# design 1

Figure 1. Cell sizes after repair (design 1).
Scale: 4 px per um.
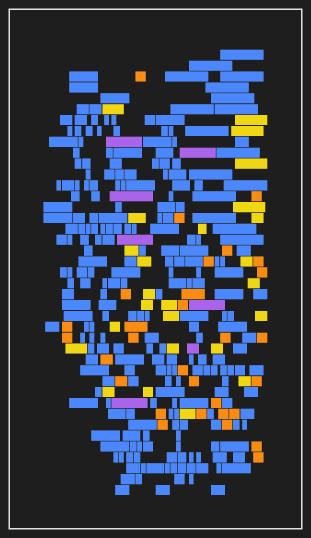
Figure 2. Congestion heat map (design 1).
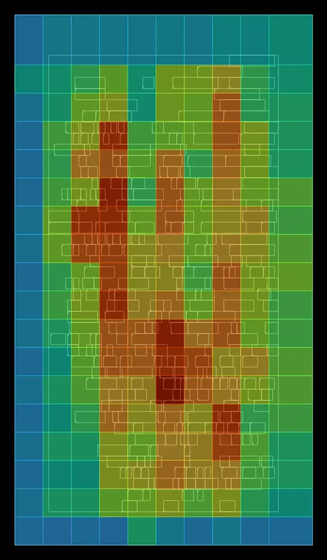
File: config.mk
export PLATFORM = sky130hd
export DESIGN_NAME = lock_entry_ctrl
export DESIGN_NICKNAME = d
export VERILOG_FILES = /design/src/rtl/lock_entry_ctrl.sv
export SDC_FILE = /design/constraint.sdc
export NUM_CORES = 1
export LEC_CHECK = 0
export ABC_CLOCK_PERIOD_IN_PS = 2550
export CORE_ASPECT_RATIO = 2
export CORE_MARGIN = 8
export CORE_UTILIZATION = 40
export CTS_BUF_LIST = sky130_fd_sc_hd__clkbuf_16
export DETAILED_ROUTE_END_ITERATION = 6
export GPL_ROUTABILITY_DRIVEN = 0
export SYNTH_ARGS = -nofsm -noshare
export SYNTH_HDL_FRONTEND = slang
export SYNTH_SLANG_ARGS = --single-unit
File: constraint.sdc
create_clock -name clk -period 2.55 [get_ports clk]
set_clock_uncertainty 0.05 [all_clocks]
set_input_delay 0.51 -clock clk [delete_from_list [all_inputs] [get_ports clk]]
set_output_delay 0.51 -clock clk [all_outputs]
set_load 0.05 [all_outputs]
File: src/rtl/lock_entry_ctrl.sv
// Buffers entered digits and replays them to the lock core, one o_CE pulse per digit with
// GAP_CYCLES idle between pulses; tracks failures and lockout. Optional macro: LOCK_ENTRY_CTRL_TIMEOUT_EN.
module lock_entry_ctrl #(
    parameter int DEPTH          = 4,
    parameter int GAP_CYCLES     = 2,
    parameter int SETTLE_CYCLES  = 2,
    parameter int MAX_FAIL       = 3,
    parameter int LOCKOUT_CYCLES = 16,
    parameter int TIMEOUT_CYCLES = 64
) (
    input  logic       clk,
    input  logic       i_Rst,
    input  logic       i_digit_valid,
    input  logic [3:0] iv_digit,
    input  logic       i_submit,
    input  logic       i_program,
    input  logic       i_relock,
    input  logic [7:0] iv_ack,
    output logic       o_CE,
    output logic       o_set_data,
    output logic [3:0] ov_data,
    output logic       o_busy,
    output logic       o_unlocked,
    output logic       o_locked_out,
    output logic       o_overflow,
    output logic [2:0] ov_fail_cnt
);
    localparam int CW = $clog2(DEPTH + 1);
    localparam int IW = $clog2(DEPTH);
    localparam int TW = 16;

    typedef enum logic [2:0] {
        S_IDLE, S_SEND, S_GAP, S_SETTLE, S_CHECK, S_UNLOCKED, S_LOCKOUT
    } state_t;

    state_t         state_q, state_d;
    logic           mode_prog_q, mode_prog_d;
    logic [IW-1:0]  idx_q, idx_d;
    logic [CW-1:0]  cnt_q, cnt_d;
    logic [TW-1:0]  tmr_q, tmr_d;
    logic [2:0]     fail_q, fail_d;
    logic           ovf_q, ovf_d;
    logic [3:0]     dbuf_q [DEPTH];
    logic           wr_en;
    logic           cap_en;
    logic           push_ok;
    logic           entry_st;
    logic           tmo_fire;
    logic           unused_ack;

    assign unused_ack = ^iv_ack[6:0];
    assign entry_st   = (state_q == S_IDLE) || (state_q == S_UNLOCKED);
    assign push_ok    = i_digit_valid && (cnt_q < CW'(DEPTH));

`ifdef LOCK_ENTRY_CTRL_TIMEOUT_EN
    localparam int OW = $clog2(TIMEOUT_CYCLES + 1);
    logic [OW-1:0] tmo_q;

    assign tmo_fire = entry_st && (cnt_q != '0) && (tmo_q == OW'(TIMEOUT_CYCLES - 1));

    always_ff @(posedge clk) begin
        if (i_Rst) begin
            tmo_q <= '0;
        end else if (entry_st && (cnt_q != '0) && !push_ok && !tmo_fire) begin
            tmo_q <= tmo_q + 1'b1;
        end else begin
            tmo_q <= '0;
        end
    end
`else
    localparam int unused_timeout = TIMEOUT_CYCLES;
    assign tmo_fire = 1'b0;
`endif

    always_comb begin
        state_d     = state_q;
        mode_prog_d = mode_prog_q;
        idx_d       = idx_q;
        cnt_d       = cnt_q;
        tmr_d       = tmr_q;
        fail_d      = fail_q;
        ovf_d       = ovf_q;
        wr_en       = 1'b0;
        cap_en      = 1'b0;
        case (state_q)
            S_IDLE: begin
                // An accepted submit swallows a digit strobed in the same cycle.
                if (i_submit && (cnt_q != '0)) begin
                    state_d     = S_SEND;
                    mode_prog_d = 1'b0;
                    idx_d       = '0;
                    ovf_d       = 1'b0;
                end else begin
                    cap_en = 1'b1;
                end
            end
            S_UNLOCKED: begin
                if (i_relock) begin
                    state_d = S_IDLE;
                    cnt_d   = '0;
                end else if (i_program && (cnt_q != '0)) begin
                    state_d     = S_SEND;
                    mode_prog_d = 1'b1;
                    idx_d       = '0;
                    ovf_d       = 1'b0;
                end else begin
                    cap_en = 1'b1;
                end
            end
            S_SEND: begin
                state_d = S_GAP;
                tmr_d   = '0;
            end
            S_GAP: begin
                if (tmr_q == TW'(GAP_CYCLES - 1)) begin
                    if ((CW'(idx_q) + CW'(1)) < cnt_q) begin
                        idx_d   = idx_q + 1'b1;
                        state_d = S_SEND;
                    end else if (mode_prog_q) begin
                        state_d     = S_IDLE;
                        mode_prog_d = 1'b0;
                        cnt_d       = '0;
                        fail_d      = '0;
                    end else begin
                        state_d = S_SETTLE;
                        tmr_d   = '0;
                    end
                end else begin
                    tmr_d = tmr_q + 1'b1;
                end
            end
            S_SETTLE: begin
                if (tmr_q == TW'(SETTLE_CYCLES - 1)) begin
                    state_d = S_CHECK;
                end else begin
                    tmr_d = tmr_q + 1'b1;
                end
            end
            S_CHECK: begin
                cnt_d = '0;
                if (iv_ack[7]) begin
                    state_d = S_UNLOCKED;
                    fail_d  = '0;
                end else if (({1'b0, fail_q} + 4'd1) >= 4'(MAX_FAIL)) begin
                    state_d = S_LOCKOUT;
                    fail_d  = 3'(MAX_FAIL);
                    tmr_d   = '0;
                end else begin
                    state_d = S_IDLE;
                    fail_d  = fail_q + 1'b1;
                end
            end
            S_LOCKOUT: begin
                if (tmr_q == TW'(LOCKOUT_CYCLES - 1)) begin
                    state_d = S_IDLE;
                    fail_d  = '0;
                    cnt_d   = '0;
                end else begin
                    tmr_d = tmr_q + 1'b1;
                end
            end
            default: state_d = S_IDLE;
        endcase

        if (cap_en) begin
            if (push_ok) begin
                wr_en = 1'b1;
                cnt_d = cnt_q + 1'b1;
            end else begin
                if (i_digit_valid) ovf_d = 1'b1;
                if (tmo_fire) begin
                    cnt_d = '0;
                    ovf_d = 1'b0;
                end
            end
        end
    end

    always_ff @(posedge clk) begin
        if (i_Rst) begin
            state_q     <= S_IDLE;
            mode_prog_q <= 1'b0;
            idx_q       <= '0;
            cnt_q       <= '0;
            tmr_q       <= '0;
            fail_q      <= '0;
            ovf_q       <= 1'b0;
        end else begin
            state_q     <= state_d;
            mode_prog_q <= mode_prog_d;
            idx_q       <= idx_d;
            cnt_q       <= cnt_d;
            tmr_q       <= tmr_d;
            fail_q      <= fail_d;
            ovf_q       <= ovf_d;
        end
    end

    always_ff @(posedge clk) begin
        if (wr_en) dbuf_q[IW'(cnt_q)] <= iv_digit;
    end

    always_comb begin
        o_CE         = (state_q == S_SEND);
        o_busy       = (state_q == S_SEND) || (state_q == S_GAP) ||
                       (state_q == S_SETTLE) || (state_q == S_CHECK);
        o_set_data   = 1'b0;
        ov_data      = 4'd0;
        if ((state_q == S_SEND) || (state_q == S_GAP)) begin
            o_set_data = mode_prog_q;
            ov_data    = dbuf_q[idx_q];
        end
        o_unlocked   = (state_q == S_UNLOCKED);
        o_locked_out = (state_q == S_LOCKOUT);
        o_overflow   = ovf_q;
        ov_fail_cnt  = fail_q;
    end
endmodule

==> flow_summary.ini <==
; generated from flow reports
[status]
outcome = complete, no violations

[clock_tree]
path_clk_slew_ps = 70
cts_sinks = 47
htreeDepth = 2
hold_buffers = 0

[timing]
finalCritPeriodShare = 0.927
final-setup-viol-count = 0
min_period_ps = 2360
worst_pin_slew_ps = 532

[layout]
clk_share = 0.0550
final_cell_mix = dfxtp_1 (31), buf_4 (26), nor2_1 (22), a21oi_1 (22), nand2_1 (21)
drive_gt1_frac = 0.205
fillCellCount = 607
nonClkBufAreaFrac = 0.107
layout.nets = 330
inv_count = 12
final_core_util = 0.501
dominant_cells = multi-input combinational cells

[synth]
post_synth_and_or_nand_nor_area_fraction = 0.213
synth-main-ff-cell = dfxtp_1
ys_types = 59
async_flop_share = 0
ys_chip_area_sq_um = 2580

[power]
p_comb_mw = 1.09
power_clock_uw = 766
pwr-share-clk = 0.278
leakagePower_nw = 1.13
power_frac_comb = 0.397

[placed_design]
pre_cts_slack_ps = -24.5
postPlaceCellArea_sq_um = 2960

[critical_path]
reg2reg_from = idx_q[0]$_SDFFE_PP0P_
critPathArrivalTime_ps = 2520
crit_buf_inv = 1
path_cells = ha_1 > ha_1 > a31oi_1 > o311a_2 > nor3_4 > buf_4 > a41oi_1 > a311oi_1
r2r_slack_ps = 190
crit_end = tmr_q[12]$_SDFFE_PP0P_

[drt]
drtPass1Iterations = 4
routed_wl_mm = 6.65

[run]
tool_warnings = 38

[global_routing]
antenna_found_initial = 0
grt_max_degree = 19

[floorplan]
rows = 41
## Picture notes: Figure 1
drive 2 -> yellow  # cells 25, share 8.3%, most used nor2b_2
drive 3 to 4 -> orange  # cells 30, share 9.9%, most used buf_4
drive 6 and up -> purple  # cells 7, share 2.3%, most used clkbuf_16
drive 1 or less -> blue  # cells 240, share 79%, most used dfxtp_1
setup ws final: 187 ps
buffers outside the clock class: 40
Design Area, Final: 3140 sq um
Area Growth Syn to Fin: 21.7%

## Picture notes: Figure 2
DR WL/cell: 17.1 um
met2 Use GR: 0.289
gr usage total: 0.147
global route hottest layer: met2

-- layer usage --
layer / GRT usage / routed length [um]
met1: 0.131 / 2400
met2: 0.289 / 3800
met3: 0.0263 / 225
met4: 0.0819 / 225
met5: 0 / 0
-- cells in the mapped netlist (3+ instances only) --
cell type and instances:
a21oi_1 23, inv_1 12, buf_6 3, nand2_1 21, o21a_1 3, a31oi_1 4, o31ai_1 3, nor2b_1 6
dfxtp_1 31, a21boi_0 5, o21ai_0 8, mux4_2 4, nand3_1 11, nor4_1 3, and2_1 3, edfxtp_1 16
nor2_1 22, buf_4 3, ha_1 11, nor3_1 5, and3_1 5, a311oi_1 11
-- how the worst min path moves through the flow --
stage | end | slack (ps) | depth (start not counted)
after global routing | o_overflow$_SDFF_PP0_ | 470 | 2
final | o_overflow$_SDFF_PP0_ | 450 | 2
after detailed placement | o_overflow$_SDFF_PP0_ | 440 | 2
after CTS | tmr_q[15]$_SDFFE_PP0P_ | 450 | 1
after floorplan | tmr_q[15]$_SDFFE_PP0P_ | 400 | 1
after global placement | o_overflow$_SDFF_PP0_ | 430 | 2

# design 2

===== src/rtl/reg_exec_seq.sv =====
// Multi-cycle register-register execute controller in front of a register file.
// Sequence: read Rn, read and shift Rm, run the ALU and latch flags, write Rd back.
module reg_exec_seq #(
    parameter int WIDTH = 16
) (
    input  logic             clk,
    input  logic             reset_n,
    input  logic             start,
    input  logic [1:0]       opcode,
    input  logic [2:0]       rd,
    input  logic [2:0]       rn,
    input  logic [2:0]       rm,
    input  logic [1:0]       shift,
    input  logic [WIDTH-1:0] rf_data,
    output logic [2:0]       readnum,
    output logic [2:0]       writenum,
    output logic             write,
    output logic [WIDTH-1:0] data_in,
    output logic             busy,
    output logic             done,
    output logic [2:0]       flags
);
    localparam logic [1:0] OP_MOV = 2'b00;
    localparam logic [1:0] OP_ADD = 2'b01;
    localparam logic [1:0] OP_CMP = 2'b10;
    localparam logic [1:0] OP_AND = 2'b11;

    typedef enum logic [2:0] {S_WAIT, S_GETA, S_GETB, S_EXEC, S_WRITE} state_t;

    state_t           state_q, state_d;
    logic [1:0]       op_q, sh_q;
    logic [2:0]       rd_q, rn_q, rm_q;
    logic [WIDTH-1:0] a_q, b_q, c_q;
    logic [2:0]       flags_q;
    logic             done_q, done_d;

    logic [WIDTH-1:0] shifted, sum, dif, res;
    logic             ovf;

    always_comb begin
        state_d = state_q;
        readnum = rn_q;
        done_d  = 1'b0;
        case (state_q)
            S_WAIT:  if (start) state_d = S_GETA;
            S_GETA:  state_d = S_GETB;
            S_GETB: begin
                readnum = rm_q;
                state_d = S_EXEC;
            end
            S_EXEC: begin
                if (op_q == OP_CMP) begin
                    state_d = S_WAIT;
                    done_d  = 1'b1;
                end else begin
                    state_d = S_WRITE;
                end
            end
            S_WRITE: begin
                state_d = S_WAIT;
                done_d  = 1'b1;
            end
            default: state_d = S_WAIT;
        endcase
    end

    always_comb begin
        case (sh_q)
            2'b01:   shifted = {rf_data[WIDTH-2:0], 1'b0};
            2'b10:   shifted = {1'b0, rf_data[WIDTH-1:1]};
            2'b11:   shifted = {rf_data[WIDTH-1], rf_data[WIDTH-1:1]};
            default: shifted = rf_data;
        endcase
    end

    // Carry out is dropped; V comes from operand/result sign agreement.
    always_comb begin
        sum = a_q + b_q;
        dif = a_q - b_q;
        res = b_q;
        ovf = 1'b0;
        case (op_q)
            OP_ADD: begin
                res = sum;
                ovf = (a_q[WIDTH-1] == b_q[WIDTH-1]) && (sum[WIDTH-1] != a_q[WIDTH-1]);
            end
            OP_CMP: begin
                res = dif;
                ovf = (a_q[WIDTH-1] != b_q[WIDTH-1]) && (dif[WIDTH-1] != a_q[WIDTH-1]);
            end
            OP_AND:  res = a_q & b_q;
            default: res = b_q;
        endcase
    end

    always_ff @(posedge clk) begin
        if (!reset_n) begin
            state_q <= S_WAIT;
            op_q    <= '0;
            sh_q    <= '0;
            rd_q    <= '0;
            rn_q    <= '0;
            rm_q    <= '0;
            a_q     <= '0;
            b_q     <= '0;
            c_q     <= '0;
            flags_q <= '0;
            done_q  <= 1'b0;
        end else begin
            state_q <= state_d;
            done_q  <= done_d;
            if (state_q == S_WAIT && start) begin
                op_q <= opcode;
                sh_q <= shift;
                rd_q <= rd;
                rn_q <= rn;
                rm_q <= rm;
            end
            if (state_q == S_GETA) a_q <= rf_data;
            if (state_q == S_GETB) b_q <= shifted;
            if (state_q == S_EXEC) begin
                c_q     <= res;
                flags_q <= {res[WIDTH-1], ovf, res == '0};
            end
        end
    end

    // Gating with reset_n keeps an op aborted in WRITE from landing in the register file.
    assign write    = (state_q == S_WRITE) && reset_n;
    assign writenum = rd_q;
    assign data_in  = c_q;
    assign busy     = (state_q != S_WAIT);
    assign done     = done_q;
    assign flags    = flags_q;

endmodule

===== config.mk =====
export PLATFORM = sky130hd
export DESIGN_NAME = reg_exec_seq
export DESIGN_NICKNAME = d
export VERILOG_FILES = /design/src/rtl/reg_exec_seq.sv
export SDC_FILE = /design/constraint.sdc
export NUM_CORES = 1
export LEC_CHECK = 0
export ABC_AREA = 1
export CAP_MARGIN = 10
export CORE_ASPECT_RATIO = 1.1
export CORE_UTILIZATION = 45
export DETAILED_ROUTE_END_ITERATION = 10
export PLACE_DENSITY_LB_ADDON = 0.1
export SLEW_MARGIN = 20
export SYNTH_ARGS = -nofsm -noshare
export SYNTH_HDL_FRONTEND = slang
export SYNTH_SLANG_ARGS = --single-unit

===== constraint.sdc =====
create_clock -name clk -period 2.8 [get_ports clk]
set_input_delay 0.56 -clock clk [delete_from_list [all_inputs] [get_ports clk]]
set_output_delay 0.56 -clock clk [all_outputs]
set_load 0.02 [all_outputs]

==> flow_summary.ini <==
; generated from flow reports
[synth]
muxShareOfSynthArea = 0
xor_share = 0
ys_ff = 67
edf_count = 0
fa_ha_area_frac = 0.0967

[timing]
tns_ps = 0
drv_slew = 0
worst_pin_slew_ps = 776
finalCritPeriodShare = 0.904

[status]
outcome = complete, no violations

[critical_path]
crit_path_top_delay_cell = fa_1
critPathArrivalTime_ps = 2790
cp-start-kind = flip-flop
crit_start = a_q[0]$_SDFFE_PN0P_

[drt]
vias = 5313
drc = 0

[clock_tree]
hold_buffers = 0
clockBufferDepth = 2

[layout]
final_cell_count_no_fill = 999
layout.nets = 919
final_core_util = 0.546

[floorplan]
die_x_um = 103

[run]
drv_cap = 0

[power]
powerSeq_mw = 1.15
p_sw_mw = 1.51

[placed_design]
hpwl_mm = 12.0
## flip-flops by register name, summed over array words and instances (netlist names)
signal    cells
done          1
a_q          16
rm_q          3
state_q       3
rn_q          3
flags         2
op_q          2
b_q          16
data_in      16
writenum      3
sh_q          2
## critical path: cells and delay by family (launching register included)
kind            cells  cell delay, ps
buf+inv             3             220
compound gates      2             220
fa+ha+maj           2             630
simple gates       11            1060
flops               1             340
## cell type report
class	instances	area, sq um	share of cell area
clock buffer	12	267	0.0446
tap	147	184	0.0307
multi-input combinational	594	3080	0.514
clock inverter	2	35.0	0.00586
sequential	67	1340	0.224
timing repair buffer	71	681	0.114
inverter	106	398	0.0665
## metal layers
layer	share of wire	global-route usage	wire, um	vias to the layer above
met5	0	0	0	-
met4	0.022	0.100	332	0
met3	0.053	0.0420	810	26
met2	0.46	0.446	7080	158
met1	0.46	0.364	7120	2422
li1	-	-	-	2707
## path summary, 6_finish.rpt
path | endpoint | slack, ps | cells after the start
setup / recovery | flags[0]$_SDFFE_PN0N_ | 270 | 18
setup reg to reg | flags[0]$_SDFFE_PN0N_ | 270 | 18
hold / removal | writenum[1]$_SDFFE_PN0P_ | 440 | 2
hold reg to reg | writenum[1]$_SDFFE_PN0P_ | 440 | 2
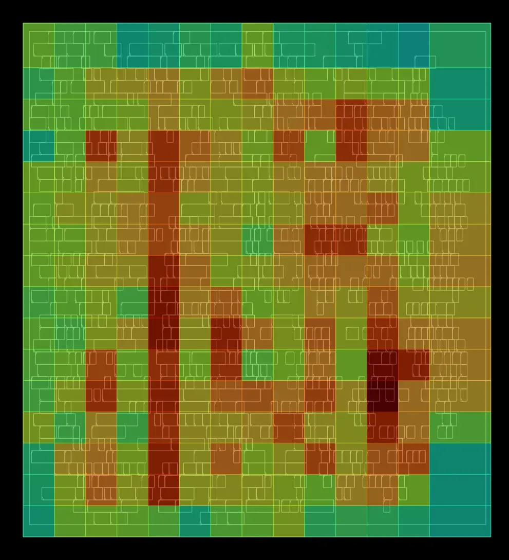
Figure 3: design 2, congestion heat map.
DR WL/cell: 15.4 um
GR Util met3: 0.0420


# design 3

Figure 4. Cells coloured by class (design 3).
Scale: 4 px per um.
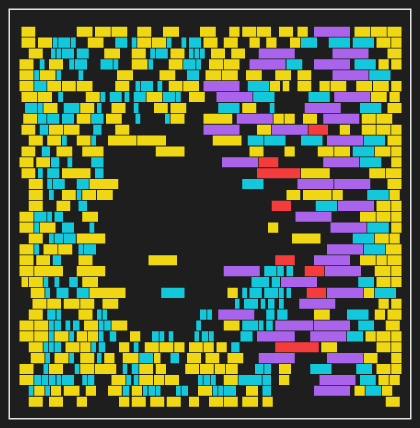
Figure 5. Congestion heat map (design 3).
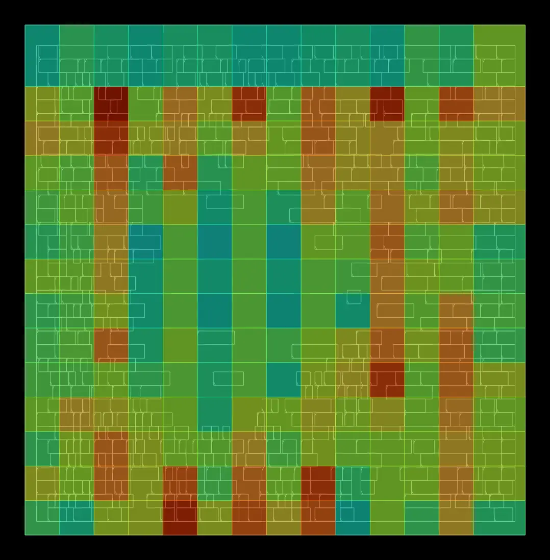
<file path="src/rtl/dmem_arbiter.sv">
// Arbitrates the data-memory port between the CPU MEM stage and one external requester; the mux is combinational, ext read data returns one cycle after grant.
// The CPU has fixed priority; DMEM_ARB_PERF_EN adds contention/forced-grant counters.
module dmem_arbiter #(
    parameter int MAX_WAIT = 8,
    parameter int WAIT_W   = 4
) (
    input  logic              clk,
    input  logic              rst,
    input  logic [13:0]       cpu_addr,
    input  logic [31:0]       cpu_wrdata,
    input  logic              cpu_memwrite,
    input  logic              cpu_memread,
    input  logic [2:0]        cpu_sign_mask,
    output logic              cpu_stall,
    input  logic              ext_req,
    input  logic              ext_we,
    input  logic [13:0]       ext_addr,
    input  logic [31:0]       ext_wdata,
    input  logic [2:0]        ext_sign_mask,
    output logic              ext_gnt,
    output logic              ext_rvalid,
    output logic [31:0]       ext_rdata,
    output logic [13:0]       mem_addr,
    output logic [31:0]       mem_wrdata,
    output logic              mem_memwrite,
    output logic              mem_memread,
    output logic [2:0]        mem_sign_mask,
    input  logic [31:0]       mem_rdata,
    output logic [31:0]       cpu_rdata
`ifdef DMEM_ARB_PERF_EN
    ,
    output logic [31:0]       perf_contend,
    output logic [15:0]       perf_forced
`endif
);

    typedef enum logic {CPU_OWN, FORCE} state_t;

    // The forced grant lands on the MAX_WAIT-th cycle the ext request is held.
    localparam logic [WAIT_W-1:0] FORCE_AT = WAIT_W'(MAX_WAIT - 1);

    state_t            state_q, state_d;
    logic [WAIT_W-1:0] wait_q, wait_d, wait_inc;
    logic              rvalid_q;
    logic [31:0]       rdata_q;
    logic              cpu_act, sel_cpu, sel_ext;

    always_comb begin
        cpu_act   = cpu_memread | cpu_memwrite;
        state_d   = state_q;
        wait_d    = wait_q;
        sel_cpu   = 1'b0;
        sel_ext   = 1'b0;
        cpu_stall = 1'b0;
        wait_inc  = (wait_q == '1) ? wait_q : wait_q + WAIT_W'(1);
        case (state_q)
            CPU_OWN: begin
                if (cpu_act) begin
                    sel_cpu = 1'b1;
                    if (ext_req) begin
                        wait_d = wait_inc;
                        if (wait_inc >= FORCE_AT) begin
                            state_d = FORCE;
                        end
                    end else begin
                        wait_d = '0;
                    end
                end else begin
                    sel_ext = ext_req;
                    wait_d  = '0;
                end
            end
            FORCE: begin
                // A dropped ext_req here is a protocol error: nothing is issued.
                cpu_stall = 1'b1;
                sel_ext   = ext_req;
                wait_d    = '0;
                state_d   = CPU_OWN;
            end
            default: state_d = CPU_OWN;
        endcase
    end

    always_comb begin
        mem_addr      = '0;
        mem_wrdata    = '0;
        mem_memwrite  = 1'b0;
        mem_memread   = 1'b0;
        mem_sign_mask = '0;
        if (sel_cpu) begin
            mem_addr      = cpu_addr;
            mem_wrdata    = cpu_wrdata;
            mem_memwrite  = cpu_memwrite;
            mem_memread   = cpu_memread;
            mem_sign_mask = cpu_sign_mask;
        end else if (sel_ext) begin
            mem_addr      = ext_addr;
            mem_wrdata    = ext_wdata;
            mem_memwrite  = ext_we;
            mem_memread   = ~ext_we;
            mem_sign_mask = ext_sign_mask;
        end
    end

    assign ext_gnt    = sel_ext;
    assign ext_rvalid = rvalid_q;
    assign ext_rdata  = rvalid_q ? mem_rdata : rdata_q;
    assign cpu_rdata  = mem_rdata;

    always_ff @(posedge clk or posedge rst) begin
        if (rst) begin
            state_q  <= CPU_OWN;
            wait_q   <= '0;
            rvalid_q <= 1'b0;
            rdata_q  <= '0;
        end else begin
            state_q  <= state_d;
            wait_q   <= wait_d;
            rvalid_q <= sel_ext & ~ext_we;
            if (rvalid_q) begin
                rdata_q <= mem_rdata;
            end
        end
    end

`ifdef DMEM_ARB_PERF_EN
    logic [31:0] contend_q;
    logic [15:0] forced_q;

    always_ff @(posedge clk or posedge rst) begin
        if (rst) begin
            contend_q <= '0;
            forced_q  <= '0;
        end else begin
            if (cpu_act && ext_req) begin
                contend_q <= contend_q + 32'd1;
            end
            if (state_q == CPU_OWN && state_d == FORCE) begin
                forced_q <= forced_q + 16'd1;
            end
        end
    end

    assign perf_contend = contend_q;
    assign perf_forced  = forced_q;
`endif

endmodule
</file>
<file path="config.mk">
export PLATFORM = sky130hd
export DESIGN_NAME = dmem_arbiter
export DESIGN_NICKNAME = d
export VERILOG_FILES = /design/src/rtl/dmem_arbiter.sv
export SDC_FILE = /design/constraint.sdc
export NUM_CORES = 1
export LEC_CHECK = 0
export ABC_AREA = 0
export CAP_MARGIN = 15
export CORE_AREA = 2 2 98 100
export DETAILED_ROUTE_END_ITERATION = 12
export DIE_AREA = 0 0 100 102
export PLACE_DENSITY = 0.73
export SETUP_SLACK_MARGIN = 0.02
export SLEW_MARGIN = 20
export SYNTH_ARGS = -nofsm -noshare
export SYNTH_HDL_FRONTEND = slang
export SYNTH_SLANG_ARGS = --single-unit
export TNS_END_PERCENT = 5
</file>
<file path="constraint.sdc">
create_clock -name clk -period 1.7 [get_ports clk]
set_input_delay 0.34 -clock clk [delete_from_list [all_inputs] [get_ports clk]]
set_output_delay 0.34 -clock clk [all_outputs]
set_load 0.03 [all_outputs]
</file>
==> flow_summary.ini <==
; generated from flow reports
[timing]
fin_ws_ps = -172
hold_viol_final = 0
whs_ps = 383
final-setup-viol-count = 82

[global_routing]
antenna_found_initial = 0
grt_max_degree = 54
grt_first_pass_wirelength_mm = 13.6

[synth]
largest_area_cell = dfrtp_1
yosysSeqAreaShare = 0.386
avgSynthCellArea_sq_um = 8.26
xor_share = 0.00356
ys_warn_count = 0
syn_area_sq_um = 2460
ys_types = 27
synth-main-ff-cell = dfrtp_1
area_leaders = dfrtp_1 (39%), nand2_1 (15%), mux2_2 (14%)

[clock_tree]
clockBufferDepth = 2
cts.repair.resized = 74
root_buffer = clkbuf_8

[critical_path]
critPathArrivalTime_ps = 1530
crit_end = mem_wrdata[3]
cp-start-kind = flip-flop
crit_start = state_q$_DFF_PP0_
crit_fanout = 8
slowest_delay_ps = 450

[status]
violations = negative setup slack
outcome = complete, but fails checks

[drt]
routedWlPerCell_um = 14.7
drc = 0

[run]
tool_warnings = 29

[power]
ir_drop_uv = 359
power_mw = 4.45
p_per_area_nw_per_um2 = 814

[floorplan]
boundaryPins = 254
die_area_sq_um = 10200

[placed_design]
gp_congestion = 0.726
io_buffers = 253

[layout]
drive_gt1_frac = 0.433
syn2layout_area_growth_pct = 122
diodes = 0
## Picture notes: Figure 4
other buffers and delay cells -> yellow  # cells 274, share of their area 53%
clock drivers and dummy loads -> red  # cells 8, share of their area 2.7%
flip-flops -> purple  # cells 38, share of their area 18%
all other logic -> cyan  # cells 209, share of their area 27%

## Picture notes: Figure 5
final design utilization: 0.600
GR Util met3: 0.0404

layer usage:
layer / global-route usage / vias up / wire length, um
li1: - / 1425 / -
met3: 0.0404 / 16 / 834
met4: 0.0622 / 0 / 227
met5: 0 / - / 0
met1: 0.178 / 1287 / 3330
met2: 0.322 / 161 / 4990
power by group:
part | switching (mW) | internal [mW] | leakage, nW
Clock | 0.301 | 0.626 | 0.0714
Combinational | 1.21 | 1.17 | 1.99
Sequential | 0.0591 | 1.08 | 0.462
sequential cells by signal, indices dropped and copies added (netlist names):
signal,flops
state_q,1
wait_q,4
ext_rvalid,1
rdata_q,32
area by class of cell:
class / instances / area, sq um
Tap cell: 111 / 139
Sequential cell: 38 / 953
Fill cell: 769 / 3650
Clock buffer: 6 / 82.6
Inverter: 2 / 7.51
Multi-Input combinational cell: 207 / 1420
Timing Repair Buffer: 274 / 2800
Clock inverter: 2 / 60.1
stage by stage:
| stage | cell area (sq um) | instances | TNS (ps) |
|---|---|---|---|
| after detailed placement | 4870 | 625 | -14790 |
| after floorplan | 2570 | 298 | -3780 |
| final | 5460 | 640 | -8910 |
| after global placement | 4870 | 625 | -13360 |
| after global routing | 5460 | 640 | -14040 |
| after CTS | 5310 | 638 | -13550 |

# design 4

Figure 6. Cells coloured by class (design 4).
Scale: 4 px per um.
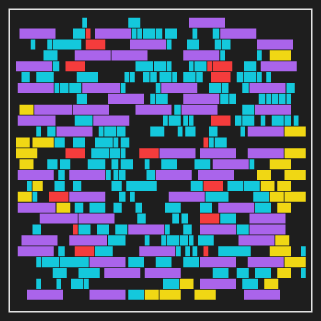
Figure 7. Congestion heat map (design 4).
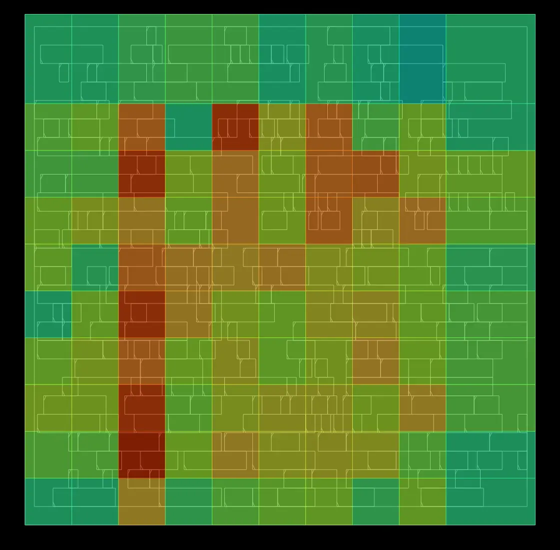
Figure 8. Cell sizes after repair (design 4).
Scale: 4 px per um.
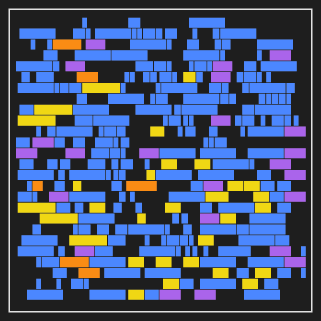
$ cat src/rtl/ps2_rx_pkg.sv
// ----------------------------------------------------------------------------
// ps2_rx_pkg
//   Shared types and constants for the PS/2 frame receiver.
//   - state_t    : deframer FSM states
//   - err_code_t : error code reported on o_err_code
//   - PS2_BREAK / PS2_EXT : scancode prefix bytes
// ----------------------------------------------------------------------------
package ps2_rx_pkg;

    typedef enum logic [1:0] {
        IDLE   = 2'd0,
        DATA   = 2'd1,
        PARITY = 2'd2,
        STOP   = 2'd3
    } state_t;

    typedef enum logic [1:0] {
        ERR_NONE    = 2'd0,
        ERR_PARITY  = 2'd1,
        ERR_FRAMING = 2'd2,
        ERR_TIMEOUT = 2'd3
    } err_code_t;

    localparam logic [7:0] PS2_BREAK = 8'hF0;
    localparam logic [7:0] PS2_EXT   = 8'hE0;

endpackage

$ cat src/rtl/ps2_line_filter.sv
// ----------------------------------------------------------------------------
// ps2_line_filter
//   Synchronises one asynchronous PS/2 line into i_clk, glitch-filters it and
//   produces a one-cycle strobe when the filtered level falls 1->0.
//   Parameters:
//     SYNC_STAGES : synchroniser depth (>=2)
//     FILTER_LEN  : consecutive differing samples needed to flip the level (>=1)
//   Ports:
//     i_clk    in  1  system clock
//     i_reset  in  1  asynchronous active-high reset (line assumed idle high)
//     i_line   in  1  raw asynchronous line
//     o_level  out 1  filtered line level
//     o_fall   out 1  one-cycle strobe, filtered level just went 1->0
// ----------------------------------------------------------------------------
module ps2_line_filter #(
    parameter int SYNC_STAGES = 2,
    parameter int FILTER_LEN  = 8
) (
    input  logic i_clk,
    input  logic i_reset,
    input  logic i_line,
    output logic o_level,
    output logic o_fall
);

    localparam int CNT_W = $clog2(FILTER_LEN + 1);

    logic [SYNC_STAGES-1:0] sync_q;
    logic [CNT_W-1:0]       cnt_q;
    logic                   level_q;
    logic                   fall_q;
    logic                   synced;
    logic                   flip;

    assign synced = sync_q[SYNC_STAGES-1];
    // The level flips on the FILTER_LEN-th consecutive differing sample.
    assign flip   = (synced != level_q) && (cnt_q == CNT_W'(FILTER_LEN - 1));

    always_ff @(posedge i_clk or posedge i_reset) begin
        if (i_reset) begin
            sync_q  <= '1;
            cnt_q   <= '0;
            level_q <= 1'b1;
            fall_q  <= 1'b0;
        end else begin
            sync_q <= {sync_q[SYNC_STAGES-2:0], i_line};
            fall_q <= flip && level_q;
            if (synced == level_q) begin
                cnt_q <= '0;
            end else if (flip) begin
                cnt_q   <= '0;
                level_q <= synced;
            end else begin
                cnt_q <= cnt_q + CNT_W'(1);
            end
        end
    end

    assign o_level = level_q;
    assign o_fall  = fall_q;

endmodule

$ cat src/rtl/ps2_frame_rx.sv
// ----------------------------------------------------------------------------
// ps2_frame_rx
//   PS/2 device-to-host frame receiver. Filters the raw PS/2 clock/data lines
//   and deframes 11-bit frames (start, 8 data LSB first, odd parity, stop).
//   Optional feature macro: PS2_BREAK_TRACK_EN
//     defined   : 0xE0/0xF0 prefixes are absorbed into o_extended/o_break
//                 flags reported alongside the following byte.
//     undefined : every accepted byte strobes o_valid; o_break/o_extended = 0.
//   Ports:
//     i_clk        in  1  50 MHz system clock
//     i_reset      in  1  asynchronous active-high reset
//     i_ps2_clk    in  1  raw PS/2 clock
//     i_ps2_data   in  1  raw PS/2 data
//     o_data       out 8  last received byte, held
//     o_valid      out 1  one-cycle strobe, o_data updated
//     o_err        out 1  one-cycle strobe, frame discarded
//     o_err_code   out 2  01 parity, 10 framing, 11 timeout; held
//     o_break      out 1  0xF0 preceded o_data (feature only)
//     o_extended   out 1  0xE0 preceded o_data (feature only)
// ----------------------------------------------------------------------------
module ps2_frame_rx
    import ps2_rx_pkg::*;
#(
    parameter int SYNC_STAGES    = 2,
    parameter int FILTER_LEN     = 8,
    parameter int TIMEOUT_CYCLES = 100000
) (
    input  logic       i_clk,
    input  logic       i_reset,
    input  logic       i_ps2_clk,
    input  logic       i_ps2_data,
    output logic [7:0] o_data,
    output logic       o_valid,
    output logic       o_err,
    output logic [1:0] o_err_code,
    output logic       o_break,
    output logic       o_extended
);

    localparam int TMO_W = $clog2(TIMEOUT_CYCLES);

    logic clk_f;
    logic clk_fall;
    logic data_f;
    logic data_fall_unused;

    ps2_line_filter #(
        .SYNC_STAGES (SYNC_STAGES),
        .FILTER_LEN  (FILTER_LEN)
    ) u_clk_filter (
        .i_clk   (i_clk),
        .i_reset (i_reset),
        .i_line  (i_ps2_clk),
        .o_level (clk_f),
        .o_fall  (clk_fall)
    );

    ps2_line_filter #(
        .SYNC_STAGES (SYNC_STAGES),
        .FILTER_LEN  (FILTER_LEN)
    ) u_data_filter (
        .i_clk   (i_clk),
        .i_reset (i_reset),
        .i_line  (i_ps2_data),
        .o_level (data_f),
        .o_fall  (data_fall_unused)
    );

    state_t     state_q;
    logic [2:0] bitcnt_q;
    logic [7:0] shift_q;
    logic       parity_q;
    logic [TMO_W-1:0] tmo_q;
    logic       tmo_hit;

    logic [7:0] data_q;
    logic       valid_q;
    logic       err_q;
    err_code_t  err_code_q;
    logic       break_q;
    logic       ext_q;
`ifdef PS2_BREAK_TRACK_EN
    logic       brk_flag_q;
    logic       ext_flag_q;
`endif

    assign tmo_hit = (tmo_q == TMO_W'(TIMEOUT_CYCLES - 1));

    always_ff @(posedge i_clk or posedge i_reset) begin
        if (i_reset) begin
            state_q    <= IDLE;
            bitcnt_q   <= '0;
            shift_q    <= '0;
            parity_q   <= 1'b0;
            tmo_q      <= '0;
            data_q     <= '0;
            valid_q    <= 1'b0;
            err_q      <= 1'b0;
            err_code_q <= ERR_NONE;
            break_q    <= 1'b0;
            ext_q      <= 1'b0;
`ifdef PS2_BREAK_TRACK_EN
            brk_flag_q <= 1'b0;
            ext_flag_q <= 1'b0;
`endif
        end else begin
            valid_q <= 1'b0;
            err_q   <= 1'b0;
            break_q <= 1'b0;
            ext_q   <= 1'b0;

            if (state_q == IDLE || clk_fall)
                tmo_q <= '0;
            else
                tmo_q <= tmo_q + TMO_W'(1);

            case (state_q)
                IDLE: begin
                    // A falling edge with data high is a spurious edge; ignore it.
                    if (clk_fall && !data_f) begin
                        state_q  <= DATA;
                        bitcnt_q <= '0;
                    end
                end
                DATA: begin
                    if (clk_fall) begin
                        shift_q[bitcnt_q] <= data_f;
                        bitcnt_q          <= bitcnt_q + 3'd1;
                        if (bitcnt_q == 3'd7)
                            state_q <= PARITY;
                    end
                end
                PARITY: begin
                    if (clk_fall) begin
                        parity_q <= data_f;
                        state_q  <= STOP;
                    end
                end
                STOP: begin
                    if (clk_fall) begin
                        state_q <= IDLE;
                        if (!data_f || !(^{shift_q, parity_q})) begin
                            // Framing outranks parity.
                            err_q      <= 1'b1;
                            err_code_q <= !data_f ? ERR_FRAMING : ERR_PARITY;
`ifdef PS2_BREAK_TRACK_EN
                            brk_flag_q <= 1'b0;
                            ext_flag_q <= 1'b0;
`endif
                        end else begin
`ifdef PS2_BREAK_TRACK_EN
                            if (shift_q == PS2_EXT) begin
                                ext_flag_q <= 1'b1;
                            end else if (shift_q == PS2_BREAK) begin
                                brk_flag_q <= 1'b1;
                            end else begin
                                valid_q    <= 1'b1;
                                data_q     <= shift_q;
                                break_q    <= brk_flag_q;
                                ext_q      <= ext_flag_q;
                                brk_flag_q <= 1'b0;
                                ext_flag_q <= 1'b0;
                            end
`else
                            valid_q <= 1'b1;
                            data_q  <= shift_q;
`endif
                        end
                    end
                end
            endcase

            // Timeout only applies mid-frame, and a coincident strobe wins.
            if (state_q != IDLE && !clk_fall && tmo_hit) begin
                state_q    <= IDLE;
                err_q      <= 1'b1;
                err_code_q <= ERR_TIMEOUT;
`ifdef PS2_BREAK_TRACK_EN
                brk_flag_q <= 1'b0;
                ext_flag_q <= 1'b0;
`endif
            end
        end
    end

    assign o_data     = data_q;
    assign o_valid    = valid_q;
    assign o_err      = err_q;
    assign o_err_code = err_code_q;
    assign o_break    = break_q;
    assign o_extended = ext_q;

endmodule
$ cat config.mk
export PLATFORM = sky130hd
export DESIGN_NAME = ps2_frame_rx
export DESIGN_NICKNAME = d
export VERILOG_FILES = /design/src/rtl/ps2_rx_pkg.sv /design/src/rtl/ps2_line_filter.sv /design/src/rtl/ps2_frame_rx.sv
export SDC_FILE = /design/constraint.sdc
export NUM_CORES = 1
export LEC_CHECK = 0
export CAP_MARGIN = 40
export CELL_PAD_IN_SITES_DETAIL_PLACEMENT = 0
export CELL_PAD_IN_SITES_GLOBAL_PLACEMENT = 1
export CORE_MARGIN = 1
export CORE_UTILIZATION = 51
export DETAILED_ROUTE_END_ITERATION = 6
export GPL_ROUTABILITY_DRIVEN = 0
export HOLD_SLACK_MARGIN = 0.08
export PLACE_DENSITY_LB_ADDON = 0.1
export SETUP_SLACK_MARGIN = 0.15
export SLEW_MARGIN = 10
export SYNTH_ARGS = -nofsm -noshare
export SYNTH_HDL_FRONTEND = slang
export SYNTH_HIERARCHICAL = 1
export SYNTH_SLANG_ARGS = --single-unit
$ cat constraint.sdc
create_clock -name i_clk -period 3.5 [get_ports i_clk]
set_clock_uncertainty 0.1 [all_clocks]
set_input_delay 0.525 -clock i_clk [delete_from_list [all_inputs] [get_ports i_clk]]
set_output_delay 0.525 -clock i_clk [all_outputs]
set_load 0.1 [all_outputs]
==> flow_summary.ini <==
; generated from flow reports
[synth]
avgSynthCellArea_sq_um = 11.6

[min_path]
holdPathStages = 0
worstHoldStart = u_data_filter/sync_q[0]$_DFF_PP1_
hold_end = u_data_filter/sync_q[1]$_DFF_PP1_

[global_routing]
overflow = 0

[critical_path]
cp.required_ps = 3590
reg2reg_from = state_q[0]$_DFFE_PP0P_
reg2reg_to = state_q[1]$_DFFE_PP0P_

[drt]
vias = 1778
drtPass1Iterations = 4
wl_met1_mm = 2.28

[clock_tree]
root_buffer = clkbuf_8
htreeDepth = 3

[placed_design]
post-place-cells = 328

[layout]
num-multi-input-gates = 162
final_common_cell = dfrtp_1
fin_area_sq_um = 3300
inv_count = 10

[status]
outcome = complete, no violations

[timing]
worst_pin_slew_ps = 592
fmax_mhz = 388

[floorplan]
core_area_sq_um = 5140
taps = 70

[power]
p_sw_uw = 527
Notes on Figure 6 above:
clock drivers and dummy loads -> red  # cells 16, share of their area 5.3%
flip-flops -> purple  # cells 58, share of their area 45%
all other logic -> cyan  # cells 172, share of their area 39%
other buffers and delay cells -> yellow  # cells 28, share of their area 11%

Notes on Figure 7 above:
met2 Use GR: 0.287
GR Util met3: 0.0442
global route hottest layer: met2
gr usage total: 0.191

Notes on Figure 8 above:
drive 6 and up -> purple  # cells 23, share 8.4%, most used buf_8
drive 1 or less -> blue  # cells 215, share 78%, most used dfrtp_1
drive 2 -> yellow  # cells 30, share 11%, most used mux2_2
drive 3 to 4 -> orange  # cells 6, share 2.2%

==> state kept, by name (all words and copies together) (netlist names), 2 cells and up <==
register,count
bitcnt_q,3
o_data,8
o_err_code,2
shift_q,8
state_q,2
tmo_q,17
u_clk_filter/cnt_q,4
u_clk_filter/sync_q,2
u_data_filter/cnt_q,4
u_data_filter/sync_q,2
==> power groups by stage <==
stage	Sequential, mW	Combinational [mW]	Clock, mW
after floorplan	0.824	0.303	0
after global placement	0.848	0.336	0
after detailed placement	0.850	0.343	0
after CTS	0.840	0.346	0.552
after global routing	0.853	0.389	0.580
final	0.839	0.342	0.540
==> metrics by stage <==
stage	worst slack, ps	utilization	hold slack [ps]	power, mW
2_1_floorplan	1330	-	226	1.13
3_3_place_gp	991	0.573	247	1.18
3_5_place_dp	928	0.608	248	1.19
4_1_cts	910	0.641	256	1.74
5_1_grt	731	0.641	257	1.82
6_report	920	0.641	255	1.72
==> critical path, stage by stage (launching register included) <==
cell and delay (ps):
dfrtp_1 390, inv_1 90, ha_1 270, or2_1 460
or4_1 590, nor3_2 290, nand4b_1 170, o211ai_1 90

# design 5

Figure 9. Congestion heat map (design 5).
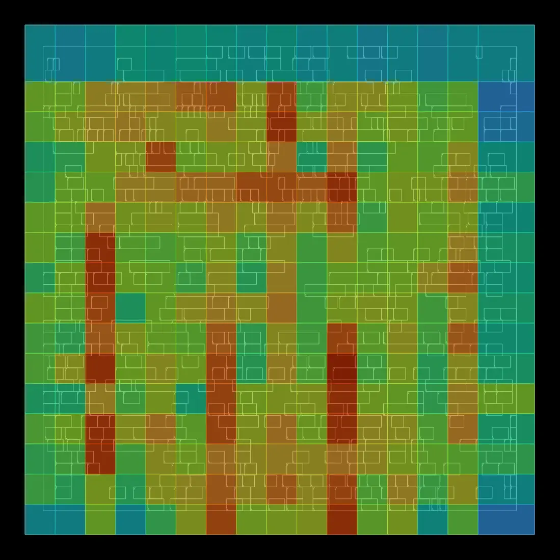
Figure 10. Cells coloured by class (design 5).
Scale: 3 px per um.
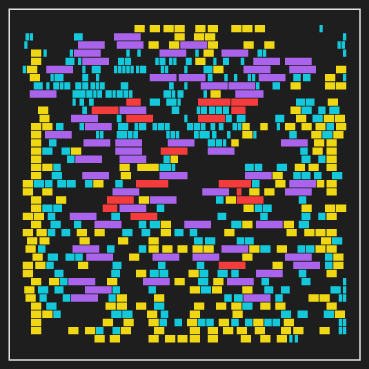
Figure 11. Cell sizes after repair (design 5).
Scale: 3 px per um.
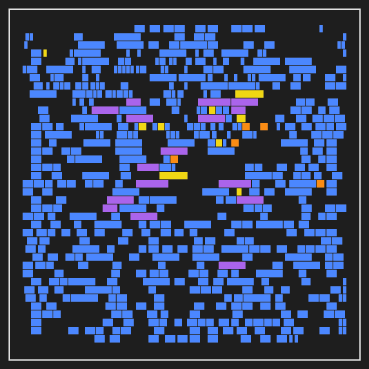
## src/rtl/mips_state_dump.sv

```systemverilog
// Post-run scan-out engine: walks DMEM, IMEM, heap RAM and the register file
// and streams one (region, address, data) beat per word over valid/ready.
module mips_state_dump #(
  parameter int          DMEM_WORDS = 64,
  parameter int          IMEM_WORDS = 64,
  parameter int          HMEM_WORDS = 64,
  parameter int          NUM_REGS   = 32,
  parameter logic [31:0] DMEM_BASE  = 32'h10010000,
  parameter logic [31:0] IMEM_BASE  = 32'h00000000,
  parameter logic [31:0] HMEM_BASE  = 32'h10000000,
  parameter int          IDX_W      = 8
) (
  input  logic             clk,
  input  logic             reset,
  input  logic             start,
  output logic             busy,
  output logic             done,
  output logic [1:0]       rd_sel,
  output logic [IDX_W-1:0] rd_idx,
  input  logic [31:0]      dmem_rd_data,
  input  logic [31:0]      imem_rd_data,
  input  logic [31:0]      hmem_rd_data,
  input  logic [31:0]      reg_rd_data,
  output logic             out_valid,
  input  logic             out_ready,
  output logic [1:0]       out_region,
  output logic [31:0]      out_addr,
  output logic [31:0]      out_data
);

  typedef enum logic [2:0] {
    IDLE  = 3'd0,
    DMEM  = 3'd1,
    IMEM  = 3'd2,
    HMEM  = 3'd3,
    REGS  = 3'd4,
    FLUSH = 3'd5
  } state_t;

  localparam logic [IDX_W-1:0] DMEM_LAST = IDX_W'(DMEM_WORDS - 1);
  localparam logic [IDX_W-1:0] IMEM_LAST = IDX_W'(IMEM_WORDS - 1);
  localparam logic [IDX_W-1:0] HMEM_LAST = IDX_W'(HMEM_WORDS - 1);
  localparam logic [IDX_W-1:0] REGS_LAST = IDX_W'(NUM_REGS - 1);

  state_t           state, state_next, adv_state;
  logic [IDX_W-1:0] idx, idx_next, last_idx;
  logic             load, done_next, in_region;
  logic [1:0]       region;
  logic [31:0]      base, word, beat_addr;

  always_ff @(posedge clk or posedge reset) begin
    if (reset) begin
      state <= IDLE;
      idx   <= '0;
      done  <= 1'b0;
    end else begin
      state <= state_next;
      idx   <= idx_next;
      done  <= done_next;
    end
  end

  // A start coinciding with the done pulse is dropped so back-to-back dumps
  // always see at least one idle cycle between them.
  always_comb begin
    state_next = state;
    idx_next   = idx;
    load       = 1'b0;
    done_next  = 1'b0;
    in_region  = 1'b0;
    region     = 2'd0;
    base       = 32'd0;
    word       = 32'd0;
    last_idx   = '0;
    adv_state  = IDLE;
    case (state)
      IDLE: begin
        if (start && !done) begin
          state_next = DMEM;
          idx_next   = '0;
        end
      end
      DMEM: begin
        in_region = 1'b1;
        region    = 2'd0;
        base      = DMEM_BASE;
        word      = dmem_rd_data;
        last_idx  = DMEM_LAST;
        adv_state = IMEM;
      end
      IMEM: begin
        in_region = 1'b1;
        region    = 2'd1;
        base      = IMEM_BASE;
        word      = imem_rd_data;
        last_idx  = IMEM_LAST;
        adv_state = HMEM;
      end
      HMEM: begin
        in_region = 1'b1;
        region    = 2'd2;
        base      = HMEM_BASE;
        word      = hmem_rd_data;
        last_idx  = HMEM_LAST;
        adv_state = REGS;
      end
      REGS: begin
        in_region = 1'b1;
        region    = 2'd3;
        word      = reg_rd_data;
        last_idx  = REGS_LAST;
        adv_state = FLUSH;
      end
      FLUSH: begin
        if (out_valid && out_ready) begin
          state_next = IDLE;
          done_next  = 1'b1;
        end
      end
      default: state_next = IDLE;
    endcase

    // The output register refills whenever it is empty or being drained.
    if (in_region) begin
      load = !out_valid || out_ready;
      if (load) begin
        if (idx == last_idx) begin
          idx_next   = '0;
          state_next = adv_state;
        end else begin
          idx_next = idx + 1'b1;
        end
      end
    end
  end

  assign beat_addr = (state == REGS) ? 32'(idx) : base + (32'(idx) << 2);

  // Beat register: holds stable while the sink stalls.
  always_ff @(posedge clk or posedge reset) begin
    if (reset) begin
      out_valid  <= 1'b0;
      out_region <= 2'd0;
      out_addr   <= 32'd0;
      out_data   <= 32'd0;
    end else if (load) begin
      out_valid  <= 1'b1;
      out_region <= region;
      out_addr   <= beat_addr;
      out_data   <= word;
    end else if (out_valid && out_ready) begin
      out_valid <= 1'b0;
    end
  end

  assign busy   = (state != IDLE);
  assign rd_sel = region;
  assign rd_idx = idx;

endmodule

```

## config.mk

```make
export PLATFORM = sky130hd
export DESIGN_NAME = mips_state_dump
export DESIGN_NICKNAME = d
export VERILOG_FILES = /design/src/rtl/mips_state_dump.sv
export SDC_FILE = /design/constraint.sdc
export NUM_CORES = 1
export LEC_CHECK = 0
export CAP_MARGIN = 20
export CORE_MARGIN = 4
export CORE_UTILIZATION = 30
export CTS_CLUSTER_SIZE = 14
export DETAILED_ROUTE_END_ITERATION = 16
export HOLD_SLACK_MARGIN = 0.15
export PLACE_DENSITY_LB_ADDON = 0.05
export SETUP_SLACK_MARGIN = 0.2
export SLEW_MARGIN = 20
export SYNTH_ARGS = -nofsm -noshare
export SYNTH_HDL_FRONTEND = slang
export SYNTH_SLANG_ARGS = --single-unit
```

## constraint.sdc

```tcl
create_clock -name clk -period 5.5 [get_ports clk]
set_clock_uncertainty 0.2 [all_clocks]
set_input_delay 1.65 -clock clk [delete_from_list [all_inputs] [get_ports clk]]
set_output_delay 1.65 -clock clk [all_outputs]
set_load 0.01 [all_outputs]
```

==> flow_summary.ini <==
; generated from flow reports
[synth]
ys_chip_area_sq_um = 3520
largest_area_cell = dfrtp_1
edf_count = 0
post_synth_and_or_nand_nor_area_fraction = 0.107
ys_ff = 59
yosys.area_share.aoi = 0.262
fa_ha_area_frac = 0.00355
most_common_cell = dfrtp_1
common_cells = dfrtp_1 (59), mux2i_1 (34), a22oi_1 (32), o21a_1 (32), o221ai_1 (32)
yosysSeqAreaShare = 0.419

[timing]
min_period_ps = 4400
hold_viol_final = 0
final-setup-viol-count = 0

[power]
ir_drop_uv = 194
pwr-share-seq = 0.312
pwr-share-clk = 0.256
p_per_area_nw_per_um2 = 454

[critical_path]
reg2reg_to = out_data[25]$_DFFE_PP0P_
crit_path_top_delay_cell = dfrtp_2
crit_family = simple AND/OR/NAND/NOR gates
slowest_delay_ps = 760
critPathCaptureType = primary output
crit_buf_inv = 1

[drt]
dr_wl_met2_mm = 6.18
via_per_inst = 5.18

[placed_design]
io_buffers = 190
hpwl_mm = 9.25
pre_cts_slack_ps = 1400

[floorplan]
boundaryPins = 211
die_x_um = 116

[run]
tool_warnings = 26

[status]
outcome = complete, no violations

[layout]
final_core_util = 0.504
final_common_cell = clkdlybuf4s50_1
regMostFlops = out_data
logic_area_sq_um = 1790
drive_gt1_frac = 0.0557
layout.nets = 667
final_cell_mix = clkdlybuf4s50_1 (190), dfrtp_1 (57), mux2i_1 (34)

[clock_tree]
clkLatencyLatePin_ps = 320
hold_buffers = 0
cts_buffers = 9
root_buffer = clkbuf_16

[min_path]
worstHoldStart = out_data[19]$_DFFE_PP0P_
holdPathStages = 1
## Picture notes: Figure 9
GR Util met3: 0.0560
DR WL/cell: 18.6 um
gr usage total: 0.187

## Picture notes: Figure 10
other buffers and delay cells -> yellow  # cells 196, share of their area 35%
all other logic -> cyan  # cells 268, share of their area 32%
flip-flops -> purple  # cells 59, share of their area 26%
clock drivers and dummy loads -> red  # cells 16, share of their area 6.5%

## Picture notes: Figure 11
drive 2 -> yellow  # cells 9, share 1.7%, most used dfrtp_2
drive 3 to 4 -> orange  # cells 5, share 0.93%, most used buf_4
drive 6 and up -> purple  # cells 16, share 3.0%, most used clkbuf_16
drive 1 or less -> blue  # cells 509, share 94%, most used clkdlybuf4s50_1

-- power by group through the flow --
stage | Clock, mW | Combinational, mW | Sequential [mW]
detailed placement | 0 | 1.15 | 0.827
floorplan | 0 | 0.586 | 0.798
finish | 0.672 | 1.13 | 0.817
global placement | 0 | 1.14 | 0.821
CTS | 0.689 | 1.15 | 0.823
global route | 0.709 | 1.23 | 0.847
-- final cells by class --
class                      count  share of cell area
clock inverter                 4              0.0165
multi-input combinational    265               0.309
inverter                       3             0.00195
sequential                    59               0.256
clock buffer                  12              0.0461
tap                          143              0.0310
timing repair buffer         196               0.339
-- worst max-delay path by stage --
stage,startpoint,to,slack [ps],depth (start not counted)
4_1_cts,state[1]$_DFF_PP0_,rd_sel[1],1030,4
6_report,state[1]$_DFF_PP0_,rd_sel[1],1100,4
2_1_floorplan,reset,done$_DFF_PP0_,2190,1
3_3_place_gp,state[1]$_DFF_PP0_,rd_sel[1],1460,4
3_5_place_dp,state[1]$_DFF_PP0_,rd_sel[1],1400,4
5_1_grt,state[1]$_DFF_PP0_,rd_sel[1],980,4

# design 6

Figure 12. Metal 1 (design 6).
Scale: 8 px per um.
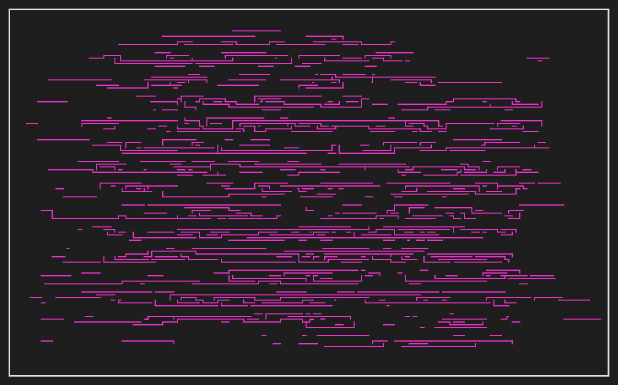
Figure 13. Congestion heat map (design 6).
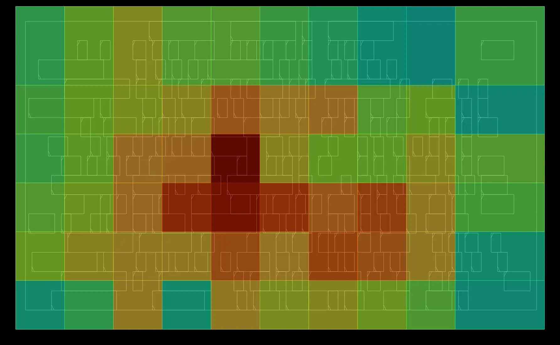
$ cat src/rtl/decoder_select_sequencer.sv
// Select-code sequencer feeding a 3-to-8 decoder: walks {a,b,c} up or down,
// holding each code for DWELL cycles, in one-shot or continuous mode.
module decoder_select_sequencer #(
  parameter int DWELL = 4,
  parameter int CNT_W = 8
) (
  input  logic       clk,
  input  logic       rst,
  input  logic       start,
  input  logic       stop,
  input  logic       pause,
  input  logic       dir,
  input  logic       mode_cont,
  input  logic       load,
  input  logic [2:0] load_val,
  output logic       a,
  output logic       b,
  output logic       c,
  output logic       busy,
  output logic       done,
  output logic       wrap
);

  typedef enum logic [1:0] {IDLE, RUN, PAUSED, DONE} state_t;

  localparam logic [CNT_W-1:0] LastCnt = CNT_W'(DWELL - 1);

  state_t           r_state, w_nextState;
  logic [2:0]       r_code, w_nextCode;
  logic [CNT_W-1:0] r_cnt, w_nextCnt;
  logic             r_busy, r_done, r_wrap;
  logic             w_nextBusy, w_nextDone, w_nextWrap;
  logic             w_atLast, w_atTerminal;
  logic [2:0]       w_terminal, w_stepCode, w_origin;

  assign w_atLast     = (r_cnt == LastCnt);
  assign w_terminal   = dir ? 3'd0 : 3'd7;
  assign w_origin     = dir ? 3'd7 : 3'd0;
  assign w_atTerminal = (r_code == w_terminal);
  assign w_stepCode   = dir ? (r_code - 3'd1) : (r_code + 3'd1);

  always_ff @(posedge clk or posedge rst) begin
    if (rst) begin
      r_state <= IDLE;
      r_code  <= 3'd0;
      r_cnt   <= '0;
      r_busy  <= 1'b0;
      r_done  <= 1'b0;
      r_wrap  <= 1'b0;
    end else begin
      r_state <= w_nextState;
      r_code  <= w_nextCode;
      r_cnt   <= w_nextCnt;
      r_busy  <= w_nextBusy;
      r_done  <= w_nextDone;
      r_wrap  <= w_nextWrap;
    end
  end

  always_comb begin
    w_nextState = r_state;
    if (stop) begin
      w_nextState = IDLE;
    end else begin
      case (r_state)
        IDLE:    if (start) w_nextState = RUN;
        RUN: begin
          if (pause)
            w_nextState = PAUSED;
          else if (w_atLast && !mode_cont && w_atTerminal)
            w_nextState = DONE;
        end
        PAUSED:  if (!pause) w_nextState = RUN;
        DONE: begin
          if (load)
            w_nextState = IDLE;
          else if (start)
            w_nextState = RUN;
        end
        default: w_nextState = IDLE;
      endcase
    end
  end

  // Code/counter datapath; a one-shot step at the terminal code holds the code.
  always_comb begin
    w_nextCode = r_code;
    w_nextCnt  = r_cnt;
    w_nextWrap = 1'b0;
    if (stop) begin
      w_nextCnt = '0;
    end else begin
      case (r_state)
        IDLE: begin
          if (load)  w_nextCode = load_val;
          if (start) w_nextCnt  = '0;
        end
        RUN: begin
          if (!pause) begin
            if (w_atLast) begin
              w_nextCnt = '0;
              if (mode_cont) begin
                w_nextCode = w_stepCode;
                w_nextWrap = w_atTerminal;
              end else if (!w_atTerminal) begin
                w_nextCode = w_stepCode;
              end
            end else begin
              w_nextCnt = r_cnt + CNT_W'(1);
            end
          end
        end
        DONE: begin
          if (load) begin
            w_nextCode = load_val;
          end else if (start) begin
            w_nextCode = w_origin;
            w_nextCnt  = '0;
          end
        end
        default: ;
      endcase
    end
    w_nextBusy = (w_nextState == RUN) || (w_nextState == PAUSED);
    w_nextDone = (w_nextState == DONE);
  end

  assign {a, b, c} = r_code;
  assign busy      = r_busy;
  assign done      = r_done;
  assign wrap      = r_wrap;

endmodule

$ cat config.mk
export PLATFORM = sky130hd
export DESIGN_NAME = decoder_select_sequencer
export DESIGN_NICKNAME = d
export VERILOG_FILES = /design/src/rtl/decoder_select_sequencer.sv
export SDC_FILE = /design/constraint.sdc
export NUM_CORES = 1
export LEC_CHECK = 0
export ABC_AREA = 1
export CAP_MARGIN = 20
export CELL_PAD_IN_SITES_DETAIL_PLACEMENT = 1
export CELL_PAD_IN_SITES_GLOBAL_PLACEMENT = 1
export CORE_ASPECT_RATIO = 0.6
export CORE_UTILIZATION = 37
export DETAILED_ROUTE_END_ITERATION = 10
export PLACE_DENSITY = 0.88
export SLEW_MARGIN = 30
export SYNTH_ARGS = -nofsm -noshare
export SYNTH_HDL_FRONTEND = slang
export SYNTH_SLANG_ARGS = --single-unit
$ cat constraint.sdc
create_clock -name clk -period 2 [get_ports clk]
set_clock_uncertainty 0.15 [all_clocks]
set_input_delay 0.6 -clock clk [delete_from_list [all_inputs] [get_ports clk]]
set_output_delay 0.6 -clock clk [all_outputs]
set_load 0.05 [all_outputs]
==> flow_summary.ini <==
; generated from flow reports
[clock_tree]
hold_buffers = 0

[global_routing]
grt_pass1_vias = 1280
grt_max_degree = 17

[layout]
layout.nets = 233
fillCellCount = 405
final_core_util = 0.527
final_cell_mix = nand2_1 (61), nor2_1 (35), nand3_1 (22)
regMostFlops = r_cnt
largest_reg_flops = 8
drive_gt1_frac = 0.143

[placed_design]
gp_congestion = 0.886
io_buffers = 16

[critical_path]
reg2reg_from = r_cnt[0]$_DFFE_PP0P_
crit_type = in2reg
r2r_slack_ps = 120

[status]
outcome = complete, no violations

[synth]
syn_area_sq_um = 1170
ys_warn_count = 0
ys_ff = 16

[floorplan]
taps = 42
die_x_um = 74.7
rows = 15

[drt]
top_layer_used = met4

[timing]
tns_ps = 0
hold_viol_final = 0
fmax_mhz = 519
Notes on Figure 12 above:
wire length on this layer = 1980 um
nets with wire on the layer = 209
longest straight run = 31.3 um
main direction = horizontal
share of all routed wire = 50%
via count: 1311
total wire length: 3.94 mm
met1 Use GR: 0.373

Notes on Figure 13 above:
gr usage total: 0.261
GR Util met3: 0.0597
global route hottest layer: met2
met2 Use GR: 0.404

-- synth_stat cells --
| cell type | count |
|---|---|
| nand3_1 | 22 |
| dfrtp_1 | 16 |
| xnor2_1 | 1 |
| inv_1 | 21 |
| nand2_2 | 1 |
| o21bai_1 | 1 |
| fa_1 | 1 |
| inv_2 | 4 |
| xor2_1 | 1 |
| nand4_1 | 2 |
| nand2_1 | 61 |
| ha_1 | 3 |
| nor2_4 | 2 |
| o21ai_0 | 4 |
| nor3_1 | 5 |
| nor2_1 | 36 |
| nor4_1 | 1 |
| buf_2 | 1 |
| a21oi_1 | 5 |
-- power groups by stage --
stage	Combinational [mW]	Sequential [mW]	Clock, mW
after floorplan	0.159	0.474	0
after global placement	0.417	0.410	0
after detailed placement	0.438	0.412	0
after CTS	0.444	0.407	0.293
after global routing	0.478	0.413	0.312
final	0.444	0.407	0.289
-- worst register-to-register path: stages, from the launching register on --
cell and delay (ps):
dfrtp_1 370, ha_1 290, nand3_1 120, nor2_1 290, nand3_1 140, a21oi_2 160
ha_1 240

# design 7

Figure 14. Sequential cells coloured by netlist name (design 7).
Scale: 1 px per um. Other sequential cells in the stronger grey, the rest of the logic in the fainter grey.
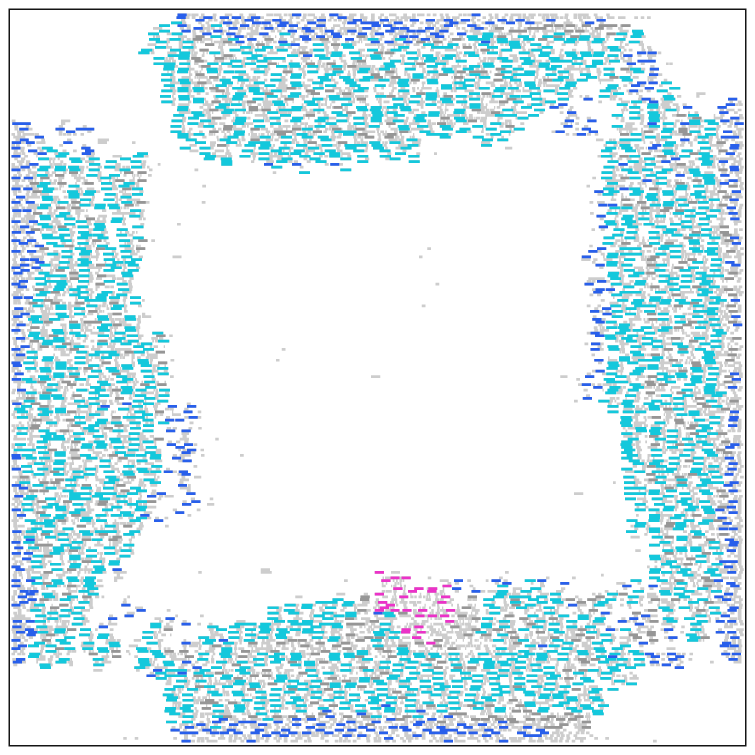
Figure 15. Congestion heat map (design 7).
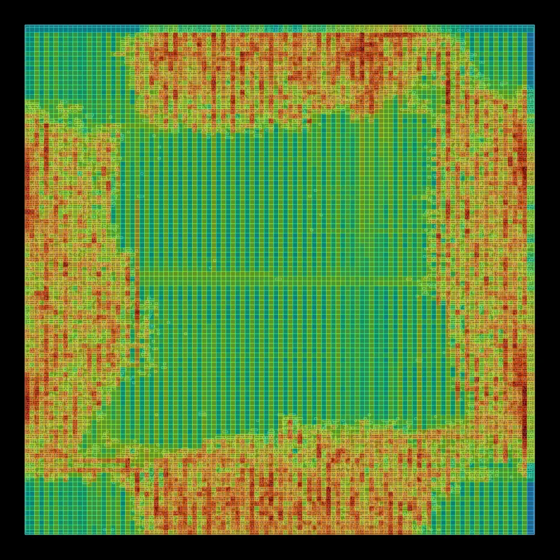
## src/rtl/db_fetch_sched.sv

```systemverilog
`default_nettype none
`timescale 1ns/1ps
// ============================================================================
//  Module      : db_fetch_sched
//  Description : DDR read scheduler for the BLAST pipeline. Streams database
//                blocks in order into a prefetch FIFO for the hit stage and
//                serves random-address expand reads, which take priority.
//                One DDR read is outstanding at a time.
//  Revision    : 1.0 - initial release
// ============================================================================
module db_fetch_sched #(
    parameter int                    ADDR_W     = 32,
    parameter int                    DATA_W     = 512,
    parameter int                    DEPTH      = 4,
    parameter logic [ADDR_W-1:0]     BASE_ADDR  = '0,
    parameter longint unsigned       NUM_BLOCKS = 65536
) (
    input  logic              clk,
    input  logic              rst,
    input  logic              start,
    input  logic              flush,
    output logic              ddr_rd,
    output logic [ADDR_W-1:0] readAdd,
    input  logic              ddr_rd_valid,
    input  logic              ddr_rd_done,
    input  logic [DATA_W-1:0] ddr_rd_data,
    output logic [DATA_W-1:0] db_data,
    output logic              db_last,
    output logic              db_valid,
    input  logic              db_ready,
    input  logic              exp_req,
    input  logic [ADDR_W-1:0] exp_addr,
    output logic [DATA_W-1:0] exp_data,
    output logic              exp_valid,
    output logic              busy,
    output logic              done
);

    localparam int              c_PTR_W  = $clog2(DEPTH);
    localparam int              c_CNT_W  = c_PTR_W + 1;
    localparam logic [ADDR_W-1:0]  c_NUM    = ADDR_W'(NUM_BLOCKS);
    localparam logic [ADDR_W-1:0]  c_LAST   = ADDR_W'(NUM_BLOCKS - 1);
    localparam logic [ADDR_W-1:0]  c_STRIDE = ADDR_W'(DATA_W);
    localparam logic [c_CNT_W-1:0] c_DEPTH  = c_CNT_W'(DEPTH);

    localparam logic [2:0] c_IDLE     = 3'd0;
    localparam logic [2:0] c_ARB      = 3'd1;
    localparam logic [2:0] c_SEQ_WAIT = 3'd2;
    localparam logic [2:0] c_EXP_WAIT = 3'd3;
    localparam logic [2:0] c_DRAIN    = 3'd4;

    logic [2:0]          r_state;
    logic [ADDR_W-1:0]   r_seqIdx;
    logic                r_started;
    logic                r_ddrRd;
    logic [ADDR_W-1:0]   r_readAdd;
    logic [DATA_W:0]     r_mem [DEPTH];
    logic [c_PTR_W-1:0]  r_wrPtr;
    logic [c_PTR_W-1:0]  r_rdPtr;
    logic [c_CNT_W-1:0]  r_count;
    logic [DATA_W-1:0]   r_dbData;
    logic                r_dbLast;
    logic                r_dbValid;
    logic [DATA_W-1:0]   r_expData;
    logic                r_expValid;
    logic                r_busy;
    logic                r_done;

    logic                w_resp;
    logic                w_active;
    logic                w_seqOk;
    logic [ADDR_W-1:0]   w_seqAddr;
    logic [2:0]          w_nextState;
    logic                w_issueExp;
    logic                w_issueSeq;
    logic                w_push;
    logic                w_pop;
    logic                w_expResp;
    logic                w_pushLast;
    logic [c_CNT_W-1:0]  w_countNext;
    logic [c_PTR_W-1:0]  w_headIdx;
    logic                w_bypass;

    assign w_resp     = ddr_rd_valid & ddr_rd_done;
    // The stream stays active until every block has been issued and returned.
    assign w_active   = r_started && (r_seqIdx != c_NUM);
    // Only one read is in flight and ARB has none, so the count is the reservation.
    assign w_seqOk    = w_active && (r_count < c_DEPTH);
    assign w_seqAddr  = BASE_ADDR + r_seqIdx * c_STRIDE;
    assign w_pushLast = (r_seqIdx == c_LAST);
    assign w_pop      = db_ready && (r_count != '0) && !flush;
    assign w_countNext = r_count + c_CNT_W'(w_push) - c_CNT_W'(w_pop);
    assign w_headIdx  = w_pop ? r_rdPtr + c_PTR_W'(1) : r_rdPtr;
    // A push into a FIFO that is (or becomes) empty this cycle is the new head.
    assign w_bypass   = w_push && (r_count == c_CNT_W'(w_pop));

    // Next-state and issue decisions; flush overrides everything below rst.
    always_comb begin
        w_nextState = r_state;
        w_issueExp  = 1'b0;
        w_issueSeq  = 1'b0;
        w_push      = 1'b0;
        w_expResp   = 1'b0;
        case (r_state)
            c_IDLE: begin
                if (start || exp_req) w_nextState = c_ARB;
            end
            c_ARB: begin
                if (exp_req) begin
                    w_issueExp  = 1'b1;
                    w_nextState = c_EXP_WAIT;
                end else if (w_seqOk) begin
                    w_issueSeq  = 1'b1;
                    w_nextState = c_SEQ_WAIT;
                end else if (!w_active) begin
                    w_nextState = c_IDLE;
                end
            end
            c_SEQ_WAIT: begin
                if (w_resp) begin
                    w_push      = 1'b1;
                    w_nextState = c_ARB;
                end
            end
            c_EXP_WAIT: begin
                if (w_resp) begin
                    w_expResp   = 1'b1;
                    w_nextState = c_ARB;
                end
            end
            c_DRAIN: begin
                if (w_resp) w_nextState = c_IDLE;
            end
            default: w_nextState = c_IDLE;
        endcase
        if (flush) begin
            w_issueExp = 1'b0;
            w_issueSeq = 1'b0;
            w_push     = 1'b0;
            w_expResp  = 1'b0;
            // A response arriving with the flush already retires the read, so
            // there is nothing left to drain.
            if ((r_state == c_SEQ_WAIT || r_state == c_EXP_WAIT || r_state == c_DRAIN) && !w_resp)
                w_nextState = c_DRAIN;
            else
                w_nextState = c_IDLE;
        end
    end

    // Control state, DDR request, expand response and status registers.
    always_ff @(posedge clk or posedge rst) begin
        if (rst) begin
            r_state    <= c_IDLE;
            r_seqIdx   <= '0;
            r_started  <= 1'b0;
            r_ddrRd    <= 1'b0;
            r_readAdd  <= '0;
            r_expData  <= '0;
            r_expValid <= 1'b0;
            r_busy     <= 1'b0;
            r_done     <= 1'b0;
        end else begin
            r_state    <= w_nextState;
            r_busy     <= (w_nextState != c_IDLE);
            r_ddrRd    <= w_issueExp | w_issueSeq;
            if (w_issueExp)      r_readAdd <= exp_addr;
            else if (w_issueSeq) r_readAdd <= w_seqAddr;
            r_expValid <= w_expResp;
            if (w_expResp) r_expData <= ddr_rd_data;
            if (flush) begin
                r_seqIdx  <= '0;
                r_started <= 1'b0;
                r_done    <= 1'b0;
            end else if (start && r_state == c_IDLE) begin
                r_seqIdx  <= '0;
                r_started <= 1'b1;
                r_done    <= 1'b0;
            end else begin
                if (w_push) r_seqIdx <= r_seqIdx + ADDR_W'(1);
                if (r_started && r_seqIdx == c_NUM && r_count == '0) r_done <= 1'b1;
            end
        end
    end

    // FIFO pointers, occupancy and the registered head presented to the hit stage.
    always_ff @(posedge clk or posedge rst) begin
        if (rst) begin
            r_wrPtr   <= '0;
            r_rdPtr   <= '0;
            r_count   <= '0;
            r_dbData  <= '0;
            r_dbLast  <= 1'b0;
            r_dbValid <= 1'b0;
        end else if (flush) begin
            r_wrPtr   <= '0;
            r_rdPtr   <= '0;
            r_count   <= '0;
            r_dbLast  <= 1'b0;
            r_dbValid <= 1'b0;
        end else begin
            if (w_push) r_wrPtr <= r_wrPtr + c_PTR_W'(1);
            if (w_pop)  r_rdPtr <= w_headIdx;
            r_count   <= w_countNext;
            r_dbValid <= (w_countNext != '0);
            if (w_countNext == '0)
                r_dbLast <= 1'b0;
            else if (w_bypass)
                {r_dbLast, r_dbData} <= {w_pushLast, ddr_rd_data};
            else
                {r_dbLast, r_dbData} <= r_mem[w_headIdx];
        end
    end

    // FIFO storage; contents are qualified by the count, so no reset is needed.
    always_ff @(posedge clk) begin
        if (w_push) r_mem[r_wrPtr] <= {w_pushLast, ddr_rd_data};
    end

    assign ddr_rd    = r_ddrRd;
    assign readAdd   = r_readAdd;
    assign db_data   = r_dbData;
    assign db_last   = r_dbLast;
    assign db_valid  = r_dbValid;
    assign exp_data  = r_expData;
    assign exp_valid = r_expValid;
    assign busy      = r_busy;
    assign done      = r_done;

endmodule
`default_nettype wire
```

## config.mk

```make
export PLATFORM = sky130hd
export DESIGN_NAME = db_fetch_sched
export DESIGN_NICKNAME = d
export VERILOG_FILES = /design/src/rtl/db_fetch_sched.sv
export SDC_FILE = /design/constraint.sdc
export NUM_CORES = 2
export LEC_CHECK = 0
export CORE_UTILIZATION = 25
export CTS_CLUSTER_DIAMETER = 80
export DETAILED_ROUTE_END_ITERATION = 16
export HOLD_SLACK_MARGIN = 0.12
export SYNTH_ARGS = -nofsm -noshare
export SYNTH_HDL_FRONTEND = slang
export SYNTH_SLANG_ARGS = --single-unit
```

## constraint.sdc

```tcl
create_clock -name clk -period 35.5 [get_ports clk]
set_clock_uncertainty 0.15 [all_clocks]
set_input_delay 3.55 -clock clk [delete_from_list [all_inputs] [get_ports clk]]
set_output_delay 3.55 -clock clk [all_outputs]
set_load 0.02 [all_outputs]
```

==> flow_summary.ini <==
; generated from flow reports
[floorplan]
core_area_sq_um = 534000
boundaryPins = 1614
rows = 268

[drt]
drtAntennaViolNets = 0
top_layer_used = met5
vias = 90502
via_per_inst = 4.96

[synth]
muxShareOfSynthArea = 0.128
ys_cells = 9399
top_area_frac = 0.459
post_synth_and_or_nand_nor_area_fraction = 0.0821
xor_share = 0.00196
avgSynthCellArea_sq_um = 14.3
async_flop_share = 0.350
ys_ff = 3157

[timing]
drv_slew = 0
fin_ws_ps = 24570
tns_ps = 0
slew-limit-headroom = 0.0370

[status]
outcome = complete, no violations

[layout]
syn2layout_area_growth_pct = 26.3
regMostFlops = r_mem
clk_share = 0.0692
fillCellCount = 52670

[critical_path]
r2r_slack_ps = 27490
cp.required_ps = 36160
cp-start-kind = input pin
reg2reg_from = r_state[1]$_DFF_PP0_
crit_type = in2reg

[power]
ir_drop_uv = 79.1
leakagePower_nw = 59.2

[clock_tree]
root_buffer = clkbuf_16
cts.repair.resized = 0
hold_buffers = 0
clkLatencyLatePin_ps = 970

[run]
drv_cap = 0

[placed_design]
io_buffers = 1613

[global_routing]
grt_first_pass_wirelength_mm = 674
met1_usage = 0.209
Notes on Figure 14 above:
`r_seqIdx` -> magenta  # sequential cells 32, where south
`r_mem` -> cyan  # sequential cells 2052, where widely spread
`exp_data` -> blue  # sequential cells 512, where widely spread
final design utilization: 0.318
Seq area share: 0.526
register area: 89300 sq um
Seq. pwr: 4.74 mW

Notes on Figure 15 above:
GR Util met3: 0.0532
gr usage total: 0.169

[per-stage QoR]
| step | instance area [sq um] | power (mW) | std cells |
|---|---|---|---|
| finish | 170000 | 12.6 | 18244 |
| global route | 170000 | 13.1 | 18223 |
| CTS | 170000 | 12.7 | 18200 |
| detailed placement | 158000 | 8.99 | 17525 |
| global placement | 158000 | 8.93 | 17525 |
| floorplan | 134000 | 6.85 | 9399 |
[critical path, cell delays in order]
cell	delay (ps)
clkdlybuf4s50_1	500
buf_4	270
nor2b_1	350
nand2_2	220
inv_8	490
ha_1	350
inv_1	60
ha_1	120
inv_1	50
fa_1	400
xnor2_1	150
xnor2_1	160
a31o_4	470
inv_8	510
buf_4	600
buf_4	610
buf_12	560
buf_4	660
buf_4	710
nand3_1	160
o211ai_1	140
[power by group through the flow]
| stage | clock, mW | combinational (mW) | sequential, mW |
|---|---|---|---|
| after CTS | 3.79 | 4.19 | 4.75 |
| after global placement | 0 | 4.13 | 4.80 |
| after global routing | 3.92 | 4.39 | 4.79 |
| final | 3.71 | 4.14 | 4.74 |
| after detailed placement | 0 | 4.18 | 4.81 |
| after floorplan | 0 | 1.61 | 5.24 |

# design 8

`src/rtl/mips_pkg.sv`:
```
// Shared encodings for the multicycle MIPS control unit: opcodes, funct codes,
// ALU function codes, FSM state encoding and datapath mux selects.
package mips_pkg;

    localparam logic [5:0] OP_RTYPE = 6'b000000;
    localparam logic [5:0] OP_J     = 6'b000010;
    localparam logic [5:0] OP_BEQ   = 6'b000100;
    localparam logic [5:0] OP_BNE   = 6'b000101;
    localparam logic [5:0] OP_BLEZ  = 6'b000110;
    localparam logic [5:0] OP_ADDI  = 6'b001000;
    localparam logic [5:0] OP_ORI   = 6'b001101;
    localparam logic [5:0] OP_LUI   = 6'b001111;
    localparam logic [5:0] OP_LW    = 6'b100011;
    localparam logic [5:0] OP_SW    = 6'b101011;

    localparam logic [5:0] FN_SLL  = 6'b000000;
    localparam logic [5:0] FN_SRL  = 6'b000010;
    localparam logic [5:0] FN_SRLV = 6'b000110;
    localparam logic [5:0] FN_ADD  = 6'b100000;
    localparam logic [5:0] FN_SUB  = 6'b100010;
    localparam logic [5:0] FN_AND  = 6'b100100;
    localparam logic [5:0] FN_OR   = 6'b100101;
    localparam logic [5:0] FN_XOR  = 6'b100110;
    localparam logic [5:0] FN_SLT  = 6'b101010;

    localparam logic [3:0] ALU_AND  = 4'b0000;
    localparam logic [3:0] ALU_OR   = 4'b0001;
    localparam logic [3:0] ALU_ADD  = 4'b0010;
    localparam logic [3:0] ALU_SLL  = 4'b0011;
    localparam logic [3:0] ALU_SUB  = 4'b0110;
    localparam logic [3:0] ALU_SLT  = 4'b0111;
    localparam logic [3:0] ALU_LUI  = 4'b1000;
    localparam logic [3:0] ALU_XOR  = 4'b1001;
    localparam logic [3:0] ALU_BLEZ = 4'b1010;
    localparam logic [3:0] ALU_SRLV = 4'b1011;
    localparam logic [3:0] ALU_SRL  = 4'b1100;

    localparam logic [1:0] SRCB_REGB  = 2'b00;
    localparam logic [1:0] SRCB_FOUR  = 2'b01;
    localparam logic [1:0] SRCB_IMM   = 2'b10;
    localparam logic [1:0] SRCB_IMMSH = 2'b11;

    localparam logic [1:0] PC_ALU    = 2'b00;
    localparam logic [1:0] PC_ALUOUT = 2'b01;
    localparam logic [1:0] PC_JUMP   = 2'b10;

    typedef enum logic [3:0] {
        S_FETCH   = 4'd0,
        S_DECODE  = 4'd1,
        S_MEMADR  = 4'd2,
        S_MEMRD   = 4'd3,
        S_MEMWB   = 4'd4,
        S_MEMWR   = 4'd5,
        S_RTYPEEX = 4'd6,
        S_ALUWB   = 4'd7,
        S_BRANCH  = 4'd8,
        S_IMMEX   = 4'd9,
        S_IMMWB   = 4'd10,
        S_JUMP    = 4'd11,
        S_HALT    = 4'd12
    } state_t;

    function automatic logic op_known(input logic [5:0] op);
        case (op)
            OP_RTYPE, OP_J, OP_BEQ, OP_BNE, OP_BLEZ,
            OP_ADDI, OP_ORI, OP_LUI, OP_LW, OP_SW: op_known = 1'b1;
            default:                               op_known = 1'b0;
        endcase
    endfunction

    function automatic logic funct_known(input logic [5:0] funct);
        case (funct)
            FN_SLL, FN_SRL, FN_SRLV, FN_ADD, FN_SUB,
            FN_AND, FN_OR, FN_XOR, FN_SLT: funct_known = 1'b1;
            default:                       funct_known = 1'b0;
        endcase
    endfunction

endpackage

```
`src/rtl/alu_dec.sv`:
```
// R-type funct to ALU function code decoder; purely combinational.
// Unrecognised funct yields code 0000.
module alu_dec
    import mips_pkg::*;
(
    input  logic [5:0] i_funct,
    output logic [3:0] o_f
);

    always_comb begin
        o_f = ALU_AND;
        case (i_funct)
            FN_ADD:  o_f = ALU_ADD;
            FN_SUB:  o_f = ALU_SUB;
            FN_AND:  o_f = ALU_AND;
            FN_OR:   o_f = ALU_OR;
            FN_XOR:  o_f = ALU_XOR;
            FN_SLT:  o_f = ALU_SLT;
            FN_SLL:  o_f = ALU_SLL;
            FN_SRL:  o_f = ALU_SRL;
            FN_SRLV: o_f = ALU_SRLV;
            default: o_f = ALU_AND;
        endcase
    end

endmodule

```
`src/rtl/mc_controller.sv`:
```
// Multicycle MIPS control FSM: Moore outputs from state, pcen also depends on zero.
// MC_ILLEGAL_TRAP_EN adds a sticky HALT state for unknown op/funct (left only by reset).
module mc_controller
    import mips_pkg::*;
(
    input  logic       clk,
    input  logic       reset,
    input  logic [5:0] op,
    input  logic [5:0] funct,
    input  logic       zero,
    output logic [3:0] f,
    output logic       alusrca,
    output logic [1:0] alusrcb,
    output logic       zeroext,
    output logic [1:0] pcsrc,
    output logic       pcen,
    output logic       iord,
    output logic       memwrite,
    output logic       irwrite,
    output logic       regdst,
    output logic       memtoreg,
    output logic       regwrite,
    output logic [3:0] state,
    output logic       illegal
);

    state_t     r_state;
    logic [3:0] w_f_rtype;
    logic       w_pcen;
    logic       w_memwrite;
    logic       w_irwrite;
    logic       w_regwrite;

    alu_dec u_alu_dec (
        .i_funct (funct),
        .o_f     (w_f_rtype)
    );

`ifdef MC_ILLEGAL_TRAP_EN
    logic r_illegal;
    logic w_trap;

    assign w_trap = !op_known(op) || ((op == OP_RTYPE) && !funct_known(funct));
`endif

    always_ff @(posedge clk or posedge reset) begin
        if (reset) begin
            r_state <= S_FETCH;
`ifdef MC_ILLEGAL_TRAP_EN
            r_illegal <= 1'b0;
`endif
        end else begin
            case (r_state)
                S_FETCH:  r_state <= S_DECODE;
                S_DECODE: begin
                    case (op)
                        OP_LW, OP_SW:             r_state <= S_MEMADR;
                        OP_RTYPE:                 r_state <= S_RTYPEEX;
                        OP_BEQ, OP_BNE, OP_BLEZ:  r_state <= S_BRANCH;
                        OP_ADDI, OP_ORI, OP_LUI:  r_state <= S_IMMEX;
                        OP_J:                     r_state <= S_JUMP;
                        default:                  r_state <= S_FETCH;
                    endcase
`ifdef MC_ILLEGAL_TRAP_EN
                    if (w_trap) begin
                        r_state   <= S_HALT;
                        r_illegal <= 1'b1;
                    end
`endif
                end
                S_MEMADR:  r_state <= (op == OP_SW) ? S_MEMWR : S_MEMRD;
                S_MEMRD:   r_state <= S_MEMWB;
                S_RTYPEEX: r_state <= S_ALUWB;
                S_IMMEX:   r_state <= S_IMMWB;
`ifdef MC_ILLEGAL_TRAP_EN
                S_HALT:    r_state <= S_HALT;
`endif
                default:   r_state <= S_FETCH;
            endcase
        end
    end

    always_comb begin
        f          = ALU_ADD;
        alusrca    = 1'b0;
        alusrcb    = SRCB_REGB;
        zeroext    = 1'b0;
        pcsrc      = PC_ALU;
        w_pcen     = 1'b0;
        iord       = 1'b0;
        w_memwrite = 1'b0;
        w_irwrite  = 1'b0;
        regdst     = 1'b0;
        memtoreg   = 1'b0;
        w_regwrite = 1'b0;
        case (r_state)
            S_FETCH: begin
                alusrcb   = SRCB_FOUR;
                w_irwrite = 1'b1;
                w_pcen    = 1'b1;
            end
            S_DECODE:  alusrcb = SRCB_IMMSH;
            S_MEMADR: begin
                alusrca = 1'b1;
                alusrcb = SRCB_IMM;
            end
            S_MEMRD:   iord = 1'b1;
            S_MEMWB: begin
                memtoreg   = 1'b1;
                w_regwrite = 1'b1;
            end
            S_MEMWR: begin
                iord       = 1'b1;
                w_memwrite = 1'b1;
            end
            S_RTYPEEX: begin
                alusrca = 1'b1;
                f       = w_f_rtype;
            end
            S_ALUWB: begin
                regdst     = 1'b1;
                w_regwrite = 1'b1;
            end
            S_BRANCH: begin
                alusrca = 1'b1;
                pcsrc   = PC_ALUOUT;
                case (op)
                    OP_BEQ:  begin f = ALU_SUB;  w_pcen = zero;  end
                    OP_BNE:  begin f = ALU_SUB;  w_pcen = !zero; end
                    OP_BLEZ: begin f = ALU_BLEZ; w_pcen = zero;  end
                    default: w_pcen = 1'b0;
                endcase
            end
            S_IMMEX: begin
                alusrca = 1'b1;
                alusrcb = SRCB_IMM;
                case (op)
                    OP_ORI:  begin f = ALU_OR; zeroext = 1'b1; end
                    OP_LUI:  f = ALU_LUI;
                    default: f = ALU_ADD;
                endcase
            end
            S_IMMWB:   w_regwrite = 1'b1;
            S_JUMP: begin
                pcsrc  = PC_JUMP;
                w_pcen = 1'b1;
            end
            default: ;
        endcase
    end

    // Write enables are gated by reset itself so nothing commits while reset is high.
    assign pcen     = w_pcen     & ~reset;
    assign memwrite = w_memwrite & ~reset;
    assign irwrite  = w_irwrite  & ~reset;
    assign regwrite = w_regwrite & ~reset;
    assign state    = r_state;

`ifdef MC_ILLEGAL_TRAP_EN
    assign illegal = r_illegal;
`else
    assign illegal = 1'b0;
`endif

endmodule

```
`config.mk`:
```
export PLATFORM = sky130hd
export DESIGN_NAME = mc_controller
export DESIGN_NICKNAME = d
export VERILOG_FILES = /design/src/rtl/mips_pkg.sv /design/src/rtl/alu_dec.sv /design/src/rtl/mc_controller.sv
export SDC_FILE = /design/constraint.sdc
export NUM_CORES = 1
export LEC_CHECK = 0
export ABC_AREA = 1
export CORE_MARGIN = 2
export CORE_UTILIZATION = 42
export CTS_CLUSTER_SIZE = 30
export DETAILED_ROUTE_END_ITERATION = 8
export GPL_TIMING_DRIVEN = 0
export PLACE_DENSITY = 0.9
export SLEW_MARGIN = 20
export SYNTH_ARGS = -nofsm -noshare
export SYNTH_HDL_FRONTEND = slang
export SYNTH_SLANG_ARGS = --single-unit
```
`constraint.sdc`:
```
create_clock -name clk -period 2 [get_ports clk]
set_clock_uncertainty 0.05 [all_clocks]
set_input_delay 0.4 -clock clk [delete_from_list [all_inputs] [get_ports clk]]
set_output_delay 0.4 -clock clk [all_outputs]
set_load 0.02 [all_outputs]
```
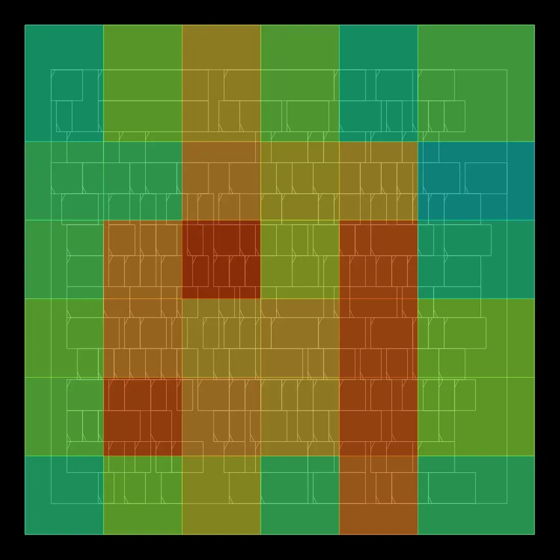
Figure 16: design 8, congestion heat map.
GR Util met3: 0.0920
final design utilization: 0.782

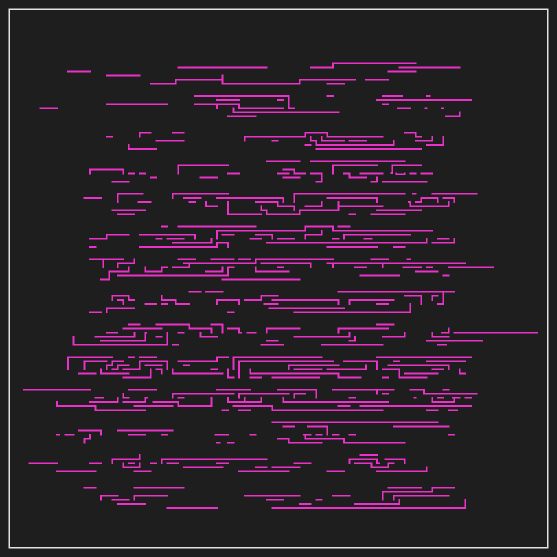
Figure 17: design 8, metal 1.
Scale: 12 px per um.
share of all routed wire = 41%
longest straight run = 16.1 um
nets with wire on the layer = 175
main direction = horizontal
met1 Use GR: 0.277
via count: 1004
total wire length: 2.34 mm

==> flow_summary.ini <==
; generated from flow reports
[status]
outcome = complete, no violations

[global_routing]
grt_max_degree = 7
antenna_found_initial = 0
grt_pass1_vias = 968

[timing]
final-setup-viol-count = 0
tns_ps = 0
hold_viol_final = 0

[layout]
final_cell_count_no_fill = 196
final-seq-area_sq_um = 105
logic_area_sq_um = 568

[critical_path]
critPathCaptureType = primary output
cp-start-kind = input pin
critPathArrivalTime_ps = 1490

[synth]
top_area_frac = 0.199
post_synth_and_or_nand_nor_area_fraction = 0.648
yosysSeqAreaShare = 0.144
xor_share = 0
yosys.area_share.aoi = 0.0359

[floorplan]
die_area_sq_um = 2000

[run]
tool_warnings = 27

[power]
leakagePower_nw = 0.709

[drt]
via_per_inst = 5.12
drtAntennaViolNets = 0

[clock_tree]
cts_setup_buffers = 3
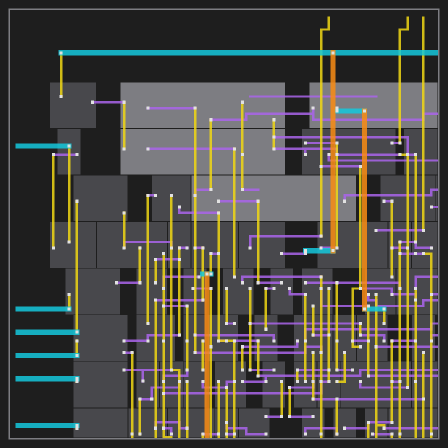
Figure 18: design 8, a small window of the routed layout.
Region (0, 20) to (25, 45) um. Cells in grey, sequential cells in the stronger grey; small squares are vias.
met4 -> orange
met2 -> yellow
met3 -> cyan
met1 -> purple
netlist names of flops here include = `state` (4)
cells with their middle in the window = 56
sequential cells in the window = 4
most frequent = nand2_1 (9), nand3_1 (8), dlygate4sd2_1 (6)

per-layer routing:
layer  global-route usage  part of all wire  vias up
li1                     -                 -      512
met1                0.277              0.41      451
met2                0.429              0.52       35
met3               0.0920             0.057        6
met4                0.103             0.017        0
met5                    0                 0        -
power breakdown:
group	total, mW	switching, mW	internal, mW
registers	0.178	0.0610	0.117
logic	0.810	0.498	0.312
clock network	0.102	0.0345	0.0672
metrics by stage:
stage | util | hold WS (ps) | total power, mW | area (sq um)
4_1_cts | 0.724 | 405 | 0.979 | 1100
3_3_place_gp | 0.700 | 643 | 0.888 | 1070
3_5_place_dp | 0.700 | 657 | 0.905 | 1070
6_report | 0.782 | 413 | 1.09 | 1190
2_1_floorplan | - | 124 | 0.589 | 697
5_1_grt | 0.782 | 445 | 1.17 | 1190
worst max-delay path, cell delays in order:
cell and delay [ps]:
dlygate4sd2_1 260, nor2_4 150, nand2_2 60, nor2_2 170
nand3_1 100, o21ai_1 80, nand2_1 60, nand2_1 60
buf_4 130
cell type report:
cell class,instances,share of cell area
Sequential cell,4,0.0882
Buffer,1,0.00630
Tap cell,16,0.0168
Timing Repair Buffer,39,0.299
Inverter,29,0.0935
Multi-Input combinational cell,104,0.477
Clock buffer,3,0.0189

# design 9

--- config.mk ---
export PLATFORM = sky130hd
export DESIGN_NAME = merge_sort_sched
export DESIGN_NICKNAME = d
export VERILOG_FILES = /design/src/rtl/merge_sched_pkg.sv /design/src/rtl/merge_run_calc.sv /design/src/rtl/merge_sort_sched.sv
export SDC_FILE = /design/constraint.sdc
export NUM_CORES = 1
export LEC_CHECK = 0
export ABC_AREA = 1
export CORE_ASPECT_RATIO = 1.4
export CORE_MARGIN = 4
export CORE_UTILIZATION = 47
export DETAILED_ROUTE_END_ITERATION = 10
export HOLD_SLACK_MARGIN = 0.02
export PLACE_DENSITY = 0.68
export SLEW_MARGIN = 10
export SYNTH_ARGS = -nofsm -noshare
export SYNTH_HDL_FRONTEND = slang
export SYNTH_HIERARCHICAL = 1
export SYNTH_SLANG_ARGS = --single-unit
--- constraint.sdc ---
create_clock -name clock -period 10.2 [get_ports clock]
set_input_delay 2.04 -clock clock [delete_from_list [all_inputs] [get_ports clock]]
set_output_delay 2.04 -clock clock [all_outputs]
set_load 0.01 [all_outputs]
--- src/rtl/merge_sched_pkg.sv ---
// +----------------------------------------------------------------------------+
// | merge_sched_pkg                                                            |
// | Shared state encoding, descriptor width offsets and min helper for the     |
// | bottom-up merge sort pass scheduler.                                       |
// | Revision: 1.0                                                              |
// +----------------------------------------------------------------------------+
`default_nettype none

package merge_sched_pkg;

  typedef enum logic [2:0] {
    IDLE  = 3'd0,
    SETUP = 3'd1,
    ISSUE = 3'd2,
    WAIT  = 3'd3,
    DONE  = 3'd4
  } state_t;

  // Descriptor fields are ADDR_W+LEN_EXTRA_W wide so they can hold 2^ADDR_W;
  // the running base needs one more bit so base + 2*run_len never wraps.
  localparam int unsigned LEN_EXTRA_W  = 1;
  localparam int unsigned BASE_EXTRA_W = 2;

  function automatic logic [31:0] min_u(input logic [31:0] a, input logic [31:0] b);
    return (a < b) ? a : b;
  endfunction

endpackage

`default_nettype wire

--- src/rtl/merge_run_calc.sv ---
// +----------------------------------------------------------------------------+
// | merge_run_calc                                                             |
// | Combinational two-run descriptor: clips both runs to the buffer end.       |
// | Revision: 1.0                                                              |
// +----------------------------------------------------------------------------+
`default_nettype none

module merge_run_calc
  import merge_sched_pkg::*;
#(
  parameter int unsigned ADDR_W = 8
) (
  input  logic [ADDR_W+BASE_EXTRA_W-1:0] base,
  input  logic [ADDR_W+BASE_EXTRA_W-1:0] run_len,
  input  logic [ADDR_W+LEN_EXTRA_W-1:0]  n_total,
  output logic [ADDR_W+LEN_EXTRA_W-1:0]  a_len,
  output logic [ADDR_W+LEN_EXTRA_W-1:0]  b_base,
  output logic [ADDR_W+LEN_EXTRA_W-1:0]  b_len
);

  localparam int unsigned BW = ADDR_W + BASE_EXTRA_W;
  localparam int unsigned LW = ADDR_W + LEN_EXTRA_W;

  logic [BW-1:0] w_n;
  logic [BW-1:0] w_rem_a;
  logic [BW-1:0] w_a_len;
  logic [BW-1:0] w_b_base;
  logic [BW-1:0] w_rem_b;

  always_comb begin
    w_n      = BW'(n_total);
    w_rem_a  = (base < w_n) ? (w_n - base) : '0;
    w_a_len  = BW'(min_u(32'(run_len), 32'(w_rem_a)));
    w_b_base = base + w_a_len;
    w_rem_b  = (w_b_base < w_n) ? (w_n - w_b_base) : '0;
    a_len    = LW'(w_a_len);
    b_base   = LW'(w_b_base);
    // A missing B run turns the command into a plain copy of A.
    b_len    = (w_b_base >= w_n) ? '0 : LW'(min_u(32'(run_len), 32'(w_rem_b)));
  end

endmodule

`default_nettype wire

--- src/rtl/merge_sort_sched.sv ---
// +----------------------------------------------------------------------------+
// | merge_sort_sched                                                           |
// | Bottom-up merge sort pass scheduler driving one shared merge datapath.     |
// | Optional perf counters enabled by defining MERGE_SCHED_PERF_EN.            |
// | Revision: 1.0                                                              |
// +----------------------------------------------------------------------------+
`default_nettype none

module merge_sort_sched
  import merge_sched_pkg::*;
#(
  parameter int unsigned ADDR_W = 8,
  parameter int unsigned CNT_W  = 16
) (
  input  logic                clock,
  input  logic                reset,
  input  logic                start,
  input  logic                abort,
  input  logic [ADDR_W:0]     n_words,
  output logic                cmd_valid,
  input  logic                cmd_ready,
  output logic [ADDR_W:0]     cmd_a_base,
  output logic [ADDR_W:0]     cmd_a_len,
  output logic [ADDR_W:0]     cmd_b_base,
  output logic [ADDR_W:0]     cmd_b_len,
  output logic                cmd_src_bank,
  input  logic                merge_done,
  output logic                busy,
  output logic                done,
  output logic                result_bank,
`ifdef MERGE_SCHED_PERF_EN
  output logic [CNT_W-1:0]    perf_cmds,
  output logic [CNT_W-1:0]    perf_busy_cycles,
`endif
  output logic [ADDR_W-1:0]   pass_idx
);

  localparam int unsigned BW = ADDR_W + BASE_EXTRA_W;
  localparam int unsigned LW = ADDR_W + LEN_EXTRA_W;

  state_t              r_state;
  state_t              w_state_next;
  logic [LW-1:0]       r_n;
  logic [BW-1:0]       r_base;
  logic [BW-1:0]       r_run_len;
  logic                r_bank;
  logic [ADDR_W-1:0]   r_pass_idx;
  logic [LW-1:0]       r_a_base;
  logic [LW-1:0]       r_a_len;
  logic [LW-1:0]       r_b_base;
  logic [LW-1:0]       r_b_len;
  logic                r_src_bank;
  logic                r_result_bank;

  logic [LW-1:0]       w_a_len;
  logic [LW-1:0]       w_b_base;
  logic [LW-1:0]       w_b_len;
  logic [BW-1:0]       w_base_next;
  logic [BW-1:0]       w_run_len_next;
  logic                w_pass_end;
  logic                w_sort_end;

  merge_run_calc #(
    .ADDR_W (ADDR_W)
  ) u_run_calc (
    .base    (r_base),
    .run_len (r_run_len),
    .n_total (r_n),
    .a_len   (w_a_len),
    .b_base  (w_b_base),
    .b_len   (w_b_len)
  );

  always_comb begin
    w_state_next   = r_state;
    w_base_next    = r_base + {r_run_len[BW-2:0], 1'b0};
    w_run_len_next = {r_run_len[BW-2:0], 1'b0};
    w_pass_end     = (w_base_next >= BW'(r_n));
    w_sort_end     = (w_run_len_next >= BW'(r_n));

    case (r_state)
      IDLE:    if (start) w_state_next = (n_words <= LW'(1)) ? DONE : SETUP;
      SETUP:   w_state_next = ISSUE;
      ISSUE:   if (cmd_ready) w_state_next = WAIT;
      WAIT:    if (merge_done) w_state_next = (w_pass_end && w_sort_end) ? DONE : SETUP;
      DONE:    w_state_next = IDLE;
      default: w_state_next = IDLE;
    endcase

    if (abort) w_state_next = IDLE;

    cmd_valid    = (r_state == ISSUE);
    busy         = (r_state != IDLE);
    done         = (r_state == DONE);
    cmd_a_base   = r_a_base;
    cmd_a_len    = r_a_len;
    cmd_b_base   = r_b_base;
    cmd_b_len    = r_b_len;
    cmd_src_bank = r_src_bank;
    result_bank  = r_result_bank;
    pass_idx     = r_pass_idx;
  end

  always_ff @(posedge clock) begin
    if (reset) begin
      r_state       <= IDLE;
      r_n           <= '0;
      r_base        <= '0;
      r_run_len     <= BW'(1);
      r_bank        <= 1'b0;
      r_pass_idx    <= '0;
      r_a_base      <= '0;
      r_a_len       <= '0;
      r_b_base      <= '0;
      r_b_len       <= '0;
      r_src_bank    <= 1'b0;
      r_result_bank <= 1'b0;
    end else begin
      r_state <= w_state_next;
      if (!abort) begin
        case (r_state)
          IDLE: begin
            if (start) begin
              r_n        <= n_words;
              r_base     <= '0;
              r_run_len  <= BW'(1);
              r_bank     <= 1'b0;
              r_pass_idx <= '0;
              if (n_words <= LW'(1)) r_result_bank <= 1'b0;
            end
          end
          SETUP: begin
            r_a_base   <= LW'(r_base);
            r_a_len    <= w_a_len;
            r_b_base   <= w_b_base;
            r_b_len    <= w_b_len;
            r_src_bank <= r_bank;
          end
          WAIT: begin
            if (merge_done) begin
              if (w_pass_end) begin
                r_base     <= '0;
                r_run_len  <= w_run_len_next;
                r_bank     <= ~r_bank;
                r_pass_idx <= r_pass_idx + ADDR_W'(1);
                // Sorted data lands in the bank this last pass wrote.
                if (w_sort_end) r_result_bank <= ~r_bank;
              end else begin
                r_base <= w_base_next;
              end
            end
          end
          default: ;
        endcase
      end
    end
  end

`ifdef MERGE_SCHED_PERF_EN
  logic [CNT_W-1:0] r_perf_cmds;
  logic [CNT_W-1:0] r_perf_busy;
  logic             w_accept;
  logic             w_hs;

  assign w_accept = (r_state == IDLE) && start && !abort;
  assign w_hs     = (r_state == ISSUE) && cmd_ready && !abort;

  always_ff @(posedge clock) begin
    if (reset || w_accept) begin
      r_perf_cmds <= '0;
      r_perf_busy <= '0;
    end else begin
      if (w_hs && (r_perf_cmds != '1)) r_perf_cmds <= r_perf_cmds + CNT_W'(1);
      if (busy && (r_perf_busy != '1)) r_perf_busy <= r_perf_busy + CNT_W'(1);
    end
  end

  assign perf_cmds        = r_perf_cmds;
  assign perf_busy_cycles = r_perf_busy;
`else
  logic w_unused_cnt_w;
  assign w_unused_cnt_w = (CNT_W > 0);
`endif

endmodule

`default_nettype wire

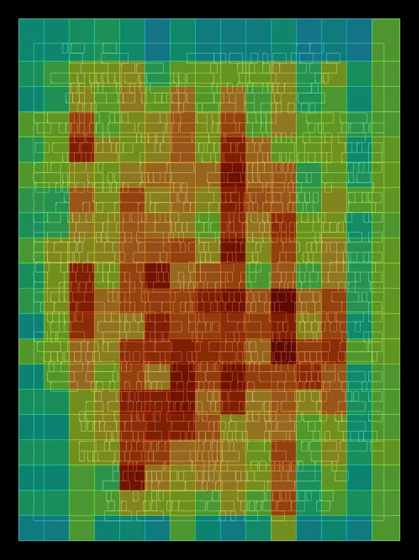
Figure 19: design 9, congestion heat map.
global route hottest layer: met2
met1 Use GR: 0.264
GR Util met3: 0.0362

==> flow_summary.ini <==
; generated from flow reports
[run]
tool_warnings = 27

[layout]
syn2layout_area_growth_pct = 16.7
drive_gt1_frac = 0.0690
clock_buffers = 9
buffers = 67
final-seq-area_sq_um = 1540
final_core_util = 0.569
final_cell_count_no_fill = 1107

[critical_path]
crit_buf_inv = 5
critPathCaptureType = flip-flop
critPathArrivalTime_ps = 8370
crit_fanout = 18

[global_routing]
grtUsageMet2 = 0.417

[floorplan]
core_area_sq_um = 12500

[drt]
drtAntennaViolNets = 0
drtIter0Drc = 258

[timing]
rsz0062_at_grt = no
hold_viol_final = 0

[clock_tree]
clkLatencyLatePin_ps = 340

[synth]
synth-main-ff-cell = dfxtp_1
syn_area_sq_um = 6090

[power]
power_leader = combinational logic

[status]
outcome = complete, no violations
cells in the mapped netlist (all sizes together), types with 9 or more instances:
library cell	instances
nor2	51
inv	149
ha	68
xor2	12
nand3	63
nor3	14
dfxtp	77
nand2	195
clkbuf	18
nand4	10
nand3b	10
buf	9
a21oi	113
o21ai	68
cells by family after synthesis:
logic type               synth area share
AND/OR/NAND/NOR                     0.275
AND-OR/OR-AND                       0.175
buffers and inverters               0.118
flip-flops                          0.253
adder cells (fa/ha/maj)             0.153
XOR/XNOR                           0.0259
other                            0.000616
how the worst max path moves through the flow:
stage,slack (ps),start,end
floorplan,3520,r_base[2]$_SDFFE_PP0P_,cmd_b_len[8]$_SDFFE_PP0P_
detailed placement,2310,r_n[1]$_SDFFE_PP0P_,cmd_b_len[4]$_SDFFE_PP0P_
CTS,2270,r_n[1]$_SDFFE_PP0P_,cmd_b_len[4]$_SDFFE_PP0P_
finish,2040,r_base[8]$_SDFFE_PP0P_,cmd_b_len[0]$_SDFFE_PP0P_
global placement,2360,r_base[2]$_SDFFE_PP0P_,cmd_b_len[4]$_SDFFE_PP0P_
global route,1110,r_base[4]$_SDFFE_PP0P_,cmd_b_len[1]$_SDFFE_PP0P_

# design 10

Figure 20. Congestion heat map (design 10).
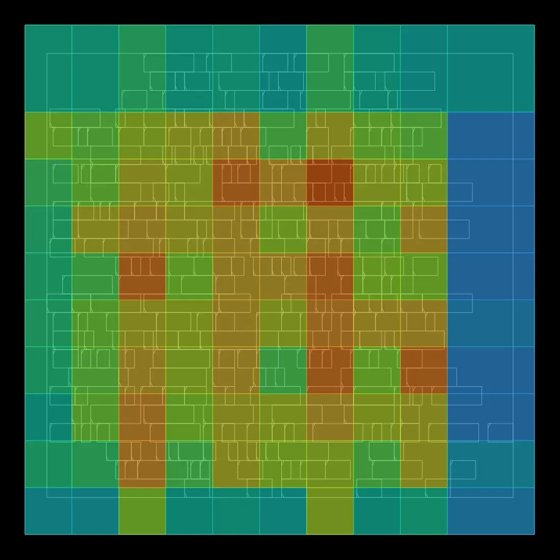
Figure 21. Metal 1 (design 10).
Scale: 6 px per um.
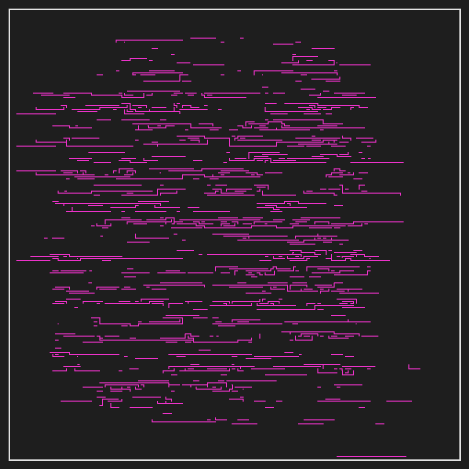
`src/rtl/tipi_link_pkg.sv`:
```
// Shared types and constants for the TIPI register-link host master.
package tipi_link_pkg;

  typedef enum logic [3:0] {
    S_IDLE,
    S_SETUP,
    S_LE_HI,
    S_LE_LO,
    S_CK_HI,
    S_CK_LO,
    S_PAR_HI,
    S_PAR_LO,
    S_DONE
  } state_e;

  // r_rt / r_cd line encodings as seen by the CPLD
  localparam logic RT_TI   = 1'b1;
  localparam logic RT_RPI  = 1'b0;
  localparam logic CD_DATA = 1'b1;
  localparam logic CD_CTRL = 1'b0;

  localparam int unsigned DIV_DEFAULT = 2;

endpackage

```
`src/rtl/tipi_sync2.sv`:
```
// Two-flop synchronizer with synchronous reset for the asynchronous r_din line.
module tipi_sync2 (
  input  logic clk_i,
  input  logic rst_i,
  input  logic d_i,
  output logic q_o
);

  logic meta_q;
  logic sync_q;

  always_ff @(posedge clk_i) begin
    if (rst_i) begin
      meta_q <= 1'b0;
      sync_q <= 1'b0;
    end else begin
      meta_q <= d_i;
      sync_q <= meta_q;
    end
  end

  assign q_o = sync_q;

endmodule

```
`src/rtl/tipi_link_master.sv`:
```
// Host-side serial master for the TIPI register link: one byte read (TD/TC)
// or written (RD/RC) per command, all link lines driven from registers.
module tipi_link_master
  import tipi_link_pkg::*;
#(
  parameter int unsigned DIV          = DIV_DEFAULT,
  parameter bit          PARITY_CHECK = 1'b1
) (
  input  logic       clk,
  input  logic       rst,
  input  logic       cmd_valid,
  output logic       cmd_ready,
  input  logic       cmd_write,
  input  logic       cmd_ctrl,
  input  logic [0:7] cmd_data,
  output logic       rsp_valid,
  output logic [0:7] rsp_data,
  output logic       rsp_parity_err,
  output logic       busy,
  output logic       r_clk,
  output logic       r_le,
  output logic       r_rt,
  output logic       r_cd,
  output logic       r_dout,
  input  logic       r_din
);

  localparam logic [7:0] TMR_LOAD = 8'(DIV - 1);

  state_e     state_q, state_d;
  logic [7:0] tmr_q, tmr_d;
  logic [2:0] bit_q, bit_d;
  logic       wr_q, wr_d;
  logic [0:7] tx_q, tx_d;
  logic [0:7] rsp_data_q, rsp_data_d;
  logic       perr_q, perr_d;
  logic       rt_q, rt_d;
  logic       cd_q, cd_d;
  logic       dout_q, dout_d;
  logic       r_clk_q, r_le_q, rsp_valid_q, busy_q, ready_q;
  logic       din_s;
  logic [2:0] bit_nxt;

  tipi_sync2 u_sync (
    .clk_i (clk),
    .rst_i (rst),
    .d_i   (r_din),
    .q_o   (din_s)
  );

  assign bit_nxt = bit_q + 3'd1;

  always_comb begin
    state_d    = state_q;
    tmr_d      = tmr_q;
    bit_d      = bit_q;
    wr_d       = wr_q;
    tx_d       = tx_q;
    rsp_data_d = rsp_data_q;
    perr_d     = perr_q;
    rt_d       = rt_q;
    cd_d       = cd_q;
    dout_d     = dout_q;

    unique case (state_q)
      S_IDLE: begin
        if (cmd_valid && ready_q) begin
          state_d    = S_SETUP;
          tmr_d      = TMR_LOAD;
          bit_d      = 3'd0;
          wr_d       = cmd_write;
          tx_d       = cmd_data;
          rsp_data_d = '0;
          perr_d     = 1'b0;
          rt_d       = cmd_write ? RT_RPI : RT_TI;
          cd_d       = cmd_ctrl ? CD_CTRL : CD_DATA;
          dout_d     = cmd_write & cmd_data[0];
        end
      end
      S_DONE: state_d = S_IDLE;
      default: begin
        if (tmr_q != '0) begin
          tmr_d = tmr_q - 8'd1;
        end else begin
          tmr_d = TMR_LOAD;
          case (state_q)
            S_SETUP: state_d = wr_q ? S_CK_HI : S_LE_HI;
            S_LE_HI: state_d = S_LE_LO;
            S_LE_LO: begin
              if (!wr_q)             state_d = S_CK_HI;
              else if (PARITY_CHECK) state_d = S_PAR_HI;
              else                   state_d = S_DONE;
            end
            S_CK_HI: begin
              state_d = S_CK_LO;
              // next write bit only appears once r_clk is low again
              if (wr_q && bit_q != 3'd7) dout_d = tx_q[bit_nxt];
            end
            S_CK_LO: begin
              if (!wr_q) rsp_data_d[bit_q] = din_s;
              if (bit_q == 3'd7) begin
                state_d = wr_q ? S_LE_HI : S_DONE;
              end else begin
                bit_d   = bit_nxt;
                state_d = S_CK_HI;
              end
            end
            S_PAR_HI: state_d = S_PAR_LO;
            S_PAR_LO: begin
              perr_d  = din_s != (^tx_q);
              state_d = S_DONE;
            end
            default: state_d = S_IDLE;
          endcase
        end
      end
    endcase
  end

  always_ff @(posedge clk) begin
    if (rst) begin
      state_q     <= S_IDLE;
      tmr_q       <= '0;
      bit_q       <= '0;
      wr_q        <= 1'b0;
      tx_q        <= '0;
      rsp_data_q  <= '0;
      perr_q      <= 1'b0;
      rt_q        <= 1'b0;
      cd_q        <= 1'b0;
      dout_q      <= 1'b0;
      r_clk_q     <= 1'b0;
      r_le_q      <= 1'b0;
      rsp_valid_q <= 1'b0;
      busy_q      <= 1'b0;
      ready_q     <= 1'b0;
    end else begin
      state_q     <= state_d;
      tmr_q       <= tmr_d;
      bit_q       <= bit_d;
      wr_q        <= wr_d;
      tx_q        <= tx_d;
      rsp_data_q  <= rsp_data_d;
      perr_q      <= perr_d;
      rt_q        <= rt_d;
      cd_q        <= cd_d;
      dout_q      <= dout_d;
      // strobes are registered decodes of the next state so they never glitch
      r_clk_q     <= (state_d == S_CK_HI) || (state_d == S_PAR_HI);
      r_le_q      <= (state_d == S_LE_HI);
      rsp_valid_q <= (state_d == S_DONE);
      busy_q      <= (state_d != S_IDLE);
      ready_q     <= (state_d == S_IDLE);
    end
  end

  assign cmd_ready      = ready_q;
  assign rsp_valid      = rsp_valid_q;
  assign rsp_data       = rsp_data_q;
  assign rsp_parity_err = perr_q;
  assign busy           = busy_q;
  assign r_clk          = r_clk_q;
  assign r_le           = r_le_q;
  assign r_rt           = rt_q;
  assign r_cd           = cd_q;
  assign r_dout         = dout_q;

endmodule
```
`config.mk`:
```
export PLATFORM = sky130hd
export DESIGN_NAME = tipi_link_master
export DESIGN_NICKNAME = d
export VERILOG_FILES = /design/src/rtl/tipi_link_pkg.sv /design/src/rtl/tipi_sync2.sv /design/src/rtl/tipi_link_master.sv
export SDC_FILE = /design/constraint.sdc
export NUM_CORES = 1
export LEC_CHECK = 0
export ABC_CLOCK_PERIOD_IN_PS = 2100
export CORE_MARGIN = 3
export CORE_UTILIZATION = 44
export DETAILED_ROUTE_END_ITERATION = 7
export PLACE_DENSITY_LB_ADDON = 0.25
export SYNTH_ARGS = -nofsm -noshare
export SYNTH_HDL_FRONTEND = slang
export SYNTH_SLANG_ARGS = --single-unit
```
`constraint.sdc`:
```
create_clock -name clk -period 2.1 [get_ports clk]
set_input_delay 0.42 -clock clk [delete_from_list [all_inputs] [get_ports clk]]
set_output_delay 0.42 -clock clk [all_outputs]
set_load 0.01 [all_outputs]
```
==> flow_summary.ini <==
; generated from flow reports
[status]
outcome = complete, no violations

[floorplan]
die_y_um = 74.9
die_x_um = 74.9
die_area_sq_um = 5610

[drt]
vias = 1775
dr_wl_met2_mm = 2.01
top_layer_used = met4
routedWlPerCell_um = 12.9
route.met3.wl_um = 148
via_per_inst = 5.36
routed_wl_mm = 4.26

[run]
drv_cap = 0

[clock_tree]
cts.repair.resized = 0
clkLatencyLatePin_ps = 290
cts_buffers = 5
hold_buffers = 0
cts_tree = yes
path_clk_slew_ps = 80
cts_setup_buffers = 0
clockBufferDepth = 2

[global_routing]
grt_max_degree = 28
overflow = 0
track_usage = 0.167

[layout]
layout.nets = 296
logic_area_sq_um = 1170
sh_seq_area = 0.322
diodes = 0
comb_share = 0.437
fillCellCount = 389
buffers = 48

[synth]
fa_ha_area_frac = 0.0240
top_area_frac = 0.412
syn_area_sq_um = 2090
yosysSeqAreaShare = 0.412
area_leaders = dfxtp_1 (41%), nand2_1 (6.5%), nor2_1 (5.0%)
yosys.area_share.aoi = 0.138
ys_cells = 237
largest_area_cell = dfxtp_1

[min_path]
hold_class = reg2reg

[critical_path]
path_cells = or4_4 > or2_4 > o31a_2 > and2_1 > a41oi_2
critPathArrivalTime_ps = 2230
cp-start-kind = flip-flop
cp.required_ps = 2320

[timing]
min_period_ps = 2010
final-setup-viol-count = 0
About Figure 20:
met1 Use GR: 0.226
GR Util met3: 0.0401
met2 Use GR: 0.261

About Figure 21:
share of all routed wire = 48%
nets with wire on the layer = 274

[report_power, final]
part / total (mW) / switching (mW) / internal [mW]
registers: 1.11 / 0.143 / 0.967
clock network: 0.750 / 0.275 / 0.475
logic: 1.75 / 0.927 / 0.821
total: 3.61 / 1.35 / 2.26
[path summary, 6_finish.rpt]
kind | start | to | depth (start not counted)
setup reg to reg | tmr_q[2]$_SDFFE_PP0P_ | busy$_SDFF_PP0_ | 5
hold reg to reg | u_sync.meta_q$_SDFF_PP0_ | u_sync.q_o$_SDFF_PP0_ | 1
hold / removal | u_sync.meta_q$_SDFF_PP0_ | u_sync.q_o$_SDFF_PP0_ | 1
setup / recovery | tmr_q[2]$_SDFFE_PP0P_ | busy$_SDFF_PP0_ | 5
[worst max-delay path: cells and delay by family, from the launching register on]
kind / cells / cell delay, ps
and+or+nand+nor: 3 / 1080
DFF: 1 / 330
AOI/OAI and AO/OA: 2 / 530
[through the flow]
step	cell area (sq um)	setup slack [ps]	instances	utilization	TNS, ps
finish	2680	89.2	331	0.598	0
global route	2680	-3.04	331	0.598	-3.04
CTS	2650	4.26	331	0.593	0
detailed placement	2520	21.5	323	0.563	0
global placement	2520	87.8	323	0.563	0
floorplan	2100	12.2	237	-	0

# design 11

Figure 22. A small window of the routed layout (design 11).
Region (37, 136) to (62, 161) um. Cells in grey, sequential cells in the stronger grey; small squares are vias.
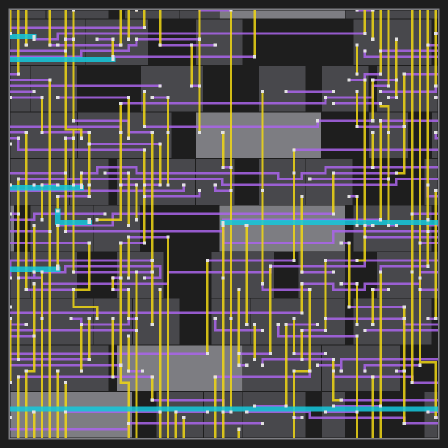
Figure 23. Congestion heat map (design 11).
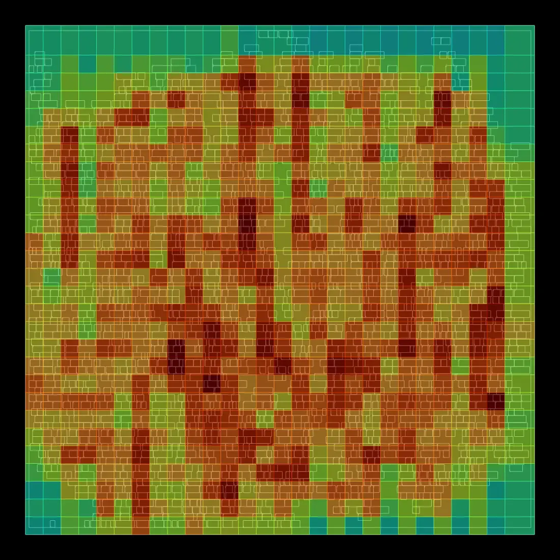
Figure 24. Cells coloured by class (design 11).
Scale: 2 px per um.
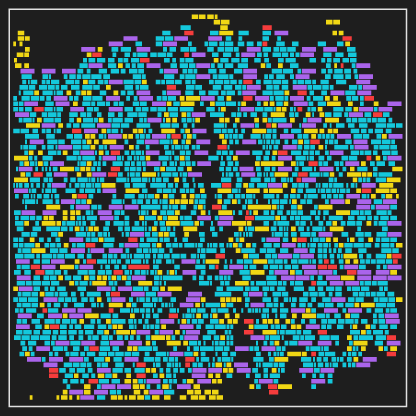
--- src/rtl/status_tag_queue_pkg.sv ---
// status_queue_pkg: shared sizing helpers, entry field layout and per-entry operation codes
package status_queue_pkg;
  localparam int VLD_OFS = 0;
  localparam int DONE_OFS = 1;
  localparam int TAG_OFS = 2;
  function automatic int cnt_w(input int depth);
    return $clog2(depth + 1);
  endfunction
  function automatic int val_ofs(input int tag_w);
    return TAG_OFS + tag_w;
  endfunction
  function automatic int ent_w(input int width, input int tag_w);
    return val_ofs(tag_w) + width;
  endfunction
  typedef enum logic [2:0] {
    OP_HOLD,
    OP_SHIFT,
    OP_LOAD,
    OP_UPDATE,
    OP_SHIFT_UPDATE,
    OP_CLEAR
  } entry_op_e;
endpackage

--- src/rtl/status_tag_queue_if.sv ---
// status_tag_queue_if: push/update/pull handshake and head/status bundle of the tag queue
interface status_tag_queue_if
  import status_queue_pkg::*;
#(
  parameter int DEPTH = 16,
  parameter int WIDTH = 8,
  parameter int TAG_W = 4
);
  localparam int CNT_W = cnt_w(DEPTH);
  logic             flush_i;
  logic             push_i;
  logic [TAG_W-1:0] push_tag_i;
  logic [WIDTH-1:0] push_value_i;
  logic             push_ready_o;
  logic             upd_i;
  logic [TAG_W-1:0] upd_tag_i;
  logic [WIDTH-1:0] upd_value_i;
  logic             upd_hit_o;
  logic             pull_i;
  logic             valid_o;
  logic             done_o;
  logic [WIDTH-1:0] value_o;
  logic [TAG_W-1:0] tag_o;
  logic [CNT_W-1:0] count_o;
  logic             empty_o;
  logic             full_o;
  logic             afull_o;
  modport master (
    output flush_i, push_i, push_tag_i, push_value_i, upd_i, upd_tag_i, upd_value_i, pull_i,
    input  push_ready_o, upd_hit_o, valid_o, done_o, value_o, tag_o, count_o, empty_o, full_o, afull_o
  );
  modport slave (
    input  flush_i, push_i, push_tag_i, push_value_i, upd_i, upd_tag_i, upd_value_i, pull_i,
    output push_ready_o, upd_hit_o, valid_o, done_o, value_o, tag_o, count_o, empty_o, full_o, afull_o
  );
endinterface

--- src/rtl/status_tag_queue_entry.sv ---
// status_tag_entry: next-state mux for one queue slot {value, tag, done, valid}
module status_tag_entry
  import status_queue_pkg::*;
#(
  parameter int WIDTH = 8,
  parameter int TAG_W = 4,
  localparam int EW = ent_w(WIDTH, TAG_W)
) (
  input  entry_op_e         op_i,
  input  logic [EW-1:0]     cur_i,
  input  logic [EW-1:0]     up_i,
  input  logic [TAG_W-1:0]  push_tag_i,
  input  logic [WIDTH-1:0]  push_value_i,
  input  logic [WIDTH-1:0]  upd_value_i,
  output logic [EW-1:0]     nxt_o
);
  localparam int VO = val_ofs(TAG_W);
  logic shift;
  logic upd;
  always_comb begin
    shift = op_i == OP_SHIFT || op_i == OP_SHIFT_UPDATE;
    upd = op_i == OP_UPDATE || op_i == OP_SHIFT_UPDATE;
    nxt_o = shift ? up_i : cur_i;
    if (upd) begin
      nxt_o[DONE_OFS] = 1'b1;
      nxt_o[VO+:WIDTH] = upd_value_i;
    end
    if (op_i == OP_LOAD) nxt_o = {push_value_i, push_tag_i, 1'b0, 1'b1};
    if (op_i == OP_CLEAR) nxt_o = '0;
  end
endmodule

--- src/rtl/status_tag_queue.sv ---
// status_tag_queue: in-order collapsing completion queue with tag-matched out-of-order updates
module status_tag_queue
  import status_queue_pkg::*;
#(
  parameter int DEPTH = 16,
  parameter int WIDTH = 8,
  parameter int TAG_W = 4,
  parameter int AFULL_LVL = 14
) (
  input  logic              clk_i,
  input  logic              rst_i,
  status_tag_queue_if.slave q
);
  localparam int CNT_W = cnt_w(DEPTH);
  localparam int EW = ent_w(WIDTH, TAG_W);
  localparam int VO = val_ofs(TAG_W);
  logic [EW-1:0]    ent [DEPTH];
  logic [EW-1:0]    nxt [DEPTH];
  entry_op_e        op [DEPTH];
  logic [DEPTH-1:0] hit;
  logic [CNT_W-1:0] count, cnt_nxt, ld_idx;
  logic             empty, full, afull;
  logic             pull_fire, push_fire;
  assign pull_fire = q.pull_i & ent[0][VLD_OFS] & ent[0][DONE_OFS];
  assign push_fire = q.push_i & (~full | pull_fire);
  assign ld_idx = pull_fire ? count - 1'b1 : count;
  assign cnt_nxt = q.flush_i ? '0 : count + CNT_W'(push_fire) - CNT_W'(pull_fire);
  for (genvar i = 0; i < DEPTH; i++) begin : g_ent
    logic [EW-1:0] up;
    logic          hit_up;
    if (i == DEPTH - 1) begin : g_top
      assign up = '0;
      assign hit_up = 1'b0;
    end else begin : g_mid
      assign up = ent[i+1];
      assign hit_up = hit[i+1];
    end
    assign hit[i] = q.upd_i & ent[i][VLD_OFS] & ~ent[i][DONE_OFS] & (ent[i][TAG_OFS+:TAG_W] == q.upd_tag_i);
    assign op[i] = q.flush_i ? OP_CLEAR :
                   (push_fire && ld_idx == CNT_W'(i)) ? OP_LOAD :
                   pull_fire ? (hit_up ? OP_SHIFT_UPDATE : OP_SHIFT) :
                   hit[i] ? OP_UPDATE : OP_HOLD;
    status_tag_entry #(.WIDTH(WIDTH), .TAG_W(TAG_W)) u_ent (
      .op_i        (op[i]),
      .cur_i       (ent[i]),
      .up_i        (up),
      .push_tag_i  (q.push_tag_i),
      .push_value_i(q.push_value_i),
      .upd_value_i (q.upd_value_i),
      .nxt_o       (nxt[i])
    );
  end
  always_ff @(posedge clk_i) begin
    if (rst_i) begin
      ent <= '{default: '0};
      count <= '0;
      empty <= 1'b1;
      full <= 1'b0;
      afull <= 1'b0;
    end else begin
      ent <= nxt;
      count <= cnt_nxt;
      empty <= cnt_nxt == '0;
      full <= cnt_nxt == CNT_W'(DEPTH);
      afull <= cnt_nxt >= CNT_W'(AFULL_LVL);
    end
  end
  assign q.valid_o = ent[0][VLD_OFS];
  assign q.done_o = ent[0][DONE_OFS];
  assign q.tag_o = ent[0][TAG_OFS+:TAG_W];
  assign q.value_o = ent[0][VO+:WIDTH];
  assign q.count_o = count;
  assign q.empty_o = empty;
  assign q.full_o = full;
  assign q.afull_o = afull;
  assign q.push_ready_o = ~full;
  assign q.upd_hit_o = |hit;
endmodule
--- src/flat_wrapper.sv ---
// flat-port wrapper written by rule: the top's interface ports become plain ports
module status_tag_queue_flat import status_queue_pkg::*;
#(
  parameter int DEPTH = 16,
  parameter int WIDTH = 8,
  parameter int TAG_W = 4,
  parameter int AFULL_LVL = 14
)
  (clk_i, rst_i, q_flush_i, q_push_i, q_push_tag_i, q_push_value_i, q_upd_i, q_upd_tag_i, q_upd_value_i, q_pull_i, q_push_ready_o, q_upd_hit_o, q_valid_o, q_done_o, q_value_o, q_tag_o, q_count_o, q_empty_o, q_full_o, q_afull_o);
  status_tag_queue_if #(.DEPTH(DEPTH), .WIDTH(WIDTH), .TAG_W(TAG_W)) q_i ();
  input  logic clk_i;
  input  logic rst_i;
  input wire logic [$bits(q_i.flush_i)-1:0] q_flush_i;
  input wire logic [$bits(q_i.push_i)-1:0] q_push_i;
  input wire logic [$bits(q_i.push_tag_i)-1:0] q_push_tag_i;
  input wire logic [$bits(q_i.push_value_i)-1:0] q_push_value_i;
  input wire logic [$bits(q_i.upd_i)-1:0] q_upd_i;
  input wire logic [$bits(q_i.upd_tag_i)-1:0] q_upd_tag_i;
  input wire logic [$bits(q_i.upd_value_i)-1:0] q_upd_value_i;
  input wire logic [$bits(q_i.pull_i)-1:0] q_pull_i;
  output wire logic [$bits(q_i.push_ready_o)-1:0] q_push_ready_o;
  output wire logic [$bits(q_i.upd_hit_o)-1:0] q_upd_hit_o;
  output wire logic [$bits(q_i.valid_o)-1:0] q_valid_o;
  output wire logic [$bits(q_i.done_o)-1:0] q_done_o;
  output wire logic [$bits(q_i.value_o)-1:0] q_value_o;
  output wire logic [$bits(q_i.tag_o)-1:0] q_tag_o;
  output wire logic [$bits(q_i.count_o)-1:0] q_count_o;
  output wire logic [$bits(q_i.empty_o)-1:0] q_empty_o;
  output wire logic [$bits(q_i.full_o)-1:0] q_full_o;
  output wire logic [$bits(q_i.afull_o)-1:0] q_afull_o;
  assign q_i.flush_i = q_flush_i;
  assign q_i.push_i = q_push_i;
  assign q_i.push_tag_i = q_push_tag_i;
  assign q_i.push_value_i = q_push_value_i;
  assign q_i.upd_i = q_upd_i;
  assign q_i.upd_tag_i = q_upd_tag_i;
  assign q_i.upd_value_i = q_upd_value_i;
  assign q_i.pull_i = q_pull_i;
  assign q_push_ready_o = q_i.push_ready_o;
  assign q_upd_hit_o = q_i.upd_hit_o;
  assign q_valid_o = q_i.valid_o;
  assign q_done_o = q_i.done_o;
  assign q_value_o = q_i.value_o;
  assign q_tag_o = q_i.tag_o;
  assign q_count_o = q_i.count_o;
  assign q_empty_o = q_i.empty_o;
  assign q_full_o = q_i.full_o;
  assign q_afull_o = q_i.afull_o;
  status_tag_queue #(.DEPTH(DEPTH), .WIDTH(WIDTH), .TAG_W(TAG_W), .AFULL_LVL(AFULL_LVL)) u_core (.clk_i(clk_i), .rst_i(rst_i), .q(q_i));
endmodule
--- config.mk ---
export PLATFORM = sky130hd
export DESIGN_NAME = status_tag_queue_flat
export DESIGN_NICKNAME = d
export VERILOG_FILES = /design/src/rtl/status_tag_queue_pkg.sv /design/src/rtl/status_tag_queue_if.sv /design/src/rtl/status_tag_queue_entry.sv /design/src/rtl/status_tag_queue.sv /design/src/flat_wrapper.sv
export SDC_FILE = /design/constraint.sdc
export NUM_CORES = 1
export LEC_CHECK = 0
export CAP_MARGIN = 20
export CORE_MARGIN = 1
export CORE_UTILIZATION = 55
export CTS_BUF_LIST = sky130_fd_sc_hd__clkbuf_2 sky130_fd_sc_hd__clkbuf_4 sky130_fd_sc_hd__clkbuf_8
export DETAILED_ROUTE_END_ITERATION = 6
export PLACE_DENSITY = 0.72
export SETUP_SLACK_MARGIN = 0.2
export SYNTH_ARGS = -nofsm -noshare
export SYNTH_HDL_FRONTEND = slang
export SYNTH_HIERARCHICAL = 1
export SYNTH_SLANG_ARGS = --single-unit
--- constraint.sdc ---
create_clock -name clk_i -period 3.33 [get_ports clk_i]
set_input_delay 0.666 -clock clk_i [delete_from_list [all_inputs] [get_ports clk_i]]
set_output_delay 0.666 -clock clk_i [all_outputs]
set_load 0.02 [all_outputs]
==> flow_summary.ini <==
; generated from flow reports
[synth]
most_common_cell = nor2b_1
ys_chip_area_sq_um = 21100
synth-main-ff-cell = dfxtp_1
ys_cells = 2155
edf_count = 0
yosysSeqAreaShare = 0.220
area_leaders = dfxtp_1 (22%), a211oi_2 (10%), nor2b_1 (7.6%)
common_cells = nor2b_1 (256), dfxtp_1 (232), a211oi_2 (176)
ys_types = 60

[drt]
routed_wl_mm = 69.1
dr_wl_met2_mm = 31.3
drtAntennaViolNets = 0
top_layer_used = met4
vias = 19229

[floorplan]
core_area_sq_um = 37700
die_x_um = 198
boundaryPins = 54
die_y_um = 198
fp_util = 0.560

[power]
p_per_area_nw_per_um2 = 330
power_mw = 8.25
leakagePower_nw = 9.26

[timing]
rsz0062_at_grt = yes
fin_ws_ps = 244
min_period_ps = 3090
final-setup-viol-count = 0
finalCritPeriodShare = 0.927

[clock_tree]
cts_buffers = 45
root_buffer = clkbuf_8
cts_sinks = 232

[status]
outcome = complete, no violations

[critical_path]
reg2reg_from = u_core/q.count_o[2]$_SDFF_PP0_
crit_fanout = 6
crit_type = in2out
critPathArrivalTime_ps = 2420
reg2reg_depth = 13
crit_start = q_upd_tag_i[2]

[run]
tool_warnings = 31

[layout]
diodes = 0
final_common_cell = buf_4
final_cell_mix = buf_4 (276), nor2b_1 (256), dfxtp_1 (232)

[global_routing]
grtUsageMet3 = 0.0589
overflow = 0
## Picture notes: Figure 22
met3 -> cyan
met2 -> yellow
met1 -> purple
netlist names of flops here include = `u_core/g_ent.up` (4)
cells with their middle in the window = 43
most frequent = a211oi_2 (7), nor2b_1 (6)
sequential cells in the window = 4

## Picture notes: Figure 23
met1 Use GR: 0.444
DR WL/cell: 23.5 um
global route hottest layer: met2

## Picture notes: Figure 24
all other logic -> cyan  # cells 1737, share of their area 61%
other buffers and delay cells -> yellow  # cells 393, share of their area 16%
flip-flops -> purple  # cells 232, share of their area 19%
clock drivers and dummy loads -> red  # cells 74, share of their area 3.8%

[report_power, final]
part	switching [mW]	internal (mW)
clock network	1.33	1.72
registers	0.195	2.92
logic	1.10	0.984
total	2.63	5.62
[critical path, cell delays in order]
cell and delay (ps):
clkdlybuf4s15_1 200, buf_12 160, buf_8 140, buf_4 130, xnor2_1 110, nand4_1 140, nand4_1 210, or4_4 510
buf_6 160
[cells by family after synthesis]
group                    share of synthesized area
AND/OR/NAND/NOR                              0.201
other                                     0.000178
AND-OR/OR-AND                                0.338
XOR/XNOR                                    0.0291
multiplexers                                 0.109
buffers and inverters                       0.0962
flip-flops                                   0.220
adder cells (fa/ha/maj)                    0.00629
[what timing repair did]
action                                  4_1_cts  5_1_grt
gates resized                                17       37
pin swaps                                     4       16
buffers inserted                             11       11
gates cloned                                  3        1
endpoints found under the setup margin       13      135
[final cells by class]
type / instances / area (sq um)
Tap cell: 511 / 639
Inverter: 44 / 165
Fill cell: 2982 / 12600
Clock buffer: 68 / 867
Sequential cell: 232 / 4640
Multi-Input combinational cell: 1693 / 14800
Clock inverter: 6 / 60.1
Timing Repair Buffer: 393 / 3830

# design 12

**config.mk**
```make
export PLATFORM = sky130hd
export DESIGN_NAME = pipe_hazard_ctrl
export DESIGN_NICKNAME = d
export VERILOG_FILES = /design/src/rtl/pipe_ctrl_pkg.sv /design/src/rtl/pipe_fwd_sel.sv /design/src/rtl/pipe_hazard_ctrl.sv
export SDC_FILE = /design/constraint.sdc
export NUM_CORES = 1
export LEC_CHECK = 0
export ABC_CLOCK_PERIOD_IN_PS = 2100
export CAP_MARGIN = 10
export CELL_PAD_IN_SITES_DETAIL_PLACEMENT = 0
export CELL_PAD_IN_SITES_GLOBAL_PLACEMENT = 2
export CORE_MARGIN = 1
export CORE_UTILIZATION = 31
export CTS_CLUSTER_DIAMETER = 100
export DETAILED_ROUTE_END_ITERATION = 6
export DONT_BUFFER_PORTS = 1
export PLACE_DENSITY_LB_ADDON = 0.08
export SYNTH_ARGS = -nofsm -noshare
export SYNTH_HDL_FRONTEND = slang
export SYNTH_SLANG_ARGS = --single-unit
```
**constraint.sdc**
```tcl
create_clock -name clk -period 2.1 [get_ports clk]
set_input_delay 0.42 -clock clk [delete_from_list [all_inputs] [get_ports clk]]
set_output_delay 0.42 -clock clk [all_outputs]
set_load 0.02 [all_outputs]
```
**src/rtl/pipe_ctrl_pkg.sv**
```systemverilog
// ============================================================================
//  pipe_ctrl_pkg
//  Shared encodings for the pipeline hazard controller.
//  Revision: 1.0
// ============================================================================
`default_nettype none

package pipe_ctrl_pkg;

    typedef enum logic [1:0] {
        ST_RUN   = 2'd0,
        ST_FENCE = 2'd1,
        ST_DRAIN = 2'd2,
        ST_HALT  = 2'd3
    } ctrl_state_e;

    localparam logic [1:0] FWD_RF  = 2'b00;
    localparam logic [1:0] FWD_WB  = 2'b01;
    localparam logic [1:0] FWD_EXM = 2'b10;

    // addi x0,x0,0
    localparam logic [31:0] NOP_INSTR = 32'h0000_0013;

    typedef struct packed {
        logic pc;
        logic if_id;
        logic id_ex;
        logic ex_mem;
        logic mem_wb;
    } stage_en_t;

    typedef struct packed {
        logic if_id;
        logic id_ex;
        logic ex_mem;
    } stage_flush_t;

    localparam stage_en_t    EN_ALL     = 5'b11111;
    localparam stage_en_t    EN_NONE    = 5'b00000;
    localparam stage_en_t    EN_HOLD_ID = 5'b00111;
    localparam stage_flush_t FL_NONE    = 3'b000;
    localparam stage_flush_t FL_BUBBLE  = 3'b010;
    localparam stage_flush_t FL_BRANCH  = 3'b111;

endpackage

`default_nettype wire

```
**src/rtl/pipe_fwd_sel.sv**
```systemverilog
// ============================================================================
//  pipe_fwd_sel
//  Operand forward select: youngest producer (EX/MEM) wins, x0 never forwarded.
//  Revision: 1.0
// ============================================================================
`default_nettype none

module pipe_fwd_sel
    import pipe_ctrl_pkg::*;
#(
    parameter int REG_AW = 5
) (
    input  logic [REG_AW-1:0] ex_rs,
    input  logic [REG_AW-1:0] exm_rd,
    input  logic              exm_regwrite,
    input  logic [REG_AW-1:0] wb_rd,
    input  logic              wb_regwrite,
    output logic [1:0]        fwd
);

    logic w_exm_hit;
    logic w_wb_hit;

    always_comb begin
        w_exm_hit = exm_regwrite && (exm_rd != '0) && (exm_rd == ex_rs);
        w_wb_hit  = wb_regwrite  && (wb_rd  != '0) && (wb_rd  == ex_rs);
        fwd       = FWD_RF;
        if (w_exm_hit) begin
            fwd = FWD_EXM;
        end else if (w_wb_hit) begin
            fwd = FWD_WB;
        end
    end

endmodule

`default_nettype wire

```
**src/rtl/pipe_hazard_ctrl.sv**
```systemverilog
// ============================================================================
//  pipe_hazard_ctrl
//  Stall/flush/forward/halt controller for the 5-stage RV32 pipeline.
//  Revision: 1.0
// ============================================================================
`default_nettype none

module pipe_hazard_ctrl
    import pipe_ctrl_pkg::*;
#(
    parameter int REG_AW    = 5,
    parameter int LOAD_LAT  = 1,
    parameter int DRAIN_CYC = 3,
    parameter int CNT_W     = 16
) (
    input  logic              clk,
    input  logic              rst,
    input  logic              id_valid,
    input  logic [REG_AW-1:0] id_rs1,
    input  logic [REG_AW-1:0] id_rs2,
    input  logic              id_use_rs1,
    input  logic              id_use_rs2,
    input  logic              id_is_sys,
    input  logic              id_is_fence,
    input  logic [REG_AW-1:0] ex_rs1,
    input  logic [REG_AW-1:0] ex_rs2,
    input  logic [REG_AW-1:0] ex_rd,
    input  logic              ex_memread,
    input  logic [REG_AW-1:0] exm_rd,
    input  logic              exm_regwrite,
    input  logic [REG_AW-1:0] wb_rd,
    input  logic              wb_regwrite,
    input  logic              br_taken,
    input  logic              dmem_ready,
    output logic              pc_en,
    output logic              if_id_en,
    output logic              id_ex_en,
    output logic              ex_mem_en,
    output logic              mem_wb_en,
    output logic              if_id_flush,
    output logic              id_ex_flush,
    output logic              ex_mem_flush,
    output logic [1:0]        fwd_a,
    output logic [1:0]        fwd_b,
    output logic              halted,
    output logic [CNT_W-1:0]  stall_cnt,
    output logic [CNT_W-1:0]  flush_cnt
);

    localparam int LU_W = $clog2(LOAD_LAT + 1);
    localparam int DR_W = $clog2(DRAIN_CYC + 1);

    ctrl_state_e      state_q,      state_d;
    logic [LU_W-1:0]  lu_tmr_q,     lu_tmr_d;
    logic [DR_W-1:0]  dr_tmr_q,     dr_tmr_d;
    logic             fence_done_q, fence_done_d;
    logic [CNT_W-1:0] stall_cnt_q,  stall_cnt_d;
    logic [CNT_W-1:0] flush_cnt_q,  flush_cnt_d;

    stage_en_t        w_en;
    stage_flush_t     w_fl;
    logic             w_load_use;
    logic             w_stall_inc;
    logic             w_flush_inc;

    pipe_fwd_sel #(.REG_AW(REG_AW)) u_fwd_a (
        .ex_rs        (ex_rs1),
        .exm_rd       (exm_rd),
        .exm_regwrite (exm_regwrite),
        .wb_rd        (wb_rd),
        .wb_regwrite  (wb_regwrite),
        .fwd          (fwd_a)
    );

    pipe_fwd_sel #(.REG_AW(REG_AW)) u_fwd_b (
        .ex_rs        (ex_rs2),
        .exm_rd       (exm_rd),
        .exm_regwrite (exm_regwrite),
        .wb_rd        (wb_rd),
        .wb_regwrite  (wb_regwrite),
        .fwd          (fwd_b)
    );

    always_comb begin
        w_load_use = id_valid && ex_memread && (ex_rd != '0) &&
                     ((id_use_rs1 && (id_rs1 == ex_rd)) ||
                      (id_use_rs2 && (id_rs2 == ex_rd)));
    end

    always_comb begin
        state_d      = state_q;
        lu_tmr_d     = lu_tmr_q;
        dr_tmr_d     = dr_tmr_q;
        fence_done_d = fence_done_q;
        w_en         = EN_ALL;
        w_fl         = FL_NONE;
        w_stall_inc  = 1'b0;
        w_flush_inc  = 1'b0;

        if (state_q == ST_HALT) begin
            w_en = EN_NONE;
        end else if (!dmem_ready) begin
            w_en        = EN_NONE;
            w_stall_inc = 1'b1;
        end else if (br_taken) begin
            // An older taken branch squashes whatever sits in ID, including
            // a fence or ecall that is still being held there.
            w_fl         = FL_BRANCH;
            w_flush_inc  = 1'b1;
            lu_tmr_d     = '0;
            dr_tmr_d     = '0;
            fence_done_d = 1'b0;
            state_d      = ST_RUN;
        end else if ((state_q == ST_FENCE) || (state_q == ST_DRAIN)) begin
            w_en = EN_HOLD_ID;
            w_fl = FL_BUBBLE;
            if (dr_tmr_q <= DR_W'(1)) begin
                dr_tmr_d = '0;
                if (state_q == ST_FENCE) begin
                    state_d      = ST_RUN;
                    fence_done_d = 1'b1;
                end else begin
                    state_d = ST_HALT;
                end
            end else begin
                dr_tmr_d = dr_tmr_q - DR_W'(1);
            end
        end else if (id_valid && (id_is_sys || (id_is_fence && !fence_done_q))) begin
            // Entry cycle is the first of the DRAIN_CYC hold cycles.
            w_en     = EN_HOLD_ID;
            w_fl     = FL_BUBBLE;
            lu_tmr_d = '0;
            if (DRAIN_CYC > 1) begin
                state_d  = id_is_sys ? ST_DRAIN : ST_FENCE;
                dr_tmr_d = DR_W'(DRAIN_CYC - 1);
            end else if (id_is_sys) begin
                state_d = ST_HALT;
            end else begin
                fence_done_d = 1'b1;
            end
        end else if (lu_tmr_q != '0) begin
            w_en        = EN_HOLD_ID;
            w_fl        = FL_BUBBLE;
            w_stall_inc = 1'b1;
            lu_tmr_d    = lu_tmr_q - LU_W'(1);
        end else if (w_load_use) begin
            w_en        = EN_HOLD_ID;
            w_fl        = FL_BUBBLE;
            w_stall_inc = 1'b1;
            lu_tmr_d    = LU_W'(LOAD_LAT - 1);
        end else begin
            fence_done_d = 1'b0;
        end

        stall_cnt_d = stall_cnt_q;
        if (w_stall_inc && (stall_cnt_q != '1)) begin
            stall_cnt_d = stall_cnt_q + CNT_W'(1);
        end
        flush_cnt_d = flush_cnt_q;
        if (w_flush_inc && (flush_cnt_q != '1)) begin
            flush_cnt_d = flush_cnt_q + CNT_W'(1);
        end
    end

    always_ff @(posedge clk) begin
        if (!rst) begin
            state_q      <= ST_RUN;
            lu_tmr_q     <= '0;
            dr_tmr_q     <= '0;
            fence_done_q <= 1'b0;
            stall_cnt_q  <= '0;
            flush_cnt_q  <= '0;
        end else begin
            state_q      <= state_d;
            lu_tmr_q     <= lu_tmr_d;
            dr_tmr_q     <= dr_tmr_d;
            fence_done_q <= fence_done_d;
            stall_cnt_q  <= stall_cnt_d;
            flush_cnt_q  <= flush_cnt_d;
        end
    end

    always_comb begin
        pc_en        = w_en.pc;
        if_id_en     = w_en.if_id;
        id_ex_en     = w_en.id_ex;
        ex_mem_en    = w_en.ex_mem;
        mem_wb_en    = w_en.mem_wb;
        if_id_flush  = w_fl.if_id;
        id_ex_flush  = w_fl.id_ex;
        ex_mem_flush = w_fl.ex_mem;
        halted       = (state_q == ST_HALT);
        stall_cnt    = stall_cnt_q;
        flush_cnt    = flush_cnt_q;
    end

endmodule

`default_nettype wire

```
==> flow_summary.ini <==
; generated from flow reports
[layout]
layout.nets = 373
syn2layout_area_growth_pct = 27.1
final_cell_mix = buf_4 (50), dfxtp_1 (35), xnor2_1 (23)

[clock_tree]
path_clk_slew_ps = 70
clkLatencyLatePin_ps = 290
root_buffer = clkbuf_8

[global_routing]
track_usage = 0.158
overflow = 0
grt_max_degree = 31

[critical_path]
crit_buf_inv = 2
crit_type = in2out
cp.required_ps = 1680
reg2reg_to = stall_cnt[8]$_SDFFE_PN0P_

[placed_design]
post-place-cells = 409
gp_congestion = 0.733
io_buffers = 0

[min_path]
hold_class = in2reg
holdPathStages = 1

[run]
drv_cap = 0

[power]
power_clock_uw = 510
leakagePower_nw = 1.06
pwr-share-clk = 0.335
swShare = 0.268
p_comb_uw = 287

[timing]
worst_pin_slew_ps = 464
drv_slew = 0
rsz0062_at_grt = yes
whs_ps = 268
hold_viol_final = 0

[floorplan]
boundaryPins = 92
die_area_sq_um = 7660
die_x_um = 87.5

[synth]
edf_count = 0
async_flop_share = 0
area_leaders = dfxtp_1 (33%), xnor2_1 (8.9%), xor2_1 (7.7%)
ys_cells = 277
syn_area_sq_um = 2270
yosys.area_share.aoi = 0.153

[drt]
drc = 0

[status]
outcome = complete, no violations
## sequential cells by signal, summed over array words and instances (netlist names)
name and count:
dr_tmr_q 2, fence_done_q 1, stall_cnt 16, flush_cnt 16
state_q 2
## layer usage
layer  routed length, um  GRT usage  vias to the layer above
met5                   0          0                        -
met4                  76     0.0492                        0
met3                 378     0.0452                        7
met2                2630      0.251                       62
met1                2840      0.208                      963
li1                    -          -                     1082
## metrics by stage
stage	util	setup TNS, ps	area [sq um]
after floorplan	-	-60.7	2280
after global placement	0.391	-49.3	2710
after detailed placement	0.391	-106	2710
after CTS	0.404	0	2800
after global routing	0.415	-32.8	2880
final	0.415	0	2880
## logic make-up (layout without fill, tap and decap cells)
group,count (synthesis),after routing
AOI/OAI and AO/OA,56,56
xor gates and xnor gates,43,43
adders and majority gates,4,4
buffers and inverters,25,70
DFF,37,37
muxes,2,2
and+or+nand+nor,110,110
## cell type report
| type | instances | area, sq um |
|---|---|---|
| clock buffer | 7 | 86.3 |
| fill | 709 | 4060 |
| sequential | 37 | 743 |
| multi-input combinational | 215 | 1480 |
| tap | 96 | 120 |
| timing repair buffer | 52 | 415 |
| inverter | 11 | 41.3 |
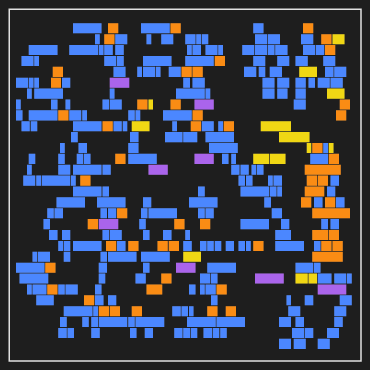
Figure 25: design 12, cell sizes after repair.
Scale: 4 px per um.
drive 2 -> yellow  # cells 14, share 4.3%
drive 6 and up -> purple  # cells 8, share 2.5%, most used clkbuf_8
drive 3 to 4 -> orange  # cells 56, share 17%, most used buf_4
drive 1 or less -> blue  # cells 244, share 76%, most used dfxtp_1


# design 13

## src/rtl/gameover_rle_if.sv

```systemverilog
// Run-entry handshake between the asset loader (master) and the RLE loader (slave).
interface gameover_rle_if #(
    parameter int unsigned COLOR_W = 12,
    parameter int unsigned LEN_W   = 10
);
    logic               run_valid;
    logic               run_ready;
    logic [COLOR_W-1:0] run_color;
    logic [LEN_W-1:0]   run_len;

    modport master (output run_valid, run_color, run_len, input run_ready);
    modport slave  (input run_valid, run_color, run_len, output run_ready);
endinterface

```

## src/rtl/gameover_rle_loader.sv

```systemverilog
// Expands {color, length} runs into sequential sprite-RAM writes covering a
// ROW x COL image, then pulses done once the last pixel has been written.
module gameover_rle_loader #(
    parameter int unsigned COLOR_W = 12,
    parameter int unsigned ROW_W   = 4,
    parameter int unsigned COL_W   = 5,
    parameter int unsigned LEN_W   = 10
) (
    input  logic               clk,
    input  logic               reset_n,
    input  logic               start,
    input  logic               abort,
    gameover_rle_if.slave      run,
    output logic               wr_en,
    output logic [ROW_W-1:0]   wr_row,
    output logic [COL_W-1:0]   wr_col,
    output logic [COLOR_W-1:0] wr_data,
    output logic               busy,
    output logic               done,
    output logic               err
);
    localparam int unsigned ADDR_W = ROW_W + COL_W;
    localparam logic [ADDR_W-1:0] ADDR_LAST = '1;

    typedef enum logic [1:0] {
        IDLE   = 2'd0,
        ACCEPT = 2'd1,
        WRITE  = 2'd2,
        DONE   = 2'd3
    } state_t;

    state_t             state, state_d;
    logic [ADDR_W-1:0]  addr, addr_d;
    logic [LEN_W-1:0]   remain, remain_d;
    logic [COLOR_W-1:0] color, color_d;
    logic               err_d;

    // State, datapath and state-decoded strobes; strobes register the next state
    // so they are aligned with the state they describe.
    always_ff @(posedge clk or negedge reset_n) begin
        if (!reset_n) begin
            state         <= IDLE;
            addr          <= '0;
            remain        <= '0;
            color         <= '0;
            err           <= 1'b0;
            run.run_ready <= 1'b0;
            wr_en         <= 1'b0;
            busy          <= 1'b0;
            done          <= 1'b0;
        end else begin
            state         <= state_d;
            addr          <= addr_d;
            remain        <= remain_d;
            color         <= color_d;
            err           <= err_d;
            run.run_ready <= (state_d == ACCEPT);
            wr_en         <= (state_d == WRITE);
            busy          <= (state_d != IDLE);
            done          <= (state_d == DONE);
        end
    end

    // Next-state and datapath update; abort overrides every transition.
    always_comb begin
        state_d  = state;
        addr_d   = addr;
        remain_d = remain;
        color_d  = color;
        err_d    = err;
        if (abort) begin
            state_d = IDLE;
        end else begin
            case (state)
                IDLE: begin
                    if (start) begin
                        addr_d  = '0;
                        err_d   = 1'b0;
                        state_d = ACCEPT;
                    end
                end
                ACCEPT: begin
                    if (run.run_valid && run.run_ready && (run.run_len != '0)) begin
                        color_d  = run.run_color;
                        remain_d = run.run_len;
                        state_d  = WRITE;
                    end
                end
                WRITE: begin
                    addr_d   = addr + ADDR_W'(1);
                    remain_d = remain - LEN_W'(1);
                    if (addr == ADDR_LAST) begin
                        state_d = DONE;
                        if (remain > LEN_W'(1)) err_d = 1'b1;
                    end else if (remain == LEN_W'(1)) begin
                        state_d = ACCEPT;
                    end
                end
                DONE: state_d = IDLE;
                default: state_d = IDLE;
            endcase
        end
    end

    assign wr_row  = addr[ADDR_W-1:COL_W];
    assign wr_col  = addr[COL_W-1:0];
    assign wr_data = color;
endmodule

```

## src/flat_wrapper.sv

```systemverilog
// flat-port wrapper written by rule: the top's interface ports become plain ports
module gameover_rle_loader_flat 
#(
    parameter int unsigned COLOR_W = 12,
    parameter int unsigned ROW_W   = 4,
    parameter int unsigned COL_W   = 5,
    parameter int unsigned LEN_W   = 10
)
  (clk, reset_n, start, abort, wr_en, wr_row, wr_col, wr_data, busy, done, err, run_run_valid, run_run_color, run_run_len, run_run_ready);
  gameover_rle_if #(.COLOR_W(COLOR_W), .LEN_W(LEN_W)) run_i ();
  input  logic clk;
  input  logic reset_n;
  input  logic start;
  input  logic abort;
  output logic wr_en;
  output logic [ROW_W-1:0] wr_row;
  output logic [COL_W-1:0] wr_col;
  output logic [COLOR_W-1:0] wr_data;
  output logic busy;
  output logic done;
  output logic err;
  input wire logic [$bits(run_i.run_valid)-1:0] run_run_valid;
  input wire logic [$bits(run_i.run_color)-1:0] run_run_color;
  input wire logic [$bits(run_i.run_len)-1:0] run_run_len;
  output wire logic [$bits(run_i.run_ready)-1:0] run_run_ready;
  assign run_i.run_valid = run_run_valid;
  assign run_i.run_color = run_run_color;
  assign run_i.run_len = run_run_len;
  assign run_run_ready = run_i.run_ready;
  gameover_rle_loader #(.COLOR_W(COLOR_W), .ROW_W(ROW_W), .COL_W(COL_W), .LEN_W(LEN_W)) u_core (.clk(clk), .reset_n(reset_n), .start(start), .abort(abort), .run(run_i), .wr_en(wr_en), .wr_row(wr_row), .wr_col(wr_col), .wr_data(wr_data), .busy(busy), .done(done), .err(err));
endmodule
```

## config.mk

```make
export PLATFORM = sky130hd
export DESIGN_NAME = gameover_rle_loader_flat
export DESIGN_NICKNAME = d
export VERILOG_FILES = /design/src/rtl/gameover_rle_if.sv /design/src/rtl/gameover_rle_loader.sv /design/src/flat_wrapper.sv
export SDC_FILE = /design/constraint.sdc
export NUM_CORES = 1
export LEC_CHECK = 0
export CELL_PAD_IN_SITES_DETAIL_PLACEMENT = 1
export CELL_PAD_IN_SITES_GLOBAL_PLACEMENT = 2
export CORE_ASPECT_RATIO = 0.6
export CORE_UTILIZATION = 32
export CTS_BUF_LIST = sky130_fd_sc_hd__clkbuf_8
export DETAILED_ROUTE_END_ITERATION = 8
export PLACE_DENSITY_LB_ADDON = 0.1
export SLEW_MARGIN = 20
export SYNTH_ARGS = -nofsm -noshare
export SYNTH_HDL_FRONTEND = slang
export SYNTH_SLANG_ARGS = --single-unit
```

## constraint.sdc

```tcl
create_clock -name clk -period 2.6 [get_ports clk]
set_clock_uncertainty 0.1 [all_clocks]
set_input_delay 0.52 -clock clk [delete_from_list [all_inputs] [get_ports clk]]
set_output_delay 0.52 -clock clk [all_outputs]
set_load 0.02 [all_outputs]
```

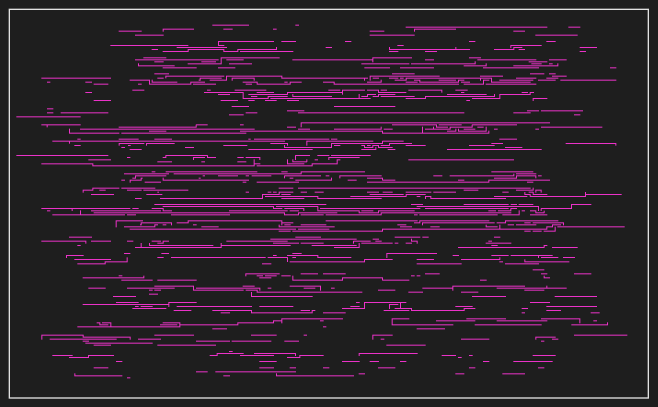
Figure 26: design 13, metal 1.
Scale: 6 px per um.
nets with wire on the layer = 243
longest straight run = 41.4 um
wire length on this layer = 3230 um
share of all routed wire = 53%
met1 Use GR: 0.295
via count: 1745
total wire length: 6.09 mm

==> flow_summary.ini <==
; generated from flow reports
[power]
powerSeq_uw = 918
p_int_mw = 1.46
ir_drop_uv = 291
power_frac_comb = 0.358
pwr-share-clk = 0.229
power_mw = 2.22

[placed_design]
pre_cts_slack_ps = 127
postPlaceCellArea_sq_um = 2740
gp_congestion = 0.772

[timing]
worst_pin_slew_ps = 912
drv_slew = 0
rsz0062_at_grt = no

[clock_tree]
path_clk_slew_ps = 80
cts_buffers = 5
cts.repair.resized = 0
cts_tree = yes

[layout]
clock_buffers = 5
final_core_util = 0.461
drive_gt1_frac = 0.180
final-seq-area_sq_um = 951
fin_area_sq_um = 2850
final_cell_mix = clkdlybuf4s50_1 (51), dfrtp_1 (38), mux2_4 (12)
sh_seq_area = 0.333
fillCellCount = 684

[global_routing]
gr-max-usage-layer = met1
grt_first_pass_wirelength_mm = 10.0
grtUsageMet3 = 0.0463

[drt]
drc = 0
drtIter0Drc = 69
drtAntennaViolNets = 0
dr_wl_met2_mm = 2.54
top_layer_used = met4
wl_met1_mm = 3.23

[status]
outcome = complete, no violations

[synth]
ys_warn_count = 0
fa_ha_area_frac = 0.0240
ys_cells = 183

[critical_path]
crit_family = simple AND/OR/NAND/NOR gates
crit_path_top_delay_cell = dfrtp_1

[floorplan]
die_y_um = 64.6
rows = 22
taps = 84
-- sequential cells by signal, summed over array words and instances, names as in the netlist --
name / cells
u_core.wr_data: 12
u_core.remain: 10
u_core.addr: 9
u_core.state: 2
u_core.busy: 1
u_core.done: 1
u_core.err: 1
u_core.run.run_ready: 1
u_core.wr_en: 1
-- synth_stat cells (2+ instances only) --
| library cell | number |
|---|---|
| a211oi_1 | 2 |
| a21oi_1 | 7 |
| a22o_1 | 2 |
| a22oi_1 | 2 |
| a32oi_1 | 3 |
| and2_1 | 2 |
| and3_1 | 3 |
| and4_1 | 2 |
| buf_2 | 2 |
| buf_6 | 2 |
| clkbuf_1 | 3 |
| dfrtp_1 | 38 |
| ha_1 | 4 |
| inv_1 | 9 |
| mux2_4 | 12 |
| nand2_1 | 7 |
| nand3_1 | 6 |
| nand3b_1 | 2 |
| nand4_1 | 2 |
| nor2_1 | 8 |
| nor2_2 | 2 |
| nor2b_1 | 4 |
| nor3_1 | 6 |
| nor3b_1 | 3 |
| nor4_1 | 2 |
| nor4_4 | 2 |
| o21ai_0 | 10 |
| o21ai_1 | 2 |
| o22a_1 | 2 |
| o22ai_1 | 4 |
| o2bb2ai_1 | 2 |
| o31a_1 | 2 |

# design 14

**config.mk**
```make
export PLATFORM = sky130hd
export DESIGN_NAME = fetch_unit
export DESIGN_NICKNAME = d
export VERILOG_FILES = /design/src/rtl/fetch_pkg.sv /design/src/rtl/fetch_fifo.sv /design/src/rtl/fetch_unit.sv
export SDC_FILE = /design/constraint.sdc
export NUM_CORES = 1
export LEC_CHECK = 0
export ABC_AREA = 1
export CAP_MARGIN = 10
export CORE_MARGIN = 5
export CORE_UTILIZATION = 35
export CTS_BUF_LIST = sky130_fd_sc_hd__clkbuf_2
export CTS_CLUSTER_SIZE = 8
export DETAILED_ROUTE_END_ITERATION = 6
export PLACE_DENSITY = 0.55
export SYNTH_ARGS = -nofsm -noshare
export SYNTH_HDL_FRONTEND = slang
export SYNTH_SLANG_ARGS = --single-unit
```
**constraint.sdc**
```tcl
create_clock -name clk -period 8.4 [get_ports clk]
set_input_delay 1.68 -clock clk [delete_from_list [all_inputs] [get_ports clk]]
set_output_delay 1.68 -clock clk [all_outputs]
set_load 0.02 [all_outputs]
```
**src/rtl/fetch_pkg.sv**
```systemverilog
// Shared types and constants for the instruction fetch front end.
package fetch_pkg;

    typedef enum logic [1:0] {
        ST_IDLE    = 2'd0,
        ST_REQ     = 2'd1,
        ST_DISCARD = 2'd2
    } fetch_state_e;

    localparam int INSTR_W    = 16;
    localparam int OPCODE_MSB = 15;
    localparam int OPCODE_LSB = 6;
    localparam int OPCODE_W   = OPCODE_MSB - OPCODE_LSB + 1;
    localparam int PC_STEP    = 2;

endpackage

```
**src/rtl/fetch_fifo.sv**
```systemverilog
// Prefetch FIFO of {instr, pc} entries; flush beats push and pop.
module fetch_fifo
    import fetch_pkg::*;
#(
    parameter int  DEPTH = 2,
    parameter int  WIDTH = INSTR_W + 32,
    localparam int PTR_W = $clog2(DEPTH),
    localparam int CNT_W = PTR_W + 1
) (
    input  logic             clk,
    input  logic             rst_n,
    input  logic             push,
    input  logic             pop,
    input  logic             flush,
    input  logic [WIDTH-1:0] wdata,
    output logic [WIDTH-1:0] rdata,
    output logic [CNT_W-1:0] count,
    output logic             full,
    output logic             empty
);

    logic [WIDTH-1:0] mem [DEPTH];
    logic [PTR_W-1:0] wr_ptr;
    logic [PTR_W-1:0] rd_ptr;
    logic             do_push;
    logic             do_pop;

    assign full    = (count == CNT_W'(DEPTH));
    assign empty   = (count == '0);
    assign do_pop  = pop && !flush && !empty;
    // A push into a full FIFO is fine when the head leaves in the same cycle.
    assign do_push = push && !flush && (!full || do_pop);
    assign rdata   = mem[rd_ptr];

    always_ff @(posedge clk or negedge rst_n) begin
        if (!rst_n) begin
            wr_ptr <= '0;
            rd_ptr <= '0;
            count  <= '0;
        end else if (flush) begin
            wr_ptr <= '0;
            rd_ptr <= '0;
            count  <= '0;
        end else begin
            if (do_push) wr_ptr <= wr_ptr + PTR_W'(1);
            if (do_pop)  rd_ptr <= rd_ptr + PTR_W'(1);
            count <= count + CNT_W'(do_push) - CNT_W'(do_pop);
        end
    end

    always_ff @(posedge clk) begin
        if (do_push) mem[wr_ptr] <= wdata;
    end

endmodule

```
**src/rtl/fetch_unit.sv**
```systemverilog
// Instruction fetch front end: req/ack fetch FSM feeding a prefetch FIFO.
// Build option FETCH_STATS_EN adds saturating fetch/flush statistics ports.
//
// state   | meaning
// IDLE    | no request outstanding; waiting for FIFO room
// REQ     | right-path request outstanding at the fetch PC
// DISCARD | wrong-path request outstanding; its data is dropped, then fetch target
module fetch_unit
    import fetch_pkg::*;
#(
    parameter int                ADDR_W     = 32,
    parameter logic [ADDR_W-1:0] RESET_PC   = '0,
    parameter int                FIFO_DEPTH = 2
) (
    input  logic                clk,
    input  logic                rst_n,
    output logic                imem_req,
    output logic [ADDR_W-1:0]   imem_addr,
    input  logic                imem_ack,
    input  logic [INSTR_W-1:0]  imem_rdata,
    input  logic                redirect,
    input  logic [ADDR_W-1:0]   redirect_pc,
    input  logic                stall,
    output logic                instr_valid,
    output logic [INSTR_W-1:0]  instr,
    output logic [OPCODE_W-1:0] opcode,
    output logic [ADDR_W-1:0]   instr_pc
`ifdef FETCH_STATS_EN
    ,
    output logic [31:0]         stat_fetched,
    output logic [31:0]         stat_flushed
`endif
);

    localparam int               CNT_W     = $clog2(FIFO_DEPTH) + 1;
    localparam int               ENTRY_W   = INSTR_W + ADDR_W;
    localparam logic [CNT_W-1:0] LAST_SLOT = CNT_W'(FIFO_DEPTH - 1);

    fetch_state_e      state_q;
    fetch_state_e      state_d;
    logic [ADDR_W-1:0] addr_q;
    logic [ADDR_W-1:0] addr_d;
    logic [ADDR_W-1:0] target_q;
    logic [ADDR_W-1:0] target_d;
    logic [ADDR_W-1:0] redir_pc;
    logic              push;
    logic              pop;
    logic              ack_dropped;
    logic              room_after_push;
    logic [CNT_W-1:0]  count;
    logic              full;
    logic              empty;
    logic [ENTRY_W-1:0] head;

    assign redir_pc    = redirect_pc & ~ADDR_W'(1);
    assign instr_valid = !empty;
    assign pop         = instr_valid && !stall && !redirect;
    assign imem_req    = (state_q != ST_IDLE);
    assign imem_addr   = addr_q;

    // Any pop this cycle leaves a slot; otherwise the push must not take the last one.
    assign room_after_push = pop || (count < LAST_SLOT);

    assign instr    = instr_valid ? head[ENTRY_W-1 -: INSTR_W] : '0;
    assign instr_pc = instr_valid ? head[ADDR_W-1:0] : '0;
    assign opcode   = instr[OPCODE_MSB:OPCODE_LSB];

    fetch_fifo #(
        .DEPTH (FIFO_DEPTH),
        .WIDTH (ENTRY_W)
    ) u_fifo (
        .clk   (clk),
        .rst_n (rst_n),
        .push  (push),
        .pop   (pop),
        .flush (redirect),
        .wdata ({imem_rdata, addr_q}),
        .rdata (head),
        .count (count),
        .full  (full),
        .empty (empty)
    );

    always_ff @(posedge clk or negedge rst_n) begin
        if (!rst_n) begin
            state_q  <= ST_IDLE;
            addr_q   <= RESET_PC;
            target_q <= RESET_PC;
        end else begin
            state_q  <= state_d;
            addr_q   <= addr_d;
            target_q <= target_d;
        end
    end

    // addr_q doubles as the fetch PC and is only moved once the current request acks.
    always_comb begin
        state_d     = state_q;
        addr_d      = addr_q;
        target_d    = target_q;
        push        = 1'b0;
        ack_dropped = 1'b0;
        case (state_q)
            ST_IDLE: begin
                if (redirect) begin
                    addr_d  = redir_pc;
                    state_d = ST_REQ;
                end else if (!full) begin
                    state_d = ST_REQ;
                end
            end
            ST_REQ: begin
                if (imem_ack) begin
                    if (redirect) begin
                        ack_dropped = 1'b1;
                        addr_d      = redir_pc;
                        state_d     = ST_REQ;
                    end else begin
                        push    = 1'b1;
                        addr_d  = addr_q + ADDR_W'(PC_STEP);
                        state_d = room_after_push ? ST_REQ : ST_IDLE;
                    end
                end else if (redirect) begin
                    target_d = redir_pc;
                    state_d  = ST_DISCARD;
                end
            end
            ST_DISCARD: begin
                if (redirect) target_d = redir_pc;
                if (imem_ack) begin
                    ack_dropped = 1'b1;
                    addr_d      = redirect ? redir_pc : target_q;
                    state_d     = ST_REQ;
                end
            end
            default: state_d = ST_IDLE;
        endcase
    end

`ifdef FETCH_STATS_EN
    logic [32:0] fetched_sum;
    logic [32:0] flushed_sum;

    assign fetched_sum = {1'b0, stat_fetched} + 33'(push);
    assign flushed_sum = {1'b0, stat_flushed} + 33'(ack_dropped)
                       + (redirect ? 33'(count) : 33'd0);

    always_ff @(posedge clk or negedge rst_n) begin
        if (!rst_n) begin
            stat_fetched <= '0;
            stat_flushed <= '0;
        end else begin
            stat_fetched <= fetched_sum[32] ? '1 : fetched_sum[31:0];
            stat_flushed <= flushed_sum[32] ? '1 : flushed_sum[31:0];
        end
    end
`endif

endmodule
```
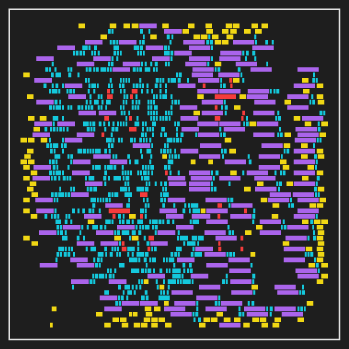
Figure 27: design 14, cells coloured by class.
Scale: 2 px per um.
all other logic -> cyan  # cells 740, share of their area 35%
clock drivers and dummy loads -> red  # cells 32, share of their area 2.5%
other buffers and delay cells -> yellow  # cells 153, share of their area 15%
flip-flops -> purple  # cells 166, share of their area 47%
Design Area, Final: 10200 sq um
final design utilization: 0.436
Seq area share: 0.453
site row count: 56

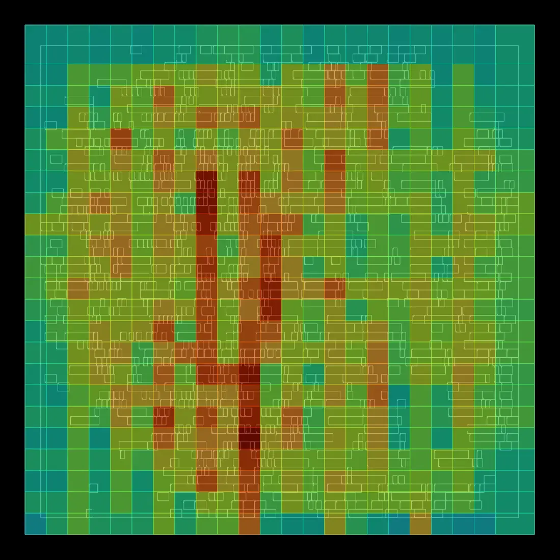
Figure 28: design 14, congestion heat map.
met2 Use GR: 0.284
GR Util met3: 0.0329
global route hottest layer: met2

## sequential cells by signal (all words and copies together) (netlist names)
| register | cells |
|---|---|
| u_fifo.mem | 96 |
| imem_addr | 32 |
| target_q | 32 |
| state_q | 2 |
| u_fifo.count | 2 |
| u_fifo.rd_ptr | 1 |
| u_fifo.wr_ptr | 1 |
## power breakdown
part	switching, mW	internal (mW)	leakage, nW
Sequential	0.266	1.12	1.73
Combinational	1.05	0.647	2.16
Clock	0.304	0.141	0.137
Total	1.62	1.91	4.03
## through the flow
step | power (mW) | instance area [sq um] | instances | utilization | setup WS (ps)
after floorplan | 2.42 | 8340 | 964 | - | 3630
after global routing | 3.81 | 10200 | 1411 | 0.436 | 2750
after detailed placement | 3.12 | 9980 | 1378 | 0.425 | 3860
final | 3.53 | 10200 | 1411 | 0.436 | 3120
after global placement | 3.10 | 9980 | 1378 | 0.425 | 3840
after CTS | 3.57 | 10200 | 1410 | 0.436 | 2990
## tightest hold or removal path, cell delays in order, from the launching register on
cell     delay [ps]
dfrtp_1         410
inv_1            60
o21ai_0          70
==> flow_summary.ini <==
; generated from flow reports
[min_path]
worstHoldStart = target_q[6]$_DFFE_PN0P_
holdPathStages = 2

[global_routing]
track_usage = 0.172

[layout]
syn2layout_area_growth_pct = 22.6
clock_buffers = 18
comb_share = 0.311
drive_gt1_frac = 0.0623

[clock_tree]
cts_setup_buffers = 0
htreeDepth = 4
cts.repair.resized = 0

[timing]
whs_ps = 553
slew-limit-headroom = 0.194

[synth]
synthCells = 964
async_flop_share = 0.422
ys_cells = 964
yosysSeqAreaShare = 0.556
logic_family = simple AND/OR/NAND/NOR gates

[drt]
vias = 6838
drtAntennaViolNets = 0
routedWlPerCell_um = 16.3
top_layer_used = met4
drtPass1Iterations = 5

[status]
outcome = complete, no violations

[critical_path]
cp-start-kind = flip-flop
cp.required_ps = 6720

# design 15

--- config.mk ---
export PLATFORM = sky130hd
export DESIGN_NAME = player_ctrl
export DESIGN_NICKNAME = d
export VERILOG_FILES = /design/src/rtl/player_pkg.sv /design/src/rtl/player_anim.sv /design/src/rtl/player_ctrl.sv
export SDC_FILE = /design/constraint.sdc
export NUM_CORES = 1
export LEC_CHECK = 0
export CAP_MARGIN = 0
export CORE_MARGIN = 8
export CORE_UTILIZATION = 54
export DETAILED_ROUTE_END_ITERATION = 6
export PLACE_DENSITY_LB_ADDON = 0.12
export SYNTH_ARGS = -nofsm -noshare
export SYNTH_HDL_FRONTEND = slang
export SYNTH_SLANG_ARGS = --single-unit
--- constraint.sdc ---
create_clock -name clk -period 3.15 [get_ports clk]
set_clock_uncertainty 0.05 [all_clocks]
set_input_delay 0.4725 -clock clk [delete_from_list [all_inputs] [get_ports clk]]
set_output_delay 0.4725 -clock clk [all_outputs]
set_load 0.005 [all_outputs]
--- src/rtl/player_pkg.sv ---
// Shared types and constants for the per-player movement/animation sequencer.
package player_pkg;

  localparam int CELL_SIZE = 32;
  localparam int CELL_BITS = 5;

  typedef enum logic [1:0] {
    DIR_UP,
    DIR_DOWN,
    DIR_LEFT,
    DIR_RIGHT
  } dir_t;

  typedef enum logic [2:0] {
    ST_IDLE,
    ST_SAMPLE,
    ST_QUERY,
    ST_MOVE,
    ST_DEAD
  } state_t;

  localparam logic [2:0] SPR_FRONT_IDLE = 3'd0;
  localparam logic [2:0] SPR_FRONT_WALK = 3'd1;
  localparam logic [2:0] SPR_BACK_IDLE  = 3'd2;
  localparam logic [2:0] SPR_BACK_WALK  = 3'd3;
  localparam logic [2:0] SPR_SIDE_LEFT  = 3'd4;
  localparam logic [2:0] SPR_SIDE_RIGHT = 3'd5;
  localparam logic [2:0] SPR_DEAD       = 3'd6;

  // Facing down shows the front of the sprite, facing up shows its back.
  function automatic logic [2:0] idle_sprite(input dir_t facing);
    case (facing)
      DIR_UP:    return SPR_BACK_IDLE;
      DIR_LEFT:  return SPR_SIDE_LEFT;
      DIR_RIGHT: return SPR_SIDE_RIGHT;
      default:   return SPR_FRONT_IDLE;
    endcase
  endfunction

endpackage

--- src/rtl/player_anim.sv ---
// Walk-animation counter and sprite selection; instantiated by player_ctrl only
// when PLAYER_CTRL_ANIM_EN is defined.
module player_anim
  import player_pkg::*;
#(
  parameter int ANIM_DIV = 8
) (
  input  logic       clk,
  input  logic       reset_n,
  input  logic       frame_tick,
  input  logic       moving,
  input  logic       dead,
  input  dir_t       facing,
  output logic [2:0] sprite_num
);

  localparam int CNT_W = (ANIM_DIV > 1) ? $clog2(ANIM_DIV) : 1;

  logic [CNT_W-1:0] cnt_q, cnt_d;
  logic             alt_q, alt_d;
  logic [2:0]       sprite_q, sprite_d;
  logic             walk;

  always_comb begin
    cnt_d = cnt_q;
    alt_d = alt_q;
    if (!moving) begin
      cnt_d = '0;
      alt_d = 1'b0;
    end else if (frame_tick) begin
      if (cnt_q == CNT_W'(ANIM_DIV - 1)) begin
        cnt_d = '0;
        alt_d = ~alt_q;
      end else begin
        cnt_d = cnt_q + CNT_W'(1);
      end
    end

    // alt_q low selects the walk image so a fresh move starts on walk.
    walk = moving && !alt_d;
    case (facing)
      DIR_UP:    sprite_d = walk ? SPR_BACK_WALK : SPR_BACK_IDLE;
      DIR_DOWN:  sprite_d = walk ? SPR_FRONT_WALK : SPR_FRONT_IDLE;
      DIR_LEFT:  sprite_d = SPR_SIDE_LEFT;
      default:   sprite_d = SPR_SIDE_RIGHT;
    endcase
    if (dead) sprite_d = SPR_DEAD;
  end

  always_ff @(posedge clk or negedge reset_n) begin
    if (!reset_n) begin
      cnt_q    <= '0;
      alt_q    <= 1'b0;
      sprite_q <= SPR_FRONT_IDLE;
    end else begin
      cnt_q    <= cnt_d;
      alt_q    <= alt_d;
      sprite_q <= sprite_d;
    end
  end

  assign sprite_num = sprite_q;

endmodule

--- src/rtl/player_ctrl.sv ---
// Per-frame player movement sequencer with wall lookup through a req/ack port.
// Optional walk animation is enabled by defining PLAYER_CTRL_ANIM_EN.
module player_ctrl
  import player_pkg::*;
#(
  parameter int START_X    = 32,
  parameter int START_Y    = 32,
  parameter int MIN_CELL_X = 1,
  parameter int MAX_CELL_X = 18,
  parameter int MIN_CELL_Y = 1,
  parameter int MAX_CELL_Y = 13,
  parameter int STEP       = 4,
  parameter int ANIM_DIV   = 8
) (
  input  logic       clk,
  input  logic       reset_n,
  input  logic       frame_tick,
  input  logic       btn_up,
  input  logic       btn_down,
  input  logic       btn_left,
  input  logic       btn_right,
  input  logic       hit,
  input  logic       respawn,
  output logic       map_req,
  output logic [4:0] map_cellX,
  output logic [4:0] map_cellY,
  input  logic       map_ack,
  input  logic       map_wall,
  output logic [9:0] player_centerX,
  output logic [9:0] player_centerY,
  output logic [2:0] sprite_num,
  output logic       moving,
  output logic       overrun
);

  state_t         state_q, state_d;
  logic [9:0]     pos_x_q, pos_x_d, pos_y_q, pos_y_d;
  dir_t           dir_q, dir_d, face_q, face_d;
  logic [4:0]     tgt_x_q, tgt_x_d, tgt_y_q, tgt_y_d;
  logic           map_req_q, map_req_d;
  logic           moving_q, moving_d;
  logic           overrun_q, overrun_d;

  logic           aligned, any_btn, oob;
  dir_t           req_dir;
  int             tx, ty;

  // NOTE: every variable gets a default at the top of always_comb so no path
  // leaves it unassigned, which would otherwise infer a latch.
  always_comb begin
    state_d   = state_q;
    pos_x_d   = pos_x_q;
    pos_y_d   = pos_y_q;
    dir_d     = dir_q;
    face_d    = face_q;
    tgt_x_d   = tgt_x_q;
    tgt_y_d   = tgt_y_q;
    map_req_d = 1'b0;
    overrun_d = overrun_q ||
                (frame_tick && state_q != ST_IDLE && state_q != ST_DEAD);

    aligned = (pos_x_q[CELL_BITS-1:0] == '0) && (pos_y_q[CELL_BITS-1:0] == '0);
    any_btn = btn_up || btn_down || btn_left || btn_right;
    if (btn_up)        req_dir = DIR_UP;
    else if (btn_down) req_dir = DIR_DOWN;
    else if (btn_left) req_dir = DIR_LEFT;
    else               req_dir = DIR_RIGHT;

    tx = int'(pos_x_q[9:CELL_BITS]);
    ty = int'(pos_y_q[9:CELL_BITS]);
    case (req_dir)
      DIR_UP:    ty = ty - 1;
      DIR_DOWN:  ty = ty + 1;
      DIR_LEFT:  tx = tx - 1;
      default:   tx = tx + 1;
    endcase
    oob = (tx < MIN_CELL_X) || (tx > MAX_CELL_X) ||
          (ty < MIN_CELL_Y) || (ty > MAX_CELL_Y);

    unique case (state_q)
      ST_IDLE: begin
        if (frame_tick) state_d = ST_SAMPLE;
      end
      ST_SAMPLE: begin
        if (!aligned) begin
          state_d = ST_MOVE;
        end else if (!any_btn) begin
          state_d = ST_IDLE;
        end else begin
          dir_d  = req_dir;
          face_d = req_dir;
          if (oob) begin
            state_d = ST_IDLE;
          end else begin
            tgt_x_d   = tx[CELL_BITS-1:0];
            tgt_y_d   = ty[CELL_BITS-1:0];
            map_req_d = 1'b1;
            state_d   = ST_QUERY;
          end
        end
      end
      ST_QUERY: begin
        if (map_ack) state_d = map_wall ? ST_IDLE : ST_MOVE;
        else         map_req_d = 1'b1;
      end
      ST_MOVE: begin
        case (dir_q)
          DIR_UP:    pos_y_d = pos_y_q - 10'(STEP);
          DIR_DOWN:  pos_y_d = pos_y_q + 10'(STEP);
          DIR_LEFT:  pos_x_d = pos_x_q - 10'(STEP);
          default:   pos_x_d = pos_x_q + 10'(STEP);
        endcase
        state_d = ST_IDLE;
      end
      ST_DEAD: begin
        if (respawn) begin
          pos_x_d = 10'(START_X);
          pos_y_d = 10'(START_Y);
          face_d  = DIR_DOWN;
          state_d = ST_IDLE;
        end
      end
      default: state_d = ST_IDLE;
    endcase

    // A hit freezes the player where it stands and abandons any pending lookup.
    if (hit && state_q != ST_DEAD) begin
      state_d   = ST_DEAD;
      pos_x_d   = pos_x_q;
      pos_y_d   = pos_y_q;
      map_req_d = 1'b0;
    end

    moving_d = (pos_x_d[CELL_BITS-1:0] != '0) || (pos_y_d[CELL_BITS-1:0] != '0);
  end

  // NOTE: state registers use non-blocking assignments so every flop samples
  // its _d value from before the edge, independent of statement order.
  always_ff @(posedge clk or negedge reset_n) begin
    if (!reset_n) begin
      state_q   <= ST_IDLE;
      pos_x_q   <= 10'(START_X);
      pos_y_q   <= 10'(START_Y);
      dir_q     <= DIR_DOWN;
      face_q    <= DIR_DOWN;
      tgt_x_q   <= '0;
      tgt_y_q   <= '0;
      map_req_q <= 1'b0;
      moving_q  <= 1'b0;
      overrun_q <= 1'b0;
    end else begin
      state_q   <= state_d;
      pos_x_q   <= pos_x_d;
      pos_y_q   <= pos_y_d;
      dir_q     <= dir_d;
      face_q    <= face_d;
      tgt_x_q   <= tgt_x_d;
      tgt_y_q   <= tgt_y_d;
      map_req_q <= map_req_d;
      moving_q  <= moving_d;
      overrun_q <= overrun_d;
    end
  end

`ifdef PLAYER_CTRL_ANIM_EN
  player_anim #(
    .ANIM_DIV (ANIM_DIV)
  ) u_anim (
    .clk        (clk),
    .reset_n    (reset_n),
    .frame_tick (frame_tick),
    .moving     (moving_d),
    .dead       (state_d == ST_DEAD),
    .facing     (face_d),
    .sprite_num (sprite_num)
  );
`else
  logic [2:0] sprite_q, sprite_d;

  always_comb begin
    sprite_d = (state_d == ST_DEAD) ? SPR_DEAD : idle_sprite(face_d);
  end

  always_ff @(posedge clk or negedge reset_n) begin
    if (!reset_n) sprite_q <= SPR_FRONT_IDLE;
    else          sprite_q <= sprite_d;
  end

  assign sprite_num = sprite_q;
`endif

  assign map_req        = map_req_q;
  assign map_cellX      = tgt_x_q;
  assign map_cellY      = tgt_y_q;
  assign player_centerX = pos_x_q;
  assign player_centerY = pos_y_q;
  assign moving         = moving_q;
  assign overrun        = overrun_q;

endmodule
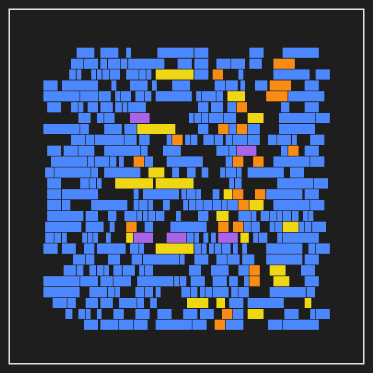
Figure 29: design 15, cell sizes after repair.
Scale: 4 px per um.
drive 3 to 4 -> orange  # cells 22, share 6.1%, most used buf_4
drive 6 and up -> purple  # cells 5, share 1.4%, most used clkbuf_8
drive 1 or less -> blue  # cells 314, share 87%, most used clkdlybuf4s50_1
drive 2 -> yellow  # cells 20, share 5.5%, most used mux2_2

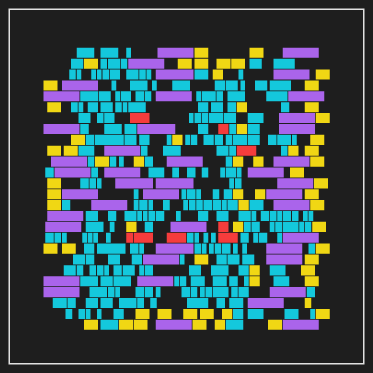
Figure 30: design 15, cells coloured by class.
Scale: 4 px per um.
other buffers and delay cells -> yellow  # cells 63, share of their area 17%
flip-flops -> purple  # cells 43, share of their area 32%
all other logic -> cyan  # cells 247, share of their area 49%
clock drivers and dummy loads -> red  # cells 8, share of their area 2.6%
final design utilization: 0.691
site row count: 26

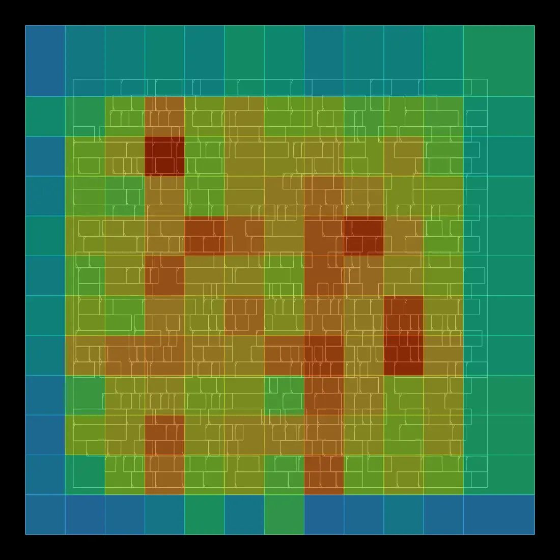
Figure 31: design 15, congestion heat map.
gr usage total: 0.182
GR Util met3: 0.0474
met1 Use GR: 0.232
met2 Use GR: 0.299
global route hottest layer: met2

==> flow_summary.ini <==
; generated from flow reports
[status]
outcome = complete, no violations

[global_routing]
grt_first_pass_wirelength_mm = 11.1
grt_max_degree = 44

[clock_tree]
cts_setup_buffers = 0
cts_tree = yes
path_clk_slew_ps = 90
clkLatencyLatePin_ps = 300
clockBufferDepth = 2
cts_sinks = 43

[timing]
rsz0062_at_grt = no

[layout]
diodes = 0
drive_gt1_frac = 0.130

[critical_path]
r2r_slack_ps = 240
crit_type = reg2reg
reg2reg_depth = 9
crit_cells = 9
crit_family = multiplexers
crit_start = player_centerX[6]$_DFFE_PN0P_

[synth]
common_cells = dfrtp_1 (39), nor2_1 (26), a21oi_1 (24)
synthCells = 302
avgSynthCellArea_sq_um = 9.33
ys_ff = 43
synth-main-ff-cell = dfrtp_1
logic_family = simple AND/OR/NAND/NOR gates
edf_count = 0
ys_cells = 302
muxShareOfSynthArea = 0.0578
top_area_frac = 0.347
ys_types = 53

[power]
leakagePower_nw = 1.58
power_leader = sequential cells
power_frac_comb = 0.394
p_comb_uw = 680
p_sw_uw = 594

[placed_design]
hpwl_mm = 5.02
post-place-cells = 423
postPlaceCellArea_sq_um = 3420

[drt]
drtPass1Iterations = 4
drtAntennaViolNets = 0

[floorplan]
core_area_sq_um = 5070

[run]
tool_warnings = 28
[area by class of cell]
class / count / area [sq um]
sequential: 43 / 1080
inverter: 17 / 63.8
clock inverter: 3 / 20.0
multi-input combinational: 230 / 1600
tap: 70 / 87.6
timing repair buffer: 63 / 583
fill: 406 / 1570
clock buffer: 5 / 68.8
[worst min path at each step]
stage	start	to	slack [ps]	cells after the start
final	reset_n	map_cellY[3]$_DFFE_PN0P_	260	1
after global routing	reset_n	map_cellY[3]$_DFFE_PN0P_	350	1
after CTS	reset_n	map_cellY[3]$_DFFE_PN0P_	290	1
after detailed placement	map_cellY[4]$_DFFE_PN0P_	map_cellY[4]$_DFFE_PN0P_	420	1
after global placement	overrun$_DFF_PN0_	overrun$_DFF_PN0_	400	1
after floorplan	reset_n	dir_q[1]$_DFFE_PN0P_	130	0
[stage by stage]
stage / power (mW) / setup WS [ps]
detailed placement: 1.39 / 4.03
finish: 1.73 / 236
CTS: 1.74 / 199
floorplan: 1.15 / 372
global route: 1.85 / 6.75
global placement: 1.37 / 26.1
[per-layer routing]
layer  GRT usage  share of wire
met4      0.0492         0.0065
met2       0.299           0.48
met3      0.0474          0.063
met5           0              0
met1       0.232           0.45

# design 16

Figure 32. A small window of the routed layout (design 16).
Region (27, 107) to (52, 132) um. Cells in grey, sequential cells in the stronger grey; small squares are vias.
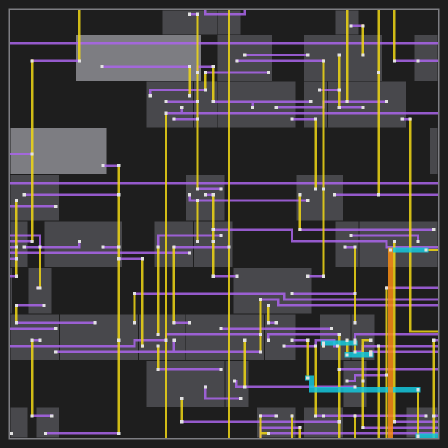
Figure 33. Congestion heat map (design 16).
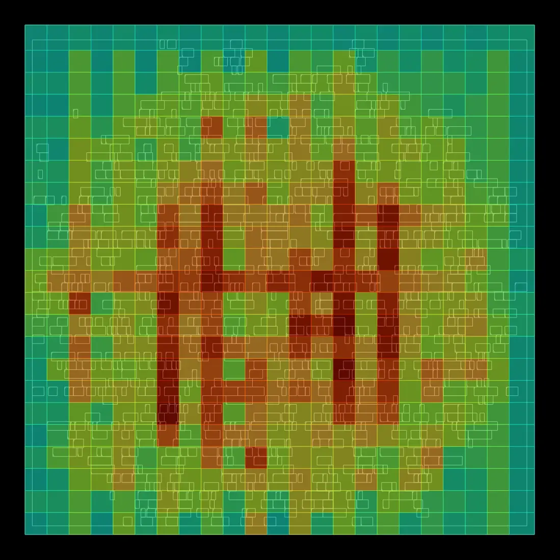
===== src/rtl/pipe_ctrl_pkg.sv =====
// Shared definitions for the pipeline interlock: control-hazard FSM encoding,
// in-flight write limit and the width of the DE-to-FE stall bus.
package pipe_ctrl_pkg;

    typedef enum logic [0:0] {
        SB_IDLE    = 1'b0,
        SB_WAIT_BR = 1'b1
    } sb_state_e;

    localparam int unsigned MAX_INFLIGHT  = 3;
    localparam int unsigned FE_STALL_BITS = 1;

endpackage


===== src/rtl/reg_busy_counter.sv =====
// Saturating up/down counter of outstanding writes to one architectural register.
// Reports nonzero / exactly-one, plus a one-cycle error on overflow or underflow.
module reg_busy_counter #(
    parameter int unsigned CNTBITS = 2,
    parameter int unsigned MAX_CNT = 3
) (
    input  logic clk,
    input  logic reset,
    input  logic inc,
    input  logic dec,
    output logic nonzero,
    output logic is_one,
    output logic err
);

    localparam logic [CNTBITS-1:0] MaxVal = CNTBITS'(MAX_CNT);

    logic [CNTBITS-1:0] cnt_q, cnt_d;

    always_comb begin
        cnt_d = cnt_q;
        err   = 1'b0;
        unique case ({inc, dec})
            2'b10: begin
                if (cnt_q == MaxVal) err = 1'b1;
                else                 cnt_d = cnt_q + 1'b1;
            end
            2'b01: begin
                if (cnt_q == '0) err = 1'b1;
                else             cnt_d = cnt_q - 1'b1;
            end
            // Simultaneous inc and dec cancel out.
            default: ;
        endcase
    end

    always_ff @(posedge clk) begin
        if (reset) cnt_q <= '0;
        else       cnt_q <= cnt_d;
    end

    assign nonzero = (cnt_q != '0);
    assign is_one  = (cnt_q == CNTBITS'(1));

endmodule


===== src/rtl/hazard_scoreboard.sv =====
// Pipeline interlock: tracks in-flight register/CSR writes between DE and WB,
// stalls DE on RAW hazards and holds FE while a control instruction is unresolved.
module hazard_scoreboard #(
    parameter int unsigned REGNOBITS    = 5,
    parameter int unsigned MAX_INFLIGHT = pipe_ctrl_pkg::MAX_INFLIGHT,
    parameter int unsigned CNTBITS      = 2
) (
    input  logic                                   clk,
    input  logic                                   reset,
    input  logic                                   de_valid,
    input  logic [REGNOBITS-1:0]                   de_rs1,
    input  logic [REGNOBITS-1:0]                   de_rs2,
    input  logic                                   de_rs1_used,
    input  logic                                   de_rs2_used,
    input  logic [REGNOBITS-1:0]                   de_rd,
    input  logic                                   de_wr_reg,
    input  logic                                   de_rd_csr,
    input  logic                                   de_wr_csr,
    input  logic                                   de_is_ctrl,
    input  logic                                   wb_wr_reg,
    input  logic [REGNOBITS-1:0]                   wb_regno,
    input  logic                                   wb_wr_csr,
    input  logic                                   agex_br_resolved,
    output logic                                   stall_de,
    output logic [pipe_ctrl_pkg::FE_STALL_BITS-1:0] stall_fe,
    output logic                                   issue,
    output logic [31:0]                            busy_mask,
    output logic                                   sb_error
);

    import pipe_ctrl_pkg::*;

    localparam int unsigned NREGS = 2 ** REGNOBITS;

    sb_state_e state_q, state_d;

    logic [NREGS-1:0] reg_nz, reg_one, reg_err;
    logic             csr_nz, csr_one, csr_err;
    logic             reg_inc, csr_inc;
    logic             rs1_hz, rs2_hz, csr_hz, raw_hz;
    logic             sb_error_q;

    assign reg_inc = issue & de_wr_reg;
    assign csr_inc = issue & de_wr_csr;

    // x0 is hardwired zero and never tracked.
    assign reg_nz[0]  = 1'b0;
    assign reg_one[0] = 1'b0;
    assign reg_err[0] = 1'b0;

    for (genvar i = 1; i < NREGS; i++) begin : g_reg
        reg_busy_counter #(
            .CNTBITS (CNTBITS),
            .MAX_CNT (MAX_INFLIGHT)
        ) u_cnt (
            .clk     (clk),
            .reset   (reset),
            .inc     (reg_inc & (de_rd == REGNOBITS'(i))),
            .dec     (wb_wr_reg & (wb_regno == REGNOBITS'(i))),
            .nonzero (reg_nz[i]),
            .is_one  (reg_one[i]),
            .err     (reg_err[i])
        );
    end

    reg_busy_counter #(
        .CNTBITS (CNTBITS),
        .MAX_CNT (MAX_INFLIGHT)
    ) u_csr_cnt (
        .clk     (clk),
        .reset   (reset),
        .inc     (csr_inc),
        .dec     (wb_wr_csr),
        .nonzero (csr_nz),
        .is_one  (csr_one),
        .err     (csr_err)
    );

    // A last outstanding write retiring this cycle does not stall: the register
    // file writes on negedge so DE already sees the new value.
    assign rs1_hz = de_rs1_used & (de_rs1 != '0) & reg_nz[de_rs1]
                  & ~(reg_one[de_rs1] & wb_wr_reg & (wb_regno == de_rs1));
    assign rs2_hz = de_rs2_used & (de_rs2 != '0) & reg_nz[de_rs2]
                  & ~(reg_one[de_rs2] & wb_wr_reg & (wb_regno == de_rs2));
    assign csr_hz = de_rd_csr & csr_nz;
    assign raw_hz = de_valid & (rs1_hz | rs2_hz | csr_hz);

    always_comb begin
        stall_de = raw_hz | (state_q == SB_WAIT_BR);
        issue    = de_valid & ~stall_de;
        stall_fe = {FE_STALL_BITS{(de_valid & de_is_ctrl) | (state_q == SB_WAIT_BR) | stall_de}};
        state_d  = state_q;
        unique case (state_q)
            SB_IDLE:    if (issue & de_is_ctrl) state_d = SB_WAIT_BR;
            SB_WAIT_BR: if (agex_br_resolved)   state_d = SB_IDLE;
        endcase
    end

    always_ff @(posedge clk) begin
        if (reset) begin
            state_q    <= SB_IDLE;
            sb_error_q <= 1'b0;
        end else begin
            state_q    <= state_d;
            sb_error_q <= sb_error_q | (|reg_err) | csr_err;
        end
    end

    assign busy_mask = 32'(reg_nz);
    assign sb_error  = sb_error_q;

    logic unused_csr_one;
    assign unused_csr_one = csr_one;

endmodule

===== config.mk =====
export PLATFORM = sky130hd
export DESIGN_NAME = hazard_scoreboard
export DESIGN_NICKNAME = d
export VERILOG_FILES = /design/src/rtl/pipe_ctrl_pkg.sv /design/src/rtl/reg_busy_counter.sv /design/src/rtl/hazard_scoreboard.sv
export SDC_FILE = /design/constraint.sdc
export NUM_CORES = 1
export LEC_CHECK = 0
export CORE_MARGIN = 2
export CORE_UTILIZATION = 32
export DETAILED_ROUTE_END_ITERATION = 6
export GPL_TIMING_DRIVEN = 0
export PLACE_DENSITY = 0.47
export SETUP_SLACK_MARGIN = 0.05
export SLEW_MARGIN = 15
export SYNTH_ARGS = -nofsm -noshare
export SYNTH_HDL_FRONTEND = slang
export SYNTH_SLANG_ARGS = --single-unit

===== constraint.sdc =====
create_clock -name clk -period 5.3 [get_ports clk]
set_input_delay 1.06 -clock clk [delete_from_list [all_inputs] [get_ports clk]]
set_output_delay 1.06 -clock clk [all_outputs]
set_load 0.02 [all_outputs]

==> flow_summary.ini <==
; generated from flow reports
[synth]
area_leaders = ha_1 (26%), dfxtp_1 (17%), mux4_2 (7.5%)
top_area_frac = 0.256
largest_area_cell = ha_1
edf_count = 0
ys_warn_count = 0
ys_chip_area_sq_um = 7760
fp_nets = 1120
post_synth_and_or_nand_nor_area_fraction = 0.189
fa_ha_area_frac = 0.256
synth-main-ff-cell = dfxtp_1
ys_cells = 929

[clock_tree]
clkLatencyLatePin_ps = 360
clockBufferDepth = 2
path_clk_slew_ps = 60
cts_buffers = 9

[layout]
clk_share = 0.0323
fin_area_sq_um = 9190
buffers = 132
inv_count = 127
final_common_cell = ha_1
dominant_cells = multi-input combinational cells

[critical_path]
path_cells = clkdlybuf4s50_1 > buf_6 > buf_4 > xnor2_1 > nand3_1 > or4_4 > a32oi_2 > buf_6 > buf_6 > nand3_1 > ha_2 > a22oi_2 > o22ai_1 > nor4_2 > o211ai_1 > nor4_2 > a21oi_2
crit_family = simple AND/OR/NAND/NOR gates
r2r_slack_ps = 890
cp.required_ps = 5500
reg2reg_depth = 16

[run]
drv_cap = 0

[min_path]
hold_class = reg2reg

[floorplan]
fp_util = 0.329
boundaryPins = 68
die_area_sq_um = 25500

[placed_design]
postPlaceCellArea_sq_um = 8750
gp_congestion = 0.900

[global_routing]
gr-max-usage-layer = met2

[timing]
final-setup-viol-count = 0
finClkSkew_ps = 5.32
finalCritPeriodShare = 0.959

[power]
ir_drop_uv = 130
p_per_area_nw_per_um2 = 170
leakagePower_nw = 3.72

[drt]
drtAntennaViolNets = 0
via_per_inst = 4.95
drtPass1Iterations = 5

[status]
outcome = complete, no violations
About Figure 32:
met4 -> orange
met2 -> yellow
met3 -> cyan
met1 -> purple
most frequent = ha_1 (10), inv_1 (7), nor2_1 (5)
netlist names of flops here include = `g_reg.u_cnt.cnt_q` (2)
sequential cells in the window = 2
cells with their middle in the window = 38

About Figure 33:
met2 Use GR: 0.312
GR Util met3: 0.0312
met1 Use GR: 0.290
final design utilization: 0.389
DR WL/cell: 19.4 um

## how the worst max path moves through the flow
stage                          from                   to
final                     de_rs1[0]  sb_error$_SDFF_PP0_
after global routing      de_rs1[2]  sb_error$_SDFF_PP0_
after CTS                 de_rs1[2]  sb_error$_SDFF_PP0_
after detailed placement  de_rs1[0]  sb_error$_SDFF_PP0_
after global placement    de_rs1[0]  sb_error$_SDFF_PP0_
after floorplan           de_rs1[1]  sb_error$_SDFF_PP0_
## stage by stage
stage	setup WS, ps	utilization
CTS	1.70	0.385
global route	41.5	0.389
detailed placement	-646	0.370
finish	218	0.389
floorplan	824	-
global placement	-668	0.370
## state kept, by name, summed over array words and instances, names as in the netlist
signal	flops
g.u_cnt.cnt_q	62
state_q	1
u_csr_cnt.cnt_q	2
sb_error	1
## power by group
part / total, mW / internal, mW / switching, mW
logic: 0.406 / 0.168 / 0.239
clock network: 0.637 / 0.376 / 0.261
registers: 0.522 / 0.509 / 0.0134
## per-layer routing
layer	wire length, um	share of wire	vias up
li1	-	-	3259
met1	12600	0.49	3112
met2	11200	0.43	179
met3	1450	0.056	29
met4	512	0.020	0
met5	0	0	-

# design 17

**config.mk**
```make
export PLATFORM = sky130hd
export DESIGN_NAME = braille_dot_driver
export DESIGN_NICKNAME = d
export VERILOG_FILES = /design/src/rtl/braille_dot_driver_pkg.sv /design/src/rtl/braille_dot_driver_fifo.sv /design/src/rtl/braille_dot_driver.sv
export SDC_FILE = /design/constraint.sdc
export NUM_CORES = 1
export LEC_CHECK = 0
export CAP_MARGIN = 20
export CORE_ASPECT_RATIO = 2
export CORE_MARGIN = 1
export CORE_UTILIZATION = 35
export CTS_CLUSTER_SIZE = 14
export DETAILED_ROUTE_END_ITERATION = 8
export GPL_TIMING_DRIVEN = 1
export PLACE_DENSITY = 0.58
export SLEW_MARGIN = 10
export SYNTH_ARGS = -nofsm -noshare
export SYNTH_HDL_FRONTEND = slang
export SYNTH_HIERARCHICAL = 1
export SYNTH_SLANG_ARGS = --single-unit
```
**constraint.sdc**
```tcl
create_clock -name clk -period 3.5 [get_ports clk]
set_input_delay 0.525 -clock clk [delete_from_list [all_inputs] [get_ports clk]]
set_output_delay 0.525 -clock clk [all_outputs]
set_load 0.02 [all_outputs]
```
**src/rtl/braille_dot_driver_pkg.sv**
```systemverilog
// Shared definitions for the Braille dot driver: code constants, FSM states
// and the ASCII-to-dot lookup used at FIFO write time.
package braille_dot_driver_pkg;

  localparam logic [7:0] ASCII_A  = 8'h61;
  localparam logic [7:0] ASCII_Z  = 8'h7A;
  localparam logic [7:0] ASCII_SP = 8'h20;

  typedef enum logic [1:0] {
    ST_IDLE = 2'd0,
    ST_SHOW = 2'd1,
    ST_GAP  = 2'd2
  } state_e;

  // Returns {ok, pattern}; pattern bit k drives Braille dot k+1.
  function automatic logic [6:0] braille_pat(input logic [7:0] ascii);
    logic [6:0] res;
    case (ascii)
      ASCII_SP: res = {1'b1, 6'b000000};
      8'h61:    res = {1'b1, 6'b000001};
      8'h62:    res = {1'b1, 6'b000011};
      8'h63:    res = {1'b1, 6'b001001};
      8'h64:    res = {1'b1, 6'b011001};
      8'h65:    res = {1'b1, 6'b010001};
      8'h66:    res = {1'b1, 6'b001011};
      8'h67:    res = {1'b1, 6'b011011};
      8'h68:    res = {1'b1, 6'b010011};
      8'h69:    res = {1'b1, 6'b001010};
      8'h6A:    res = {1'b1, 6'b011010};
      8'h6B:    res = {1'b1, 6'b000101};
      8'h6C:    res = {1'b1, 6'b000111};
      8'h6D:    res = {1'b1, 6'b001101};
      8'h6E:    res = {1'b1, 6'b011101};
      8'h6F:    res = {1'b1, 6'b010101};
      8'h70:    res = {1'b1, 6'b001111};
      8'h71:    res = {1'b1, 6'b011111};
      8'h72:    res = {1'b1, 6'b010111};
      8'h73:    res = {1'b1, 6'b001110};
      8'h74:    res = {1'b1, 6'b011110};
      8'h75:    res = {1'b1, 6'b100101};
      8'h76:    res = {1'b1, 6'b100111};
      8'h77:    res = {1'b1, 6'b111010};
      8'h78:    res = {1'b1, 6'b101101};
      8'h79:    res = {1'b1, 6'b111101};
      8'h7A:    res = {1'b1, 6'b110101};
      default:  res = {1'b0, 6'b000000};
    endcase
    return res;
  endfunction

endpackage

```
**src/rtl/braille_dot_driver_fifo.sv**
```systemverilog
// Small synchronous FIFO holding translated 6-bit dot patterns.
// full/empty are registered alongside the count so they never glitch.
module braille_fifo #(
  parameter int DEPTH = 4
) (
  input  logic                     clk,
  input  logic                     reset,
  input  logic                     push,
  input  logic                     pop,
  input  logic [5:0]               wdata,
  output logic [5:0]               rdata,
  output logic                     full,
  output logic                     empty,
  output logic [$clog2(DEPTH):0]   count
);

  localparam int AW = $clog2(DEPTH);
  localparam int CW = AW + 1;

  logic [AW-1:0] wr_ptr_q, wr_ptr_d;
  logic [AW-1:0] rd_ptr_q, rd_ptr_d;
  logic [CW-1:0] count_q, count_d;
  logic          full_q, full_d;
  logic          empty_q, empty_d;
  logic          do_push, do_pop;
  logic [5:0]    mem_q [DEPTH];

  // Next-state for pointers, occupancy and flags; requests are gated by the registered flags.
  always_comb begin
    do_push  = push & ~full_q;
    do_pop   = pop & ~empty_q;
    wr_ptr_d = do_push ? (wr_ptr_q + AW'(1)) : wr_ptr_q;
    rd_ptr_d = do_pop ? (rd_ptr_q + AW'(1)) : rd_ptr_q;
    count_d  = count_q + CW'(do_push) - CW'(do_pop);
    full_d   = (count_d == CW'(DEPTH));
    empty_d  = (count_d == CW'(0));
  end

  // Control state register.
  always_ff @(posedge clk or posedge reset) begin
    if (reset) begin
      wr_ptr_q <= AW'(0);
      rd_ptr_q <= AW'(0);
      count_q  <= CW'(0);
      full_q   <= 1'b0;
      empty_q  <= 1'b1;
    end else begin
      wr_ptr_q <= wr_ptr_d;
      rd_ptr_q <= rd_ptr_d;
      count_q  <= count_d;
      full_q   <= full_d;
      empty_q  <= empty_d;
    end
  end

  // Payload storage; contents are don't-care until written.
  always_ff @(posedge clk) begin
    if (do_push) begin
      mem_q[wr_ptr_q] <= wdata;
    end
  end

  assign rdata = mem_q[rd_ptr_q];
  assign full  = full_q;
  assign empty = empty_q;
  assign count = count_q;

endmodule

```
**src/rtl/braille_dot_driver.sv**
```systemverilog
// Braille actuator driver: translates incoming characters into dot patterns,
// buffers them, and shows each for HOLD_CYCLES followed by a GAP_CYCLES blank.
module braille_dot_driver
  import braille_dot_driver_pkg::*;
#(
  parameter int HOLD_CYCLES = 50_000_000,
  parameter int GAP_CYCLES  = 10_000_000,
  parameter int FIFO_DEPTH  = 4,
  parameter int CNT_BW      = 32
) (
  input  logic       clk,
  input  logic       reset,
  input  logic       i_valid,
  input  logic [7:0] i_alpha,
  output logic [5:0] o_dots,
  output logic       o_busy,
  output logic       o_full,
  output logic       o_drop,
  output logic       o_err,
  output logic       o_char_done
);

  localparam int CW = $clog2(FIFO_DEPTH) + 1;
  localparam logic [CNT_BW-1:0] HOLD_LD = CNT_BW'(HOLD_CYCLES - 1);
  localparam logic [CNT_BW-1:0] GAP_LD  = CNT_BW'(GAP_CYCLES - 1);

  logic [6:0]        lut;
  logic              code_ok;
  logic              push, pop;
  logic [5:0]        fifo_rdata;
  logic              fifo_full, fifo_empty;
  logic [CW-1:0]     fifo_count, count_nxt;

  state_e            state_q, state_d;
  logic [CNT_BW-1:0] timer_q, timer_d;
  logic [5:0]        dots_q, dots_d;
  logic              busy_q, busy_d;
  logic              drop_q, drop_d;
  logic              err_q, err_d;
  logic              done_q, done_d;

  braille_fifo #(
    .DEPTH (FIFO_DEPTH)
  ) u_fifo (
    .clk   (clk),
    .reset (reset),
    .push  (push),
    .pop   (pop),
    .wdata (lut[5:0]),
    .rdata (fifo_rdata),
    .full  (fifo_full),
    .empty (fifo_empty),
    .count (fifo_count)
  );

  // Write path: translate on arrival, reject unsupported codes, flag overflow.
  always_comb begin
    lut     = braille_pat(i_alpha);
    code_ok = lut[6];
    push    = i_valid & code_ok & ~fifo_full;
    err_d   = i_valid & ~code_ok;
    drop_d  = i_valid & code_ok & fifo_full;
  end

  // Display FSM and hold/gap timer; GAP expiry chains straight into the next SHOW.
  always_comb begin
    state_d = state_q;
    timer_d = timer_q;
    dots_d  = dots_q;
    done_d  = 1'b0;
    pop     = 1'b0;
    case (state_q)
      ST_IDLE: begin
        if (!fifo_empty) begin
          pop     = 1'b1;
          dots_d  = fifo_rdata;
          timer_d = HOLD_LD;
          state_d = ST_SHOW;
        end else begin
          dots_d  = 6'b000000;
          state_d = ST_IDLE;
        end
      end
      ST_SHOW: begin
        if (timer_q == {CNT_BW{1'b0}}) begin
          dots_d  = 6'b000000;
          timer_d = GAP_LD;
          state_d = ST_GAP;
        end else begin
          timer_d = timer_q - CNT_BW'(1);
        end
      end
      ST_GAP: begin
        if (timer_q == {CNT_BW{1'b0}}) begin
          done_d = 1'b1;
          if (!fifo_empty) begin
            pop     = 1'b1;
            dots_d  = fifo_rdata;
            timer_d = HOLD_LD;
            state_d = ST_SHOW;
          end else begin
            dots_d  = 6'b000000;
            state_d = ST_IDLE;
          end
        end else begin
          timer_d = timer_q - CNT_BW'(1);
        end
      end
      default: begin
        dots_d  = 6'b000000;
        timer_d = {CNT_BW{1'b0}};
        state_d = ST_IDLE;
      end
    endcase
    count_nxt = fifo_count + CW'(push) - CW'(pop);
    busy_d    = (state_d != ST_IDLE) || (count_nxt != CW'(0));
  end

  // FSM, timer and output registers; dots fall to zero the moment reset asserts.
  always_ff @(posedge clk or posedge reset) begin
    if (reset) begin
      state_q <= ST_IDLE;
      timer_q <= {CNT_BW{1'b0}};
      dots_q  <= 6'b000000;
      busy_q  <= 1'b0;
      drop_q  <= 1'b0;
      err_q   <= 1'b0;
      done_q  <= 1'b0;
    end else begin
      state_q <= state_d;
      timer_q <= timer_d;
      dots_q  <= dots_d;
      busy_q  <= busy_d;
      drop_q  <= drop_d;
      err_q   <= err_d;
      done_q  <= done_d;
    end
  end

  assign o_dots      = dots_q;
  assign o_busy      = busy_q;
  assign o_full      = fifo_full;
  assign o_drop      = drop_q;
  assign o_err       = err_q;
  assign o_char_done = done_q;

endmodule

```
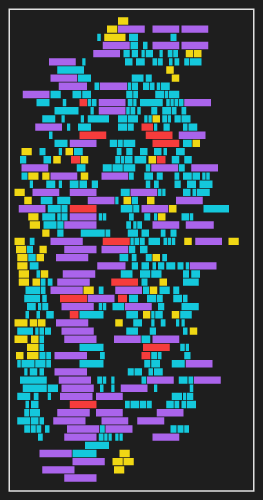
Figure 34: design 17, cells coloured by class.
Scale: 3 px per um.
other buffers and delay cells -> yellow  # cells 58, share of their area 10%
clock drivers and dummy loads -> red  # cells 16, share of their area 5.6%
flip-flops -> purple  # cells 77, share of their area 40%
all other logic -> cyan  # cells 318, share of their area 45%

==> flow_summary.ini <==
; generated from flow reports
[timing]
worst_pin_slew_ps = 713
slew-limit-headroom = 0.524
finClkSkew_ps = 3.36
hold_viol_final = 0
rsz0062_at_grt = no
fin_ws_ps = 171

[power]
powerSeq_mw = 1.39
power_leader = sequential cells
power_frac_comb = 0.305
ir_drop_uv = 295

[placed_design]
pre_cts_slack_ps = -332

[floorplan]
fp_util = 0.359
boundaryPins = 22
die_area_sq_um = 13000
taps = 147
core_area_sq_um = 12200

[layout]
nonClkBufAreaFrac = 0.0962
buffers = 58
dominant_cells = multi-input combinational cells
sh_seq_area = 0.385
inv_count = 22
diodes = 0

[global_routing]
grt_pass1_vias = 3657
grt_first_pass_wirelength_mm = 17.9
met1_usage = 0.169

[synth]
logic_family = simple AND/OR/NAND/NOR gates
largest_area_cell = dfrtp_1
most_common_cell = dfrtp_1
ys_warn_count = 6
muxShareOfSynthArea = 0.0478
ys_cells = 417
yosys.area_share.aoi = 0.149
yosysSeqAreaShare = 0.468

[status]
outcome = complete, no violations

[clock_tree]
clockBufferDepth = 2
htreeDepth = 3

[critical_path]
cp.required_ps = 3730
cp-start-kind = flip-flop
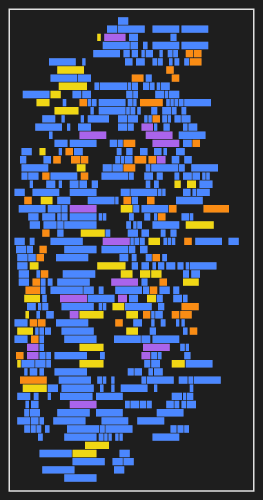
Figure 35: design 17, cell sizes after repair.
Scale: 3 px per um.
drive 6 and up -> purple  # cells 17, share 3.6%, most used clkbuf_16
drive 1 or less -> blue  # cells 369, share 79%, most used dfrtp_1
drive 3 to 4 -> orange  # cells 47, share 10%, most used buf_4
drive 2 -> yellow  # cells 36, share 7.7%, most used mux4_2
Design Area, Final: 5330 sq um
Area Growth Syn to Fin: 21.9%

flip-flops by register name (all words and copies together), names as in the netlist:
register and flops:
o_char_done 1, timer_q 32, u_fifo/full 1, o_busy 1
state_q 2, u_fifo/wr_ptr_q 2, u_fifo/rd_ptr_q 2, u_fifo/empty 1
o_drop 1, o_dots 6, u_fifo/count 3, u_fifo/mem_q 24
o_err 1
timing repair:
action | 4_1_cts | 5_1_grt
resized | 0 | 24
setup endpoints to repair | 0 | 3
setup buffers | 0 | 3
placed cells by master (no fill, tap or decap), types with 15 or more instances in the layout:
cell type | synthesis | final
o21ai_0 | 19 | 18
xnor2_1 | 15 | 15
nor3_1 | 19 | 17
a21oi_1 | 20 | 19
nand2_1 | 35 | 35
inv_1 | 22 | 19
nor2_1 | 20 | 19
clkdlybuf4s50_1 | 0 | 19
edfxtp_1 | 24 | 24
buf_4 | 1 | 34
dfrtp_1 | 52 | 50
per-layer routing:
layer / vias to the layer above / routed length (um)
met3: 33 / 299
met4: 0 / 617
met2: 78 / 6420
met1: 1717 / 3610
met5: - / 0
li1: 1663 / -

# design 18

Figure 36. Cells coloured by class (design 18).
Scale: 1 px per um.
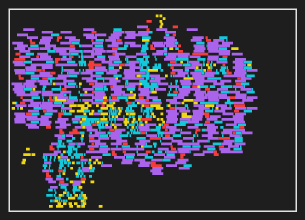
Figure 37. Congestion heat map (design 18).
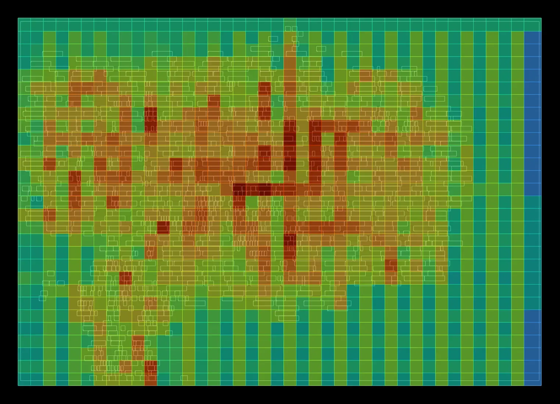
Figure 38. Metal 1 (design 18).
Scale: 1.5 px per um.
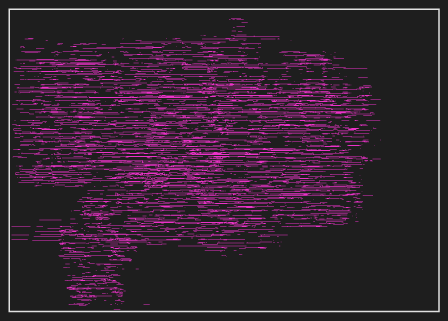
### src/rtl/construtor_caminho_pkg.sv
// Shared definitions for the path builder and the established-memory writer:
// FSM encoding and the field layout of an established-memory word.
`ifndef CONSTRUTOR_CAMINHO_PKG_SV
`define CONSTRUTOR_CAMINHO_PKG_SV

// Predecessor ("anterior") field of an established-memory word.
`define EST_ANTERIOR(word, aw) word[(aw)-1:0]

package construtor_caminho_pkg;

    typedef enum logic [2:0] {
        StOcioso,
        StLer,
        StEspera,
        StSaida,
        StPronto,
        StErro
    } estado_t;

    // The "estabelecido" flag sits in the word's most significant bit.
    function automatic int unsigned est_flag_bit(input int unsigned data_width);
        return data_width - 1;
    endfunction

endpackage

`endif

### src/rtl/construtor_caminho_pilha.sv
// LIFO holding the nodes of the walked path; top is combinational from the
// register array, so a pushed node is readable in the following cycle.
module pilha_caminho
#(
    parameter int unsigned ADDR_WIDTH = 6
)
(
    input  logic                  clk,
    input  logic                  rst,
    input  logic                  clear,
    input  logic                  push,
    input  logic                  pop,
    input  logic [ADDR_WIDTH-1:0] push_data,
    output logic [ADDR_WIDTH-1:0] top,
    output logic                  empty,
    output logic                  one
);
    localparam int unsigned Depth = 2 ** ADDR_WIDTH;
    localparam logic [ADDR_WIDTH:0] SpOne = (ADDR_WIDTH + 1)'(1);

    logic [ADDR_WIDTH-1:0] mem_q [Depth];
    logic [ADDR_WIDTH:0]   sp_q;
    logic [ADDR_WIDTH-1:0] top_idx;

    always_ff @(posedge clk) begin
        if (rst || clear) begin
            sp_q <= '0;
        end else if (push) begin
            sp_q <= sp_q + SpOne;
        end else if (pop) begin
            sp_q <= sp_q - SpOne;
        end
    end

    always_ff @(posedge clk) begin
        if (push) begin
            mem_q[sp_q[ADDR_WIDTH-1:0]] <= push_data;
        end
    end

    // With sp at full depth the low bits wrap to 0, so top_idx still lands on the last entry.
    assign top_idx = sp_q[ADDR_WIDTH-1:0] - ADDR_WIDTH'(1);
    assign top     = mem_q[top_idx];
    assign empty   = (sp_q == '0);
    assign one     = (sp_q == SpOne);

endmodule

### src/rtl/construtor_caminho.sv
// Path builder: walks predecessor links from destino back to fonte, stacks
// the nodes, then streams them source-first with a valid/lido handshake.
module construtor_caminho
    import construtor_caminho_pkg::*;
#(
    parameter int unsigned ADDR_WIDTH = 6,
    parameter int unsigned DATA_WIDTH = 8
)
(
    input  logic                  clk,
    input  logic                  rst,
    input  logic                  construir_in,
    input  logic [ADDR_WIDTH-1:0] fonte_in,
    input  logic [ADDR_WIDTH-1:0] destino_in,
    output logic                  est_rd_en_out,
    output logic [ADDR_WIDTH-1:0] est_rd_addr_out,
    input  logic [DATA_WIDTH-1:0] est_rd_data_in,
    output logic                  caminho_valid_out,
    output logic [ADDR_WIDTH-1:0] caminho_addr_out,
    output logic                  caminho_ultimo_out,
    input  logic                  lido_in,
    output logic                  caminho_pronto_out,
    output logic                  erro_out,
    output logic                  ocupado_out
);
    localparam int unsigned EstFlagBit = est_flag_bit(DATA_WIDTH);
    localparam logic [ADDR_WIDTH:0] MaxLen = (ADDR_WIDTH + 1)'(2 ** ADDR_WIDTH);
    localparam logic [ADDR_WIDTH:0] CntOne = (ADDR_WIDTH + 1)'(1);

    estado_t               state_q, state_d;
    logic [ADDR_WIDTH-1:0] fonte_q, cur_q;
    logic [ADDR_WIDTH:0]   cnt_q;

    logic                  inicio, push, pop, clear;
    logic [ADDR_WIDTH-1:0] pilha_top;
    logic                  pilha_empty, pilha_one;
    logic                  est_flag;
    logic [ADDR_WIDTH-1:0] est_anterior;
    logic                  unused_est;

    assign est_flag     = est_rd_data_in[EstFlagBit];
    assign est_anterior = `EST_ANTERIOR(est_rd_data_in, ADDR_WIDTH);
    assign unused_est   = ^est_rd_data_in;

    assign inicio = (state_q == StOcioso) && construir_in;
    assign push   = (state_q == StEspera);
    assign pop    = (state_q == StSaida) && lido_in;
    assign clear  = inicio || (state_q == StErro);

    pilha_caminho #(
        .ADDR_WIDTH (ADDR_WIDTH)
    ) u_pilha (
        .clk       (clk),
        .rst       (rst),
        .clear     (clear),
        .push      (push),
        .pop       (pop),
        .push_data (cur_q),
        .top       (pilha_top),
        .empty     (pilha_empty),
        .one       (pilha_one)
    );

    always_ff @(posedge clk) begin
        if (rst) begin
            state_q <= StOcioso;
        end else begin
            state_q <= state_d;
        end
    end

    always_ff @(posedge clk) begin
        if (rst) begin
            fonte_q <= '0;
            cur_q   <= '0;
            cnt_q   <= '0;
        end else if (inicio) begin
            fonte_q <= fonte_in;
            cur_q   <= destino_in;
            cnt_q   <= '0;
        end else if (state_q == StEspera) begin
            cnt_q <= cnt_q + CntOne;
            if (state_d == StLer) begin
                cur_q <= est_anterior;
            end
        end
    end

    always_comb begin
        state_d = state_q;
        unique case (state_q)
            StOcioso: if (construir_in) state_d = StLer;
            StLer:    state_d = StEspera;
            StEspera: begin
                // Source match wins, so the source entry's own word is never inspected.
                if (cur_q == fonte_q) begin
                    state_d = StSaida;
                end else if (!est_flag) begin
                    state_d = StErro;
                end else if ((cnt_q + CntOne) == MaxLen) begin
                    state_d = StErro;
                end else begin
                    state_d = StLer;
                end
            end
            StSaida:  if (lido_in && pilha_one) state_d = StPronto;
            StPronto: state_d = StOcioso;
            StErro:   state_d = StOcioso;
            default:  state_d = StOcioso;
        endcase
    end

    always_comb begin
        est_rd_en_out      = (state_q == StLer);
        est_rd_addr_out    = est_rd_en_out ? cur_q : '0;
        caminho_valid_out  = (state_q == StSaida) && !pilha_empty;
        caminho_addr_out   = caminho_valid_out ? pilha_top : '0;
        caminho_ultimo_out = caminho_valid_out && pilha_one;
        caminho_pronto_out = (state_q == StPronto);
        erro_out           = (state_q == StErro);
        ocupado_out        = (state_q != StOcioso);
    end

endmodule

### config.mk
export PLATFORM = sky130hd
export DESIGN_NAME = construtor_caminho
export DESIGN_NICKNAME = d
export VERILOG_FILES = /design/src/rtl/construtor_caminho_pkg.sv /design/src/rtl/construtor_caminho_pilha.sv /design/src/rtl/construtor_caminho.sv
export SDC_FILE = /design/constraint.sdc
export NUM_CORES = 1
export LEC_CHECK = 0
export CORE_ASPECT_RATIO = 0.7
export CORE_MARGIN = 1
export CORE_UTILIZATION = 30
export CTS_BUF_LIST = sky130_fd_sc_hd__clkbuf_4 sky130_fd_sc_hd__clkbuf_8
export CTS_CLUSTER_DIAMETER = 30
export CTS_CLUSTER_SIZE = 12
export DETAILED_ROUTE_END_ITERATION = 10
export SLEW_MARGIN = 30
export SYNTH_ARGS = -nofsm -noshare
export SYNTH_HDL_FRONTEND = slang
export SYNTH_SLANG_ARGS = --single-unit
### constraint.sdc
create_clock -name clk -period 3.2 [get_ports clk]
set_input_delay 0.64 -clock clk [delete_from_list [all_inputs] [get_ports clk]]
set_output_delay 0.64 -clock clk [all_outputs]
set_load 0.02 [all_outputs]
==> flow_summary.ini <==
; generated from flow reports
[synth]
avgSynthCellArea_sq_um = 16.7

[drt]
wl_met1_mm = 18.7
vias = 9643
drtPass1Iterations = 6
routed_wl_mm = 40.4
via_per_inst = 4.89

[timing]
tns_ps = -2120
finClkSkew_ps = 22.6
slew-limit-headroom = 0.467
fin_ws_ps = -381
rsz0062_at_grt = yes
final-setup-viol-count = 6

[status]
outcome = complete, but fails checks
violations = negative setup slack

[critical_path]
crit_cells = 10
critPathArrivalTime_ps = 2940
reg2reg_to = u_pilha.mem_q[50][0]$_DFFE_PP_
crit_type = reg2out

[floorplan]
rows = 72

[clock_tree]
clkLatencyLatePin_ps = 630

[layout]
final-seq-area_sq_um = 12100

[placed_design]
io_buffers = 40
hpwl_mm = 25.3
pre_cts_slack_ps = -590
gp_congestion = 0.831

[global_routing]
grt_max_degree = 66

[power]
power_mw = 12.9
Notes on Figure 36 above:
other buffers and delay cells -> yellow  # cells 150, share of their area 7.7%
clock drivers and dummy loads -> red  # cells 124, share of their area 7.8%
all other logic -> cyan  # cells 544, share of their area 24%
flip-flops -> purple  # cells 413, share of their area 61%

Notes on Figure 37 above:
GR Util met3: 0.0430
gr usage total: 0.142
global route hottest layer: met1
met2 Use GR: 0.202
final design utilization: 0.376

Notes on Figure 38 above:
wire length on this layer = 18700 um
nets with wire on the layer = 1168
share of all routed wire = 46%
longest straight run = 73.1 um
main direction = horizontal

-- placed cells by master, fill, tap and decap left out, drive strengths merged, types with 7 or more instances in the layout --
cell and count:
edfxtp 384, nor2 127, buf 114, mux4 90
clkbuf 74, nand2 59, inv 58, clkdlybuf4s50 33
dfxtp 29, a21oi 25, clkinv 20, nand3 17
o21ai 16, o22ai 15, nor3 15, nand4 14
o211ai 13, mux2i 13, xor2 12, o2bb2ai 12
xnor2 11, bufinv 9, clkinvlp 9, and2 8
a211oi 7
-- Yosys cell counts (8+ instances only) --
| library cell | count |
|---|---|
| edfxtp_1 | 384 |
| nor2_1 | 127 |
| mux4_2 | 90 |
| nand2_1 | 59 |
| inv_1 | 45 |
| dfxtp_1 | 29 |
| a21oi_1 | 25 |
| clkbuf_1 | 24 |
| buf_2 | 17 |
| nand3_1 | 17 |
| o21ai_0 | 16 |
| nor3_1 | 14 |
| o22ai_1 | 14 |
| mux2i_1 | 13 |
| nand4_1 | 13 |
| o211ai_1 | 13 |
| o2bb2ai_1 | 12 |
| xor2_1 | 12 |
| xnor2_1 | 11 |
| and2_1 | 8 |

# design 19

File: src/rtl/traffic_light_ctrl_if.sv
// traffic_light_ctrl_if: request inputs and lamp/status outputs of the
// two-direction traffic-light controller.
// The slave modport is the controller; the master modport drives its
// requests and observes its lamps.
interface traffic_light_ctrl_if;
  logic       hold_i;
  logic       ped_req_i;
  logic       flash_i;
  logic [2:0] ns_o;
  logic [2:0] ew_o;
  logic [2:0] state_o;
  logic       tick_o;
  logic       ped_pending_o;

  modport master (
    output hold_i, ped_req_i, flash_i,
    input  ns_o, ew_o, state_o, tick_o, ped_pending_o
  );

  modport slave (
    input  hold_i, ped_req_i, flash_i,
    output ns_o, ew_o, state_o, tick_o, ped_pending_o
  );
endinterface

File: src/rtl/traffic_light_ctrl.sv
// traffic_light_ctrl: north-south / east-west traffic-light controller with
// all-red clearance, pedestrian green shortening and a green-extending hold.
// Timing runs from an internal tick enable derived from the system clock.
// Optional night-flash mode is built only when TRAFFIC_FLASH_MODE_EN is
// defined; otherwise flash_i is ignored and state code 6 is invalid.
// Lamp encoding per direction {green,yellow,red}.
module traffic_light_ctrl #(
  parameter int unsigned TICK_DIV    = 4,
  parameter int unsigned CNT_W       = 8,
  parameter int unsigned T_GREEN     = 5,
  parameter int unsigned T_YELLOW    = 2,
  parameter int unsigned T_ALLRED    = 1,
  parameter int unsigned T_MIN_GREEN = 2
) (
  input  logic                 clk_i,
  input  logic                 rst_i,
  traffic_light_ctrl_if.slave  bus
);

  localparam longint unsigned MAX_DUR = longint'(1) << CNT_W;

  if (TICK_DIV == 0 || T_GREEN == 0 || T_YELLOW == 0 || T_ALLRED == 0 ||
      T_MIN_GREEN == 0 || T_MIN_GREEN > T_GREEN ||
      longint'(T_GREEN) > MAX_DUR || longint'(T_YELLOW) > MAX_DUR ||
      longint'(T_ALLRED) > MAX_DUR) begin : g_bad_params
    $error("traffic_light_ctrl: illegal duration/width parameters");
  end

  localparam int unsigned PW = (TICK_DIV > 1) ? $clog2(TICK_DIV) : 1;
  localparam logic [PW-1:0] PRESC_LAST = PW'(TICK_DIV - 1);

  localparam logic [CNT_W-1:0] LD_GREEN  = CNT_W'(T_GREEN - 1);
  localparam logic [CNT_W-1:0] LD_YELLOW = CNT_W'(T_YELLOW - 1);
  localparam logic [CNT_W-1:0] LD_ALLRED = CNT_W'(T_ALLRED - 1);
  localparam logic [CNT_W-1:0] LD_MIN    = CNT_W'(T_MIN_GREEN - 1);

  typedef enum logic [2:0] {
    NS_GREEN  = 3'd0,
    NS_YELLOW = 3'd1,
    ALLRED_A  = 3'd2,
    EW_GREEN  = 3'd3,
    EW_YELLOW = 3'd4,
    ALLRED_B  = 3'd5
`ifdef TRAFFIC_FLASH_MODE_EN
    ,FLASH    = 3'd6
`endif
  } state_t;

  logic [PW-1:0]    presc_q;
  logic             tick;
  state_t           state_q, state_d;
  logic [CNT_W-1:0] timer_q, timer_d;
  logic             pend_q, pend_d;
  logic             green;
  logic             held;
  logic             clamp;
  logic             timer_zero;
  logic [2:0]       ns_lamps, ew_lamps;

`ifdef TRAFFIC_FLASH_MODE_EN
  logic             flash_ph_q, flash_ph_d;
`else
  logic             unused_flash;
  assign unused_flash = bus.flash_i;
`endif

  assign tick       = (presc_q == PRESC_LAST);
  assign green      = (state_q == NS_GREEN) || (state_q == EW_GREEN);
  assign held       = green && bus.hold_i;
  assign clamp      = green && pend_q && (timer_q > LD_MIN);
  assign timer_zero = (timer_q == '0);

  // Free-running tick prescaler, wraps at TICK_DIV-1.
  always_ff @(posedge clk_i) begin
    if (rst_i || tick) begin
      presc_q <= '0;
    end else begin
      presc_q <= presc_q + PW'(1);
    end
  end

  // Controller state register.
  always_ff @(posedge clk_i) begin
    if (rst_i) begin
      state_q    <= NS_GREEN;
      timer_q    <= LD_GREEN;
      pend_q     <= 1'b0;
`ifdef TRAFFIC_FLASH_MODE_EN
      flash_ph_q <= 1'b0;
`endif
    end else begin
      state_q    <= state_d;
      timer_q    <= timer_d;
      pend_q     <= pend_d;
`ifdef TRAFFIC_FLASH_MODE_EN
      flash_ph_q <= flash_ph_d;
`endif
    end
  end

  // Next state, phase timer and pedestrian latch.
  always_comb begin
    state_d = state_q;
    timer_d = timer_q;
    pend_d  = pend_q || bus.ped_req_i;
`ifdef TRAFFIC_FLASH_MODE_EN
    flash_ph_d = flash_ph_q;
    if (state_q == FLASH) begin
      timer_d = '0;
      if (tick) begin
        if (bus.flash_i) begin
          flash_ph_d = ~flash_ph_q;
        end else begin
          state_d = ALLRED_A;
          timer_d = LD_ALLRED;
        end
      end
    end else if (tick && bus.flash_i) begin
      state_d    = FLASH;
      timer_d    = '0;
      flash_ph_d = 1'b0;
    end else
`endif
    if (clamp) begin
      // Clamp applies every clock, even under hold, so a held green is
      // shortened as soon as hold is released.
      timer_d = LD_MIN;
    end else if (tick && !held) begin
      if (!timer_zero) begin
        timer_d = timer_q - CNT_W'(1);
      end
      case (state_q)
        NS_GREEN:  if (timer_zero) begin state_d = NS_YELLOW; timer_d = LD_YELLOW; end
        NS_YELLOW: if (timer_zero) begin state_d = ALLRED_A;  timer_d = LD_ALLRED; end
        ALLRED_A:  if (timer_zero) begin state_d = EW_GREEN;  timer_d = LD_GREEN;  end
        EW_GREEN:  if (timer_zero) begin state_d = EW_YELLOW; timer_d = LD_YELLOW; end
        EW_YELLOW: if (timer_zero) begin state_d = ALLRED_B;  timer_d = LD_ALLRED; end
        ALLRED_B:  if (timer_zero) begin state_d = NS_GREEN;  timer_d = LD_GREEN;  end
        default: begin
          state_d = ALLRED_A;
          timer_d = LD_ALLRED;
        end
      endcase
    end

    // Entering clearance consumes the request; a request on the same edge survives.
    if ((state_d != state_q) && ((state_d == ALLRED_A) || (state_d == ALLRED_B))) begin
      pend_d = bus.ped_req_i;
    end
`ifdef TRAFFIC_FLASH_MODE_EN
    if (state_d == FLASH) begin
      pend_d = 1'b0;
    end
`endif
  end

  // Lamp decode from the registered state.
  always_comb begin
    ns_lamps = 3'b001;
    ew_lamps = 3'b001;
    case (state_q)
      NS_GREEN:  ns_lamps = 3'b100;
      NS_YELLOW: ns_lamps = 3'b010;
      EW_GREEN:  ew_lamps = 3'b100;
      EW_YELLOW: ew_lamps = 3'b010;
`ifdef TRAFFIC_FLASH_MODE_EN
      FLASH: begin
        ns_lamps = {1'b0, ~flash_ph_q, 1'b0};
        ew_lamps = {1'b0, ~flash_ph_q, 1'b0};
      end
`endif
      default: ;
    endcase
  end

  assign bus.ns_o          = ns_lamps;
  assign bus.ew_o          = ew_lamps;
  assign bus.state_o       = state_q;
  assign bus.tick_o        = tick;
  assign bus.ped_pending_o = pend_q;

endmodule

File: src/flat_wrapper.sv
// flat-port wrapper written by rule: the top's interface ports become plain ports
module traffic_light_ctrl_flat 
#(
  parameter int unsigned TICK_DIV    = 4,
  parameter int unsigned CNT_W       = 8,
  parameter int unsigned T_GREEN     = 5,
  parameter int unsigned T_YELLOW    = 2,
  parameter int unsigned T_ALLRED    = 1,
  parameter int unsigned T_MIN_GREEN = 2
)
  (clk_i, rst_i, bus_hold_i, bus_ped_req_i, bus_flash_i, bus_ns_o, bus_ew_o, bus_state_o, bus_tick_o, bus_ped_pending_o);
  traffic_light_ctrl_if bus_i ();
  input  logic clk_i;
  input  logic rst_i;
  input wire logic [$bits(bus_i.hold_i)-1:0] bus_hold_i;
  input wire logic [$bits(bus_i.ped_req_i)-1:0] bus_ped_req_i;
  input wire logic [$bits(bus_i.flash_i)-1:0] bus_flash_i;
  output wire logic [$bits(bus_i.ns_o)-1:0] bus_ns_o;
  output wire logic [$bits(bus_i.ew_o)-1:0] bus_ew_o;
  output wire logic [$bits(bus_i.state_o)-1:0] bus_state_o;
  output wire logic [$bits(bus_i.tick_o)-1:0] bus_tick_o;
  output wire logic [$bits(bus_i.ped_pending_o)-1:0] bus_ped_pending_o;
  assign bus_i.hold_i = bus_hold_i;
  assign bus_i.ped_req_i = bus_ped_req_i;
  assign bus_i.flash_i = bus_flash_i;
  assign bus_ns_o = bus_i.ns_o;
  assign bus_ew_o = bus_i.ew_o;
  assign bus_state_o = bus_i.state_o;
  assign bus_tick_o = bus_i.tick_o;
  assign bus_ped_pending_o = bus_i.ped_pending_o;
  traffic_light_ctrl #(.TICK_DIV(TICK_DIV), .CNT_W(CNT_W), .T_GREEN(T_GREEN), .T_YELLOW(T_YELLOW), .T_ALLRED(T_ALLRED), .T_MIN_GREEN(T_MIN_GREEN)) u_core (.clk_i(clk_i), .rst_i(rst_i), .bus(bus_i));
endmodule
File: config.mk
export PLATFORM = sky130hd
export DESIGN_NAME = traffic_light_ctrl_flat
export DESIGN_NICKNAME = d
export VERILOG_FILES = /design/src/rtl/traffic_light_ctrl_if.sv /design/src/rtl/traffic_light_ctrl.sv /design/src/flat_wrapper.sv
export SDC_FILE = /design/constraint.sdc
export NUM_CORES = 1
export LEC_CHECK = 0
export CAP_MARGIN = 20
export CORE_UTILIZATION = 50
export DETAILED_ROUTE_END_ITERATION = 6
export GPL_TIMING_DRIVEN = 1
export HOLD_SLACK_MARGIN = 0.08
export PLACE_DENSITY = 0.82
export REMOVE_ABC_BUFFERS = 1
export SLEW_MARGIN = 20
export SYNTH_ARGS = -nofsm -noshare
export SYNTH_HDL_FRONTEND = slang
export SYNTH_SLANG_ARGS = --single-unit
File: constraint.sdc
create_clock -name clk_i -period 2.1 [get_ports clk_i]
set_input_delay 0.525 -clock clk_i [delete_from_list [all_inputs] [get_ports clk_i]]
set_output_delay 0.525 -clock clk_i [all_outputs]
set_load 0.01 [all_outputs]
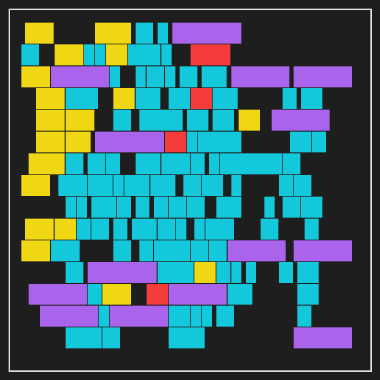
Figure 39: design 19, cells coloured by class.
Scale: 8 px per um.
all other logic -> cyan  # cells 93, share of their area 55%
flip-flops -> purple  # cells 14, share of their area 26%
other buffers and delay cells -> yellow  # cells 19, share of their area 16%
clock drivers and dummy loads -> red  # cells 4, share of their area 3.2%

==> flow_summary.ini <==
; generated from flow reports
[synth]
common_cells = dfxtp_1 (14), nor2_1 (11), inv_1 (7)
avgSynthCellArea_sq_um = 8.35
most_common_cell = dfxtp_1
async_flop_share = 0

[clock_tree]
clkLatencyLatePin_ps = 290
htreeDepth = 1
cts_sinks = 14

[drt]
via_per_inst = 6.18
vias = 958

[layout]
sh_seq_area = 0.249
fillCellCount = 141
layout.nets = 140

[placed_design]
postPlaceCellArea_sq_um = 1110
hpwl_mm = 1.69

[critical_path]
crit_type = reg2out
critPathCaptureType = primary output
crit_start = u_core.bus.state_o[1]$_SDFF_PP0_
reg2reg_to = u_core.timer_q[1]$_SDFFE_PP0N_

[status]
outcome = complete, no violations

[global_routing]
overflow = 0

[timing]
fmax_mhz = 504
rsz0062_at_grt = no

[power]
leakagePower_nw = 0.460

[floorplan]
die_area_sq_um = 2030
==> cell families (layout without fill, tap and decap cells) <==
family                     count (synthesis)  after routing
adders and majority gates                  4              4
muxes                                      1              1
DFF                                       14             14
buffers and inverters                     11             30
and+or+nand+nor                           46             46
xor gates and xnor gates                   2              2
AOI/OAI and AO/OA                         33             33
==> layer usage <==
layer | up-vias | share of wire
met5 | - | 0
met4 | 0 | 0.025
met3 | 10 | 0.063
met2 | 43 | 0.50
met1 | 441 | 0.41
li1 | 464 | -
==> per-stage QoR <==
step                hold WS (ps)  setup WS (ps)
CTS                          437           4.02
global placement             413           23.4
global route                 450           39.5
detailed placement           423          -2.31
floorplan                    403            261
finish                       435            116
==> registers in the layout (all words and copies together) (netlist names) <==
register and flops:
u_core.timer_q 8, u_core.bus.state_o 3, u_core.presc_q 2, u_core.bus.ped_pending_o 1
==> report_power, final <==
group / total (mW) / switching (mW) / internal, mW
Clock: 0.200 / 0.0939 / 0.106
Combinational: 0.162 / 0.0903 / 0.0713
Sequential: 0.291 / 0.0155 / 0.275
==> critical path: stages, from the launching register on <==
cell,delay [ps]
dfxtp_4,400
nor3_2,210
clkdlybuf4s50_1,560

# design 20

[config.mk]
export PLATFORM = sky130hd
export DESIGN_NAME = commit_trace_aligner
export DESIGN_NICKNAME = d
export VERILOG_FILES = /design/src/rtl/commit_trace_pkg.sv /design/src/rtl/trace_pending_match.sv /design/src/rtl/commit_trace_aligner.sv
export SDC_FILE = /design/constraint.sdc
export NUM_CORES = 2
export LEC_CHECK = 0
export ABC_AREA = 1
export CAP_MARGIN = 20
export CORE_MARGIN = 4
export CORE_UTILIZATION = 25
export CTS_BUF_LIST = sky130_fd_sc_hd__clkbuf_8
export CTS_CLUSTER_DIAMETER = 60
export DETAILED_ROUTE_END_ITERATION = 12
export PLACE_DENSITY = 0.43
export SETUP_SLACK_MARGIN = 0.02
export SLEW_MARGIN = 15
export SYNTH_ARGS = -nofsm -noshare
export SYNTH_HDL_FRONTEND = slang
export SYNTH_SLANG_ARGS = --single-unit
[constraint.sdc]
create_clock -name clock -period 19.56 [get_ports clock]
set_clock_uncertainty 0.2 [all_clocks]
set_input_delay 5.868 -clock clock [delete_from_list [all_inputs] [get_ports clock]]
set_output_delay 5.868 -clock clock [all_outputs]
set_load 0.03 [all_outputs]
[src/rtl/commit_trace_pkg.sv]
// Shared types and helpers for the commit trace aligner.
package commit_trace_pkg;

    localparam int TRACE_XLEN = 64;

    // One buffered retire record; wdata is final only once pending is clear.
    typedef struct packed {
        logic [TRACE_XLEN-1:0] pc;
        logic [31:0]           inst;
        logic [TRACE_XLEN-1:0] wdata;
        logic [4:0]            rd;
        logic                  pending;
    } trace_entry_t;

    // Index width for a DEPTH-entry ring (at least one bit).
    function automatic int ptr_width(input int depth);
        return (depth > 1) ? $clog2(depth) : 1;
    endfunction

endpackage

[src/rtl/trace_pending_match.sv]
// Picks the oldest pending entry whose rd matches, counting age from the head.
module trace_pending_match
    import commit_trace_pkg::*;
#(
    parameter int DEPTH = 8,
    localparam int IW = ptr_width(DEPTH)
) (
    input  logic [DEPTH-1:0] pending,
    input  logic [DEPTH-1:0] rd_eq,
    input  logic [IW-1:0]    head,
    output logic [DEPTH-1:0] match,
    output logic             hit
);

    logic [DEPTH-1:0] cand;
    logic [DEPTH-1:0] rot;
    logic [DEPTH-1:0] pri;
    logic             found;

    // Rotate so the head sits at bit 0, take the lowest set bit, rotate back.
    always_comb begin
        cand  = pending & rd_eq;
        rot   = '0;
        pri   = '0;
        match = '0;
        found = 1'b0;
        for (int i = 0; i < DEPTH; i++) rot[i] = cand[IW'(i) + head];
        for (int i = 0; i < DEPTH; i++) begin
            if (rot[i] && !found) begin
                pri[i] = 1'b1;
                found  = 1'b1;
            end
        end
        for (int i = 0; i < DEPTH; i++) match[IW'(i) + head] = pri[i];
        hit = |cand;
    end

endmodule

[src/rtl/commit_trace_aligner.sv]
// In-order retire buffer that holds records until long-latency data arrives.
module commit_trace_aligner
    import commit_trace_pkg::*;
#(
    parameter int DEPTH   = 8,
    parameter int XLEN    = TRACE_XLEN,
    parameter int TIMEOUT = 1024
) (
    input  logic                       clock,
    input  logic                       reset,
    input  logic                       in_valid,
    input  logic [XLEN-1:0]            in_pc,
    input  logic [31:0]                in_inst,
    input  logic [XLEN-1:0]            in_wdata,
    input  logic [4:0]                 in_rd,
    input  logic                       in_pending,
    input  logic                       ll_wen,
    input  logic [4:0]                 ll_waddr,
    input  logic [XLEN-1:0]            ll_wdata,
    output logic                       out_valid,
    input  logic                       out_ready,
    output logic [XLEN-1:0]            out_pc,
    output logic [31:0]                out_inst,
    output logic [XLEN-1:0]            out_wdata,
    output logic [4:0]                 out_rd,
    output logic [$clog2(DEPTH+1)-1:0] count,
    output logic                       err_overflow,
    output logic                       err_orphan,
    output logic                       err_timeout
);

    localparam int IW = ptr_width(DEPTH);
    localparam int PW = IW + 1;
    localparam int CW = $clog2(DEPTH + 1);
    localparam int TW = (TIMEOUT > 0) ? $clog2(TIMEOUT + 1) : 1;
    localparam logic [TW-1:0] TMO_MAX = TW'(TIMEOUT);

    trace_entry_t     mem [DEPTH];
    trace_entry_t     head_e;
    trace_entry_t     new_e;
    logic [PW-1:0]    head, tail, used;
    logic             empty, full, deq, enq, drop;
    logic [DEPTH-1:0] pend_vec, eq_vec, match;
    logic             hit;
    logic [TW-1:0]    tmo_cnt;

    assign used   = tail - head;
    assign empty  = (head == tail);
    assign full   = (head[IW] != tail[IW]) && (head[IW-1:0] == tail[IW-1:0]);
    assign head_e = mem[head[IW-1:0]];
    assign deq    = out_valid && out_ready;
    assign enq    = in_valid && (!full || deq);
    assign drop   = in_valid && full && !deq;
    assign count  = CW'(used);

    // Head record presented combinationally; all zero when empty.
    always_comb begin
        out_valid = !empty && !head_e.pending;
        out_pc    = empty ? '0 : head_e.pc;
        out_inst  = empty ? '0 : head_e.inst;
        out_wdata = empty ? '0 : head_e.wdata;
        out_rd    = empty ? '0 : head_e.rd;
    end

    // Match candidates: resident entries still waiting on data for ll_waddr.
    always_comb begin
        pend_vec = '0;
        eq_vec   = '0;
        for (int i = 0; i < DEPTH; i++) begin : g_cand
            logic [IW-1:0] off;
            off         = IW'(i) - head[IW-1:0];
            pend_vec[i] = mem[i].pending && ({1'b0, off} < used);
            eq_vec[i]   = (mem[i].rd == ll_waddr);
        end
    end

    // Incoming record; data is zeroed while it waits for its writeback.
    always_comb begin
        new_e.pc      = in_pc;
        new_e.inst    = in_inst;
        new_e.wdata   = in_pending ? '0 : in_wdata;
        new_e.rd      = in_rd;
        new_e.pending = in_pending;
    end

    trace_pending_match #(.DEPTH(DEPTH)) u_match (
        .pending (pend_vec),
        .rd_eq   (eq_vec),
        .head    (head[IW-1:0]),
        .match   (match),
        .hit     (hit)
    );

    // Storage: enqueue at tail, complete the matched pending entry in place.
    always_ff @(posedge clock) begin
        if (!reset) begin
            for (int i = 0; i < DEPTH; i++) mem[i] <= '0;
        end else begin
            if (enq) mem[tail[IW-1:0]] <= new_e;
            if (ll_wen && hit) begin
                for (int i = 0; i < DEPTH; i++) begin
                    if (match[i]) begin
                        mem[i].wdata   <= ll_wdata;
                        mem[i].pending <= 1'b0;
                    end
                end
            end
        end
    end

    // Ring pointers and sticky overflow/orphan flags.
    always_ff @(posedge clock) begin
        if (!reset) begin
            head         <= '0;
            tail         <= '0;
            err_overflow <= 1'b0;
            err_orphan   <= 1'b0;
        end else begin
            if (enq) tail <= tail + 1'b1;
            if (deq) head <= head + 1'b1;
            if (drop) err_overflow <= 1'b1;
            if (ll_wen && !hit) err_orphan <= 1'b1;
        end
    end

    // Head-stall watchdog; saturates at the limit and flags once reached.
    always_ff @(posedge clock) begin
        if (!reset) begin
            tmo_cnt     <= '0;
            err_timeout <= 1'b0;
        end else if (deq || empty || !head_e.pending) begin
            tmo_cnt <= '0;
        end else if (TIMEOUT != 0 && tmo_cnt != TMO_MAX) begin
            tmo_cnt <= tmo_cnt + 1'b1;
            if (tmo_cnt + 1'b1 == TMO_MAX) err_timeout <= 1'b1;
        end
    end

endmodule

==> flow_summary.ini <==
; generated from flow reports
[global_routing]
grt_max_degree = 227
grt_first_pass_wirelength_mm = 421
met1_usage = 0.268

[synth]
common_cells = nor2_1 (2304), nand2_1 (1395), edfxtp_1 (1328)
muxShareOfSynthArea = 0
async_flop_share = 0
ys_chip_area_sq_um = 69300
yosys.area_share.aoi = 0.0962
ys_warn_count = 0
logic_family = simple AND/OR/NAND/NOR gates
ys_ff = 1353
xor_share = 0.00152

[critical_path]
crit_family = buffers and inverters
crit_path_top_delay_cell = clkdlybuf4s50_1
crit_fanout = 148

[timing]
finalCritPeriodShare = 0.662
hold_viol_final = 0

[drt]
drtIter0Drc = 6011
drtPass1Iterations = 6
routed_wl_mm = 293

[layout]
drive_gt1_frac = 0.0628

[power]
p_per_area_nw_per_um2 = 134

[clock_tree]
clockBufferDepth = 4
cts_sinks = 1353

[status]
outcome = complete, no violations
area by class of cell:
cell class                 instances  area share
sequential                      1353       0.496
multi-input combinational       5653       0.305
timing repair buffer             523      0.0618
tap                             3705      0.0569
clock buffer                     299      0.0505
inverter                         417      0.0196
clock inverter                   180      0.0105
antenna                            5    0.000154
registers in the layout (all words and copies together), names as in the netlist, named ones only:
signal / cells
mem: 1328
tmo_cnt: 11
head: 4
tail: 4
err_orphan: 1
err_overflow: 1
err_timeout: 1
through the flow:
stage	hold WS, ps	utilization	worst slack [ps]	std cells	total power, mW
after CTS	266	0.295	6570	12130	11.0
after global placement	251	0.277	7240	11650	8.21
after global routing	285	0.295	6290	12133	11.5
final	258	0.295	6610	12135	10.9
after detailed placement	255	0.277	7340	11651	8.21
after floorplan	268	-	8770	8021	6.19
logic make-up after synthesis:
kind of cell,count (synthesis)
DFF,1353
AOI/OAI and AO/OA,1244
and+or+nand+nor,4370
adders and majority gates,27
buffers and inverters,1015
xor gates and xnor gates,12
where the power goes:
group / internal [mW] / total [mW] / switching, mW
Clock: 1.45 / 2.78 / 1.33
Combinational: 1.31 / 4.63 / 3.32
Sequential: 3.41 / 3.49 / 0.0849
Total: 6.17 / 10.9 / 4.74
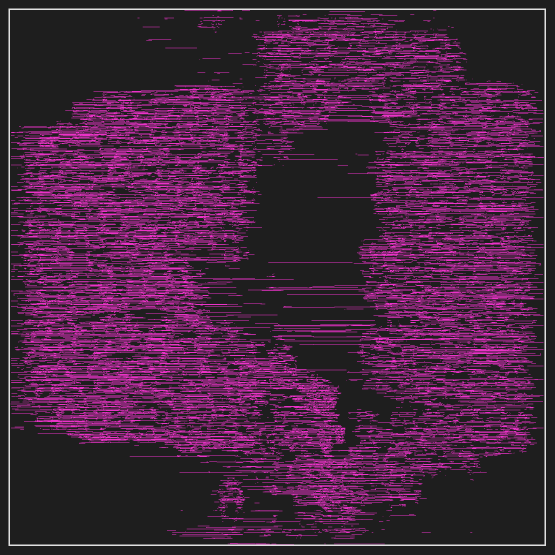
Figure 40: design 20, metal 1.
Scale: 1 px per um.
share of all routed wire = 44%
wire length on this layer = 128 mm
nets with wire on the layer = 8015


# design 21

## src/rtl/tutor_count_sequencer_pkg.sv

```systemverilog
// Shared definitions for the TutorVHDL counter/latch sequencer.
//   state_t      : sequencer states
//   TUTOR_WIDTH  : default counter/data width of the datapath
//   DP_*_RST     : idle/reset levels of the datapath control outputs
package tutor_pkg;

    localparam int unsigned TUTOR_WIDTH = 4;

    typedef enum logic [2:0] {
        ST_IDLE,
        ST_LOAD,
        ST_RUN,
        ST_CAPTURE,
        ST_SHOW,
        ST_FINISH
    } state_t;

    localparam logic DP_CLR_RST = 1'b1;
    localparam logic DP_OE_RST  = 1'b1;
    localparam logic DP_DIR_RST = 1'b1;

endpackage

```

## src/rtl/tutor_count_sequencer_prescaler.sv

```systemverilog
// Rate prescaler: DIV_W-bit down-counter with load and freeze.
//   clk, rst_n : clock, asynchronous active-low reset
//   load       : reload the counter with 'reload' (wins over freeze)
//   freeze     : hold the current count
//   reload     : reload value; a tick occurs every reload+1 enabled cycles
//   tick_next  : the count for the coming cycle is zero (tick in that cycle)
module tutor_prescaler
#(
    parameter int unsigned DIV_W = 8
)
(
    input  logic             clk,
    input  logic             rst_n,
    input  logic             load,
    input  logic             freeze,
    input  logic [DIV_W-1:0] reload,
    output logic             tick_next
);

    logic [DIV_W-1:0] count_q;
    logic [DIV_W-1:0] count_d;

    always_comb begin
        count_d = count_q;
        if (load) begin
            count_d = reload;
        end else if (!freeze) begin
            count_d = (count_q == '0) ? reload : count_q - DIV_W'(1);
        end
    end

    // Looks one cycle ahead so the caller can register its CE output.
    assign tick_next = (count_d == '0);

    always_ff @(posedge clk or negedge rst_n) begin
        if (!rst_n) begin
            count_q <= '0;
        end else begin
            count_q <= count_d;
        end
    end

endmodule

```

## src/rtl/tutor_count_sequencer.sv

```systemverilog
// Sequencer for the TutorVHDL counter/latch datapath.
// Accepts one command (start value, limit, direction, rate, dwell) via START,
// then loads the datapath, counts to the limit, latches and shows the result.
// The count is tracked in a shadow register; the datapath Q is never read.
//   CLK, CLR_N         : clock, asynchronous active-low reset
//   START, ABORT, PAUSE: command request, cancel, run freeze
//   LOAD_VAL, LIMIT, UP, DIV, DWELL : command fields, captured on START
//   OE_EN              : requested output enable (registered to DP_OE)
//   BUSY, DONE, ABORTED: status; DONE/ABORTED are one-cycle pulses
//   DP_*               : registered datapath controls and load value
module tutor_count_sequencer
    import tutor_pkg::*;
#(
    parameter int unsigned WIDTH   = TUTOR_WIDTH,
    parameter int unsigned DIV_W   = 8,
    parameter int unsigned DWELL_W = 8
)
(
    input  logic               CLK,
    input  logic               CLR_N,
    input  logic               START,
    input  logic               ABORT,
    input  logic               PAUSE,
    input  logic [WIDTH-1:0]   LOAD_VAL,
    input  logic [WIDTH-1:0]   LIMIT,
    input  logic               UP,
    input  logic [DIV_W-1:0]   DIV,
    input  logic [DWELL_W-1:0] DWELL,
    input  logic               OE_EN,
    output logic               BUSY,
    output logic               DONE,
    output logic               ABORTED,
    output logic               DP_CLR,
    output logic               DP_CE,
    output logic               DP_LOAD,
    output logic               DP_DIR,
    output logic               DP_SEL,
    output logic               DP_OE,
    output logic               DP_LE,
    output logic [WIDTH-1:0]   DP_DATA
);

    state_t             state_q, state_d;
    logic [WIDTH-1:0]   shadow_q, shadow_d, step;
    logic [WIDTH-1:0]   limit_q, limit_d;
    logic               up_q, up_d;
    logic [DIV_W-1:0]   div_q, div_d;
    logic [DWELL_W-1:0] dwell_q, dwell_d;
    logic               pause_q;
    logic               aborted_d;
    logic               run_entry, pre_freeze, tick_next;
    logic               busy_d, done_d, ce_d, load_d, dir_d, sel_d, le_d;
    logic [WIDTH-1:0]   data_d;

    assign step = up_q ? shadow_q + WIDTH'(1) : shadow_q - WIDTH'(1);

    // Next state and captured command fields.
    always_comb begin
        state_d   = state_q;
        shadow_d  = shadow_q;
        limit_d   = limit_q;
        up_d      = up_q;
        div_d     = div_q;
        dwell_d   = dwell_q;
        aborted_d = 1'b0;
        case (state_q)
            ST_IDLE: begin
                if (START) begin
                    state_d  = ST_LOAD;
                    shadow_d = LOAD_VAL;
                    limit_d  = LIMIT;
                    up_d     = UP;
                    div_d    = DIV;
                    dwell_d  = DWELL;
                end
            end
            ST_LOAD:    state_d = (shadow_q == limit_q) ? ST_CAPTURE : ST_RUN;
            ST_RUN: begin
                // DP_CE high this cycle means the datapath steps on this edge.
                if (DP_CE) begin
                    shadow_d = step;
                    if (step == limit_q) begin
                        state_d = ST_CAPTURE;
                    end
                end
            end
            ST_CAPTURE: state_d = (dwell_q != '0) ? ST_SHOW : ST_FINISH;
            ST_SHOW: begin
                dwell_d = dwell_q - DWELL_W'(1);
                if (dwell_q == DWELL_W'(1)) begin
                    state_d = ST_FINISH;
                end
            end
            ST_FINISH:  state_d = ST_IDLE;
            default:    state_d = ST_IDLE;
        endcase
        if (state_q != ST_IDLE && ABORT) begin
            state_d   = ST_IDLE;
            aborted_d = 1'b1;
        end
    end

    // Prescaler restarts on RUN entry and only advances on unpaused RUN cycles.
    assign run_entry  = (state_d == ST_RUN) && (state_q != ST_RUN);
    assign pre_freeze = (state_q != ST_RUN) || pause_q;

    tutor_prescaler #(
        .DIV_W (DIV_W)
    ) u_prescaler (
        .clk       (CLK),
        .rst_n     (CLR_N),
        .load      (run_entry),
        .freeze    (pre_freeze),
        .reload    (div_q),
        .tick_next (tick_next)
    );

    // Output values for the coming cycle, decoded from the next state so
    // every output can be registered without adding latency.
    always_comb begin
        busy_d = (state_d != ST_IDLE);
        done_d = (state_d == ST_FINISH);
        load_d = (state_d == ST_LOAD);
        le_d   = (state_d == ST_CAPTURE);
        sel_d  = (state_d == ST_SHOW);
        ce_d   = 1'b0;
        dir_d  = DP_DIR_RST;
        data_d = '0;
        if (state_d == ST_LOAD) begin
            ce_d   = 1'b1;
            dir_d  = UP;
            data_d = LOAD_VAL;
        end else if (state_d == ST_RUN) begin
            ce_d  = tick_next && !PAUSE;
            dir_d = up_q;
        end
    end

    always_ff @(posedge CLK or negedge CLR_N) begin
        if (!CLR_N) begin
            state_q  <= ST_IDLE;
            shadow_q <= '0;
            limit_q  <= '0;
            up_q     <= 1'b0;
            div_q    <= '0;
            dwell_q  <= '0;
            pause_q  <= 1'b0;
            BUSY     <= 1'b0;
            DONE     <= 1'b0;
            ABORTED  <= 1'b0;
            DP_CLR   <= DP_CLR_RST;
            DP_CE    <= 1'b0;
            DP_LOAD  <= 1'b0;
            DP_DIR   <= DP_DIR_RST;
            DP_SEL   <= 1'b0;
            DP_OE    <= DP_OE_RST;
            DP_LE    <= 1'b0;
            DP_DATA  <= '0;
        end else begin
            state_q  <= state_d;
            shadow_q <= shadow_d;
            limit_q  <= limit_d;
            up_q     <= up_d;
            div_q    <= div_d;
            dwell_q  <= dwell_d;
            pause_q  <= PAUSE;
            BUSY     <= busy_d;
            DONE     <= done_d;
            ABORTED  <= aborted_d;
            DP_CLR   <= 1'b0;
            DP_CE    <= ce_d;
            DP_LOAD  <= load_d;
            DP_DIR   <= dir_d;
            DP_SEL   <= sel_d;
            DP_OE    <= OE_EN;
            DP_LE    <= le_d;
            DP_DATA  <= data_d;
        end
    end

endmodule

```

## config.mk

```make
export PLATFORM = sky130hd
export DESIGN_NAME = tutor_count_sequencer
export DESIGN_NICKNAME = d
export VERILOG_FILES = /design/src/rtl/tutor_count_sequencer_pkg.sv /design/src/rtl/tutor_count_sequencer_prescaler.sv /design/src/rtl/tutor_count_sequencer.sv
export SDC_FILE = /design/constraint.sdc
export NUM_CORES = 1
export LEC_CHECK = 0
export ABC_AREA = 1
export CAP_MARGIN = 20
export CORE_ASPECT_RATIO = 0.7
export CORE_MARGIN = 8
export CORE_UTILIZATION = 25
export CTS_CLUSTER_DIAMETER = 120
export DETAILED_ROUTE_END_ITERATION = 10
export HOLD_SLACK_MARGIN = 0.05
export PLACE_DENSITY = 0.51
export SETUP_SLACK_MARGIN = 0.4
export SLEW_MARGIN = 30
export SYNTH_ARGS = -nofsm -noshare
export SYNTH_HDL_FRONTEND = slang
export SYNTH_HIERARCHICAL = 1
export SYNTH_SLANG_ARGS = --single-unit
```

## constraint.sdc

```tcl
create_clock -name CLK -period 3.1 [get_ports CLK]
set_input_delay 0.62 -clock CLK [delete_from_list [all_inputs] [get_ports CLK]]
set_output_delay 0.62 -clock CLK [all_outputs]
set_load 0.01 [all_outputs]
```

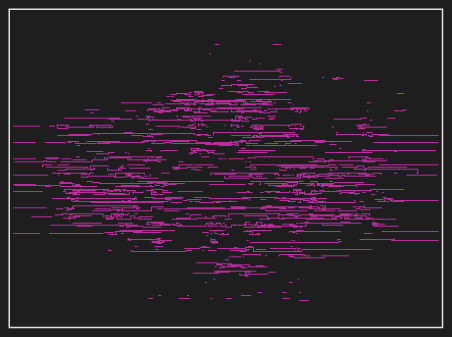
Figure 41: design 21, metal 1.
Scale: 3 px per um.
wire length on this layer = 3980 um
longest straight run = 29.7 um
via count: 2492
met1 Use GR: 0.154
total wire length: 7.41 mm

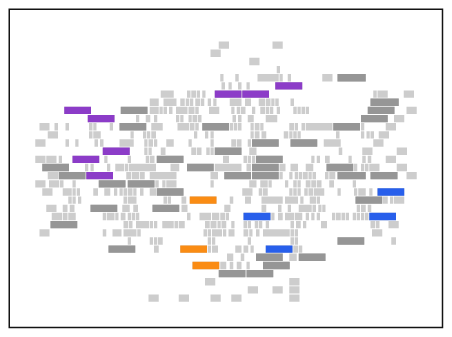
Figure 42: design 21, sequential cells coloured by netlist name.
Scale: 3 px per um. Other sequential cells in the stronger grey, the rest of the logic in the fainter grey.
`limit_q` -> blue  # sequential cells 4
`state_q` -> orange  # sequential cells 3
`div_q` -> purple  # sequential cells 8
not coloured = 36

==> flow_summary.ini <==
; generated from flow reports
[power]
leakagePower_nw = 1.87
pwr-share-clk = 0.160
powerSeq_mw = 1.19
p_int_mw = 2.00

[critical_path]
crit_end = DP_CE$_DFF_PN0_
critPathCaptureType = flip-flop
r2r_slack_ps = 480
path_cells = inv_1 > ha_1 > or2_1 > nand2_1 > nand2_1 > nand3_1 > nand3_2 > nand3_2 > nor2_1 > inv_2 > nand2_4 > nand2_1 > nand2_2 > inv_2 > nand3_1 > nor2_1 > nand2_1 > nor2_2 > nand2_1 > o21ai_1
reg2reg_to = DP_CE$_DFF_PN0_

[synth]
avgSynthCellArea_sq_um = 7.60
muxShareOfSynthArea = 0.00349
fp_nets = 415
logic_family = simple AND/OR/NAND/NOR gates
syn_area_sq_um = 2860
fa_ha_area_frac = 0.0332

[global_routing]
grt_max_degree = 31
grtUsageMet3 = 0.0275
grt_first_pass_wirelength_mm = 12.5

[timing]
final-setup-viol-count = 0
fmax_mhz = 381

[layout]
final_cell_count_no_fill = 587
logic_area_sq_um = 1360
syn2layout_area_growth_pct = 29.3

[drt]
via_per_inst = 4.25
drtIter0Drc = 187
routedWlPerCell_um = 12.6

[clock_tree]
path_clk_slew_ps = 70
cts_buffers = 5
cts_tree = yes

[placed_design]
pre_cts_slack_ps = 208
post-place-cells = 574
hpwl_mm = 5.68
io_buffers = 44

[status]
outcome = complete, no violations

[run]
drv_cap = 0

[floorplan]
boundaryPins = 45
[worst register-to-register path, delay by kind of cell (launching register included)]
kind | cells | cell delay, ps
flip-flops | 1 | 410
adder cells (fa/ha/maj) | 1 | 320
AND/OR/NAND/NOR | 15 | 1410
buffers and inverters | 3 | 310
AND-OR/OR-AND | 1 | 110
[per-layer routing]
metal | part of all wire | vias up
li1 | - | 1285
met1 | 0.54 | 1151
met2 | 0.41 | 50
met3 | 0.049 | 6
met4 | 0.0070 | 0
met5 | 0 | -
[sequential cells by signal, indices dropped and copies added, names as in the netlist, 3 cells and up]
| register | flops |
|---|---|
| DP_DATA | 4 |
| div_q | 8 |
| dwell_q | 8 |
| limit_q | 4 |
| shadow_q | 4 |
| state_q | 3 |
| u_prescaler/count_q | 8 |
[timing repair]
item	4_1_cts	5_1_grt
gates resized	1	4
setup endpoints to repair	1	1
buffers inserted	2	3
pin swaps	0	1
[area by class of cell]
| type | count | area share |
|---|---|---|
| Multi-Input combinational cell | 265 | 0.366 |
| Sequential cell | 51 | 0.346 |
| Timing Repair Buffer | 55 | 0.140 |
| Inverter | 55 | 0.0558 |
| Tap cell | 153 | 0.0517 |
| Clock buffer | 7 | 0.0385 |
| Clock inverter | 1 | 0.00237 |

# design 22

Figure 43. Cell sizes after repair (design 22).
Scale: 2 px per um.
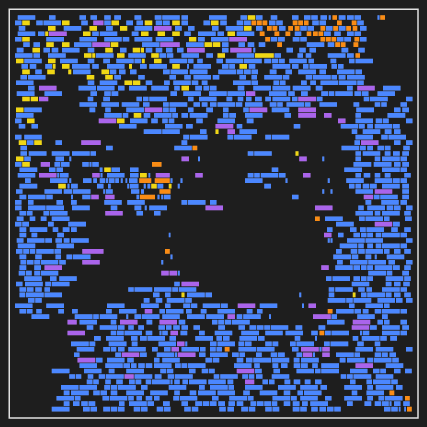
Figure 44. Cells coloured by class (design 22).
Scale: 2 px per um.
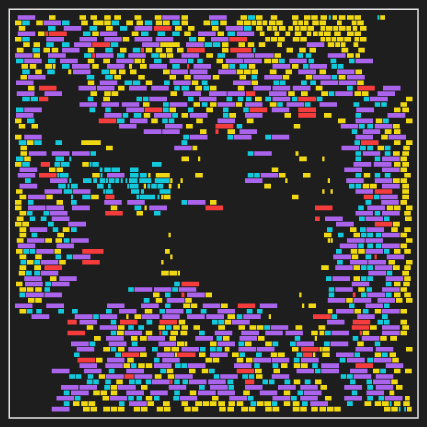
$ cat src/rtl/icache_line_fill.sv
// Icache miss fill engine: fetches a 4-beat burst from physical memory, assembles
// the beats into one cache line and commits line plus tag in a single cycle.
module icache_line_fill #(
  parameter int ADDR_W = 32,
  parameter int BEAT_W = 64,
  parameter int LINE_W = 256,
  parameter int IDX_W  = 3
) (
  input  logic                      clk,
  input  logic                      rst_n,
  input  logic                      miss_req,
  input  logic [ADDR_W-1:0]         miss_addr,
  output logic                      busy,
  output logic                      fill_done,
  output logic                      pmem_read,
  output logic [ADDR_W-1:0]         pmem_address,
  input  logic [BEAT_W-1:0]         pmem_rdata,
  input  logic                      pmem_resp,
  output logic [LINE_W/8-1:0]       data_load,
  output logic [IDX_W-1:0]          data_windex,
  output logic [LINE_W-1:0]         data_datain,
  output logic                      tag_load,
  output logic [ADDR_W-IDX_W-5-1:0] tag_out
);

  localparam int OFF_W      = $clog2(LINE_W / 8);
  localparam int TAG_W      = ADDR_W - IDX_W - OFF_W;
  localparam int BEATS      = LINE_W / BEAT_W;
  localparam int BEAT_CNT_W = $clog2(BEATS);
  localparam logic [BEAT_CNT_W-1:0] LAST_BEAT = BEAT_CNT_W'(BEATS - 1);

  typedef enum logic [1:0] {
    S_IDLE,
    S_BURST,
    S_WRITE,
    S_DONE
  } state_t;

  state_t                  r_state;
  logic [BEAT_CNT_W-1:0]   r_beat;
  logic [LINE_W-1:0]       r_line;
  logic [ADDR_W-1:0]       w_line_addr;
  logic                    w_unused_offset;

  assign w_line_addr     = {miss_addr[ADDR_W-1:OFF_W], {OFF_W{1'b0}}};
  assign w_unused_offset = ^miss_addr[OFF_W-1:0];
  assign data_datain     = r_line;

  // pmem_address doubles as the latched line address for the commit fields.
  always_ff @(posedge clk or negedge rst_n) begin
    if (!rst_n) begin
      r_state      <= S_IDLE;
      r_beat       <= '0;
      r_line       <= '0;
      busy         <= 1'b0;
      fill_done    <= 1'b0;
      pmem_read    <= 1'b0;
      pmem_address <= '0;
      data_load    <= '0;
      data_windex  <= '0;
      tag_load     <= 1'b0;
      tag_out      <= '0;
    end else begin
      data_load <= '0;
      tag_load  <= 1'b0;
      fill_done <= 1'b0;
      case (r_state)
        S_IDLE: begin
          if (miss_req) begin
            pmem_address <= w_line_addr;
            pmem_read    <= 1'b1;
            busy         <= 1'b1;
            r_beat       <= '0;
            r_state      <= S_BURST;
          end
        end
        S_BURST: begin
          if (pmem_resp) begin
            r_line[int'(r_beat)*BEAT_W +: BEAT_W] <= pmem_rdata;
            r_beat <= r_beat + 1'b1;
            if (r_beat == LAST_BEAT) begin
              pmem_read   <= 1'b0;
              data_load   <= '1;
              tag_load    <= 1'b1;
              data_windex <= pmem_address[OFF_W +: IDX_W];
              tag_out     <= pmem_address[ADDR_W-1 -: TAG_W];
              r_state     <= S_WRITE;
            end
          end
        end
        S_WRITE: begin
          fill_done <= 1'b1;
          r_state   <= S_DONE;
        end
        S_DONE: begin
          busy    <= 1'b0;
          r_state <= S_IDLE;
        end
        default: r_state <= S_IDLE;
      endcase
    end
  end

endmodule

$ cat config.mk
export PLATFORM = sky130hd
export DESIGN_NAME = icache_line_fill
export DESIGN_NICKNAME = d
export VERILOG_FILES = /design/src/rtl/icache_line_fill.sv
export SDC_FILE = /design/constraint.sdc
export NUM_CORES = 1
export LEC_CHECK = 0
export CAP_MARGIN = 0
export CORE_MARGIN = 2
export CORE_UTILIZATION = 30
export DETAILED_ROUTE_END_ITERATION = 16
export GPL_TIMING_DRIVEN = 0
export MAX_ROUTING_LAYER = met4
export PLACE_DENSITY = 0.65
export SYNTH_ARGS = -nofsm -noshare
export SYNTH_HDL_FRONTEND = slang
export SYNTH_SLANG_ARGS = --single-unit
$ cat constraint.sdc
create_clock -name clk -period 2.9 [get_ports clk]
set_input_delay 0.725 -clock clk [delete_from_list [all_inputs] [get_ports clk]]
set_output_delay 0.725 -clock clk [all_outputs]
set_load 0.005 [all_outputs]
==> flow_summary.ini <==
; generated from flow reports
[status]
outcome = complete, no violations

[synth]
most_common_cell = dfrtp_1
syn_area_sq_um = 12000
top_area_frac = 0.665
area_leaders = dfrtp_1 (67%), a22o_1 (19%), mux2_2 (5.2%)
post_synth_and_or_nand_nor_area_fraction = 0.0144
yosysSeqAreaShare = 0.665
largest_area_cell = dfrtp_1
async_flop_share = 1.00

[drt]
route.met3.wl_mm = 1.99
drc = 0
routedWlPerCell_um = 21.7
drtIter0Drc = 381
top_layer_used = met4
wl_met1_mm = 16.9

[layout]
final_core_util = 0.462
drive_gt1_frac = 0.150

[clock_tree]
root_buffer = clkbuf_16
cts.repair.resized = 1
cts_setup_buffers = 0
cts_buffers = 36
cts_tree = yes

[timing]
drv_slew = 0
rsz0062_at_grt = no
finClkSkew_ps = 18.3

[global_routing]
grtUsageMet2 = 0.297
grt_max_degree = 117

[critical_path]
cp-start-kind = flip-flop
crit_type = reg2reg
crit_end = data_datain[235]$_DFFE_PN0P_
reg2reg_from = r_beat[0]$_DFFE_PN0P_

[run]
drv_cap = 0

[floorplan]
fp_util = 0.302
rows = 73
About Figure 43:
drive 3 to 4 -> orange  # cells 48, share 3.7%, most used buf_4
drive 1 or less -> blue  # cells 1092, share 85%, most used clkdlybuf4s50_1
drive 2 -> yellow  # cells 71, share 5.5%, most used mux2_2
drive 6 and up -> purple  # cells 73, share 5.7%, most used clkbuf_16
Design Area, Final: 18300 sq um
setup ws final: 212 ps

About Figure 44:
all other logic -> cyan  # cells 367, share of their area 19%
flip-flops -> purple  # cells 318, share of their area 45%
clock drivers and dummy loads -> red  # cells 60, share of their area 6.6%
other buffers and delay cells -> yellow  # cells 539, share of their area 29%

## report_power, final
part	switching, mW	leakage [nW]	total (mW)	internal (mW)
registers	0.694	4.29	6.24	5.55
logic	1.71	3.40	4.70	3.00
clock network	1.81	0.578	4.54	2.73
## state kept, by name (all words and copies together), names as in the netlist
name,count
pmem_read,1
fill_done,1
busy,1
data_datain,256
r_state,2
data_load,1
pmem_address,27
r_beat,2
tag_out,24
data_windex,3
## worst max-delay path: cells and delay by family (launching register included)
kind	cells	cell delay (ps)
and+or+nand+nor	1	950
DFF	1	580
buffers and inverters	2	480
adders and majority gates	1	460
AOI/OAI and AO/OA	1	150
## metrics by stage
stage	instance area [sq um]	power (mW)	std cells	TNS (ps)
finish	18300	15.5	1809	0
global route	18300	16.2	1809	0
CTS	18300	15.7	1807	0
detailed placement	17100	11.1	1747	0
global placement	17000	11.0	1745	-4050660
floorplan	12000	7.93	781	0
## final cells by class
type | instances | area share
clock buffer | 51 | 0.0585
multi-input combinational | 358 | 0.181
tap | 525 | 0.0359
clock inverter | 9 | 0.00534
timing repair buffer | 443 | 0.245
sequential | 318 | 0.435
buffer | 96 | 0.0372
inverter | 9 | 0.00185


==> screenshots <==
Congestion heat map.
image #1
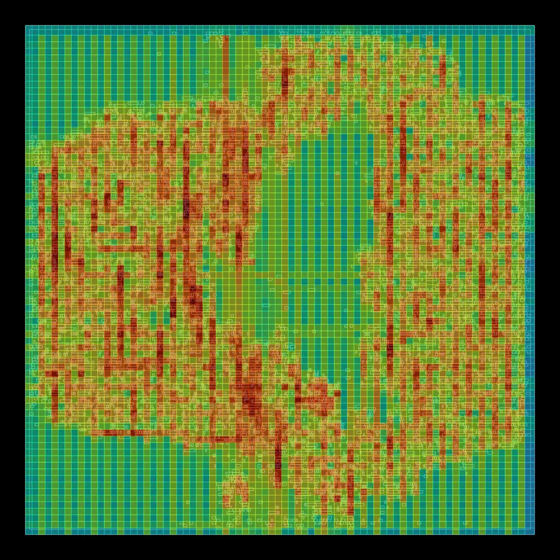
image #2
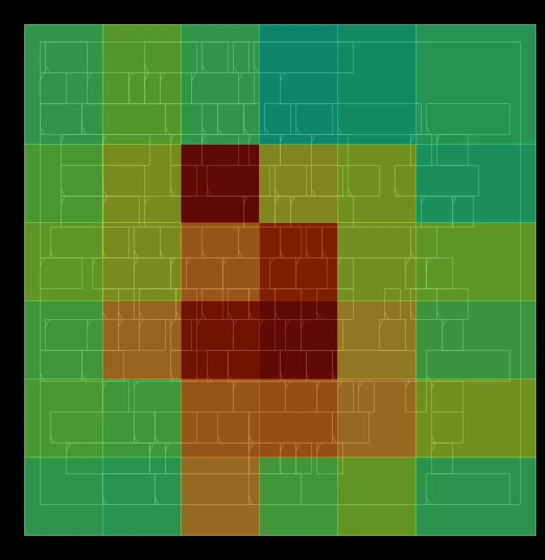
image #3
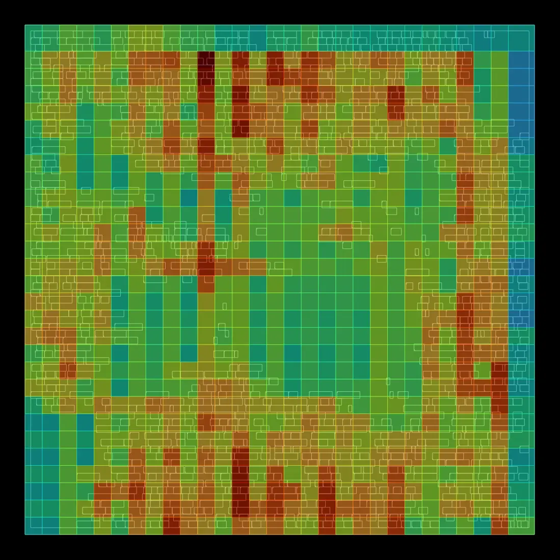
image #4
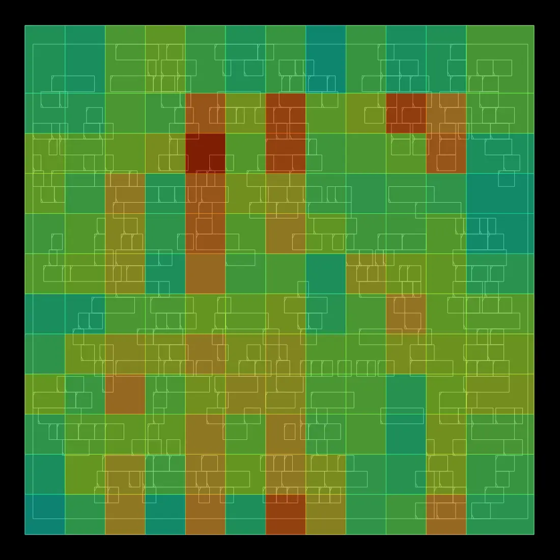
image #5
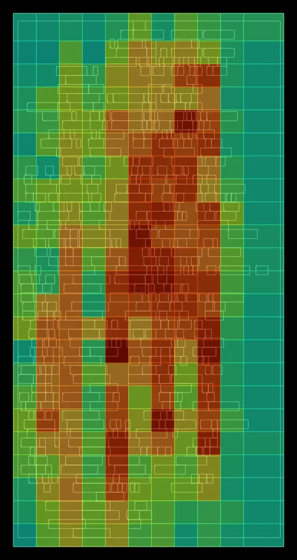
image #6
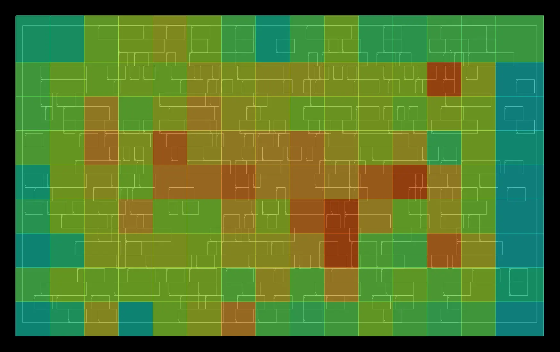
Image #2 is design 19.
Image #3 is design 22.
Image #5 is design 17.
Image #4 is design 12.
Image #6 is design 13.
Image #1 is design 20.


## Gallery

Cell sizes after repair.
Plate I
Scale: 2 px per um.
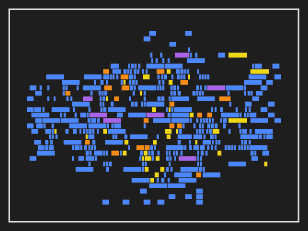
Plate II
Scale: 8 px per um.
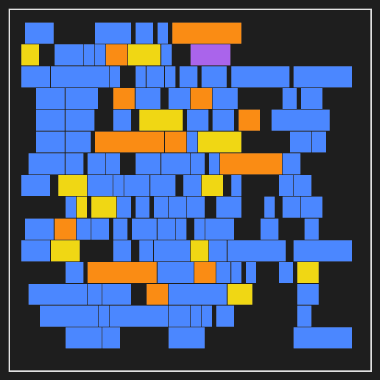
Plate III
Scale: 3 px per um.
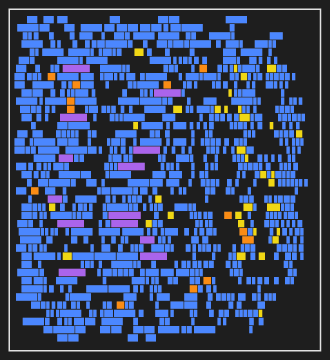
Plate IV
Scale: 8 px per um.
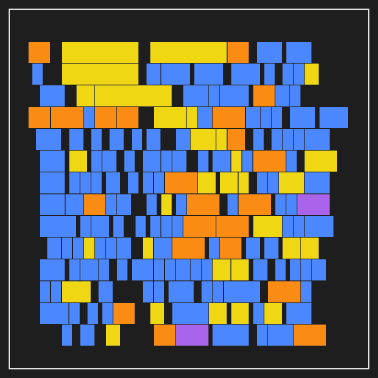
Plate V
Scale: 6 px per um.
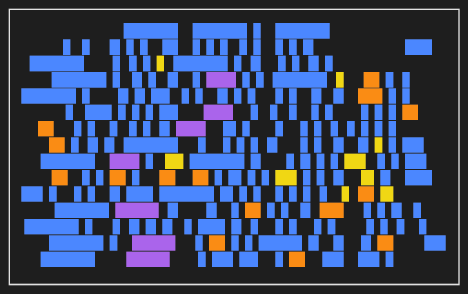
Plate VI
Scale: 2 px per um.
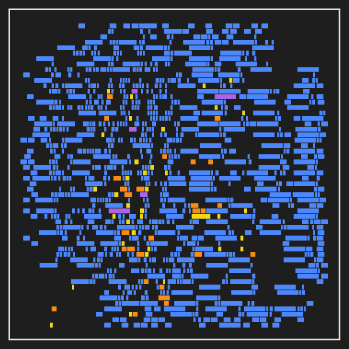
Plate III is design 2.
Plate V is design 6.
Plate IV is design 8.
Plate I is design 21.
Plate VI is design 14.
Plate II is design 19.
- largest die: Plate VI
- fewest cells: Plate II

Key to Plate III:
drive 1 or less -> blue  # cells 793, share 93%, most used nand2_1
drive 2 -> yellow  # cells 33, share 3.9%, most used inv_2
drive 3 to 4 -> orange  # cells 13, share 1.5%, most used buf_4
drive 6 and up -> purple  # cells 13, share 1.5%, most used clkbuf_16

No activity file was given, so power comes from the tool's default toggle rates.
